==================== tri_setup
**tri_setup: sequential cells grouped by signal name**

Scale bar: 100 um. Other sequential cells in the stronger gray, the rest of the logic in the fainter gray.
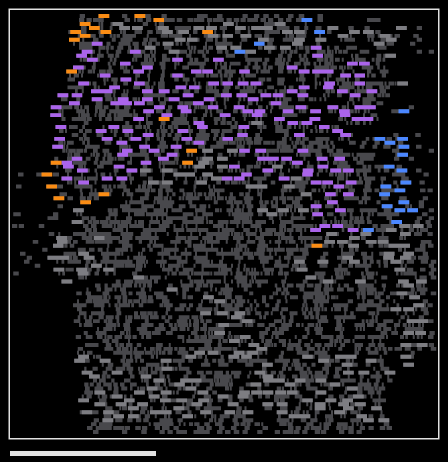

**src/rtl/tri_setup.sv**
```systemverilog
// Triangle setup: captures three vertices, derives edge equations, twice-area,
// bounding box and cull flag using one shared signed multiplier.
module tri_setup #(
   parameter int CULL_BACKFACE = 1
) (
   input  logic        clk_pix,
   input  logic        rst,
   input  logic        start,
   input  logic [9:0]  ax,
   input  logic [9:0]  ay,
   input  logic [9:0]  bx,
   input  logic [9:0]  by,
   input  logic [9:0]  cx,
   input  logic [9:0]  cy,
   output logic        busy,
   output logic        out_valid,
   input  logic        out_ready,
   output logic [10:0] e0_a,
   output logic [10:0] e1_a,
   output logic [10:0] e2_a,
   output logic [10:0] e0_b,
   output logic [10:0] e1_b,
   output logic [10:0] e2_b,
   output logic [20:0] e0_c,
   output logic [20:0] e1_c,
   output logic [20:0] e2_c,
   output logic [21:0] area2,
   output logic [9:0]  min_x,
   output logic [9:0]  max_x,
   output logic [9:0]  min_y,
   output logic [9:0]  max_y,
   output logic        culled
);

   typedef enum logic [1:0] {S_IDLE, S_MUL, S_FIN, S_DONE} state_t;

   state_t            r_state, w_next;
   logic              w_capture;
   logic [9:0]        r_ax, r_ay, r_bx, r_by, r_cx, r_cy;
   logic [2:0]        r_step, r_pidx;
   logic              r_last, r_pv;
   logic [21:0]       r_prod;
   logic [7:0][21:0]  r_p;
   logic              r_out_valid, r_culled;
   logic [10:0]       r_e0_a, r_e1_a, r_e2_a, r_e0_b, r_e1_b, r_e2_b;
   logic [20:0]       r_e0_c, r_e1_c, r_e2_c;
   logic [21:0]       r_area2;
   logic [9:0]        r_min_x, r_max_x, r_min_y, r_max_y;

   logic signed [10:0] w_sax, w_say, w_sbx, w_sby, w_scx, w_scy;
   logic signed [10:0] w_opa, w_opb;
   logic signed [21:0] w_prod, w_area;
   logic signed [20:0] w_c0, w_c1, w_c2;
   logic [9:0]         w_min_x, w_max_x, w_min_y, w_max_y;
   logic               w_culled;

   always_ff @(posedge clk_pix) begin
      if (rst) r_state <= S_IDLE;
      else     r_state <= w_next;
   end

   always_comb begin
      w_next    = r_state;
      w_capture = 1'b0;
      case (r_state)
         S_IDLE: if (start) begin
            w_capture = 1'b1;
            w_next    = S_MUL;
         end
         // The multiplier output is registered, so MUL leaves only after the
         // eighth product has been retired into r_p.
         S_MUL:  if (r_last) w_next = S_FIN;
         S_FIN:  w_next = S_DONE;
         S_DONE: if (r_out_valid && out_ready) begin
            w_capture = start;
            w_next    = start ? S_MUL : S_IDLE;
         end
         default: w_next = S_IDLE;
      endcase
   end

   assign w_sax = {1'b0, r_ax};
   assign w_say = {1'b0, r_ay};
   assign w_sbx = {1'b0, r_bx};
   assign w_sby = {1'b0, r_by};
   assign w_scx = {1'b0, r_cx};
   assign w_scy = {1'b0, r_cy};

   // Steps 0..5: cross terms of the three edge constants; 6..7: area terms.
   always_comb begin
      w_opa = '0;
      w_opb = '0;
      case (r_step)
         3'd0: begin w_opa = w_sax;         w_opb = w_sby;         end
         3'd1: begin w_opa = w_sbx;         w_opb = w_say;         end
         3'd2: begin w_opa = w_sbx;         w_opb = w_scy;         end
         3'd3: begin w_opa = w_scx;         w_opb = w_sby;         end
         3'd4: begin w_opa = w_scx;         w_opb = w_say;         end
         3'd5: begin w_opa = w_sax;         w_opb = w_scy;         end
         3'd6: begin w_opa = w_sbx - w_sax; w_opb = w_scy - w_say; end
         3'd7: begin w_opa = w_scx - w_sax; w_opb = w_sby - w_say; end
         default: ;
      endcase
   end

   assign w_prod = 22'(w_opa) * 22'(w_opb);
   assign w_c0   = 21'($signed(r_p[0]) - $signed(r_p[1]));
   assign w_c1   = 21'($signed(r_p[2]) - $signed(r_p[3]));
   assign w_c2   = 21'($signed(r_p[4]) - $signed(r_p[5]));
   assign w_area = $signed(r_p[6]) - $signed(r_p[7]);
   assign w_culled = (CULL_BACKFACE != 0) ? (w_area <= 22'sd0) : (w_area == 22'sd0);

   always_comb begin
      w_min_x = r_ax;
      w_max_x = r_ax;
      w_min_y = r_ay;
      w_max_y = r_ay;
      if (r_bx < w_min_x) w_min_x = r_bx;
      if (r_cx < w_min_x) w_min_x = r_cx;
      if (r_bx > w_max_x) w_max_x = r_bx;
      if (r_cx > w_max_x) w_max_x = r_cx;
      if (r_by < w_min_y) w_min_y = r_by;
      if (r_cy < w_min_y) w_min_y = r_cy;
      if (r_by > w_max_y) w_max_y = r_by;
      if (r_cy > w_max_y) w_max_y = r_cy;
   end

   always_ff @(posedge clk_pix) begin
      if (rst) begin
         {r_ax, r_ay, r_bx, r_by, r_cx, r_cy} <= '0;
         r_step      <= '0;
         r_pidx      <= '0;
         r_last      <= 1'b0;
         r_pv        <= 1'b0;
         r_prod      <= '0;
         r_p         <= '0;
         r_out_valid <= 1'b0;
         r_culled    <= 1'b0;
         {r_e0_a, r_e1_a, r_e2_a, r_e0_b, r_e1_b, r_e2_b} <= '0;
         {r_e0_c, r_e1_c, r_e2_c} <= '0;
         r_area2     <= '0;
         {r_min_x, r_max_x, r_min_y, r_max_y} <= '0;
      end else begin
         if (w_capture) begin
            {r_ax, r_ay, r_bx, r_by, r_cx, r_cy} <= {ax, ay, bx, by, cx, cy};
            r_step <= '0;
            r_last <= 1'b0;
            r_pv   <= 1'b0;
         end else if (r_state == S_MUL && !r_last) begin
            r_prod <= w_prod;
            r_pidx <= r_step;
            r_pv   <= 1'b1;
            if (r_step == 3'd7) r_last <= 1'b1;
            else                r_step <= r_step + 3'd1;
         end else begin
            r_pv <= 1'b0;
         end
         if (r_pv) r_p[r_pidx] <= r_prod;
         if (r_state == S_FIN) begin
            r_e0_a      <= w_say - w_sby;
            r_e0_b      <= w_sbx - w_sax;
            r_e1_a      <= w_sby - w_scy;
            r_e1_b      <= w_scx - w_sbx;
            r_e2_a      <= w_scy - w_say;
            r_e2_b      <= w_sax - w_scx;
            r_e0_c      <= w_c0;
            r_e1_c      <= w_c1;
            r_e2_c      <= w_c2;
            r_area2     <= w_area;
            r_min_x     <= w_min_x;
            r_max_x     <= w_max_x;
            r_min_y     <= w_min_y;
            r_max_y     <= w_max_y;
            r_culled    <= w_culled;
            r_out_valid <= 1'b1;
         end else if (r_state == S_DONE && r_out_valid && out_ready) begin
            r_out_valid <= 1'b0;
         end
      end
   end

   assign busy      = (r_state != S_IDLE);
   assign out_valid = r_out_valid;
   assign e0_a      = r_e0_a;
   assign e1_a      = r_e1_a;
   assign e2_a      = r_e2_a;
   assign e0_b      = r_e0_b;
   assign e1_b      = r_e1_b;
   assign e2_b      = r_e2_b;
   assign e0_c      = r_e0_c;
   assign e1_c      = r_e1_c;
   assign e2_c      = r_e2_c;
   assign area2     = r_area2;
   assign min_x     = r_min_x;
   assign max_x     = r_max_x;
   assign min_y     = r_min_y;
   assign max_y     = r_max_y;
   assign culled    = r_culled;

endmodule

```
**config.mk**
```make
export PLATFORM = sky130hd
export DESIGN_NAME = tri_setup
export DESIGN_NICKNAME = d
export VERILOG_FILES = /design/src/rtl/tri_setup.sv
export SDC_FILE = /design/constraint.sdc
export NUM_CORES = 2
export LEC_CHECK = 0
export CAP_MARGIN = 20
export CORE_UTILIZATION = 35
export DETAILED_ROUTE_END_ITERATION = 8
export PLACE_DENSITY = 0.53
export SYNTH_ARGS = -nofsm -noshare
export SYNTH_HDL_FRONTEND = slang
export SYNTH_SLANG_ARGS = --single-unit
```
**constraint.sdc**
```tcl
create_clock -name clk_pix -period 10 [get_ports clk_pix]
set_clock_uncertainty 0.05 [all_clocks]
set_input_delay 1 -clock clk_pix [delete_from_list [all_inputs] [get_ports clk_pix]]
set_output_delay 1 -clock clk_pix [all_outputs]
set_load 0.02 [all_outputs]
```
==================== inst_loader_flat
[config.mk]
export PLATFORM = sky130hd
export DESIGN_NAME = inst_loader_flat
export DESIGN_NICKNAME = d
export VERILOG_FILES = /design/src/rtl/inst_loader_pkg.sv /design/src/rtl/inst_loader_if.sv /design/src/rtl/inst_loader_encode.sv /design/src/rtl/inst_loader.sv /design/src/flat_wrapper.sv
export SDC_FILE = /design/constraint.sdc
export NUM_CORES = 1
export LEC_CHECK = 0
export CORE_MARGIN = 2
export CORE_UTILIZATION = 49
export DETAILED_ROUTE_END_ITERATION = 12
export GPL_ROUTABILITY_DRIVEN = 0
export PLACE_DENSITY = 0.84
export SKIP_CTS_REPAIR_TIMING = 1
export SLEW_MARGIN = 20
export SYNTH_ARGS = -nofsm -noshare
export SYNTH_HDL_FRONTEND = slang
export SYNTH_SLANG_ARGS = --single-unit
export TNS_END_PERCENT = 20
[constraint.sdc]
create_clock -name i_clk -period 5 [get_ports i_clk]
set_input_delay 1.5 -clock i_clk [delete_from_list [all_inputs] [get_ports i_clk]]
set_output_delay 1.5 -clock i_clk [all_outputs]
set_load 0.005 [all_outputs]
[src/rtl/inst_loader_pkg.sv]
// inst_loader_pkg
//   Shared ISA definitions for the instruction loader and decoder: opcode and
//   funct codes, instruction field bit positions, the instruction format
//   classification helper and the loader FSM state type.
//   Keeping field positions here means the decoder and loader cannot diverge.
package inst_loader_pkg;

  // Opcodes; 7..F are illegal.
  typedef enum logic [3:0] {
    OP_R_TYPE = 4'h0,
    OP_LDR    = 4'h1,
    OP_STR    = 4'h2,
    OP_ADDI   = 4'h3,
    OP_SUBI   = 4'h4,
    OP_BNE    = 4'h5,
    OP_JMP    = 4'h6
  } opcode_e;

  // R-type funct codes. The loader passes funct through unchecked.
  localparam logic [7:0] FN_ADD  = 8'h00;
  localparam logic [7:0] FN_SUB  = 8'h01;
  localparam logic [7:0] FN_SUBS = 8'h02;
  localparam logic [7:0] FN_AND  = 8'h03;
  localparam logic [7:0] FN_OR   = 8'h04;

  // Instruction field bit positions within the 18-bit word.
  localparam int unsigned OPC_MSB   = 17;
  localparam int unsigned OPC_LSB   = 14;
  localparam int unsigned RD_MSB    = 13;
  localparam int unsigned RD_LSB    = 12;
  localparam int unsigned RS1_MSB   = 11;
  localparam int unsigned RS1_LSB   = 10;
  localparam int unsigned RS2_MSB   = 9;
  localparam int unsigned RS2_LSB   = 8;
  localparam int unsigned FUNCT_MSB = 7;
  localparam int unsigned FUNCT_LSB = 0;
  localparam int unsigned IMMI_MSB  = 7;
  localparam int unsigned IMMI_LSB  = 0;
  localparam int unsigned IMMJ_MSB  = 13;
  localparam int unsigned IMMJ_LSB  = 0;

  // Encoding format selected by an opcode.
  typedef enum logic [1:0] {
    FMT_R       = 2'd0,
    FMT_I       = 2'd1,
    FMT_J       = 2'd2,
    FMT_ILLEGAL = 2'd3
  } fmt_e;

  // Loader session states. FLUSH covers the cycle in which the final word
  // is on the write port, so DONE lands one cycle after the last write.
  typedef enum logic [1:0] {
    ST_IDLE  = 2'd0,
    ST_LOAD  = 2'd1,
    ST_FLUSH = 2'd2,
    ST_DONE  = 2'd3
  } state_e;

  function automatic fmt_e opcode_format(input logic [3:0] op);
    fmt_e fmt;
    case (op)
      OP_R_TYPE:                        fmt = FMT_R;
      OP_LDR, OP_STR, OP_ADDI, OP_SUBI: fmt = FMT_I;
      OP_BNE, OP_JMP:                   fmt = FMT_J;
      default:                          fmt = FMT_ILLEGAL;
    endcase
    return fmt;
  endfunction

endpackage

[src/rtl/inst_loader_if.sv]
// inst_loader_if
//   Host-side bundle handshake, session control/status and instruction
//   memory write port of the loader, grouped in one interface.
//   master : host / program source (drives i_*, observes o_*)
//   slave  : inst_loader (observes i_*, drives o_*)
//   Signals:
//     i_start, i_base_addr         start a session at a base address
//     i_valid, o_ready, i_last     field bundle handshake
//     i_opcode, i_rd, i_rs1, i_rs2, i_funct, i_imm   instruction fields
//     o_imem_we, o_imem_addr, o_imem_wdata           registered write port
//     o_busy, o_done, o_err, o_word_count            session status
interface inst_loader_if #(
  parameter int unsigned ADDR_WIDTH     = 8,
  parameter int unsigned INST_WIDTH     = 18,
  parameter int unsigned OPCODE_WIDTH   = 4,
  parameter int unsigned FUNCTION_WIDTH = 8
);
  logic                      i_start;
  logic [ADDR_WIDTH-1:0]     i_base_addr;
  logic                      i_valid;
  logic                      o_ready;
  logic                      i_last;
  logic [OPCODE_WIDTH-1:0]   i_opcode;
  logic [1:0]                i_rd;
  logic [1:0]                i_rs1;
  logic [1:0]                i_rs2;
  logic [FUNCTION_WIDTH-1:0] i_funct;
  logic [13:0]               i_imm;
  logic                      o_imem_we;
  logic [ADDR_WIDTH-1:0]     o_imem_addr;
  logic [INST_WIDTH-1:0]     o_imem_wdata;
  logic                      o_busy;
  logic                      o_done;
  logic                      o_err;
  logic [ADDR_WIDTH:0]       o_word_count;

  modport master (
    output i_start, i_base_addr, i_valid, i_last,
    output i_opcode, i_rd, i_rs1, i_rs2, i_funct, i_imm,
    input  o_ready, o_imem_we, o_imem_addr, o_imem_wdata,
    input  o_busy, o_done, o_err, o_word_count
  );

  modport slave (
    input  i_start, i_base_addr, i_valid, i_last,
    input  i_opcode, i_rd, i_rs1, i_rs2, i_funct, i_imm,
    output o_ready, o_imem_we, o_imem_addr, o_imem_wdata,
    output o_busy, o_done, o_err, o_word_count
  );
endinterface

[src/rtl/inst_loader_encode.sv]
// inst_encode
//   Combinational field packer: builds an instruction word from its fields
//   and flags opcodes that have no encoding.
//   Ports:
//     opcode_i, rd_i, rs1_i, rs2_i, funct_i, imm_i  instruction fields
//     word_o     packed instruction word (all zero when illegal)
//     illegal_o  opcode has no defined format
//   Fields unused by the selected format are ignored; I-type takes imm[7:0],
//   J-type takes imm[13:0], and I-type bits [9:8] are always zero.
module inst_encode
  import inst_loader_pkg::*;
#(
  parameter int unsigned INST_WIDTH     = 18,
  parameter int unsigned OPCODE_WIDTH   = 4,
  parameter int unsigned FUNCTION_WIDTH = 8
) (
  input  logic [OPCODE_WIDTH-1:0]   opcode_i,
  input  logic [1:0]                rd_i,
  input  logic [1:0]                rs1_i,
  input  logic [1:0]                rs2_i,
  input  logic [FUNCTION_WIDTH-1:0] funct_i,
  input  logic [13:0]               imm_i,
  output logic [INST_WIDTH-1:0]     word_o,
  output logic                      illegal_o
);

  always_comb begin
    word_o    = '0;
    illegal_o = 1'b0;
    unique case (opcode_format(opcode_i))
      FMT_R: begin
        word_o[OPC_MSB:OPC_LSB]     = opcode_i;
        word_o[RD_MSB:RD_LSB]       = rd_i;
        word_o[RS1_MSB:RS1_LSB]     = rs1_i;
        word_o[RS2_MSB:RS2_LSB]     = rs2_i;
        word_o[FUNCT_MSB:FUNCT_LSB] = funct_i;
      end
      FMT_I: begin
        word_o[OPC_MSB:OPC_LSB]   = opcode_i;
        word_o[RD_MSB:RD_LSB]     = rd_i;
        word_o[RS1_MSB:RS1_LSB]   = rs1_i;
        word_o[IMMI_MSB:IMMI_LSB] = imm_i[IMMI_MSB:IMMI_LSB];
      end
      FMT_J: begin
        word_o[OPC_MSB:OPC_LSB]   = opcode_i;
        word_o[IMMJ_MSB:IMMJ_LSB] = imm_i[IMMJ_MSB:IMMJ_LSB];
      end
      default: begin
        illegal_o = 1'b1;
      end
    endcase
  end

endmodule

[src/rtl/inst_loader.sv]
// inst_loader
//   Writer-side counterpart of the instruction decoder. Accepts instruction
//   field bundles over a valid/ready handshake, packs them into instruction
//   words and writes them to consecutive instruction memory addresses
//   through a registered write port.
//   Ports:
//     i_clk  clock
//     i_rst  asynchronous active-high reset
//     bus    inst_loader_if.slave: start/base address, bundle handshake and
//            fields, imem write port, busy/done/err/word count status
//   Session: IDLE -(i_start)-> LOAD -(last/overflow)-> FLUSH -> DONE -> IDLE,
//   or LOAD -(illegal opcode)-> DONE directly since nothing is written.
//   o_err is sticky until the next accepted i_start (or reset).
module inst_loader
  import inst_loader_pkg::*;
#(
  parameter int unsigned ADDR_WIDTH     = 8,
  parameter int unsigned INST_WIDTH     = 18,
  parameter int unsigned OPCODE_WIDTH   = 4,
  parameter int unsigned FUNCTION_WIDTH = 8
) (
  input  logic          i_clk,
  input  logic          i_rst,
  inst_loader_if.slave  bus
);

  state_e                  state_q, state_d;
  logic [ADDR_WIDTH-1:0]   addr_q, addr_d;
  logic [ADDR_WIDTH:0]     count_q, count_d;
  logic                    err_q, err_d;
  logic                    we_q, we_d;
  logic [ADDR_WIDTH-1:0]   waddr_q, waddr_d;
  logic [INST_WIDTH-1:0]   wdata_q, wdata_d;

  logic [INST_WIDTH-1:0]   enc_word;
  logic                    enc_illegal;

  inst_encode #(
    .INST_WIDTH     (INST_WIDTH),
    .OPCODE_WIDTH   (OPCODE_WIDTH),
    .FUNCTION_WIDTH (FUNCTION_WIDTH)
  ) u_encode (
    .opcode_i  (bus.i_opcode),
    .rd_i      (bus.i_rd),
    .rs1_i     (bus.i_rs1),
    .rs2_i     (bus.i_rs2),
    .funct_i   (bus.i_funct),
    .imm_i     (bus.i_imm),
    .word_o    (enc_word),
    .illegal_o (enc_illegal)
  );

  always_ff @(posedge i_clk or posedge i_rst) begin
    if (i_rst) begin
      state_q <= ST_IDLE;
      addr_q  <= '0;
      count_q <= '0;
      err_q   <= 1'b0;
      we_q    <= 1'b0;
      waddr_q <= '0;
      wdata_q <= '0;
    end else begin
      state_q <= state_d;
      addr_q  <= addr_d;
      count_q <= count_d;
      err_q   <= err_d;
      we_q    <= we_d;
      waddr_q <= waddr_d;
      wdata_q <= wdata_d;
    end
  end

  always_comb begin
    state_d = state_q;
    addr_d  = addr_q;
    count_d = count_q;
    err_d   = err_q;
    we_d    = 1'b0;
    waddr_d = waddr_q;
    wdata_d = wdata_q;

    unique case (state_q)
      ST_IDLE: begin
        if (bus.i_start) begin
          state_d = ST_LOAD;
          addr_d  = bus.i_base_addr;
          count_d = '0;
          err_d   = 1'b0;
        end
      end

      ST_LOAD: begin
        // o_ready is 1 throughout LOAD, so i_valid alone means accepted.
        if (bus.i_valid) begin
          if (enc_illegal) begin
            err_d   = 1'b1;
            state_d = ST_DONE;
          end else begin
            we_d    = 1'b1;
            waddr_d = addr_q;
            wdata_d = enc_word;
            addr_d  = addr_q + ADDR_WIDTH'(1);
            count_d = count_q + (ADDR_WIDTH+1)'(1);
            if (bus.i_last) begin
              state_d = ST_FLUSH;
            end else if (addr_q == '1) begin
              // Top of memory reached with more words to come: the session
              // ends here instead of wrapping onto address 0.
              err_d   = 1'b1;
              state_d = ST_FLUSH;
            end
          end
        end
      end

      ST_FLUSH: begin
        state_d = ST_DONE;
      end

      ST_DONE: begin
        state_d = ST_IDLE;
      end

      default: begin
        state_d = ST_IDLE;
      end
    endcase
  end

  assign bus.o_ready      = (state_q == ST_LOAD);
  assign bus.o_busy       = (state_q != ST_IDLE);
  assign bus.o_done       = (state_q == ST_DONE);
  assign bus.o_err        = err_q;
  assign bus.o_word_count = count_q;
  assign bus.o_imem_we    = we_q;
  assign bus.o_imem_addr  = waddr_q;
  assign bus.o_imem_wdata = wdata_q;

  // A write is always the cycle after an accept, so the session is still live.
  a_we_in_session: assert property (@(posedge i_clk) disable iff (i_rst)
    we_q |-> (state_q == ST_LOAD || state_q == ST_FLUSH));

  a_done_single_cycle: assert property (@(posedge i_clk) disable iff (i_rst)
    (state_q == ST_DONE) |=> (state_q == ST_IDLE));

endmodule

[src/flat_wrapper.sv]
// flat-port wrapper written by rule: the top's interface ports become plain ports
module inst_loader_flat import inst_loader_pkg::*;
#(
  parameter int unsigned ADDR_WIDTH     = 8,
  parameter int unsigned INST_WIDTH     = 18,
  parameter int unsigned OPCODE_WIDTH   = 4,
  parameter int unsigned FUNCTION_WIDTH = 8
)
  (i_clk, i_rst, bus_i_start, bus_i_base_addr, bus_i_valid, bus_i_last, bus_i_opcode, bus_i_rd, bus_i_rs1, bus_i_rs2, bus_i_funct, bus_i_imm, bus_o_ready, bus_o_imem_we, bus_o_imem_addr, bus_o_imem_wdata, bus_o_busy, bus_o_done, bus_o_err, bus_o_word_count);
  inst_loader_if #(.ADDR_WIDTH(ADDR_WIDTH), .INST_WIDTH(INST_WIDTH), .OPCODE_WIDTH(OPCODE_WIDTH), .FUNCTION_WIDTH(FUNCTION_WIDTH)) bus_i ();
  input  logic i_clk;
  input  logic i_rst;
  input wire logic [$bits(bus_i.i_start)-1:0] bus_i_start;
  input wire logic [$bits(bus_i.i_base_addr)-1:0] bus_i_base_addr;
  input wire logic [$bits(bus_i.i_valid)-1:0] bus_i_valid;
  input wire logic [$bits(bus_i.i_last)-1:0] bus_i_last;
  input wire logic [$bits(bus_i.i_opcode)-1:0] bus_i_opcode;
  input wire logic [$bits(bus_i.i_rd)-1:0] bus_i_rd;
  input wire logic [$bits(bus_i.i_rs1)-1:0] bus_i_rs1;
  input wire logic [$bits(bus_i.i_rs2)-1:0] bus_i_rs2;
  input wire logic [$bits(bus_i.i_funct)-1:0] bus_i_funct;
  input wire logic [$bits(bus_i.i_imm)-1:0] bus_i_imm;
  output wire logic [$bits(bus_i.o_ready)-1:0] bus_o_ready;
  output wire logic [$bits(bus_i.o_imem_we)-1:0] bus_o_imem_we;
  output wire logic [$bits(bus_i.o_imem_addr)-1:0] bus_o_imem_addr;
  output wire logic [$bits(bus_i.o_imem_wdata)-1:0] bus_o_imem_wdata;
  output wire logic [$bits(bus_i.o_busy)-1:0] bus_o_busy;
  output wire logic [$bits(bus_i.o_done)-1:0] bus_o_done;
  output wire logic [$bits(bus_i.o_err)-1:0] bus_o_err;
  output wire logic [$bits(bus_i.o_word_count)-1:0] bus_o_word_count;
  assign bus_i.i_start = bus_i_start;
  assign bus_i.i_base_addr = bus_i_base_addr;
  assign bus_i.i_valid = bus_i_valid;
  assign bus_i.i_last = bus_i_last;
  assign bus_i.i_opcode = bus_i_opcode;
  assign bus_i.i_rd = bus_i_rd;
  assign bus_i.i_rs1 = bus_i_rs1;
  assign bus_i.i_rs2 = bus_i_rs2;
  assign bus_i.i_funct = bus_i_funct;
  assign bus_i.i_imm = bus_i_imm;
  assign bus_o_ready = bus_i.o_ready;
  assign bus_o_imem_we = bus_i.o_imem_we;
  assign bus_o_imem_addr = bus_i.o_imem_addr;
  assign bus_o_imem_wdata = bus_i.o_imem_wdata;
  assign bus_o_busy = bus_i.o_busy;
  assign bus_o_done = bus_i.o_done;
  assign bus_o_err = bus_i.o_err;
  assign bus_o_word_count = bus_i.o_word_count;
  inst_loader #(.ADDR_WIDTH(ADDR_WIDTH), .INST_WIDTH(INST_WIDTH), .OPCODE_WIDTH(OPCODE_WIDTH), .FUNCTION_WIDTH(FUNCTION_WIDTH)) u_core (.i_clk(i_clk), .i_rst(i_rst), .bus(bus_i));
endmodule
==================== mux2x1_arb
[src/rtl/mux2x1_arb.sv]
// mux2x1_arb: two-requester arbiter and sequencer for a 2:1 mux datapath.
// Grants one requester at a time, drives the mux select from that grant, and
// forwards the selected data downstream with a valid/ready handshake. Each
// grant is limited to BURST transfers, after which arbitration runs again.
// Optional feature macro: MUX2X1_ARB_FIXED_PRI_EN selects fixed priority
// (requester 0 always wins contention). When it is undefined, contention is
// resolved round-robin.
module mux2x1_arb #(
  parameter int WIDTH = 1,
  parameter int BURST = 4
) (
  input  logic             clk,
  input  logic             rst,
  input  logic             req0,
  input  logic [WIDTH-1:0] i0,
  output logic             gnt0,
  input  logic             req1,
  input  logic [WIDTH-1:0] i1,
  output logic             gnt1,
  output logic             s,
  output logic [WIDTH-1:0] y,
  output logic             y_valid,
  input  logic             y_ready
);

  localparam logic [7:0] CNT_LAST = 8'(BURST - 1);

  typedef enum logic [1:0] {
    IDLE = 2'b00,
    G0   = 2'b01,
    G1   = 2'b10
  } state_t;

  state_t     state;
  logic [7:0] cnt;
  logic       own_valid;
  logic       xfer;
  logic       own_req;
  logic       burst_done;
  logic       arb_point;
  logic       arb_any;
  logic       arb_idx;

  // Datapath and handshake; outputs are forced quiet while reset is held
  always_comb begin
    own_valid = (gnt0 & req0) | (gnt1 & req1);
    y_valid   = own_valid & ~rst;
    y         = (s & ~rst) ? i1 : i0;
    xfer      = own_valid & y_ready;
  end

  // Detect release events: withdrawn request or last transfer of the burst
  always_comb begin
    case (state)
      G0:      own_req = req0;
      G1:      own_req = req1;
      default: own_req = 1'b0;
    endcase
    burst_done = xfer & (cnt == CNT_LAST);
    arb_point  = (state == IDLE) | ~own_req | burst_done;
  end

`ifdef MUX2X1_ARB_FIXED_PRI_EN
  // Fixed priority: requester 0 wins whenever it is requesting
  always_comb begin
    arb_any = req0 | req1;
    arb_idx = ~req0;
  end
`else
  logic last;

  // Round-robin: on contention the requester that was not granted last wins
  always_comb begin
    arb_any = req0 | req1;
    if (req0 & req1) begin
      arb_idx = ~last;
    end else begin
      arb_idx = ~req0;
    end
  end

  // Remember the index of every new grant, including re-grants to the same side
  always_ff @(posedge clk) begin
    if (rst) begin
      last <= 1'b1;
    end else if (arb_point & arb_any) begin
      last <= arb_idx;
    end
  end
`endif

  // Grant state machine with registered grant, select and burst counter
  always_ff @(posedge clk) begin
    if (rst) begin
      state <= IDLE;
      gnt0  <= 1'b0;
      gnt1  <= 1'b0;
      s     <= 1'b0;
      cnt   <= 8'd0;
    end else if (arb_point) begin
      cnt <= 8'd0;
      if (!arb_any) begin
        state <= IDLE;
        gnt0  <= 1'b0;
        gnt1  <= 1'b0;
        s     <= 1'b0;
      end else if (arb_idx) begin
        state <= G1;
        gnt0  <= 1'b0;
        gnt1  <= 1'b1;
        s     <= 1'b1;
      end else begin
        state <= G0;
        gnt0  <= 1'b1;
        gnt1  <= 1'b0;
        s     <= 1'b0;
      end
    end else if (xfer) begin
      cnt <= cnt + 8'd1;
    end
  end

  // The two grants are mutually exclusive and the select always follows gnt1
  a_gnt_excl: assert property (@(posedge clk) disable iff (rst) !(gnt0 && gnt1));
  a_sel_gnt:  assert property (@(posedge clk) disable iff (rst) (s == gnt1));

endmodule

[config.mk]
export PLATFORM = sky130hd
export DESIGN_NAME = mux2x1_arb
export DESIGN_NICKNAME = d
export VERILOG_FILES = /design/src/rtl/mux2x1_arb.sv
export SDC_FILE = /design/constraint.sdc
export NUM_CORES = 1
export LEC_CHECK = 0
export CORE_MARGIN = 2
export CORE_UTILIZATION = 44
export CTS_BUF_LIST = sky130_fd_sc_hd__clkbuf_16
export CTS_CLUSTER_SIZE = 40
export DETAILED_ROUTE_END_ITERATION = 8
export PLACE_DENSITY = 0.72
export SYNTH_ARGS = -nofsm -noshare
export SYNTH_HDL_FRONTEND = slang
export SYNTH_SLANG_ARGS = --single-unit
[constraint.sdc]
create_clock -name clk -period 1.39 [get_ports clk]
set_input_delay 0.2085 -clock clk [delete_from_list [all_inputs] [get_ports clk]]
set_output_delay 0.2085 -clock clk [all_outputs]
set_load 0.01 [all_outputs]
==================== pwm_capture
==> src/rtl/pwm_pkg.sv <==
// Constants shared between the PWM generator and the PWM capture block,
// plus the capture FSM state type.
package pwm_pkg;
    localparam int CLK_HZ         = 50_000_000;
    localparam int PWM_PERIOD_CYC = 100000;
    localparam int DUTY_W         = 8;
    localparam logic [DUTY_W-1:0] DUTY_MAX = DUTY_W'(255);
    localparam int CAP_TIMEOUT    = 2 * PWM_PERIOD_CYC;

    // state   | meaning
    // IDLE    | waiting for the first rise after reset or a stuck-level result
    // MEASURE | counting a period; the next rise closes the measurement
    // DIVIDE  | computing duty, up to and including the valid cycle
    typedef enum logic [1:0] {
        IDLE    = 2'd0,
        MEASURE = 2'd1,
        DIVIDE  = 2'd2
    } cap_state_e;
endpackage

==> src/rtl/pwm_duty_div.sv <==
// Restoring divider producing one quotient bit per cycle, MSB first.
// Callers guarantee num < den*256, so 8 iterations give the full quotient.
module pwm_duty_div
    import pwm_pkg::*;
#(
    parameter int CNT_W = 18,
    parameter int NUM_W = CNT_W + DUTY_W
) (
    input  logic              clk,
    input  logic              rst,
    input  logic              start,
    input  logic [NUM_W-1:0]  num,
    input  logic [CNT_W-1:0]  den,
    output logic              done,
    output logic [DUTY_W-1:0] quo
);
    logic [NUM_W-1:0]  rem;
    logic [NUM_W-1:0]  dsh;
    logic [DUTY_W-2:0] acc;
    logic [2:0]        step;
    logic              busy;
    logic              ge;

    assign ge   = (rem >= dsh);
    // done and quo are valid during the final iteration so the caller can
    // register the result on the same edge that retires it
    assign done = busy && (step == 3'd7);
    assign quo  = {acc, ge};

    always_ff @(posedge clk) begin
        if (rst) begin
            rem  <= '0;
            dsh  <= '0;
            acc  <= '0;
            step <= '0;
            busy <= 1'b0;
        end else if (start) begin
            rem  <= num;
            dsh  <= {1'b0, den, {(DUTY_W-1){1'b0}}};
            acc  <= '0;
            step <= '0;
            busy <= 1'b1;
        end else if (busy) begin
            if (ge) begin
                rem <= rem - dsh;
            end
            dsh  <= dsh >> 1;
            acc  <= {acc[DUTY_W-3:0], ge};
            step <= step + 3'd1;
            if (step == 3'd7) begin
                busy <= 1'b0;
            end
        end
    end
endmodule

==> src/rtl/pwm_capture.sv <==
// Measures period, high time and 0-255 duty of an asynchronous PWM input,
// with a stuck-level result when no rising edge arrives within TIMEOUT cycles.
module pwm_capture
    import pwm_pkg::*;
#(
    parameter int CNT_W   = 18,
    parameter int TIMEOUT = CAP_TIMEOUT
) (
    input  logic              clk,
    input  logic              rst,
    input  logic              pwm_in,
    output logic [DUTY_W-1:0] duty,
    output logic [CNT_W-1:0]  period,
    output logic [CNT_W-1:0]  high_time,
    output logic              valid,
    output logic              timeout
);
    localparam int NUM_W = CNT_W + DUTY_W;
    localparam logic [CNT_W-1:0] CNT_SAT  = CNT_W'(TIMEOUT);
    localparam logic [CNT_W-1:0] CNT_LAST = CNT_W'(TIMEOUT - 1);

    cap_state_e state_q, state_d;

    logic              sync_a, s, s_d;
    logic              rise, fall;
    logic [CNT_W-1:0]  cnt, hcnt, h_cap, p_cap, hm_cap;
    logic [NUM_W-1:0]  num;
    logic [DUTY_W-1:0] div_quo;
    logic              div_start, div_done, res_load, to_load, to_hit;

    assign rise   = s & ~s_d;
    assign fall   = ~s & s_d;
    // fires once, on the step into saturation, so a stuck input reports once
    assign to_hit = ~rise && (cnt == CNT_LAST);
    assign num    = {h_cap, {DUTY_W{1'b0}}} - NUM_W'(h_cap);

    pwm_duty_div #(.CNT_W(CNT_W), .NUM_W(NUM_W)) u_div (
        .clk   (clk),
        .rst   (rst),
        .start (div_start),
        .num   (num),
        .den   (cnt),
        .done  (div_done),
        .quo   (div_quo)
    );

    always_comb begin
        state_d   = state_q;
        div_start = 1'b0;
        res_load  = 1'b0;
        to_load   = 1'b0;
        case (state_q)
            IDLE: begin
                if (rise) begin
                    state_d = MEASURE;
                end else if (to_hit) begin
                    to_load = 1'b1;
                end
            end
            MEASURE: begin
                if (rise) begin
                    div_start = 1'b1;
                    state_d   = DIVIDE;
                end else if (to_hit) begin
                    to_load = 1'b1;
                    state_d = IDLE;
                end
            end
            DIVIDE: begin
                res_load = div_done;
                // stay through the valid cycle so a rise there is dropped
                if (valid) begin
                    state_d = MEASURE;
                end
            end
            default: state_d = IDLE;
        endcase
    end

    always_ff @(posedge clk) begin
        if (rst) begin
            state_q   <= IDLE;
            sync_a    <= 1'b0;
            s         <= 1'b0;
            s_d       <= 1'b0;
            cnt       <= '0;
            hcnt      <= '0;
            h_cap     <= '0;
            p_cap     <= '0;
            hm_cap    <= '0;
            duty      <= '0;
            period    <= '0;
            high_time <= '0;
            valid     <= 1'b0;
            timeout   <= 1'b0;
        end else begin
            state_q <= state_d;
            sync_a  <= pwm_in;
            s       <= sync_a;
            s_d     <= s;

            if (rise) begin
                cnt <= CNT_W'(1);
            end else if (cnt != CNT_SAT) begin
                cnt <= cnt + CNT_W'(1);
            end

            if (rise) begin
                hcnt <= CNT_W'(1);
            end else if (s && (hcnt != CNT_SAT)) begin
                hcnt <= hcnt + CNT_W'(1);
            end

            if (fall) begin
                h_cap <= hcnt;
            end

            if (div_start) begin
                p_cap  <= cnt;
                hm_cap <= h_cap;
            end

            valid <= 1'b0;
            if (res_load) begin
                duty      <= div_quo;
                period    <= p_cap;
                high_time <= hm_cap;
                timeout   <= 1'b0;
                valid     <= 1'b1;
            end else if (to_load) begin
                duty      <= s ? DUTY_MAX : '0;
                period    <= '0;
                high_time <= '0;
                timeout   <= 1'b1;
                valid     <= 1'b1;
            end
        end
    end
endmodule

==> config.mk <==
export PLATFORM = sky130hd
export DESIGN_NAME = pwm_capture
export DESIGN_NICKNAME = d
export VERILOG_FILES = /design/src/rtl/pwm_pkg.sv /design/src/rtl/pwm_duty_div.sv /design/src/rtl/pwm_capture.sv
export SDC_FILE = /design/constraint.sdc
export NUM_CORES = 1
export LEC_CHECK = 0
export CAP_MARGIN = 10
export CELL_PAD_IN_SITES_DETAIL_PLACEMENT = 2
export CELL_PAD_IN_SITES_GLOBAL_PLACEMENT = 2
export CORE_ASPECT_RATIO = 1.25
export CORE_UTILIZATION = 33
export DETAILED_ROUTE_END_ITERATION = 8
export PLACE_DENSITY_LB_ADDON = 0.1
export SYNTH_ARGS = -nofsm -noshare
export SYNTH_HDL_FRONTEND = slang
export SYNTH_SLANG_ARGS = --single-unit
==> constraint.sdc <==
create_clock -name clk -period 2.45 [get_ports clk]
set_clock_uncertainty 0.05 [all_clocks]
set_input_delay 0.3675 -clock clk [delete_from_list [all_inputs] [get_ports clk]]
set_output_delay 0.3675 -clock clk [all_outputs]
set_load 0.005 [all_outputs]

## Gallery

The clock network.
(a)
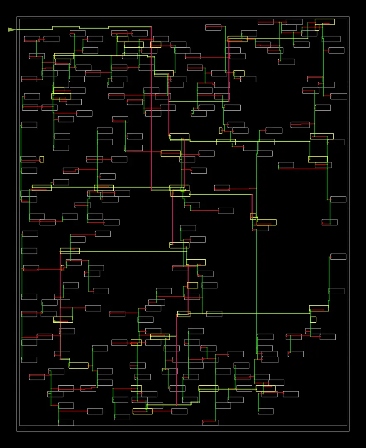
(b)
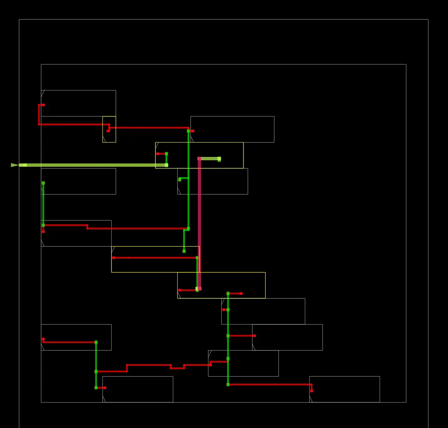
(c)
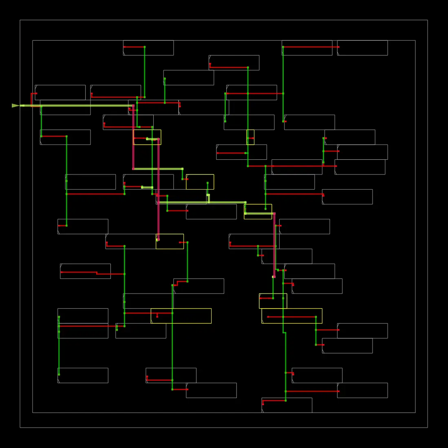
(d)
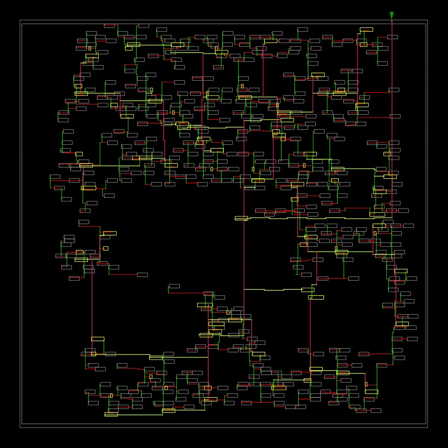
The one with the fewest clock buffers is (b).
| from | picture |
|---|---|
| tri_setup | (d) |
| pwm_capture | (a) |
| mux2x1_arb | (b) |
| inst_loader_flat | (c) |

**tri_setup: gate families picked out**

Scale bar: 100 um.
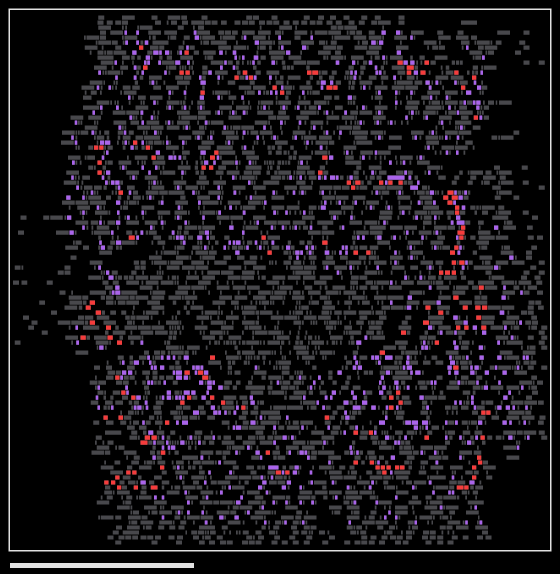
legend:
  purple:
    family: aoi and oai cells
    cells: 700
    most_used: a21oi_1
    where: spread over the die
  red:
    family: non-inverting ao/oa cells
    cells: 146
    most_used: a21o_1
    where: spread over the die
Top cell excl fill/tap: nand2_1
logic share of the area: 53.2%
Layout Cells excl Fill: 5052

## Picture notes: 'sequential cells grouped by signal name' of tri_setup
legend:
  blue:
    signal: `area2`
    flops: 22
  purple:
    signal: `r_p`
    flops: 170
  orange:
    signal: `e0_c`
    flops: 21
    where: top left
not colored: 242
sequential power: 2520 uW
final design utilization: 42.0%
Register Area: 9110 um^2
Seq area share: 25.8%

==> impl_metrics.toml, tri_setup <==
# yosys + openroad results
[grt]
grt.total_usage_pct = 22.2
grt_pass1_wl_um = 150000
busiest_layer = "met2"

[worst_setup_path]
crit_path_end = "r_prod[19]"
crit_buf_inv = 7
crit_slowest_cell = "a31oi_1"
critPathMaxStageDelay_ps = 880
timing.reg2reg.worst_path_depth = 29
start_kind = "flip-flop"
crit_start = "r_step[0]"

[worst_hold_path]
min_to = "r_p[122]"
hp-class = "flip-flop to flip-flop"

[route]
wl_met1_um = 45000

[synthesis]
yosysTopAreaCellShare_pct = 30.6

[clock_tree]
cts_buffers = 53
cts_sinks = 455
hold_buffers = 0
ctsResizeCount = 0

[final_timing]
finalClockPeriodUsage_pct = 86.0
max_slew_margin_pct = 20.5
worst_hold_slack_ps = 403

[placed_design]
placed_area_um2 = 33400
dp_worst_setup_slack_ps = 1570

[finish]
most-common-layout-cells = "638 x nand2_1, 455 x dfxtp_1, 409 x a21oi_1"
buffer_area_share_pct = 8.39
inv_count = 333

[status]
status = "finished clean"

[flow_run]
tool_warnings = 55

[floorplanning]
taps = 1134
core_area_um2 = 84000
tri_setup: power by group:
group          internal (uW)  leakage [uW]  switching (uW)
clock                   1150      0.000870             815
sequential              2080       0.00368             432
combinational           2270       0.00924            3600
total                   5510        0.0138            4850
tri_setup: kinds of logic (layout without fill, tap and decap cells):
family          Yosys count  after routing
simple gates           1240           1240
fa+ha+maj               385            385
compound gates          846            846
flops                   455            455
buf+inv                 533            733
mux                     126            126
xor+xnor                133            133
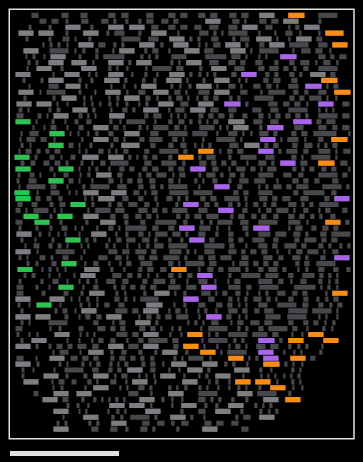
**Above:** pwm_capture (sequential cells grouped by signal name).
Scale bar: 50 um. Other sequential cells in the stronger gray, the rest of the logic in the fainter gray.
legend:
  green:
    signal: `hcnt`
    flops: 18
    where: left middle
  orange:
    signal: `u_div.dsh`
    flops: 25
  purple:
    signal: `u_div.rem`
    flops: 26
not colored: 134
Register Area: 4100 um^2
sequential power: 3340 uW

==> impl_metrics.toml, pwm_capture <==
# yosys + openroad results
[worst_setup_path]
path_cells = "inv_1 > ha_4 > nand4_1 > nor3_2 > a31oi_2 > o22ai_2 > a21oi_4 > buf_6 > buf_4 > a211oi_4 > a211oi_1 > nor4_2"
crit_start = "u_div.dsh[7]"
timing.reg2reg.worst_path_depth = 12

[finish]
comb_area_share_pct = 45.3
n_antenna_cell = 0
clock_buffers = 34

[status]
violations = "setup timing"
status = "complete, but fails checks"

[clock_tree]
post-cts-setup-buffers = 12
hold_buffers = 0
cts_tree = "yes"

[grt]
grt.total_usage_pct = 24.5

[route]
wl_met3_um = 1120
wl_met1_um = 17200
antenna_left = 0
drt_iter0_drc = 344

[flow_run]
cap_violations = 0

[worst_hold_path]
min_from = "rst"

[final_timing]
fin_ws_ps = -285
setup_viol = 27
grt_setup_unrepaired = "yes"

[synthesis]
muxShareOfSynthArea_pct = 2.59
## pwm_capture: Yosys cell counts, types with 5 or more instances
cell type and n:
buf_2 6, nor3_1 22, nand3_1 60, clkbuf_1 66, o21a_1 5, a21oi_1 165
nand4_1 14, a21o_1 9, a211oi_1 35, nor2_1 103, ha_1 42, nand2_1 224
o211ai_1 6, or4_1 5, xor2_1 34, xnor2_1 33, mux2i_1 26, o21ai_0 42
nor2b_1 5, o21bai_1 5, nand2b_1 13, or3_1 10, inv_1 58, dfxtp_1 203
and3_1 8, buf_1 6
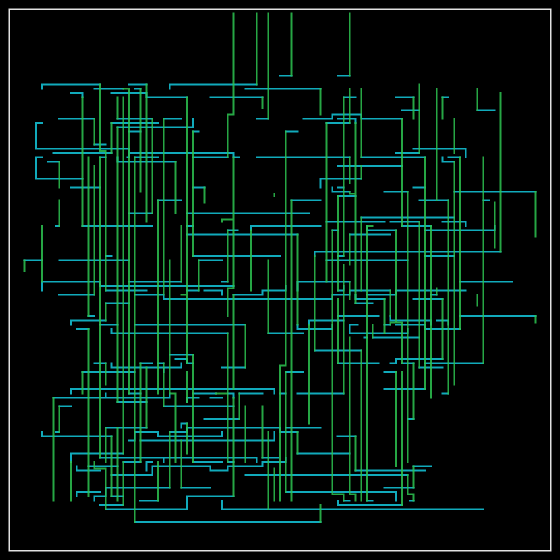
**Above:** mux2x1_arb (signal wires by layer).
Only two layers are drawn.
legend:
  green:
    layer: metal 2
    wire_length: 991 um
  cyan:
    layer: metal 1
    wire_length: 707 um
Total GRT Usage: 17.7%
Routed WL: 1780 um
Via Count: 600

**mux2x1_arb: gate families picked out**

Scale bar: 10 um.
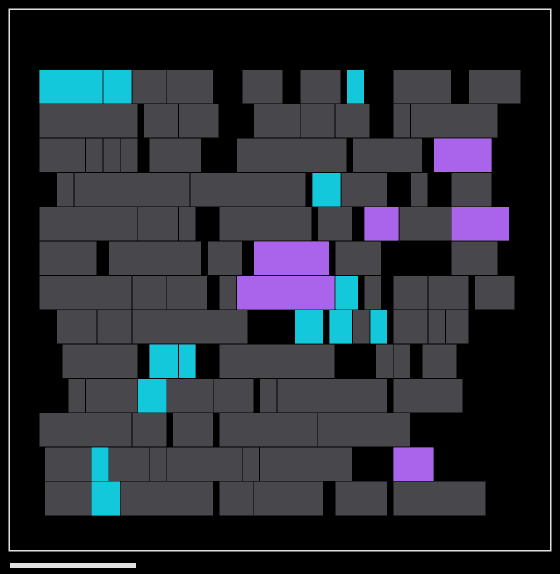
legend:
  purple:
    family: aoi and oai cells
    cells: 6
    most_used: a22oi_2
  cyan:
    family: nand cells
    cells: 13
    most_used: nand2_1
Top cell excl fill/tap: buf_4
logic share of the area: 46.0%
Layout Cells excl Fill: 116

==> impl_metrics.toml, mux2x1_arb <==
# yosys + openroad results
[clock_tree]
ctsResizeCount = 21
ctsHtreeMaxLevel = 1
root_buffer = "clkbuf_16"
cts_sinks = 11
cts_tree = "yes"
cts_buffer_depth = 2

[final_timing]
tightest_slew_ps = 289
clock_skew_ps = 1.34
fin_ws_ps = -6.34
setup_viol = 1

[status]
status = "complete, but fails checks"
violations = "setup timing"

[synthesis]
topCombFamilyByArea = "simple AND/OR/NAND/NOR gates"
muxShareOfSynthArea_pct = 6.24
yosys-top-cells-area = "dfxtp_1 33%, ha_1 7.6%, nor2_1 7.4%"
synth_area_um2 = 662
yosysMostFrequentCell = "nor2_1"
yosysTopAreaCellShare_pct = 33.3
yosysChipArea_um2 = 662

[worst_setup_path]
timing.reg2reg.worst_path_depth = 7
critPathKind = "flip-flop to flip-flop"

[flow_run]
cap_violations = 0

[placed_design]
dp_worst_setup_slack_ps = -477
globalplace.congestion = 0.782

[finish]
clock_buffers = 3
comb_area_um2 = 499

[route]
drc = 0

[floorplanning]
fp.dieW_um = 42.8
ios = 12
## mux2x1_arb: power by group through the flow
stage | sequential [uW] | combinational [uW] | clock [uW]
after floorplan | 337 | 47.7 | 0
after global placement | 336 | 107 | 0
after detailed placement | 337 | 110 | 0
after CTS | 330 | 120 | 515
after global routing | 331 | 142 | 538
final | 331 | 131 | 516
## mux2x1_arb: sequential cells by signal (all words and copies together) (netlist names)
signal and flops:
state 2, cnt 8, last 1
## mux2x1_arb: per-layer routing
layer	GRT usage, %	wire (um)
met5	0	0
met4	5.63	42
met3	2.98	38
met2	33.9	991
met1	19.2	707
**inst_loader_flat: signal wires by layer**

Only two layers are drawn.
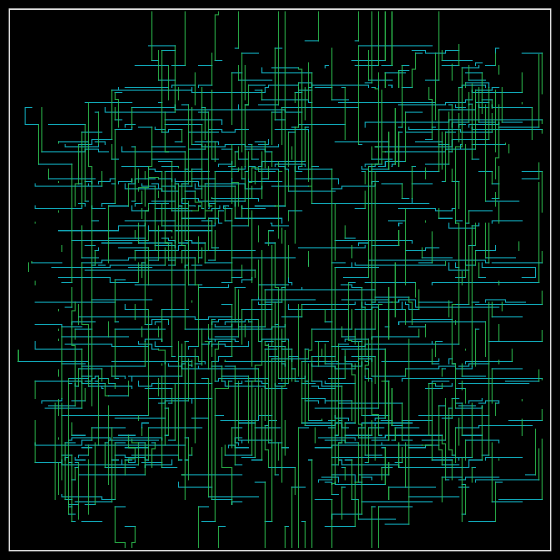
legend:
  green:
    layer: metal 2
    wire_length: 2950 um
  cyan:
    layer: metal 1
    wire_length: 2630 um
Via Count: 2364
Total GRT Usage: 22.6%
Routed WL: 6100 um
per-cell routed wire length: 14.5 um

==> impl_metrics.toml, inst_loader_flat <==
# yosys + openroad results
[final_timing]
drv_slew = 0
max_freq_mhz = 228

[finish]
fillers = 394
dominant_cells = "flip-flops and latches"
n_antenna_cell = 0
layout_top_cell = "clkdlybuf4s50_1"
logic_gate_count = 203
signal_buffers = 87

[synthesis]
synth_adder_area_share_pct = 3.60
netlist_instances = 273
netlist_top_cells_count = "47 x dfrtp_1, 45 x nand2_1, 30 x nor2_1"
synth_area_um2 = 2430

[floorplanning]
die_area_um2 = 5540

[power]
switching_power_uw = 627
p_sw_share_pct = 34.8
peakVddDrop_mv = 0.261
clockPowerShare_pct = 18.2

[clock_tree]
cts_tree = "yes"

[placed_design]
port_buffers = 84

[worst_setup_path]
crit_path_end = "u_core.bus.o_word_count[8]"

[status]
status = "finished clean"
[inst_loader_flat: cells by family (layout without fill, tap and decap cells)]
group                    Yosys count  count (layout)
AND/OR/NAND/NOR                  111             111
AND-OR/OR-AND                     80              80
flip-flops                        47              47
buffers and inverters             23             104
adder cells (fa/ha/maj)            7               7
multiplexers                       4               4
XOR/XNOR                           1               1
[inst_loader_flat: power groups by stage]
stage | clock (uW) | sequential (uW) | combinational (uW)
floorplan | 0 | 653 | 427
global placement | 0 | 663 | 798
detailed placement | 0 | 667 | 819
CTS | 330 | 660 | 825
global route | 348 | 681 | 913
finish | 328 | 660 | 816

==================== poker_round_seq
**poker_round_seq: sequential cells grouped by signal name**

Scale bar: 20 um. Other sequential cells in the stronger gray, the rest of the logic in the fainter gray.
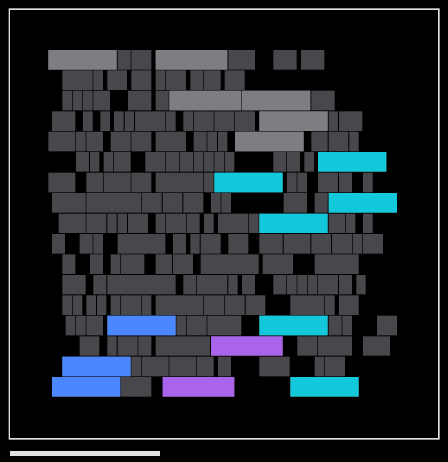

$ cat config.mk
export PLATFORM = sky130hd
export DESIGN_NAME = poker_round_seq
export DESIGN_NICKNAME = d
export VERILOG_FILES = /design/src/rtl/poker_pkg.sv /design/src/rtl/next_live_seat.sv /design/src/rtl/poker_round_seq.sv
export SDC_FILE = /design/constraint.sdc
export NUM_CORES = 1
export LEC_CHECK = 0
export ABC_AREA = 1
export CAP_MARGIN = 0
export CORE_MARGIN = 5
export CORE_UTILIZATION = 46
export CTS_CLUSTER_SIZE = 12
export DETAILED_ROUTE_END_ITERATION = 7
export HOLD_SLACK_MARGIN = 0.03
export PLACE_DENSITY = 0.73
export SYNTH_ARGS = -nofsm -noshare
export SYNTH_HDL_FRONTEND = slang
export SYNTH_SLANG_ARGS = --single-unit
export TNS_END_PERCENT = 10
$ cat constraint.sdc
create_clock -name clk -period 1.22 [get_ports clk]
set_input_delay 0.183 -clock clk [delete_from_list [all_inputs] [get_ports clk]]
set_output_delay 0.183 -clock clk [all_outputs]
set_load 0.005 [all_outputs]
$ cat src/rtl/poker_pkg.sv
// rtl/poker_pkg.sv - shared encodings and width helper for the hand/round sequencer
package poker_pkg;

  typedef enum logic [1:0] {
    ST_PLAYING = 2'd0,
    ST_CASHOUT = 2'd1,
    ST_LOADING = 2'd2
  } state_t;

  // Counter/index width that stays at least one bit for degenerate sizes.
  function automatic int cw(input int n);
    return (n > 1) ? $clog2(n) : 1;
  endfunction

endpackage

$ cat src/rtl/next_live_seat.sv
// rtl/next_live_seat.sv - next live seat above the current one, else lowest live seat with wrap
module next_live_seat
  import poker_pkg::*;
#(
  parameter int N = 2,
  localparam int W = cw(N)
) (
  input  logic [N-1:0] mask,
  input  logic [W-1:0] seat,
  output logic [W-1:0] next_seat,
  output logic         wrap
);

  logic [W-1:0] up_seat;
  logic [W-1:0] low_seat;
  logic         found;

  // Descending scan so the last hit is the lowest qualifying seat.
  always_comb begin
    up_seat  = '0;
    low_seat = '0;
    found    = 1'b0;
    for (int i = N - 1; i >= 0; i--) begin
      if (mask[i]) low_seat = W'(i);
      if (mask[i] && (i > int'(seat))) begin
        up_seat = W'(i);
        found   = 1'b1;
      end
    end
    wrap      = !found;
    next_seat = found ? up_seat : low_seat;
  end

endmodule

$ cat src/rtl/poker_round_seq.sv
// rtl/poker_round_seq.sv - hand/round sequencer: load delay, turn rotation, folding, tally and cashout
module poker_round_seq
  import poker_pkg::*;
#(
  parameter int N_PLAYERS   = 2,
  parameter int N_ROUNDS    = 5,
  parameter int LOAD_CYCLES = 53
) (
  input  logic                         clk,
  input  logic                         rst,
  input  logic                         advance,
  input  logic [N_PLAYERS-1:0]         fold,
  input  logic                         cashout_req,
  output logic [1:0]                   state,
  output logic [$clog2(N_ROUNDS)-1:0]  round,
  output logic [$clog2(N_PLAYERS)-1:0] active_player,
  output logic [N_PLAYERS-1:0]         live_mask,
  output logic                         round_start,
  output logic                         draw_req,
  output logic                         hand_done
);

  localparam int RW = $clog2(N_ROUNDS);
  localparam int AW = $clog2(N_PLAYERS);
  localparam int CW = cw(LOAD_CYCLES);
  localparam logic [RW-1:0] TALLY = RW'(N_ROUNDS - 1);

  state_t              st_q, st_n;
  logic [RW-1:0]       round_n, round_inc;
  logic [AW-1:0]       ap_n;
  logic [N_PLAYERS-1:0] mask_n, fold_mask;
  logic [CW-1:0]       cnt_q, cnt_n;
  logic                rs_n, dr_n, hd_n, restart, fold_ok;
  logic [AW-1:0]       adv_next, fold_next;
  logic                adv_wrap, fold_wrap;

  assign state     = st_q;
  assign round_inc = round + 1'b1;
  assign fold_mask = live_mask & ~(N_PLAYERS'(1) << active_player);
  // The last live player can never fold, so the mask never empties.
  assign fold_ok   = fold[active_player] && ($countones(live_mask) > 1);

  next_live_seat #(.N(N_PLAYERS)) u_adv_seat (
    .mask(live_mask), .seat(active_player), .next_seat(adv_next), .wrap(adv_wrap)
  );

  next_live_seat #(.N(N_PLAYERS)) u_fold_seat (
    .mask(fold_mask), .seat(active_player), .next_seat(fold_next), .wrap(fold_wrap)
  );

  always_ff @(posedge clk or negedge rst) begin
    if (!rst) begin
      st_q          <= ST_LOADING;
      round         <= '0;
      active_player <= '0;
      live_mask     <= '1;
      cnt_q         <= '0;
      round_start   <= 1'b0;
      draw_req      <= 1'b0;
      hand_done     <= 1'b0;
    end else begin
      st_q          <= st_n;
      round         <= round_n;
      active_player <= ap_n;
      live_mask     <= mask_n;
      cnt_q         <= cnt_n;
      round_start   <= rs_n;
      draw_req      <= dr_n;
      hand_done     <= hd_n;
    end
  end

  always_comb begin
    st_n    = st_q;
    round_n = round;
    ap_n    = active_player;
    mask_n  = live_mask;
    cnt_n   = cnt_q;
    rs_n    = 1'b0;
    dr_n    = 1'b0;
    hd_n    = 1'b0;
    restart = 1'b0;
    unique case (st_q)
      ST_LOADING: begin
        if (cnt_q == CW'(LOAD_CYCLES - 1)) begin
          st_n  = ST_PLAYING;
          cnt_n = '0;
          rs_n  = 1'b1;
          dr_n  = 1'b1;
        end else begin
          cnt_n = cnt_q + 1'b1;
        end
      end
      ST_PLAYING: begin
        if (round == TALLY) begin
          if (advance) begin
            if (cashout_req) st_n = ST_CASHOUT;
            else             restart = 1'b1;
          end
        end else if (fold_ok) begin
          // A fold coincident with advance is a single turn step.
          mask_n = fold_mask;
          ap_n   = fold_next;
          if ($countones(fold_mask) == 1) begin
            round_n = TALLY;
            rs_n    = 1'b1;
          end else if (fold_wrap) begin
            round_n = round_inc;
            rs_n    = 1'b1;
            dr_n    = (round_inc != TALLY);
          end
        end else if (advance) begin
          ap_n = adv_next;
          if (adv_wrap) begin
            round_n = round_inc;
            rs_n    = 1'b1;
            dr_n    = (round_inc != TALLY);
          end
        end
      end
      ST_CASHOUT: begin
        if (!cashout_req) restart = 1'b1;
      end
      default: st_n = ST_LOADING;
    endcase
    if (restart) begin
      st_n    = ST_PLAYING;
      round_n = '0;
      ap_n    = '0;
      mask_n  = '1;
      rs_n    = 1'b1;
      dr_n    = 1'b1;
      hd_n    = 1'b1;
    end
  end

endmodule

==================== ex_operand_forward_flat
## src/rtl/ex_operand_forward_if.sv

```systemverilog
// Bundle between the ID/EX pipeline registers and the EX operand-forwarding mux.
// Carries the hit flags, the candidate operand sources, pipeline control, and the forwarded operands.
interface ex_operand_forward_if #(
    parameter int XLEN = 32
);
    logic            hit_rs1_ldex_ex;
    logic            hit_rs1_idex_ex;
    logic            hit_rs1_idma_ex;
    logic            hit_rs1_idwb_ex;
    logic            nohit_rs1_ex;
    logic            hit_rs2_ldex_ex;
    logic            hit_rs2_idex_ex;
    logic            hit_rs2_idma_ex;
    logic            hit_rs2_idwb_ex;
    logic            nohit_rs2_ex;
    logic [XLEN-1:0] rs1_data_ex;
    logic [XLEN-1:0] rs2_data_ex;
    logic [XLEN-1:0] rd_data_ma;
    logic [XLEN-1:0] rd_data_wb;
    logic            stall;
    logic            rst_pipe;
    logic [XLEN-1:0] rs1_fwd_ex;
    logic [XLEN-1:0] rs2_fwd_ex;
    logic            ld_use_stall;

    modport master (
        output hit_rs1_ldex_ex, hit_rs1_idex_ex, hit_rs1_idma_ex, hit_rs1_idwb_ex, nohit_rs1_ex,
        output hit_rs2_ldex_ex, hit_rs2_idex_ex, hit_rs2_idma_ex, hit_rs2_idwb_ex, nohit_rs2_ex,
        output rs1_data_ex, rs2_data_ex, rd_data_ma, rd_data_wb, stall, rst_pipe,
        input  rs1_fwd_ex, rs2_fwd_ex, ld_use_stall
    );

    modport slave (
        input  hit_rs1_ldex_ex, hit_rs1_idex_ex, hit_rs1_idma_ex, hit_rs1_idwb_ex, nohit_rs1_ex,
        input  hit_rs2_ldex_ex, hit_rs2_idex_ex, hit_rs2_idma_ex, hit_rs2_idwb_ex, nohit_rs2_ex,
        input  rs1_data_ex, rs2_data_ex, rd_data_ma, rd_data_wb, stall, rst_pipe,
        output rs1_fwd_ex, rs2_fwd_ex, ld_use_stall
    );
endinterface

```

## src/rtl/ex_operand_forward.sv

```systemverilog
// EX-stage operand forwarding mux with a one-cycle load-use interlock.
// Operand selection is replicated per source operand (index 0 = rs1, 1 = rs2).
module ex_operand_forward #(
    parameter int XLEN = 32
) (
    input  logic              clk,
    input  logic              rst_n,
    ex_operand_forward_if.slave bus
);
    typedef enum logic {
        IDLE   = 1'b0,
        LDWAIT = 1'b1
    } state_t;

    state_t          state_reg;
    state_t          state_next;
    logic [XLEN-1:0] wb_hold_reg;
    logic [XLEN-1:0] cap_reg  [2];
    logic [XLEN-1:0] rs_data  [2];
    logic [XLEN-1:0] idle_sel [2];
    logic [XLEN-1:0] fwd_sel  [2];
    logic [1:0]      hit_ldex;
    logic [1:0]      hit_idex;
    logic [1:0]      hit_idma;
    logic [1:0]      hit_idwb;
    logic            ld_use;
    logic            enter_ldwait;

    assign hit_ldex   = {bus.hit_rs2_ldex_ex, bus.hit_rs1_ldex_ex};
    assign hit_idex   = {bus.hit_rs2_idex_ex, bus.hit_rs1_idex_ex};
    assign hit_idma   = {bus.hit_rs2_idma_ex, bus.hit_rs1_idma_ex};
    assign hit_idwb   = {bus.hit_rs2_idwb_ex, bus.hit_rs1_idwb_ex};
    assign rs_data[0] = bus.rs1_data_ex;
    assign rs_data[1] = bus.rs2_data_ex;

    assign ld_use       = (state_reg == IDLE) && (|hit_ldex) && !bus.rst_pipe;
    assign enter_ldwait = ld_use && !bus.stall;

    // Flush outranks the freeze; a frozen pipeline holds whatever state it is in.
    always_comb begin
        state_next = state_reg;
        if (bus.rst_pipe) begin
            state_next = IDLE;
        end else if (!bus.stall) begin
            case (state_reg)
                IDLE:    state_next = ld_use ? LDWAIT : IDLE;
                LDWAIT:  state_next = IDLE;
                default: state_next = IDLE;
            endcase
        end
    end

    always_ff @(posedge clk or negedge rst_n) begin
        if (!rst_n) begin
            state_reg <= IDLE;
        end else begin
            state_reg <= state_next;
        end
    end

    // wb_hold tracks the value retired while the EX instruction sat in ID.
    always_ff @(posedge clk or negedge rst_n) begin
        if (!rst_n) begin
            wb_hold_reg <= '0;
        end else if (!bus.stall && !ld_use) begin
            wb_hold_reg <= bus.rd_data_wb;
        end
    end

    for (genvar gi = 0; gi < 2; gi++) begin : g_operand
        // An ldex hit has no valid data yet; it shares the idex path as a don't-care.
        always_comb begin
            idle_sel[gi] = rs_data[gi];
            if (hit_ldex[gi] || hit_idex[gi]) begin
                idle_sel[gi] = bus.rd_data_ma;
            end else if (hit_idma[gi]) begin
                idle_sel[gi] = bus.rd_data_wb;
            end else if (hit_idwb[gi]) begin
                idle_sel[gi] = wb_hold_reg;
            end
        end

        // Snapshot operands on entry to LDWAIT: MA gets a bubble, so MA/WB move on.
        always_ff @(posedge clk or negedge rst_n) begin
            if (!rst_n) begin
                cap_reg[gi] <= '0;
            end else if (bus.rst_pipe) begin
                cap_reg[gi] <= '0;
            end else if (enter_ldwait) begin
                cap_reg[gi] <= idle_sel[gi];
            end
        end

        always_comb begin
            fwd_sel[gi] = idle_sel[gi];
            if (state_reg == LDWAIT) begin
                fwd_sel[gi] = hit_ldex[gi] ? bus.rd_data_wb : cap_reg[gi];
            end
        end
    end

    assign bus.rs1_fwd_ex   = fwd_sel[0];
    assign bus.rs2_fwd_ex   = fwd_sel[1];
    assign bus.ld_use_stall = ld_use;
endmodule

```

## src/flat_wrapper.sv

```systemverilog
// flat-port wrapper written by rule: the top's interface ports become plain ports
module ex_operand_forward_flat 
#(
    parameter int XLEN = 32
)
  (clk, rst_n, bus_hit_rs1_ldex_ex, bus_hit_rs1_idex_ex, bus_hit_rs1_idma_ex, bus_hit_rs1_idwb_ex, bus_nohit_rs1_ex, bus_hit_rs2_ldex_ex, bus_hit_rs2_idex_ex, bus_hit_rs2_idma_ex, bus_hit_rs2_idwb_ex, bus_nohit_rs2_ex, bus_rs1_data_ex, bus_rs2_data_ex, bus_rd_data_ma, bus_rd_data_wb, bus_stall, bus_rst_pipe, bus_rs1_fwd_ex, bus_rs2_fwd_ex, bus_ld_use_stall);
  ex_operand_forward_if #(.XLEN(XLEN)) bus_i ();
  input  logic clk;
  input  logic rst_n;
  input wire logic [$bits(bus_i.hit_rs1_ldex_ex)-1:0] bus_hit_rs1_ldex_ex;
  input wire logic [$bits(bus_i.hit_rs1_idex_ex)-1:0] bus_hit_rs1_idex_ex;
  input wire logic [$bits(bus_i.hit_rs1_idma_ex)-1:0] bus_hit_rs1_idma_ex;
  input wire logic [$bits(bus_i.hit_rs1_idwb_ex)-1:0] bus_hit_rs1_idwb_ex;
  input wire logic [$bits(bus_i.nohit_rs1_ex)-1:0] bus_nohit_rs1_ex;
  input wire logic [$bits(bus_i.hit_rs2_ldex_ex)-1:0] bus_hit_rs2_ldex_ex;
  input wire logic [$bits(bus_i.hit_rs2_idex_ex)-1:0] bus_hit_rs2_idex_ex;
  input wire logic [$bits(bus_i.hit_rs2_idma_ex)-1:0] bus_hit_rs2_idma_ex;
  input wire logic [$bits(bus_i.hit_rs2_idwb_ex)-1:0] bus_hit_rs2_idwb_ex;
  input wire logic [$bits(bus_i.nohit_rs2_ex)-1:0] bus_nohit_rs2_ex;
  input wire logic [$bits(bus_i.rs1_data_ex)-1:0] bus_rs1_data_ex;
  input wire logic [$bits(bus_i.rs2_data_ex)-1:0] bus_rs2_data_ex;
  input wire logic [$bits(bus_i.rd_data_ma)-1:0] bus_rd_data_ma;
  input wire logic [$bits(bus_i.rd_data_wb)-1:0] bus_rd_data_wb;
  input wire logic [$bits(bus_i.stall)-1:0] bus_stall;
  input wire logic [$bits(bus_i.rst_pipe)-1:0] bus_rst_pipe;
  output wire logic [$bits(bus_i.rs1_fwd_ex)-1:0] bus_rs1_fwd_ex;
  output wire logic [$bits(bus_i.rs2_fwd_ex)-1:0] bus_rs2_fwd_ex;
  output wire logic [$bits(bus_i.ld_use_stall)-1:0] bus_ld_use_stall;
  assign bus_i.hit_rs1_ldex_ex = bus_hit_rs1_ldex_ex;
  assign bus_i.hit_rs1_idex_ex = bus_hit_rs1_idex_ex;
  assign bus_i.hit_rs1_idma_ex = bus_hit_rs1_idma_ex;
  assign bus_i.hit_rs1_idwb_ex = bus_hit_rs1_idwb_ex;
  assign bus_i.nohit_rs1_ex = bus_nohit_rs1_ex;
  assign bus_i.hit_rs2_ldex_ex = bus_hit_rs2_ldex_ex;
  assign bus_i.hit_rs2_idex_ex = bus_hit_rs2_idex_ex;
  assign bus_i.hit_rs2_idma_ex = bus_hit_rs2_idma_ex;
  assign bus_i.hit_rs2_idwb_ex = bus_hit_rs2_idwb_ex;
  assign bus_i.nohit_rs2_ex = bus_nohit_rs2_ex;
  assign bus_i.rs1_data_ex = bus_rs1_data_ex;
  assign bus_i.rs2_data_ex = bus_rs2_data_ex;
  assign bus_i.rd_data_ma = bus_rd_data_ma;
  assign bus_i.rd_data_wb = bus_rd_data_wb;
  assign bus_i.stall = bus_stall;
  assign bus_i.rst_pipe = bus_rst_pipe;
  assign bus_rs1_fwd_ex = bus_i.rs1_fwd_ex;
  assign bus_rs2_fwd_ex = bus_i.rs2_fwd_ex;
  assign bus_ld_use_stall = bus_i.ld_use_stall;
  ex_operand_forward #(.XLEN(XLEN)) u_core (.clk(clk), .rst_n(rst_n), .bus(bus_i));
endmodule
```

## config.mk

```make
export PLATFORM = sky130hd
export DESIGN_NAME = ex_operand_forward_flat
export DESIGN_NICKNAME = d
export VERILOG_FILES = /design/src/rtl/ex_operand_forward_if.sv /design/src/rtl/ex_operand_forward.sv /design/src/flat_wrapper.sv
export SDC_FILE = /design/constraint.sdc
export NUM_CORES = 1
export LEC_CHECK = 0
export ABC_AREA = 1
export CAP_MARGIN = 30
export CORE_AREA = 10 10 109 184
export CTS_BUF_LIST = sky130_fd_sc_hd__clkbuf_16
export DETAILED_ROUTE_END_ITERATION = 6
export DIE_AREA = 0 0 119 194
export PLACE_DENSITY = 0.83
export SLEW_MARGIN = 20
export SYNTH_ARGS = -nofsm -noshare
export SYNTH_HDL_FRONTEND = slang
export SYNTH_SLANG_ARGS = --single-unit
```

## constraint.sdc

```tcl
create_clock -name clk -period 1.15 [get_ports clk]
set_input_delay 0.23 -clock clk [delete_from_list [all_inputs] [get_ports clk]]
set_output_delay 0.23 -clock clk [all_outputs]
set_load 0.1 [all_outputs]
```

**poker_round_seq: ports around the boundary**

Pins as bars across the die edge, other pins in gray.
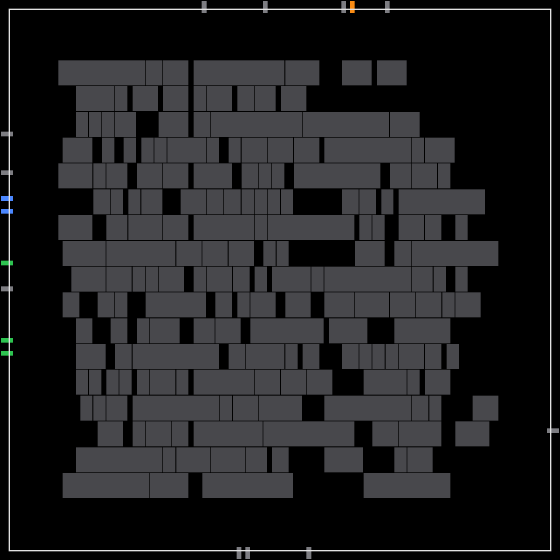
legend:
  blue:
    port: `fold`
    pins: 2
    direction: input
    edge: left
  orange:
    port: `round_start`
    pins: 1
    direction: output
    edge: top
  green:
    port: `round`
    pins: 3
    direction: output
    edge: left
IO buf count: 16
Die Span Y: 56.9 um
Die W: 56.9 um

## Picture notes: 'sequential cells grouped by signal name' of poker_round_seq
legend:
  purple:
    signal: `state`
    flops: 2
  cyan:
    signal: `cnt_q`
    flops: 6
  blue:
    signal: `round`
    flops: 3
not colored: 6
sequential power: 567 uW
Seq area share: 26.4%
final design utilization: 76.0%

==> impl_metrics.toml, poker_round_seq <==
# yosys + openroad results
[status]
status = "complete, but fails checks"
violations = "setup timing"

[final_timing]
fin_ws_ps = -184
setup_viol = 13

[synthesis]
fp_nets = 141
yosysWarnings = 0

[worst_setup_path]
crit_slowest_cell = "dfrtp_1"
reg2reg_to = "round[2]"
crit_start = "round[0]"
start_kind = "flip-flop"
crit_required_ps = 1460

[finish]
dominant_cells = "combinational gates"
most-common-layout-cells = "35 x buf_4, 25 x nand2_1, 14 x nor2_1"
area_growth_pct = 61.1
fillers = 145

[clock_tree]
cts_tree = "yes"
cts_sinks = 17

[route]
wl_met3_um = 68
drt_iter0_drc = 15

[power]
p_per_area_nw_per_um2 = 583
power_clock_uw = 303

[grt]
grt_overflow = 0
[poker_round_seq: cell families (layout without fill, tap and decap cells)]
kind of cell             Yosys count  after routing  synth area share, %
buffers and inverters             23             81                 8.52
adder cells (fa/ha/maj)            5              5                 6.17
flip-flops                        17             17                 42.3
AND-OR/OR-AND                     13             13                 7.41
XOR/XNOR                           1              1                0.864
AND/OR/NAND/NOR                   71             71                 34.7
[poker_round_seq: state kept, by name, indices dropped and copies added, names as in the netlist]
register	cells
cnt_q	6
round	3
live_mask	2
state	2
active_player	1
draw_req	1
hand_done	1
round_start	1
**ex_operand_forward_flat: ports around the boundary**

Pins as bars across the die edge, other pins in gray.
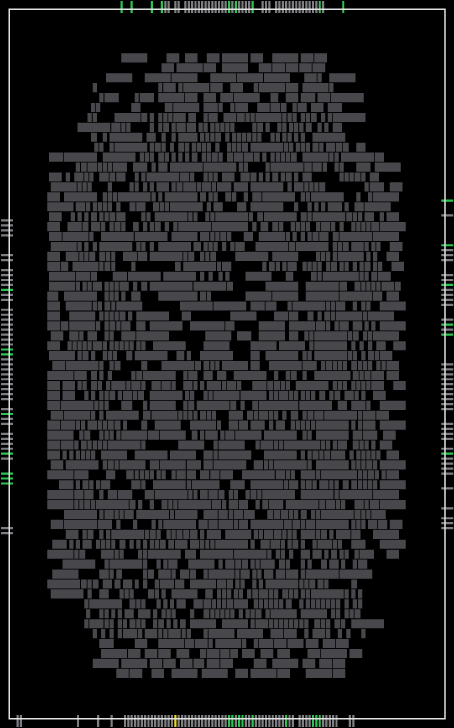
legend:
  yellow:
    port: `bus_rst_pipe`
    pins: 1
    direction: input
    edge: bottom
  green:
    port: `bus_rs2_fwd_ex`
    pins: 32
    direction: output
    edge: 9 bottom, 9 top, 8 left, 6 right
IO buf count: 204
Die Span Y: 194 um
Die W: 119 um

**ex_operand_forward_flat: gate families picked out**

Scale bar: 20 um.
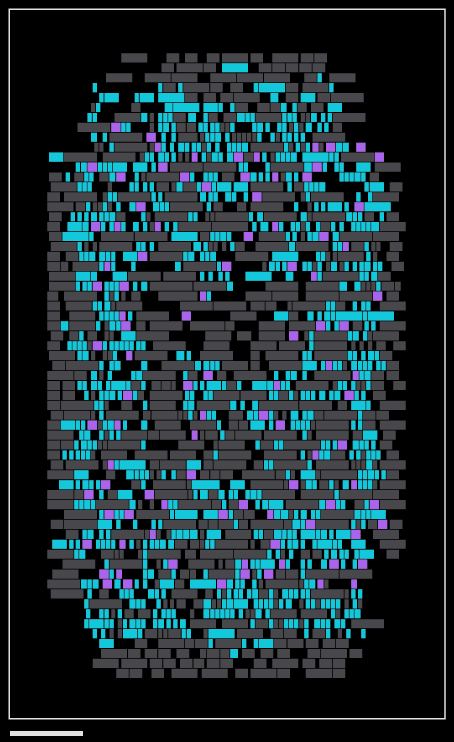
legend:
  purple:
    family: aoi and oai cells
    cells: 97
    most_used: o211ai_1
  cyan:
    family: nand cells
    cells: 806
    most_used: nand2_1
logic share of the area: 39.9%
Top cell excl fill/tap: nand2_1
Layout Cells excl Fill: 1755

==> impl_metrics.toml, ex_operand_forward_flat <==
# yosys + openroad results
[floorplanning]
taps = 227

[finish]
final_area_um2 = 12600
ff_latch_area_um2 = 2430

[flow_run]
cap_violations = 0

[final_timing]
max_slew_margin_pct = 65.9
setup_viol = 162
fin_ws_ps = -736

[placed_design]
post-dp-hpwl_um = 22300
placed_area_um2 = 11600

[route]
drt_iter0_drc = 1359
drc = 16
drt-total-wl_um = 35200
viasPerCell = 5.76

[grt]
grt_pass1_wl_um = 52700
busiest_layer = "met2"

[clock_tree]
ctsHtreeMaxLevel = 3

[worst_setup_path]
critPathCaptureType = "primary output"

[status]
violations = "DRC, setup timing"
status = "complete, but fails checks"
[ex_operand_forward_flat: what timing repair did]
action / 4_1_cts / 5_1_grt
hold endpoints to repair: 97 / 0
setup endpoints to repair: 162 / 162
cloned: 8 / 10
resized: 31 / 10
buffers inserted: 4 / 11
hold buffers: 1 / 0
pin swaps: 14 / 26
[ex_operand_forward_flat: kinds of logic (layout without fill, tap and decap cells)]
family                 after synthesis  after routing  synth area share (%)
AND/OR/NAND/NOR                    934            934                  49.4
buffers and inverters              137            396                  9.33
other                                0              4                     0
AND-OR/OR-AND                       97             97                  8.69
flip-flops                          97             97                  32.6

==================== driver_display_7seg
**driver_display_7seg: ports around the boundary**

Pins as bars across the die edge, other pins in gray.
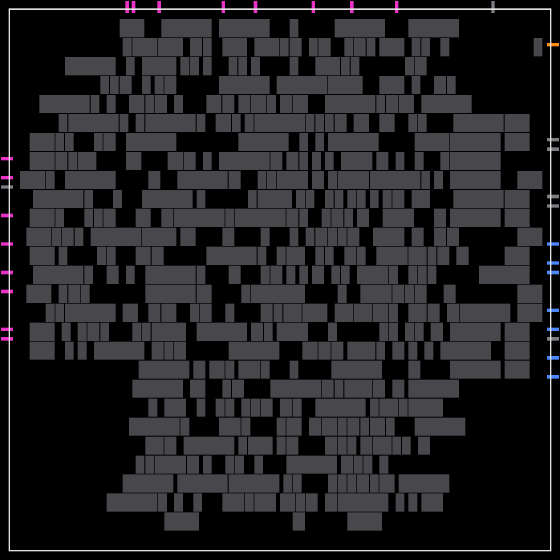

### config.mk
export PLATFORM = sky130hd
export DESIGN_NAME = driver_display_7seg
export DESIGN_NICKNAME = d
export VERILOG_FILES = /design/src/rtl/driver_display_7seg_pkg.sv /design/src/rtl/driver_display_7seg_decodificador.sv /design/src/rtl/driver_display_7seg.sv
export SDC_FILE = /design/constraint.sdc
export NUM_CORES = 1
export LEC_CHECK = 0
export ABC_AREA = 1
export CAP_MARGIN = 20
export CORE_UTILIZATION = 50
export DETAILED_ROUTE_END_ITERATION = 7
export PLACE_DENSITY = 0.76
export SYNTH_ARGS = -nofsm -noshare
export SYNTH_HDL_FRONTEND = slang
export SYNTH_SLANG_ARGS = --single-unit
### constraint.sdc
create_clock -name clk -period 1.9 [get_ports clk]
set_input_delay 0.19 -clock clk [delete_from_list [all_inputs] [get_ports clk]]
set_output_delay 0.19 -clock clk [all_outputs]
set_load 0.02 [all_outputs]
### src/rtl/driver_display_7seg_pkg.sv
// Shared constants for the multiplexed 7-segment driver: segment codes
// (active-low, {g,f,e,d,c,b,a}) and the default digit count.
package driver_display_7seg_pkg;

    localparam int BUS_DAT       = 12;
    localparam int N_DIGITOS_DEF = (BUS_DAT + 4) / 4;

    localparam logic [6:0] SEG_0       = 7'b1000000;
    localparam logic [6:0] SEG_1       = 7'b1111001;
    localparam logic [6:0] SEG_2       = 7'b0100100;
    localparam logic [6:0] SEG_3       = 7'b0110000;
    localparam logic [6:0] SEG_4       = 7'b0011001;
    localparam logic [6:0] SEG_5       = 7'b0010010;
    localparam logic [6:0] SEG_6       = 7'b0000010;
    localparam logic [6:0] SEG_7       = 7'b1111000;
    localparam logic [6:0] SEG_8       = 7'b0000000;
    localparam logic [6:0] SEG_9       = 7'b0010000;
    localparam logic [6:0] SEG_GUION   = 7'b0111111;
    localparam logic [6:0] SEG_APAGADO = 7'b1111111;

endpackage

### src/rtl/driver_display_7seg_decodificador.sv
// Combinational BCD to active-low 7-segment decoder; non-BCD codes show a dash.
module decodificador_bcd_7seg
    import driver_display_7seg_pkg::*;
(
    input  logic [3:0] bcd,
    output logic [6:0] segmentos
);

    // Digit lookup; anything above 9 is flagged as invalid with a dash
    always_comb begin
        segmentos = SEG_GUION;
        case (bcd)
            4'd0:    segmentos = SEG_0;
            4'd1:    segmentos = SEG_1;
            4'd2:    segmentos = SEG_2;
            4'd3:    segmentos = SEG_3;
            4'd4:    segmentos = SEG_4;
            4'd5:    segmentos = SEG_5;
            4'd6:    segmentos = SEG_6;
            4'd7:    segmentos = SEG_7;
            4'd8:    segmentos = SEG_8;
            4'd9:    segmentos = SEG_9;
            default: segmentos = SEG_GUION;
        endcase
    end

endmodule

### src/rtl/driver_display_7seg.sv
// Time-multiplexed common-anode 7-segment driver with tear-free frame updates
// and leading-zero blanking.
module driver_display_7seg
    import driver_display_7seg_pkg::*;
#(
    parameter int N_DIGITOS    = N_DIGITOS_DEF,
    parameter int DIV_REFRESCO = 50000,
    parameter int BLANQUEO     = 1
) (
    input  logic                   clk,
    input  logic                   reset,
    input  logic [4*N_DIGITOS-1:0] reg_BCD,
    input  logic                   cargar,
    output logic [N_DIGITOS-1:0]   anodos,
    output logic [6:0]             segmentos,
    output logic                   punto
);

    localparam int PW = (DIV_REFRESCO > 2) ? $clog2(DIV_REFRESCO) : 1;
    localparam int DW = (N_DIGITOS > 1) ? $clog2(N_DIGITOS) : 1;
    localparam logic [PW-1:0]          PRESC_MAX = PW'(DIV_REFRESCO - 1);
    localparam logic [DW-1:0]          DIG_MAX   = DW'(N_DIGITOS - 1);
    localparam logic [N_DIGITOS-1:0]   AN_UNO    = N_DIGITOS'(1);
    localparam logic                   BLANK_EN  = (BLANQUEO != 0);

    logic [PW-1:0]          prescaler_r;
    logic [DW-1:0]          digito_r;
    logic [4*N_DIGITOS-1:0] shadow_r;
    logic [4*N_DIGITOS-1:0] activo_r;
    logic [N_DIGITOS-1:0]   anodos_r;
    logic [6:0]             segmentos_r;
    logic                   punto_r;

    logic                   tick_s;
    logic                   wrap_s;
    logic [N_DIGITOS-1:0]   blanco_s;
    logic                   ceros_s;
    logic [3:0]             digito_sel_s;
    logic [6:0]             seg_dec_s;
    logic                   apagar_s;

    assign tick_s = (prescaler_r == PRESC_MAX);
    assign wrap_s = tick_s && (digito_r == DIG_MAX);

    // Refresh prescaler and scan index
    always_ff @(posedge clk) begin
        if (reset) begin
            prescaler_r <= '0;
            digito_r    <= '0;
        end else begin
            if (tick_s) begin
                prescaler_r <= '0;
                if (digito_r == DIG_MAX) begin
                    digito_r <= '0;
                end else begin
                    digito_r <= digito_r + DW'(1);
                end
            end else begin
                prescaler_r <= prescaler_r + PW'(1);
            end
        end
    end

    // Shadow captures every load; activo only follows it at the frame boundary,
    // and a load on the boundary edge itself goes straight through.
    always_ff @(posedge clk) begin
        if (reset) begin
            shadow_r <= '0;
            activo_r <= '0;
        end else begin
            if (cargar) begin
                shadow_r <= reg_BCD;
            end
            if (wrap_s) begin
                activo_r <= cargar ? reg_BCD : shadow_r;
            end
        end
    end

    // Digit k>0 is dark when it and every more significant digit are zero
    always_comb begin
        blanco_s = '0;
        ceros_s  = 1'b1;
        for (int k = N_DIGITOS - 1; k >= 1; k--) begin
            ceros_s     = ceros_s & (activo_r[4*k +: 4] == 4'h0);
            blanco_s[k] = ceros_s;
        end
    end

    assign digito_sel_s = activo_r[{digito_r, 2'b00} +: 4];
    assign apagar_s     = BLANK_EN && blanco_s[digito_r];

    decodificador_bcd_7seg u_decodificador (
        .bcd       (digito_sel_s),
        .segmentos (seg_dec_s)
    );

    // Registered anode/segment drive, one clock behind the scan index
    always_ff @(posedge clk) begin
        if (reset) begin
            anodos_r    <= {N_DIGITOS{1'b1}};
            segmentos_r <= SEG_APAGADO;
            punto_r     <= 1'b1;
        end else if (apagar_s) begin
            anodos_r    <= {N_DIGITOS{1'b1}};
            segmentos_r <= SEG_APAGADO;
            punto_r     <= 1'b1;
        end else begin
            anodos_r    <= ~(AN_UNO << digito_r);
            segmentos_r <= seg_dec_s;
            punto_r     <= 1'b1;
        end
    end

    assign anodos    = anodos_r;
    assign segmentos = segmentos_r;
    assign punto     = punto_r;

endmodule
==================== vedic_seq_mult
===== config.mk =====
export PLATFORM = sky130hd
export DESIGN_NAME = vedic_seq_mult
export DESIGN_NICKNAME = d
export VERILOG_FILES = /design/src/rtl/vedic_pkg.sv /design/src/rtl/vedic_2x2.sv /design/src/rtl/vedic_seq_mult.sv
export SDC_FILE = /design/constraint.sdc
export NUM_CORES = 1
export LEC_CHECK = 0
export ABC_AREA = 1
export CORE_MARGIN = 5
export CORE_UTILIZATION = 50
export CTS_BUF_LIST = sky130_fd_sc_hd__clkbuf_16
export CTS_CLUSTER_DIAMETER = 200
export DETAILED_ROUTE_END_ITERATION = 10
export GPL_TIMING_DRIVEN = 0
export HOLD_SLACK_MARGIN = 0.12
export PLACE_DENSITY = 0.75
export RECOVER_POWER = 50
export SLEW_MARGIN = 40
export SYNTH_ARGS = -nofsm -noshare
export SYNTH_HDL_FRONTEND = slang
export SYNTH_HIERARCHICAL = 1
export SYNTH_SLANG_ARGS = --single-unit

===== constraint.sdc =====
create_clock -name clk -period 3.3 [get_ports clk]
set_input_delay 0.99 -clock clk [delete_from_list [all_inputs] [get_ports clk]]
set_output_delay 0.99 -clock clk [all_outputs]
set_load 0.05 [all_outputs]

===== src/rtl/vedic_pkg.sv =====
// Shared constants and helpers for the iterative vedic multiplier.
// FSM state encoding and digit-count function.
package vedic_pkg;

  localparam logic [1:0] IDLE = 2'd0;
  localparam logic [1:0] RUN  = 2'd1;
  localparam logic [1:0] DONE = 2'd2;

  function automatic int digits(input int w);
    return w / 2;
  endfunction

endpackage


===== src/rtl/vedic_2x2.sv =====
// Two-bit by two-bit vedic (urdhva-tiryak) multiplier cell.
// Purely combinational, 4-bit unsigned product.
module vedic_2x2 (
  input  logic [1:0] x,
  input  logic [1:0] y,
  output logic [3:0] p
);

  logic v, c;

  // vertical and crosswise partial products with ripple carry
  always_comb begin
    v    = x[1] & y[1];
    c    = x[1] & y[0] & x[0] & y[1];
    p[0] = x[0] & y[0];
    p[1] = (x[1] & y[0]) ^ (x[0] & y[1]);
    p[2] = v ^ c;
    p[3] = v & c;
  end

endmodule


===== src/rtl/vedic_seq_mult.sv =====
// Iterative WIDTH x WIDTH unsigned multiplier built on one vedic_2x2.
// One digit pair per cycle, shifted and accumulated into 2*WIDTH bits.
module vedic_seq_mult
  import vedic_pkg::*;
#(
  parameter int WIDTH = 8
) (
  input  logic               clk,
  input  logic               reset_n,
  input  logic               in_valid,
  output logic               in_ready,
  input  logic [WIDTH-1:0]   a,
  input  logic [WIDTH-1:0]   b,
  output logic               out_valid,
  input  logic               out_ready,
  output logic [2*WIDTH-1:0] product
);

  localparam int N  = digits(WIDTH);
  localparam int PW = 2 * WIDTH;
  localparam int IW = (N > 1) ? $clog2(N) : 1;
  localparam logic [IW-1:0] LAST = IW'(N - 1);

  logic [1:0]       state;
  logic [WIDTH-1:0] a_reg, b_reg;
  logic [PW-1:0]    acc;
  logic [IW-1:0]    i, j;

  logic [1:0]       da, db;
  logic [3:0]       pp;
  logic [IW:0]      sh;
  logic [PW-1:0]    term;
  logic [PW-1:0]    sum;

  assign in_ready  = (state == IDLE);
  assign out_valid = (state == DONE);

  // digit selection and weighted partial product
  always_comb begin
    da   = 2'(a_reg >> {i, 1'b0});
    db   = 2'(b_reg >> {j, 1'b0});
    sh   = {1'b0, i} + {1'b0, j};
    term = PW'(pp) << {sh, 1'b0};
    sum  = acc + term;
  end

  vedic_2x2 u_cell (
    .x (da),
    .y (db),
    .p (pp)
  );

  // control FSM, index counters, accumulator and output register
  always_ff @(posedge clk or negedge reset_n) begin
    if (!reset_n) begin
      state   <= IDLE;
      a_reg   <= '0;
      b_reg   <= '0;
      acc     <= '0;
      i       <= '0;
      j       <= '0;
      product <= '0;
    end else begin
      case (state)
        IDLE: begin
          if (in_valid) begin
            a_reg <= a;
            b_reg <= b;
            acc   <= '0;
            i     <= '0;
            j     <= '0;
            state <= RUN;
          end
        end
        RUN: begin
          acc <= sum;
          if (j == LAST) begin
            j <= '0;
            if (i == LAST) begin
              i       <= '0;
              product <= sum;
              state   <= DONE;
            end else begin
              i <= i + 1'b1;
            end
          end else begin
            j <= j + 1'b1;
          end
        end
        DONE: begin
          if (out_ready) state <= IDLE;
        end
        default: state <= IDLE;
      endcase
    end
  end

endmodule


==================== demux_deserializer
==> config.mk <==
export PLATFORM = sky130hd
export DESIGN_NAME = demux_deserializer
export DESIGN_NICKNAME = d
export VERILOG_FILES = /design/src/rtl/demux_deserializer.sv
export SDC_FILE = /design/constraint.sdc
export NUM_CORES = 1
export LEC_CHECK = 0
export CAP_MARGIN = 20
export CORE_MARGIN = 2
export CORE_UTILIZATION = 41
export CTS_CLUSTER_SIZE = 40
export DETAILED_ROUTE_END_ITERATION = 10
export GPL_TIMING_DRIVEN = 0
export PLACE_DENSITY = 0.73
export SYNTH_ARGS = -nofsm -noshare
export SYNTH_HDL_FRONTEND = slang
export SYNTH_SLANG_ARGS = --single-unit
==> constraint.sdc <==
create_clock -name clk -period 1.4 [get_ports clk]
set_input_delay 0.28 -clock clk [delete_from_list [all_inputs] [get_ports clk]]
set_output_delay 0.28 -clock clk [all_outputs]
set_load 0.01 [all_outputs]
==> src/rtl/demux_deserializer.sv <==
// Serial-to-parallel 1:8 demux with valid/ready word output.
// Optional even-parity beat after each word when DEMUX_PARITY_EN is defined.
module demux_deserializer #(
  parameter int WIDTH = 8,
  parameter int SEL_W = 3
) (
  input  logic             clk,
  input  logic             rst_n,
  input  logic             clear,
  input  logic             din,
  input  logic             din_valid,
  output logic             din_ready,
  output logic [WIDTH-1:0] dout,
  output logic             dout_valid,
  input  logic             dout_ready,
  output logic [SEL_W-1:0] sel,
  output logic             par_err
);

  typedef enum logic [1:0] {
    COLLECT = 2'd0,
    PARITY  = 2'd1,
    HOLD    = 2'd2
  } state_e;

  state_e             state_q, state_d;
  logic [SEL_W-1:0]   sel_q, sel_d;
  logic [WIDTH-1:0]   dout_q, dout_d;
  logic               accept;
`ifdef DEMUX_PARITY_EN
  logic               par_err_q, par_err_d;
`endif

  assign din_ready  = (state_q == COLLECT) || (state_q == PARITY) ||
                      ((state_q == HOLD) && dout_ready);
  assign accept     = din_valid && din_ready;
  assign dout_valid = (state_q == HOLD);
  assign dout       = dout_q;
  assign sel        = sel_q;
`ifdef DEMUX_PARITY_EN
  assign par_err    = par_err_q;
`else
  assign par_err    = 1'b0;
`endif

  always_comb begin
    state_d = state_q;
    sel_d   = sel_q;
    dout_d  = dout_q;
`ifdef DEMUX_PARITY_EN
    par_err_d = par_err_q;
`endif
    if (clear) begin
      // Flush wins over any beat offered this cycle; dout is left as-is.
      state_d = COLLECT;
      sel_d   = '0;
`ifdef DEMUX_PARITY_EN
      par_err_d = 1'b0;
`endif
    end else begin
      case (state_q)
        COLLECT: begin
          if (accept) begin
            for (int unsigned i = 0; i < WIDTH; i++) begin
              if (sel_q == SEL_W'(WIDTH - 1 - i)) dout_d[i] = din;
            end
            if (sel_q == SEL_W'(WIDTH - 1)) begin
              sel_d = '0;
`ifdef DEMUX_PARITY_EN
              state_d = PARITY;
`else
              state_d = HOLD;
`endif
            end else begin
              sel_d = sel_q + SEL_W'(1);
            end
          end
        end
`ifdef DEMUX_PARITY_EN
        PARITY: begin
          if (accept) begin
            par_err_d = (^dout_q) ^ din;
            state_d   = HOLD;
          end
        end
`endif
        HOLD: begin
          if (dout_ready) begin
            state_d = COLLECT;
            // Consume and start the next word in the same cycle: slot 0 lands now.
            if (accept) begin
              dout_d[WIDTH-1] = din;
              sel_d           = SEL_W'(1);
            end
          end
        end
        default: state_d = COLLECT;
      endcase
    end
  end

  always_ff @(posedge clk or negedge rst_n) begin
    if (!rst_n) begin
      state_q <= COLLECT;
      sel_q   <= '0;
      dout_q  <= '0;
    end else begin
      state_q <= state_d;
      sel_q   <= sel_d;
      dout_q  <= dout_d;
    end
  end

`ifdef DEMUX_PARITY_EN
  always_ff @(posedge clk or negedge rst_n) begin
    if (!rst_n) par_err_q <= 1'b0;
    else        par_err_q <= par_err_d;
  end
`endif

endmodule
**driver_display_7seg: sequential cells grouped by signal name**

Scale bar: 20 um. Other sequential cells in the stronger gray, the rest of the logic in the fainter gray.
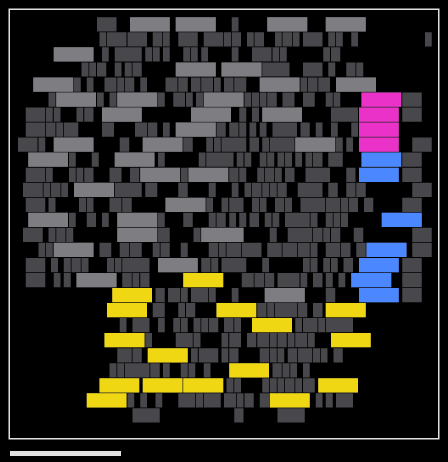
legend:
  yellow:
    signal: `prescaler_r`
    flops: 16
  blue:
    signal: `segmentos`
    flops: 7
    where: right middle
  magenta:
    signal: `anodos`
    flops: 4
    where: top right
not colored: 34
sequential power: 1320 uW
Seq area share: 37.0%
Register Area: 1220 um^2
final design utilization: 60.0%

About 'ports around the boundary' of driver_display_7seg:
legend:
  orange:
    port: `punto`
    pins: 1
    direction: output
    edge: right
  blue:
    port: `segmentos`
    pins: 7
    direction: output
    edge: right
  magenta:
    port: `reg_BCD`
    pins: 16
    direction: input
    edge: 8 left, 8 top
all pins by edge: 13 right, 9 left, 9 top
IO buf count: 29
Die Span Y: 77.4 um
Die W: 77.4 um

==> impl_metrics.toml, driver_display_7seg <==
# yosys + openroad results
[clock_tree]
hold_buffers = 0
ctsResizeCount = 0
cts_sinks = 61

[grt]
grt_pass1_vias = 2190
grt_max_degree = 35

[final_timing]
max_freq_mhz = 592
clock_skew_ps = 8.99
hold_viol_final = 0
setup_viol = 0

[route]
first_pass_iters = 4

[finish]
seq_cell_count = 61
drive_gt1_share_pct = 7.29

[floorplanning]
std_cell_rows = 27
fp_util_pct = 51.6

[flow_run]
tool_warnings = 33

[synthesis]
yosys-top-cells-area = "dfxtp_1 43%, nand2_1 12%, inv_1 6.6%"
yosysWarnings = 0
yosysChipArea_um2 = 2840
ys_async_sr_fraction_pct = 0
ys_cells = 394

[worst_setup_path]
crit_fanout = 9
start_kind = "flip-flop"
crit_buf_inv = 1

[status]
status = "finished clean"
==> driver_display_7seg: final timing paths <==
kind	start	to	slack, ps	depth (start not counted)
hold reg to reg	prescaler_r[0]	prescaler_r[0]	450	1
setup reg to reg	digito_r[1]	segmentos[3]	210	7
hold / removal	prescaler_r[0]	prescaler_r[0]	450	1
setup / recovery	digito_r[1]	segmentos[3]	210	7
==> driver_display_7seg: sequential cells by signal (all words and copies together) (netlist names) <==
name and count:
prescaler_r 16, digito_r 2, activo_r 16, shadow_r 16, anodos 4, segmentos 7
**vedic_seq_mult: sequential cells grouped by signal name**

Scale bar: 20 um. Other sequential cells in the stronger gray, the rest of the logic in the fainter gray.
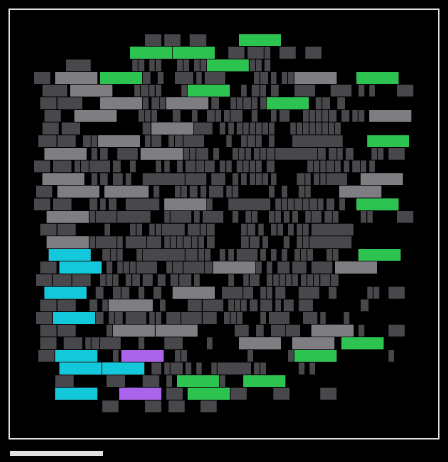
legend:
  purple:
    signal: `state`
    flops: 2
  green:
    signal: `product`
    flops: 16
  cyan:
    signal: `b_reg`
    flops: 8
    where: bottom left
not colored: 28
Register Area: 1350 um^2
sequential power: 1160 uW

**vedic_seq_mult: gate families picked out**

Scale bar: 20 um.
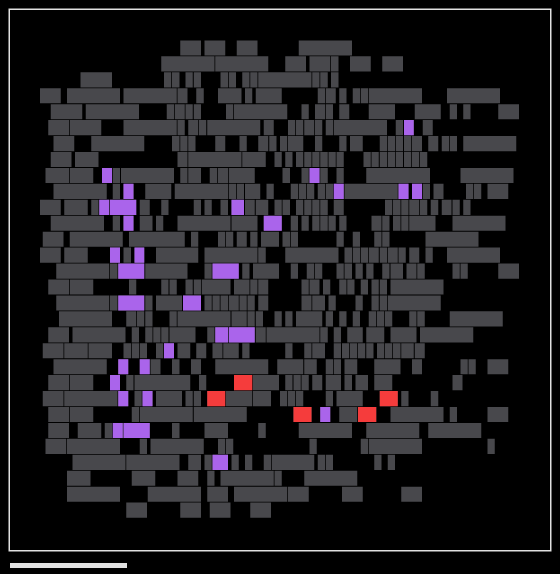
legend:
  purple:
    family: aoi and oai cells
    cells: 30
    most_used: o21ai_0
  red:
    family: non-inverting ao/oa cells
    cells: 5
    most_used: a22o_1
    where: bottom middle
Layout Cells excl Fill: 565
logic share of the area: 44.6%
Top cell excl fill/tap: nand2_1

==> impl_metrics.toml, vedic_seq_mult <==
# yosys + openroad results
[synthesis]
top_area_cell = "dfrtp_1"
ys_sh_simple_pct = 30.8
yosysChipArea_um2 = 3380
fp_nets = 479

[floorplanning]
ios = 38
taps = 80

[power]
clockPowerShare_pct = 13.3
p_per_area_nw_per_um2 = 1100
p_comb_uw = 2740

[placed_design]
port_buffers = 37
dp.cells = 556
dp_worst_setup_slack_ps = -101

[final_timing]
finalClockPeriodUsage_pct = 94.5
tightest_slew_ps = 976
max_slew_margin_pct = 35.0

[clock_tree]
path_clk_slew_ps = 70
cts_buffer_depth = 2
cts_sinks = 54

[grt]
grt_use_met1_pct = 23.4
grt_pass1_wl_um = 13200

[worst_setup_path]
cp.depth = 18
critPathMaxStageDelay_ps = 460
reg2reg_to = "acc[8]"

[worst_hold_path]
min_to = "product[1]"

[flow_run]
tool_warnings = 26

[route]
antenna_left = 0
num_vias = 2960

[finish]
dominant_cells = "combinational gates"

[status]
status = "finished clean"
-- vedic_seq_mult: stage by stage --
step                instance area (um^2)  TNS (ps)  util, %  hold WS, ps
finish                              4080         0     61.0          474
global route                        4080     -55.6     61.0          510
CTS                                 4030         0     60.3          478
detailed placement                  3860      -426     57.8          462
global placement                    3850    -21620     57.6          459
floorplan                           3380         0        -          455
**demux_deserializer: sequential cells grouped by signal name**

Scale bar: 10 um. Other sequential cells in the stronger gray, the rest of the logic in the fainter gray.
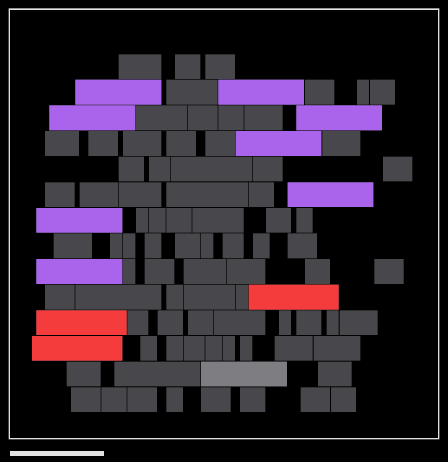
legend:
  purple:
    signal: `dout`
    flops: 8
  red:
    signal: `sel`
    flops: 3
Register Area: 304 um^2
sequential power: 410 uW

==> impl_metrics.toml, demux_deserializer <==
# yosys + openroad results
[placed_design]
dp_worst_setup_slack_ps = -444
globalplace.congestion = 0.802

[synthesis]
yosysTopAreaCellShare_pct = 42.6
netlist_top_cells_count = "12 x dfrtp_1, 7 x mux2_2, 6 x ha_1"
topCombFamilyByArea = "simple AND/OR/NAND/NOR gates"

[status]
status = "finished clean"

[worst_setup_path]
start_kind = "flip-flop"
critPathTopFamily = "flip-flops"
critical_path.most_common_cell = "buf_6"

[final_timing]
tightest_slew_ps = 525
drv_slew = 0
clock_skew_ps = 9.92

[clock_tree]
clock_latency_ps = 270
cts_tree = "yes"

[route]
drt_iter0_drc = 18
antenna_left = 0

[power]
switching_power_uw = 230
combPwrFrac_pct = 24.8
p_comb_uw = 210
power_clock_uw = 225

[grt]
grt_max_degree = 13

[finish]
fillers = 118

[floorplanning]
std_cell_rows = 14
die_h_um = 45.5
==> demux_deserializer: path summary, 6_finish.rpt <==
check / startpoint / end / cells after the start
hold / removal: rst_n / dout[0] / 1
setup reg to reg: state_q[1] / dout[6] / 4
max in group asynchronous: rst_n / sel[0] / 1
setup / recovery: state_q[1] / din_ready / 4
min in group clk: clear / sel[0] / 2
hold reg to reg: dout[7] / dout[7] / 1
==> demux_deserializer: per-layer routing <==
layer  GRT usage [%]  wire (um)  share of wire [%]
met5               0          0                  0
met3            4.76         90                6.1
met4            6.47         29                2.0
met2            27.3        748                 50
met1            22.0        616                 41

==> screenshots <==
Signal wires by layer.
Only two layers are drawn.
shot_01.png
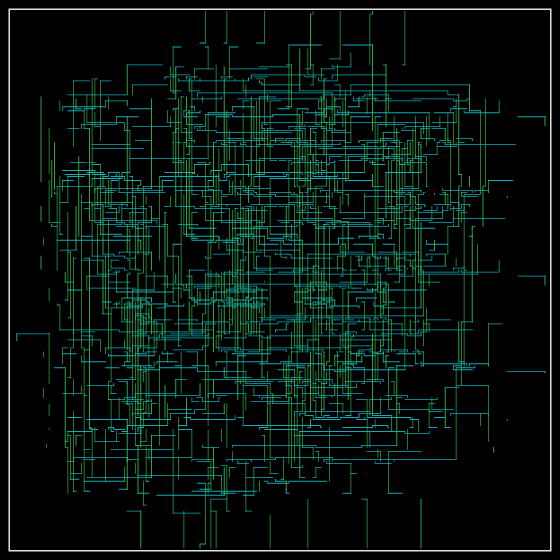
shot_02.png
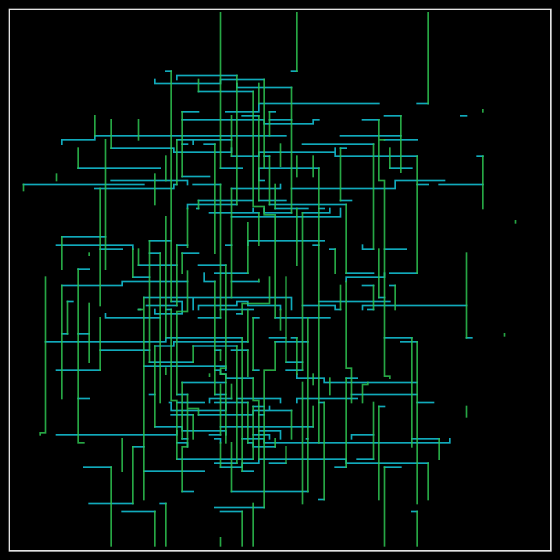
shot_03.png
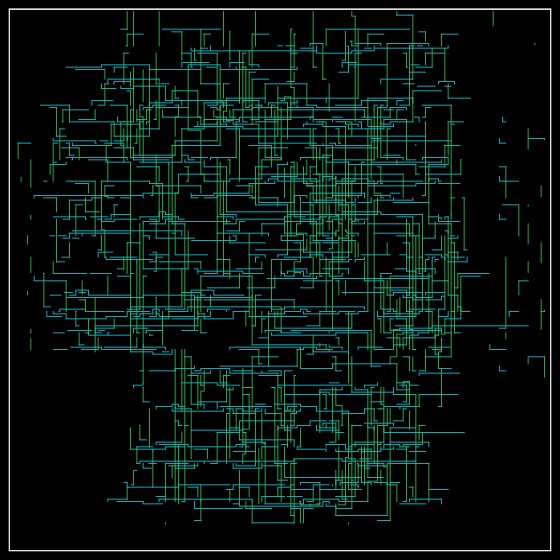
shot_03.png comes from driver_display_7seg.
shot_02.png comes from demux_deserializer.
shot_01.png comes from vedic_seq_mult.

Key to shot_01.png:
legend:
  cyan:
    layer: metal 1
    wire_length: 3300 um
  green:
    layer: metal 2
    wire_length: 3750 um


==================== iram_access_ctrl
[config.mk]
export PLATFORM = sky130hd
export DESIGN_NAME = iram_access_ctrl
export DESIGN_NICKNAME = d
export VERILOG_FILES = /design/src/rtl/iram_access_ctrl.sv
export SDC_FILE = /design/constraint.sdc
export NUM_CORES = 1
export LEC_CHECK = 0
export CAP_MARGIN = 20
export CORE_ASPECT_RATIO = 1.1
export CORE_MARGIN = 1.5
export CORE_UTILIZATION = 45
export CTS_CLUSTER_SIZE = 25
export DETAILED_ROUTE_END_ITERATION = 10
export HOLD_SLACK_MARGIN = 0.03
export PLACE_DENSITY = 0.71
export SLEW_MARGIN = 15
export SYNTH_ARGS = -nofsm -noshare
export SYNTH_HDL_FRONTEND = slang
export SYNTH_SLANG_ARGS = --single-unit
[constraint.sdc]
create_clock -name clk -period 2.8 [get_ports clk]
set_clock_uncertainty 0.15 [all_clocks]
set_input_delay 0.56 -clock clk [delete_from_list [all_inputs] [get_ports clk]]
set_output_delay 0.56 -clock clk [all_outputs]
set_load 0.05 [all_outputs]
[src/rtl/iram_access_ctrl.sv]
// CPU-side initiator for the 8051 internal RAM/SFR block: serialises byte and
// bit requests into byte-mode read / write strobes, doing bit ops as read-modify-write.
module iram_access_ctrl #(
  parameter int ADDRESS_WIDTH = 8
) (
  input  logic                     clk,
  input  logic                     rst_n,
  input  logic                     req_valid,
  output logic                     req_ready,
  input  logic [2:0]               req_op,
  input  logic [ADDRESS_WIDTH-1:0] req_addr,
  input  logic [7:0]               req_wdata,
  input  logic                     req_wbit,
  output logic                     rsp_valid,
  output logic [7:0]               rsp_data,
  output logic                     rsp_bit,
  output logic                     rsp_err,
  output logic [ADDRESS_WIDTH-1:0] mem_addr,
  output logic                     mem_rd,
  output logic                     mem_wr,
  output logic [7:0]               mem_wdata,
  input  logic [7:0]               mem_rdata
);

  localparam logic [2:0] OP_RD_BYTE  = 3'd0;
  localparam logic [2:0] OP_WR_BYTE  = 3'd1;
  localparam logic [2:0] OP_RD_BIT   = 3'd2;
  localparam logic [2:0] OP_WR_BIT   = 3'd3;
  localparam logic [2:0] OP_CPL_BIT  = 3'd4;
  localparam logic [2:0] OP_INC_BYTE = 3'd5;
  localparam logic [2:0] OP_DEC_BYTE = 3'd6;
  localparam logic [2:0] OP_RSVD     = 3'd7;

  typedef enum logic [2:0] {
    S_IDLE = 3'd0,
    S_RD   = 3'd1,
    S_CAP  = 3'd2,
    S_WR   = 3'd3,
    S_RSP  = 3'd4
  } state_t;

  state_t                   state_q, state_d;
  logic [2:0]               op_q, op_d;
  logic [2:0]               idx_q, idx_d;
  logic                     wbit_q, wbit_d;
  logic [ADDRESS_WIDTH-1:0] mem_addr_q, mem_addr_d;
  logic [7:0]               mem_wdata_q, mem_wdata_d;
  logic                     mem_rd_q, mem_rd_d;
  logic                     mem_wr_q, mem_wr_d;
  logic                     req_ready_q, req_ready_d;
  logic                     rsp_valid_q, rsp_valid_d;
  logic [7:0]               rsp_data_q, rsp_data_d;
  logic                     rsp_bit_q, rsp_bit_d;
  logic                     rsp_err_q, rsp_err_d;

  logic [ADDRESS_WIDTH-1:0] bit_byte_addr;
  logic                     req_is_bit;
  logic                     op_is_bit;
  logic [7:0]               bit_mask;
  logic [7:0]               mod_byte;

  // Bit addresses 00-7F map onto bytes 20h-2Fh; 80-FF select SFRs at multiples of 8.
  always_comb begin
    if (req_addr[ADDRESS_WIDTH-1]) begin
      bit_byte_addr = {req_addr[ADDRESS_WIDTH-1:3], 3'b000};
    end else begin
      bit_byte_addr = ADDRESS_WIDTH'(8'h20) + ADDRESS_WIDTH'(req_addr[6:3]);
    end
  end

  assign req_is_bit = (req_op == OP_RD_BIT) || (req_op == OP_WR_BIT) || (req_op == OP_CPL_BIT);
  assign op_is_bit  = (op_q == OP_RD_BIT) || (op_q == OP_WR_BIT) || (op_q == OP_CPL_BIT);
  assign bit_mask   = 8'b1 << idx_q;

  always_comb begin
    mod_byte = mem_rdata;
    case (op_q)
      OP_WR_BIT:   mod_byte = wbit_q ? (mem_rdata | bit_mask) : (mem_rdata & ~bit_mask);
      OP_CPL_BIT:  mod_byte = mem_rdata ^ bit_mask;
      OP_INC_BYTE: mod_byte = mem_rdata + 8'd1;
      OP_DEC_BYTE: mod_byte = mem_rdata - 8'd1;
      default:     mod_byte = mem_rdata;
    endcase
  end

  always_comb begin
    state_d     = state_q;
    op_d        = op_q;
    idx_d       = idx_q;
    wbit_d      = wbit_q;
    mem_addr_d  = mem_addr_q;
    mem_wdata_d = mem_wdata_q;
    rsp_data_d  = rsp_data_q;
    rsp_bit_d   = rsp_bit_q;
    rsp_err_d   = rsp_err_q;

    case (state_q)
      S_IDLE: begin
        if (req_valid) begin
          op_d       = req_op;
          idx_d      = req_addr[2:0];
          wbit_d     = req_wbit;
          mem_addr_d = req_is_bit ? bit_byte_addr : req_addr;
          case (req_op)
            OP_WR_BYTE: begin
              state_d     = S_WR;
              mem_wdata_d = req_wdata;
            end
            OP_RSVD: begin
              state_d    = S_RSP;
              rsp_data_d = 8'h00;
              rsp_bit_d  = 1'b0;
              rsp_err_d  = 1'b1;
            end
            default: state_d = S_RD;
          endcase
        end
      end
      S_RD: state_d = S_CAP;
      S_CAP: begin
        // mem_rdata is valid now, one cycle after the read strobe.
        if ((op_q == OP_RD_BYTE) || (op_q == OP_RD_BIT)) begin
          state_d    = S_RSP;
          rsp_data_d = mem_rdata;
          rsp_bit_d  = (op_q == OP_RD_BIT) ? mem_rdata[idx_q] : 1'b0;
          rsp_err_d  = 1'b0;
        end else begin
          state_d     = S_WR;
          mem_wdata_d = mod_byte;
        end
      end
      S_WR: begin
        state_d    = S_RSP;
        rsp_data_d = mem_wdata_q;
        rsp_bit_d  = op_is_bit ? mem_wdata_q[idx_q] : 1'b0;
        rsp_err_d  = 1'b0;
      end
      S_RSP:   state_d = S_IDLE;
      default: state_d = S_IDLE;
    endcase

    // Strobes and flags are registered copies of the next state.
    mem_rd_d    = (state_d == S_RD);
    mem_wr_d    = (state_d == S_WR);
    rsp_valid_d = (state_d == S_RSP);
    req_ready_d = (state_d == S_IDLE);
  end

  always_ff @(posedge clk or negedge rst_n) begin
    if (!rst_n) begin
      state_q     <= S_IDLE;
      op_q        <= OP_RD_BYTE;
      idx_q       <= 3'd0;
      wbit_q      <= 1'b0;
      mem_addr_q  <= '0;
      mem_wdata_q <= 8'h00;
      mem_rd_q    <= 1'b0;
      mem_wr_q    <= 1'b0;
      req_ready_q <= 1'b1;
      rsp_valid_q <= 1'b0;
      rsp_data_q  <= 8'h00;
      rsp_bit_q   <= 1'b0;
      rsp_err_q   <= 1'b0;
    end else begin
      state_q     <= state_d;
      op_q        <= op_d;
      idx_q       <= idx_d;
      wbit_q      <= wbit_d;
      mem_addr_q  <= mem_addr_d;
      mem_wdata_q <= mem_wdata_d;
      mem_rd_q    <= mem_rd_d;
      mem_wr_q    <= mem_wr_d;
      req_ready_q <= req_ready_d;
      rsp_valid_q <= rsp_valid_d;
      rsp_data_q  <= rsp_data_d;
      rsp_bit_q   <= rsp_bit_d;
      rsp_err_q   <= rsp_err_d;
    end
  end

  assign req_ready = req_ready_q;
  assign rsp_valid = rsp_valid_q;
  assign rsp_data  = rsp_data_q;
  assign rsp_bit   = rsp_bit_q;
  assign rsp_err   = rsp_err_q;
  assign mem_addr  = mem_addr_q;
  assign mem_rd    = mem_rd_q;
  assign mem_wr    = mem_wr_q;
  assign mem_wdata = mem_wdata_q;

endmodule

==================== drive_spindle_emulator
--- src/rtl/fdc_drive_pkg.sv ---
// Shared definitions for the floppy drive spindle emulator: spindle
// state encoding, RPM divisors and default parameter values.
package fdc_drive_pkg;

    typedef enum logic [1:0] {
        ST_STOPPED  = 2'd0,
        ST_SPINUP   = 2'd1,
        ST_AT_SPEED = 2'd2,
        ST_SPINDOWN = 2'd3
    } spindle_state_e;

    // One revolution is CLK_FREQ / divisor clocks (300 RPM -> 5 rev/s, 360 RPM -> 6 rev/s).
    localparam int unsigned RPM300_DIV = 5;
    localparam int unsigned RPM360_DIV = 6;

    localparam int unsigned DEF_CLK_FREQ         = 200_000_000;
    localparam int unsigned DEF_SPINUP_REVS      = 3;
    localparam int unsigned DEF_SPINDOWN_REVS    = 2;
    localparam int unsigned DEF_INDEX_PULSE_CLKS = 400_000;

endpackage

--- src/rtl/index_pulse_shaper.sv ---
// Turns a one-cycle revolution strobe into the registered index_pulse
// strobe and the active-low index_n line held low for PULSE_CLKS cycles.
module index_pulse_shaper #(
    parameter int unsigned PULSE_CLKS = 10
) (
    input  logic clk,
    input  logic reset_n,
    input  logic strobe,
    output logic index_pulse,
    output logic index_n
);

    logic [31:0] low_cnt_q;

    // index_n drops together with index_pulse and rises after PULSE_CLKS cycles low
    always_ff @(posedge clk or negedge reset_n) begin
        if (!reset_n) begin
            index_pulse <= 1'b0;
            index_n     <= 1'b1;
            low_cnt_q   <= '0;
        end else begin
            index_pulse <= strobe;
            if (strobe) begin
                low_cnt_q <= 32'(PULSE_CLKS);
                index_n   <= 1'b0;
            end else if (low_cnt_q > 32'd1) begin
                low_cnt_q <= low_cnt_q - 32'd1;
            end else if (low_cnt_q == 32'd1) begin
                low_cnt_q <= '0;
                index_n   <= 1'b1;
            end
        end
    end

endmodule

--- src/rtl/drive_spindle_emulator.sv ---
// Drive-side spindle model: motor_on drives a STOPPED/SPINUP/AT_SPEED/
// SPINDOWN sequence; a phase counter produces one revolution event per
// (nominal period + stretch) clocks, and the stretch shrinks or grows by
// a quarter period per revolution to emulate acceleration.
module drive_spindle_emulator
    import fdc_drive_pkg::*;
#(
    parameter int unsigned CLK_FREQ         = DEF_CLK_FREQ,
    parameter int unsigned SPINUP_REVS      = DEF_SPINUP_REVS,
    parameter int unsigned SPINDOWN_REVS    = DEF_SPINDOWN_REVS,
    parameter int unsigned INDEX_PULSE_CLKS = DEF_INDEX_PULSE_CLKS
) (
    input  logic        clk,
    input  logic        reset_n,
    input  logic        motor_on,
    input  logic        rpm_sel,
    input  logic        disk_present,
    output logic        index_pulse,
    output logic        index_n,
    output logic        spinning,
    output logic        at_speed,
    output logic        ready,
    output logic [15:0] rev_count,
    output logic [1:0]  state_dbg
);

    localparam logic [31:0] P300  = 32'(CLK_FREQ / RPM300_DIV);
    localparam logic [31:0] P360  = 32'(CLK_FREQ / RPM360_DIV);
    // Full spin-up stretch is a constant per RPM setting, so no runtime multiply.
    localparam logic [31:0] SU300 = 32'(SPINUP_REVS) * (P300 >> 2);
    localparam logic [31:0] SU360 = 32'(SPINUP_REVS) * (P360 >> 2);

    spindle_state_e state_q, state_d;
    logic [31:0] phase_q, phase_d;
    logic [31:0] stretch_q, stretch_d;
    logic [31:0] period_q, period_d;
    logic        rpm_q, rpm_d;
    logic [15:0] rev_count_q, rev_count_d;
    logic [3:0]  down_cnt_q, down_cnt_d;
    logic        at_speed_q, ready_q;

    logic [31:0] cur_period;
    logic        rev_event;
    logic [31:0] p_sel, su_sel, su_cur, q_new, stretch_capped;

    assign cur_period     = period_q + stretch_q;
    assign rev_event      = (state_q != ST_STOPPED) && (phase_q == cur_period - 32'd1);
    assign p_sel          = rpm_sel ? P360 : P300;
    assign su_sel         = rpm_sel ? SU360 : SU300;
    assign su_cur         = rpm_q ? SU360 : SU300;
    // Quarter of the period latched at this event; it sizes the next revolution.
    assign q_new          = p_sel >> 2;
    assign stretch_capped = (stretch_q > su_cur) ? su_cur : stretch_q;

    // Next-state logic: a motor_on change wins over a same-cycle event, whose
    // stretch update is then applied as the new state would apply it.
    always_comb begin
        state_d     = state_q;
        phase_d     = phase_q;
        stretch_d   = stretch_q;
        period_d    = period_q;
        rpm_d       = rpm_q;
        rev_count_d = rev_count_q;
        down_cnt_d  = down_cnt_q;

        if (state_q != ST_STOPPED) begin
            phase_d = rev_event ? 32'd0 : phase_q + 32'd1;
        end
        if (rev_event) begin
            period_d = p_sel;
            rpm_d    = rpm_sel;
        end

        case (state_q)
            ST_STOPPED: begin
                if (motor_on) begin
                    state_d     = ST_SPINUP;
                    stretch_d   = su_sel;
                    period_d    = p_sel;
                    rpm_d       = rpm_sel;
                    rev_count_d = '0;
                end
            end
            ST_SPINUP: begin
                if (!motor_on) begin
                    state_d    = ST_SPINDOWN;
                    down_cnt_d = '0;
                    if (rev_event) begin
                        stretch_d  = stretch_q + q_new;
                        down_cnt_d = 4'd1;
                    end
                end else if (rev_event) begin
                    if (stretch_q <= q_new) begin
                        stretch_d = '0;
                        state_d   = ST_AT_SPEED;
                    end else begin
                        stretch_d = stretch_q - q_new;
                    end
                end
            end
            ST_AT_SPEED: begin
                if (!motor_on) begin
                    state_d    = ST_SPINDOWN;
                    down_cnt_d = '0;
                    if (rev_event) begin
                        stretch_d  = stretch_q + q_new;
                        down_cnt_d = 4'd1;
                    end
                end else if (rev_event && (rev_count_q != 16'hFFFF)) begin
                    rev_count_d = rev_count_q + 16'd1;
                end
            end
            ST_SPINDOWN: begin
                if (motor_on) begin
                    state_d   = ST_SPINUP;
                    stretch_d = stretch_capped;
                    if (rev_event) begin
                        stretch_d = (stretch_capped <= q_new) ? 32'd0 : stretch_capped - q_new;
                    end
                end else if (rev_event) begin
                    // The in-progress revolution's event opens the stretched
                    // revolutions; the event after SPINDOWN_REVS of them stops.
                    if (down_cnt_q == 4'(SPINDOWN_REVS)) begin
                        state_d   = ST_STOPPED;
                        stretch_d = su_sel;
                    end else begin
                        down_cnt_d = down_cnt_q + 4'd1;
                        stretch_d  = stretch_q + q_new;
                    end
                end
            end
            default: state_d = ST_STOPPED;
        endcase
    end

    // State, phase, stretch and status registers
    always_ff @(posedge clk or negedge reset_n) begin
        if (!reset_n) begin
            state_q     <= ST_STOPPED;
            phase_q     <= '0;
            stretch_q   <= SU300;
            period_q    <= P300;
            rpm_q       <= 1'b0;
            rev_count_q <= '0;
            down_cnt_q  <= '0;
            at_speed_q  <= 1'b0;
            ready_q     <= 1'b0;
        end else begin
            state_q     <= state_d;
            phase_q     <= phase_d;
            stretch_q   <= stretch_d;
            period_q    <= period_d;
            rpm_q       <= rpm_d;
            rev_count_q <= rev_count_d;
            down_cnt_q  <= down_cnt_d;
            at_speed_q  <= (state_q == ST_AT_SPEED);
            ready_q     <= (state_q == ST_AT_SPEED) && disk_present;
        end
    end

    index_pulse_shaper #(
        .PULSE_CLKS(INDEX_PULSE_CLKS)
    ) u_shaper (
        .clk        (clk),
        .reset_n    (reset_n),
        .strobe     (rev_event && disk_present),
        .index_pulse(index_pulse),
        .index_n    (index_n)
    );

    assign spinning  = (state_q != ST_STOPPED);
    assign at_speed  = at_speed_q;
    assign ready     = ready_q;
    assign rev_count = rev_count_q;
    assign state_dbg = state_q;

endmodule

--- config.mk ---
export PLATFORM = sky130hd
export DESIGN_NAME = drive_spindle_emulator
export DESIGN_NICKNAME = d
export VERILOG_FILES = /design/src/rtl/fdc_drive_pkg.sv /design/src/rtl/index_pulse_shaper.sv /design/src/rtl/drive_spindle_emulator.sv
export SDC_FILE = /design/constraint.sdc
export NUM_CORES = 1
export LEC_CHECK = 0
export CAP_MARGIN = 15
export CORE_UTILIZATION = 40
export CTS_CLUSTER_DIAMETER = 60
export DETAILED_ROUTE_END_ITERATION = 10
export GPL_ROUTABILITY_DRIVEN = 0
export GPL_TIMING_DRIVEN = 0
export PLACE_DENSITY = 0.52
export SYNTH_ARGS = -nofsm -noshare
export SYNTH_HDL_FRONTEND = slang
export SYNTH_SLANG_ARGS = --single-unit
--- constraint.sdc ---
create_clock -name clk -period 6.4 [get_ports clk]
set_input_delay 1.28 -clock clk [delete_from_list [all_inputs] [get_ports clk]]
set_output_delay 1.28 -clock clk [all_outputs]
set_load 0.02 [all_outputs]
==================== mem_req_stage
<file path="src/rtl/cpu_defs.sv">
// Shared CPU definitions: address translation result, exception record,
// exception codes and the memory request stage state encoding.
package cpu_defs;

  localparam logic [4:0] EXCCODE_INT  = 5'h00;
  localparam logic [4:0] EXCCODE_MOD  = 5'h01;
  localparam logic [4:0] EXCCODE_TLBL = 5'h02;
  localparam logic [4:0] EXCCODE_TLBS = 5'h03;
  localparam logic [4:0] EXCCODE_ADEL = 5'h04;
  localparam logic [4:0] EXCCODE_ADES = 5'h05;

  typedef struct packed {
    logic [31:0] phy_addr;
    logic [31:0] virt_addr;
    logic        uncached;
    logic        miss;
    logic        invalid;
    logic        dirty;
    logic        illegal;
  } mmu_result_t;

  typedef struct packed {
    logic        ex;
    logic [4:0]  exccode;
    logic [31:0] badvaddr;
    logic        bd;
  } exception_t;

  typedef enum logic [1:0] {
    MEM_IDLE = 2'd0,
    MEM_REQ  = 2'd1,
    MEM_WAIT = 2'd2,
    MEM_DONE = 2'd3
  } mem_req_state_t;

endpackage

</file>
<file path="src/rtl/mem_align_check.sv">
// Byte-enable generation and misalignment detection for byte/half/word
// accesses from the access size and the low two address bits.
module mem_align_check (
  input  logic [1:0] size,
  input  logic [1:0] addr_lo,
  output logic [3:0] be,
  output logic       misalign
);

  always_comb begin
    be       = 4'b1111;
    misalign = 1'b0;
    case (size)
      2'd0: be = 4'b0001 << addr_lo;
      2'd1: begin
        be       = addr_lo[1] ? 4'b1100 : 4'b0011;
        misalign = addr_lo[0];
      end
      default: misalign = (addr_lo != 2'b00);
    endcase
  end

endmodule

</file>
<file path="src/rtl/mem_req_stage.sv">
// Memory request stage: turns one load/store into a bus request and returns
// the result downstream. Define CPU_MEM_ALIGN_CHECK_EN to trap misaligned accesses.
module mem_req_stage
  import cpu_defs::*;
(
  input  logic        clk,
  input  logic        resetn,
  input  logic        in_valid,
  output logic        in_ready,
  input  logic        load_op,
  input  logic        store_op,
  input  logic [1:0]  size,
  input  logic [31:0] wdata,
  input  mmu_result_t mmu_res,
  input  exception_t  tlb_ex,
  input  logic        flush,
  output logic        bus_req,
  output logic        bus_we,
  output logic [31:0] bus_addr,
  output logic [3:0]  bus_be,
  output logic [31:0] bus_wdata,
  output logic        bus_uncached,
  input  logic        bus_addr_ok,
  input  logic        bus_data_ok,
  input  logic [31:0] bus_rdata,
  output logic        out_valid,
  input  logic        out_ready,
  output logic [31:0] out_rdata,
  output exception_t  out_ex
);

`ifdef CPU_MEM_ALIGN_CHECK_EN
  localparam bit ALIGN_CHECK = 1'b1;
`else
  localparam bit ALIGN_CHECK = 1'b0;
`endif

  mem_req_state_t state;
  logic           kill;
  logic [3:0]     be;
  logic           misalign;
  logic           addr_err;
  logic           is_mem;
  logic           accept;
  exception_t     ex_next;
  logic           unused_bits;

  mem_align_check u_align (
    .size     (size),
    .addr_lo  (mmu_res.virt_addr[1:0]),
    .be       (be),
    .misalign (misalign)
  );

  assign addr_err = ALIGN_CHECK && misalign;
  assign in_ready = (state == MEM_IDLE);
  assign is_mem   = load_op | store_op;
  assign accept   = in_valid & in_ready & ~flush;

  assign unused_bits = ^{mmu_res.phy_addr[1:0], mmu_res.miss, mmu_res.invalid,
                         mmu_res.dirty, tlb_ex.badvaddr, tlb_ex.bd};

  // Exception priority: alignment, then illegal segment, then TLB.
  always_comb begin
    ex_next = '0;
    if (addr_err || mmu_res.illegal) begin
      ex_next.ex      = 1'b1;
      ex_next.exccode = store_op ? EXCCODE_ADES : EXCCODE_ADEL;
    end else if (tlb_ex.ex) begin
      ex_next.ex      = 1'b1;
      ex_next.exccode = tlb_ex.exccode;
    end
    if (ex_next.ex) ex_next.badvaddr = mmu_res.virt_addr;
  end

  always_ff @(posedge clk or negedge resetn) begin
    if (!resetn) begin
      state        <= MEM_IDLE;
      kill         <= 1'b0;
      bus_req      <= 1'b0;
      bus_we       <= 1'b0;
      bus_addr     <= '0;
      bus_be       <= '0;
      bus_wdata    <= '0;
      bus_uncached <= 1'b0;
      out_valid    <= 1'b0;
      out_rdata    <= '0;
      out_ex       <= '0;
    end else begin
      case (state)
        MEM_IDLE: if (accept) begin
          out_rdata <= '0;
          out_ex    <= '0;
          if (!is_mem) begin
            out_valid <= 1'b1;
            state     <= MEM_DONE;
          end else if (ex_next.ex) begin
            out_ex    <= ex_next;
            out_valid <= 1'b1;
            state     <= MEM_DONE;
          end else begin
            bus_req      <= 1'b1;
            bus_we       <= store_op;
            bus_addr     <= {mmu_res.phy_addr[31:2], 2'b00};
            bus_be       <= be;
            bus_wdata    <= wdata;
            bus_uncached <= mmu_res.uncached;
            state        <= MEM_REQ;
          end
        end
        MEM_REQ: if (bus_addr_ok) begin
          bus_req <= 1'b0;
          if (bus_data_ok) begin
            if (flush) begin
              state <= MEM_IDLE;
            end else begin
              out_rdata <= bus_rdata;
              out_valid <= 1'b1;
              state     <= MEM_DONE;
            end
          end else begin
            // Once the address is taken the response must still be absorbed.
            kill  <= flush;
            state <= MEM_WAIT;
          end
        end else if (flush) begin
          bus_req <= 1'b0;
          state   <= MEM_IDLE;
        end
        MEM_WAIT: if (bus_data_ok) begin
          kill <= 1'b0;
          if (kill || flush) begin
            state <= MEM_IDLE;
          end else begin
            out_rdata <= bus_rdata;
            out_valid <= 1'b1;
            state     <= MEM_DONE;
          end
        end else if (flush) begin
          kill <= 1'b1;
        end
        MEM_DONE: if (flush || out_ready) begin
          out_valid <= 1'b0;
          state     <= MEM_IDLE;
        end
        default: state <= MEM_IDLE;
      endcase
    end
  end

endmodule

</file>
<file path="config.mk">
export PLATFORM = sky130hd
export DESIGN_NAME = mem_req_stage
export DESIGN_NICKNAME = d
export VERILOG_FILES = /design/src/rtl/cpu_defs.sv /design/src/rtl/mem_align_check.sv /design/src/rtl/mem_req_stage.sv
export SDC_FILE = /design/constraint.sdc
export NUM_CORES = 1
export LEC_CHECK = 0
export CORE_MARGIN = 2
export CORE_UTILIZATION = 35
export DETAILED_ROUTE_END_ITERATION = 8
export PLACE_DENSITY = 0.74
export SLEW_MARGIN = 15
export SYNTH_ARGS = -nofsm -noshare
export SYNTH_HDL_FRONTEND = slang
export SYNTH_SLANG_ARGS = --single-unit
</file>
<file path="constraint.sdc">
create_clock -name clk -period 2.55 [get_ports clk]
set_clock_uncertainty 0.2 [all_clocks]
set_input_delay 0.3825 -clock clk [delete_from_list [all_inputs] [get_ports clk]]
set_output_delay 0.3825 -clock clk [all_outputs]
set_load 0.02 [all_outputs]
</file>
==================== pipeline_tail_fifo
<file path="src/rtl/pipeline_tail_fifo.sv">
// Elastic valid/ready output stage behind a fixed-latency pipeline; also drives the pipeline-advance enable.
// Define PIPE_TAIL_REGISTERED_READY_EN to drive pipe_ready from registered occupancy only (no nready path).
module pipeline_tail_fifo #(
  parameter int DATA_WIDTH = 32,
  parameter int DEPTH      = 4
) (
  input  logic                    clk,
  input  logic                    rst,
  input  logic                    pvalid,
  input  logic [DATA_WIDTH-1:0]   data_in,
  output logic                    pipe_ready,
  output logic                    valid,
  output logic [DATA_WIDTH-1:0]   data_out,
  input  logic                    nready,
  output logic [$clog2(DEPTH):0]  count
);

  localparam int PW = $clog2(DEPTH);
  localparam int CW = PW + 1;
  localparam logic [CW-1:0] FULL_COUNT = CW'(DEPTH);

  logic [DATA_WIDTH-1:0] mem [DEPTH];
  logic [PW-1:0]         wr_ptr;
  logic [PW-1:0]         rd_ptr;
  logic                  full;
  logic                  empty;
  logic                  push;
  logic                  pop;

  assign full  = (count == FULL_COUNT);
  assign empty = (count == '0);
  assign valid = !empty;

`ifdef PIPE_TAIL_REGISTERED_READY_EN
  assign pipe_ready = !full;
`else
  // A pop in the same cycle frees a slot, so a full FIFO may still accept.
  assign pipe_ready = !full || nready;
`endif

  assign push = pvalid && pipe_ready;
  assign pop  = valid && nready;

  // Control state: pointers and occupancy
  always_ff @(posedge clk or negedge rst) begin
    if (!rst) begin
      wr_ptr <= '0;
      rd_ptr <= '0;
      count  <= '0;
    end else begin
      if (push) wr_ptr <= wr_ptr + 1'b1;
      if (pop)  rd_ptr <= rd_ptr + 1'b1;
      case ({push, pop})
        2'b10:   count <= count + 1'b1;
        2'b01:   count <= count - 1'b1;
        default: count <= count;
      endcase
    end
  end

  // Storage array: data only, never reset
  always_ff @(posedge clk) begin
    if (push) mem[wr_ptr] <= data_in;
  end

  assign data_out = mem[rd_ptr];

endmodule

</file>
<file path="config.mk">
export PLATFORM = sky130hd
export DESIGN_NAME = pipeline_tail_fifo
export DESIGN_NICKNAME = d
export VERILOG_FILES = /design/src/rtl/pipeline_tail_fifo.sv
export SDC_FILE = /design/constraint.sdc
export NUM_CORES = 1
export LEC_CHECK = 0
export CAP_MARGIN = 25
export CORE_MARGIN = 5
export CORE_UTILIZATION = 54
export DETAILED_ROUTE_END_ITERATION = 8
export GPL_TIMING_DRIVEN = 0
export PLACE_DENSITY = 0.82
export SETUP_SLACK_MARGIN = 0.5
export SKIP_CTS_REPAIR_TIMING = 1
export SYNTH_ARGS = -nofsm -noshare
export SYNTH_HDL_FRONTEND = slang
export SYNTH_SLANG_ARGS = --single-unit
</file>
<file path="constraint.sdc">
create_clock -name clk -period 6.1 [get_ports clk]
set_clock_uncertainty 0.2 [all_clocks]
set_input_delay 1.83 -clock clk [delete_from_list [all_inputs] [get_ports clk]]
set_output_delay 1.83 -clock clk [all_outputs]
set_load 0.03 [all_outputs]
</file>
**mem_req_stage: ports around the boundary**

Pins as bars across the die edge, other pins in gray.
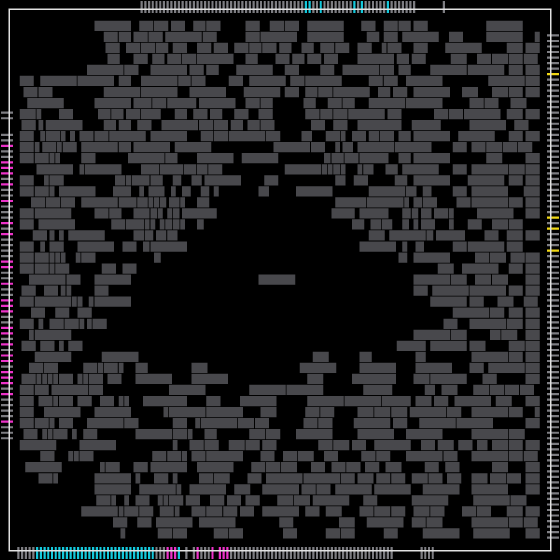
legend:
  cyan:
    port: `tlb_ex`
    pins: 39
    direction: input
    edge: 33 bottom, 6 top
  yellow:
    port: `bus_be`
    pins: 4
    direction: output
    edge: right
  magenta:
    port: `out_rdata`
    pins: 32
    direction: output
    edge: 24 left, 8 bottom
all pins by edge: 102 bottom, 92 right, 75 top, 58 left
IO buf count: 285
Die W: 133 um

==> impl_metrics.toml, mem_req_stage <==
# yosys + openroad results
[flow_run]
cap_violations = 0

[finish]
drive_gt1_share_pct = 8.13

[floorplanning]
core_area_um2 = 16400

[worst_setup_path]
critPathKind = "flip-flop to flip-flop"
crit_fanout = 16
crit_buf_inv = 3
critPathTopFamily = "buffers and inverters"
critPathMaxStageDelay_ps = 430
crit_arrival_ps = 2400
start_kind = "flip-flop"

[route]
drc = 0
wl_met2_um = 8050
top_layer = "met4"
wl_per_cell_um = 16.4
first_pass_iters = 4
drt-total-wl_um = 15900

[clock_tree]
path_clk_slew_ps = 60
ctsHtreeMaxLevel = 4
clock_latency_ps = 410

[status]
status = "finished clean"

[synthesis]
yosysWarnings = 0
edf_count = 0
topCombFamilyByArea = "multiplexers"
ys_cells = 435

[final_timing]
hold_viol_final = 0
-- mem_req_stage: cell type report --
cell class,count,area [um^2]
Inverter,38,143
Clock buffer,18,439
Sequential cell,143,3580
Timing Repair Buffer,306,3110
Multi-Input combinational cell,232,1960
Fill cell,1291,6720
Clock inverter,13,176
Tap cell,220,275
-- mem_req_stage: per-stage QoR --
step	setup WS (ps)	instance area, um^2
floorplan	109	5840
global placement	174	9060
detailed placement	111	9060
CTS	230	9680
global route	110	9680
finish	246	9680
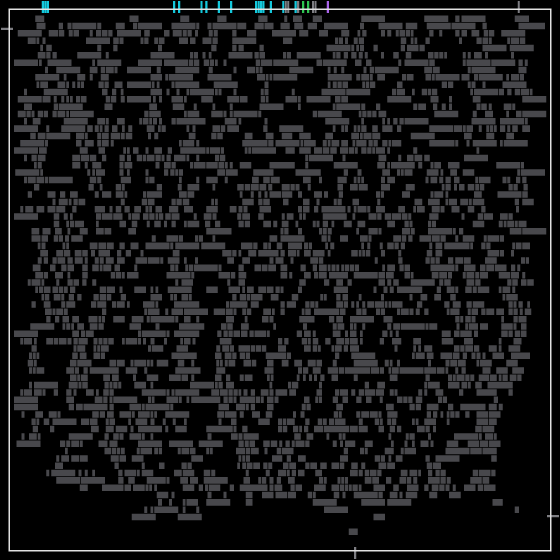
**Above:** drive_spindle_emulator (ports around the boundary).
Pins as bars across the die edge, other pins in gray.
legend:
  cyan:
    port: `rev_count`
    pins: 16
    direction: output
    edge: top
  purple:
    port: `ready`
    pins: 1
    direction: output
    edge: top
  green:
    port: `state_dbg`
    pins: 2
    direction: output
    edge: top
Die W: 200 um
Die Span Y: 200 um

**drive_spindle_emulator: gate families picked out**

Scale bar: 50 um.
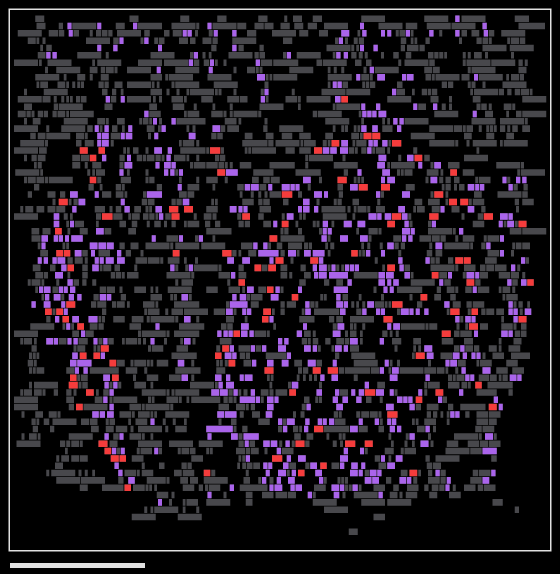
legend:
  red:
    family: non-inverting ao/oa cells
    cells: 107
    most_used: o21a_1
  purple:
    family: aoi and oai cells
    cells: 534
    most_used: a21oi_1
    where: spread over the die
Top cell excl fill/tap: nor2_1
logic share of the area: 62.7%
Layout Cells excl Fill: 2633

==> impl_metrics.toml, drive_spindle_emulator <==
# yosys + openroad results
[placed_design]
dp_worst_setup_slack_ps = -1660

[status]
status = "finished clean"

[synthesis]
topCombFamilyByArea = "AND-OR/OR-AND gates"
ys_types = 96
fp_nets = 2187

[floorplanning]
taps = 518

[finish]
clock_buffers = 24
area_growth_pct = 11.8

[clock_tree]
hold_buffers = 0

[grt]
grt_pass1_vias = 15600

[worst_setup_path]
crit_required_ps = 6740
r2r_slack_ps = 160
start_kind = "flip-flop"

[route]
wl_met3_um = 4600
==> drive_spindle_emulator: sequential cells by signal, summed over array words and instances (netlist names) <==
register,flops
at_speed,1
state_dbg,2
rpm_q,1
phase_q,32
u_shaper.index_n,1
rev_count,16
down_cnt_q,4
stretch_q,32
u_shaper.low_cnt_q,32
u_shaper.index_pulse,1
ready,1
period_q,32
**iram_access_ctrl: gate families picked out**

Scale bar: 20 um.
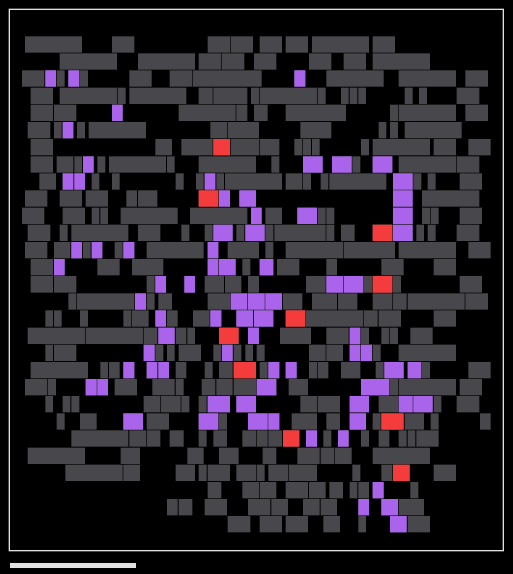
legend:
  purple:
    family: aoi and oai cells
    cells: 76
    most_used: o21ai_0
  red:
    family: non-inverting ao/oa cells
    cells: 10
    most_used: a21o_1
logic share of the area: 45.2%
Top cell excl fill/tap: clkdlybuf4s50_1

**iram_access_ctrl: sequential cells grouped by signal name**

Scale bar: 20 um. Other sequential cells in the stronger gray, the rest of the logic in the fainter gray.
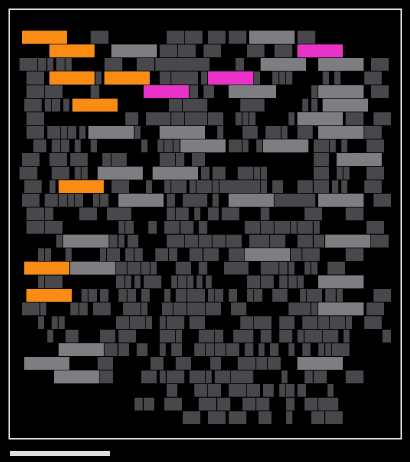
legend:
  magenta:
    signal: `state_q`
    flops: 3
  orange:
    signal: `mem_addr`
    flops: 8
not colored: 29
Seq area share: 27.9%
Register Area: 1000 um^2
final design utilization: 61.1%

==> impl_metrics.toml, iram_access_ctrl <==
# yosys + openroad results
[worst_setup_path]
crit_slowest_cell = "clkdlybuf4s50_1"
crit_arrival_ps = 2540
path_cells = "clkdlybuf4s50_1 > inv_1 > xnor2_1 > ha_1 > or3_1 > a21oi_1 > a22oi_1 > xor2_1 > o211ai_2"
critPathMaxStageDelay_ps = 500
critPathTopFamily = "buffers and inverters"

[route]
wl_per_cell_um = 17.3
viasPerCell = 5.93

[final_timing]
worst_hold_slack_ps = 226
setup_viol = 0
max_slew_margin_pct = 39.4

[status]
status = "finished clean"

[finish]
fillers = 570
comb_area_um2 = 1620
seq_cell_count = 40
fin_cells = 473
n_antenna_cell = 0

[floorplanning]
fp.dieW_um = 78.2
fp_util_pct = 47.6

[clock_tree]
clock_latency_ps = 310

[grt]
grt.total_usage_pct = 26.2
grt_use_met2_pct = 42.9
grt_use_met1_pct = 34.3

[synthesis]
yosysChipArea_um2 = 2800
synth_area_um2 = 2800
yosysTopAreaCellShare_pct = 34.9
## iram_access_ctrl: through the flow
step | setup WS, ps | util, %
after detailed placement | 61.4 | 59.1
after floorplan | 393 | -
after global placement | 135 | 59.1
after global routing | 266 | 61.1
final | 340 | 61.1
after CTS | 370 | 61.1
**pipeline_tail_fifo: gate families picked out**

Scale bar: 20 um.
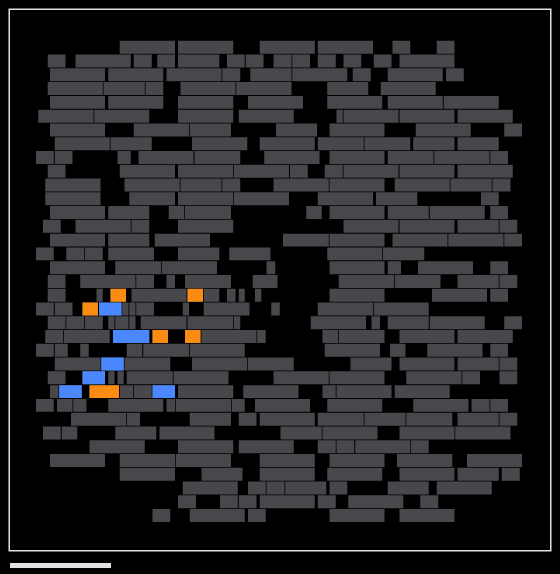
legend:
  orange:
    family: xor and xnor cells
    cells: 6
    most_used: xor2_1
    where: left middle
  blue:
    family: fa/ha/maj cells
    cells: 6
    most_used: ha_1
logic share of the area: 14.8%
Layout Cells excl Fill: 422
Top cell excl fill/tap: edfxtp_1

**pipeline_tail_fifo: sequential cells grouped by signal name**

Scale bar: 20 um. Other sequential cells in the stronger gray, the rest of the logic in the fainter gray.
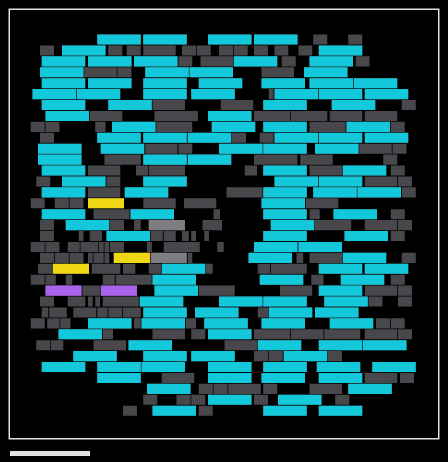
legend:
  yellow:
    signal: `count`
    flops: 3
  purple:
    signal: `wr_ptr`
    flops: 2
  cyan:
    signal: `mem`
    flops: 128
    where: spread over the die
not colored: 2
Register Area: 4020 um^2
Seq area share: 62.1%
final design utilization: 70.7%

==> impl_metrics.toml, pipeline_tail_fifo <==
# yosys + openroad results
[synthesis]
ys_types = 22
ys_seq_elements = 135
synth_area_um2 = 5040
fp_nets = 249
syn_area_per_cell_um2 = 24.4
synth_seq_share_pct = 79.7

[worst_setup_path]
crit_required_ps = 4070
critPathTopFamily = "buffers and inverters"
crit_arrival_ps = 3500

[finish]
inv_count = 6
drive_gt1_share_pct = 25.1
dominant_cells = "flip-flops and latches"
comb_area_um2 = 961

[grt]
grt.total_usage_pct = 16.7
met3_usage_pct = 5.96

[worst_hold_path]
min_to = "count[2]"

[status]
status = "finished clean"

[route]
drc = 0
drt-total-wl_um = 8580

[final_timing]
hold_viol_final = 0
finalSetupTns_ps = 0
pipeline_tail_fifo: cells in the final DEF, fill, tap and decap left out, drive strengths merged:
cell type / instances
fa: 1
inv: 7
clkinvlp: 4
o31a: 1
mux2i: 1
mux4: 32
or3: 1
bufinv: 2
xnor2: 3
clkbuf: 22
xor2: 3
buf: 5
dfrtp: 7
nand2: 1
or4b: 1
nand3: 1
nor2: 1
clkdlybuf4s50: 72
o21ai: 1
ha: 5
clkinv: 7
and3: 4
and2: 1
edfxtp: 128

==> screenshots <==
Signal wires by layer.
Only two layers are drawn.
picture 1
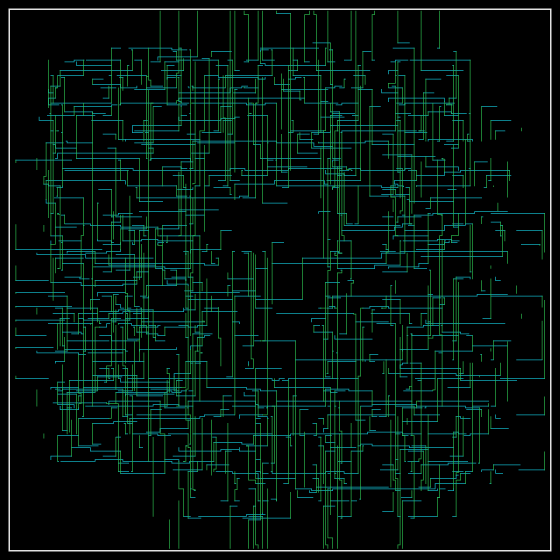
picture 2
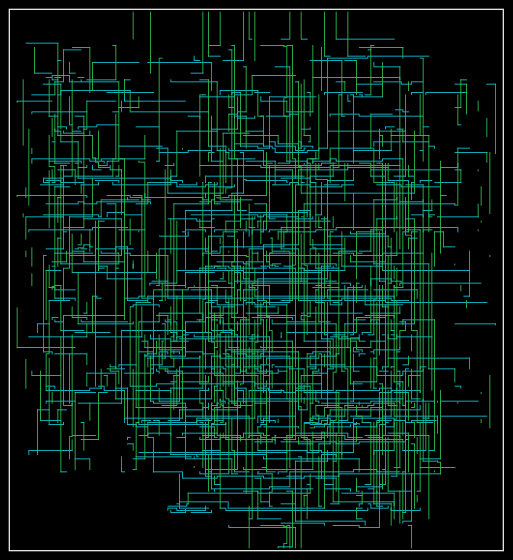
picture 3
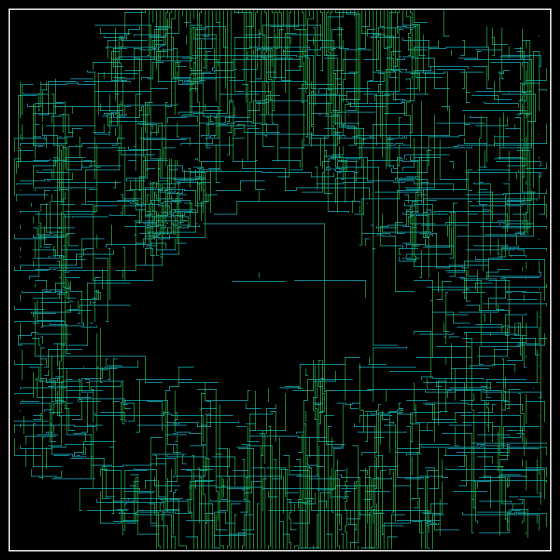
picture 4
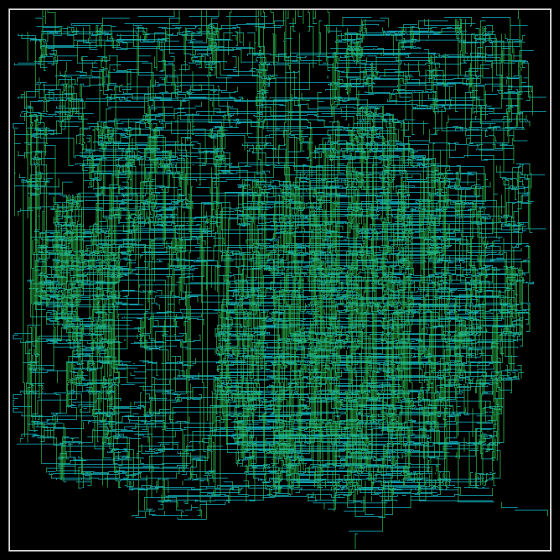
Picture 1 comes from pipeline_tail_fifo.
Picture 2 comes from iram_access_ctrl.
Picture 3 comes from mem_req_stage.
Picture 4 comes from drive_spindle_emulator.



==> layout pictures side by side <==
Ports around the boundary.
Pins as bars across the die edge, other pins in gray.
Plate I
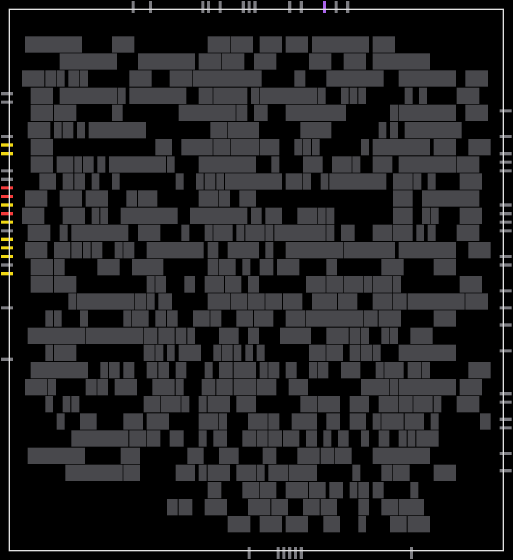
Plate II
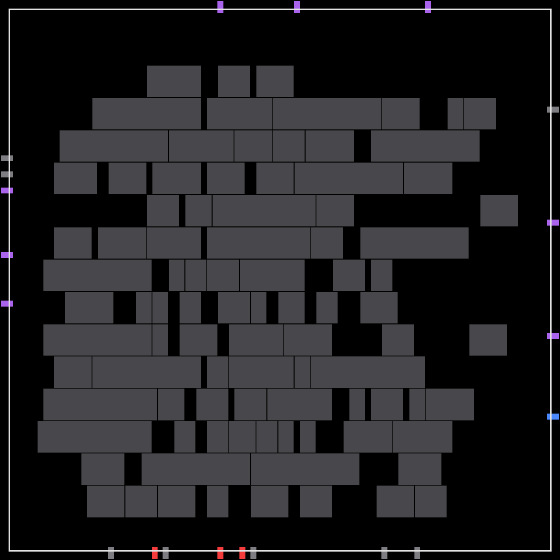
Plate III
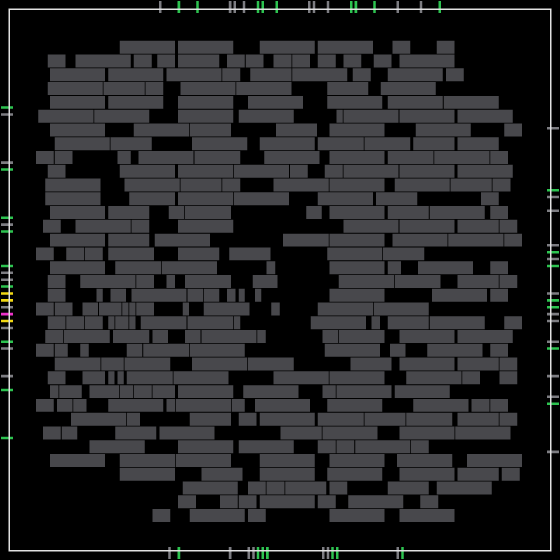
Plate IV
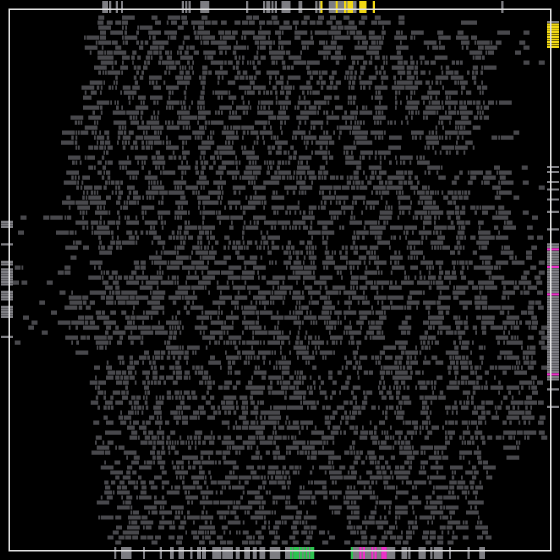
Plate V
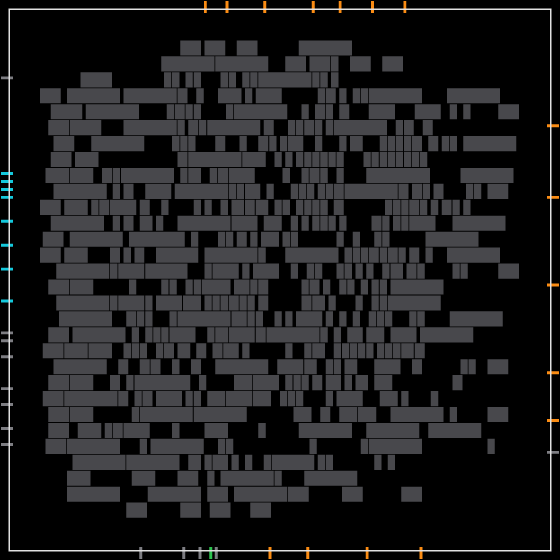
Plate VI
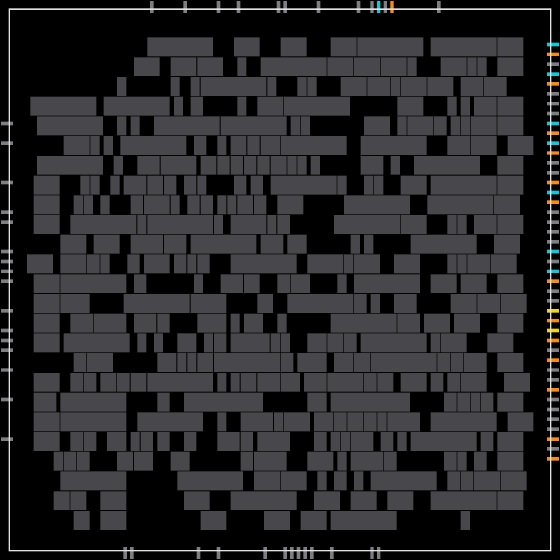
Plate III comes from pipeline_tail_fifo.
Plate I comes from iram_access_ctrl.
Plate IV comes from tri_setup.
Plate II comes from demux_deserializer.
Plate V comes from vedic_seq_mult.
Plate VI comes from inst_loader_flat.
The one with the fewest pins is Plate II.
The one with the most pins is Plate IV.

Key to Plate VI:
legend:
  yellow:
    port: `bus_i_rs2`
    pins: 2
    direction: input
    edge: right
  orange:
    port: `bus_i_imm`
    pins: 14
    direction: input
    edge: 13 right, 1 top
  cyan:
    port: `bus_i_funct`
    pins: 8
    direction: input
    edge: 7 right, 1 top
all pins by edge: 43 right, 16 left, 13 top, 13 bottom


==> layout pictures side by side <==
Signal wires by layer.
Only two layers are drawn.
panel A
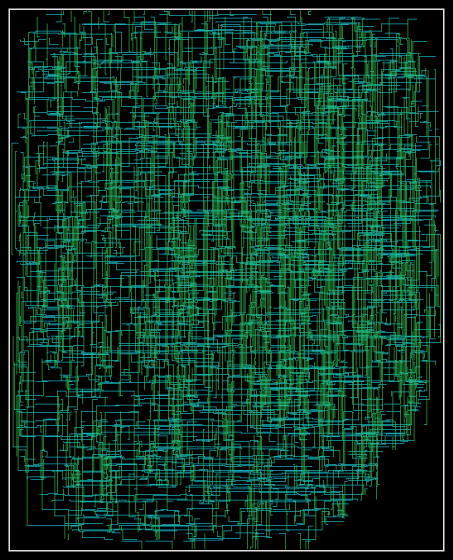
panel B
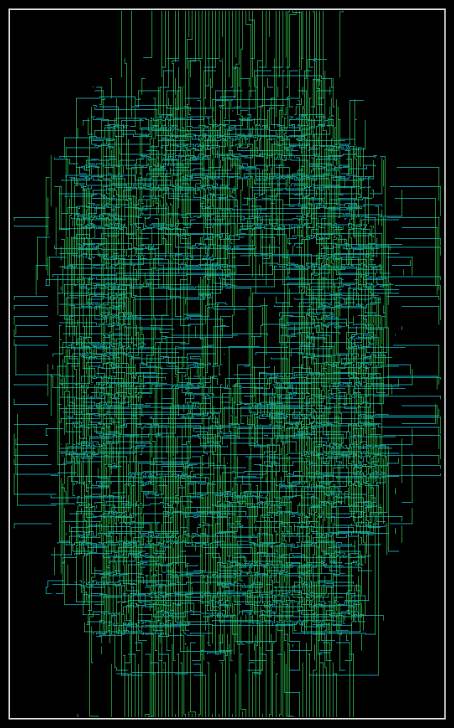
panel C
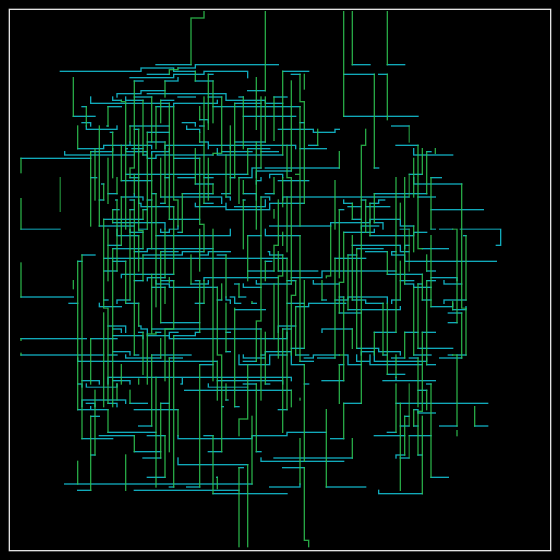
panel D
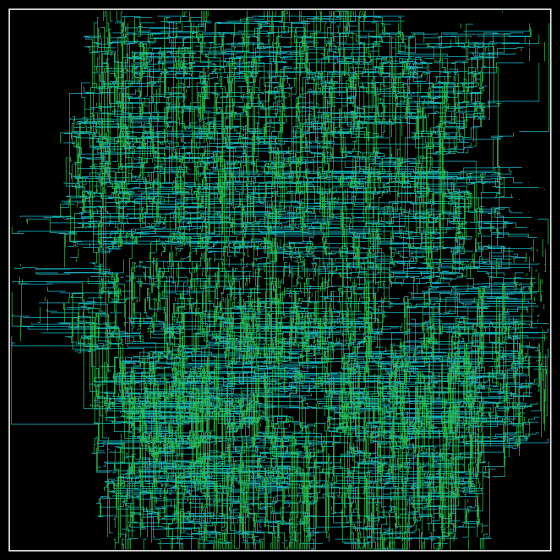
For ex_operand_forward_flat, see panel B.
For poker_round_seq, see panel C.
For pwm_capture, see panel A.
For tri_setup, see panel D.
- least wire: panel C

Key to panel D:
legend:
  green:
    layer: metal 2
    wire_length: 44.0 mm
  cyan:
    layer: metal 1
    wire_length: 45.0 mm

Power and IR drop assume default switching activity.
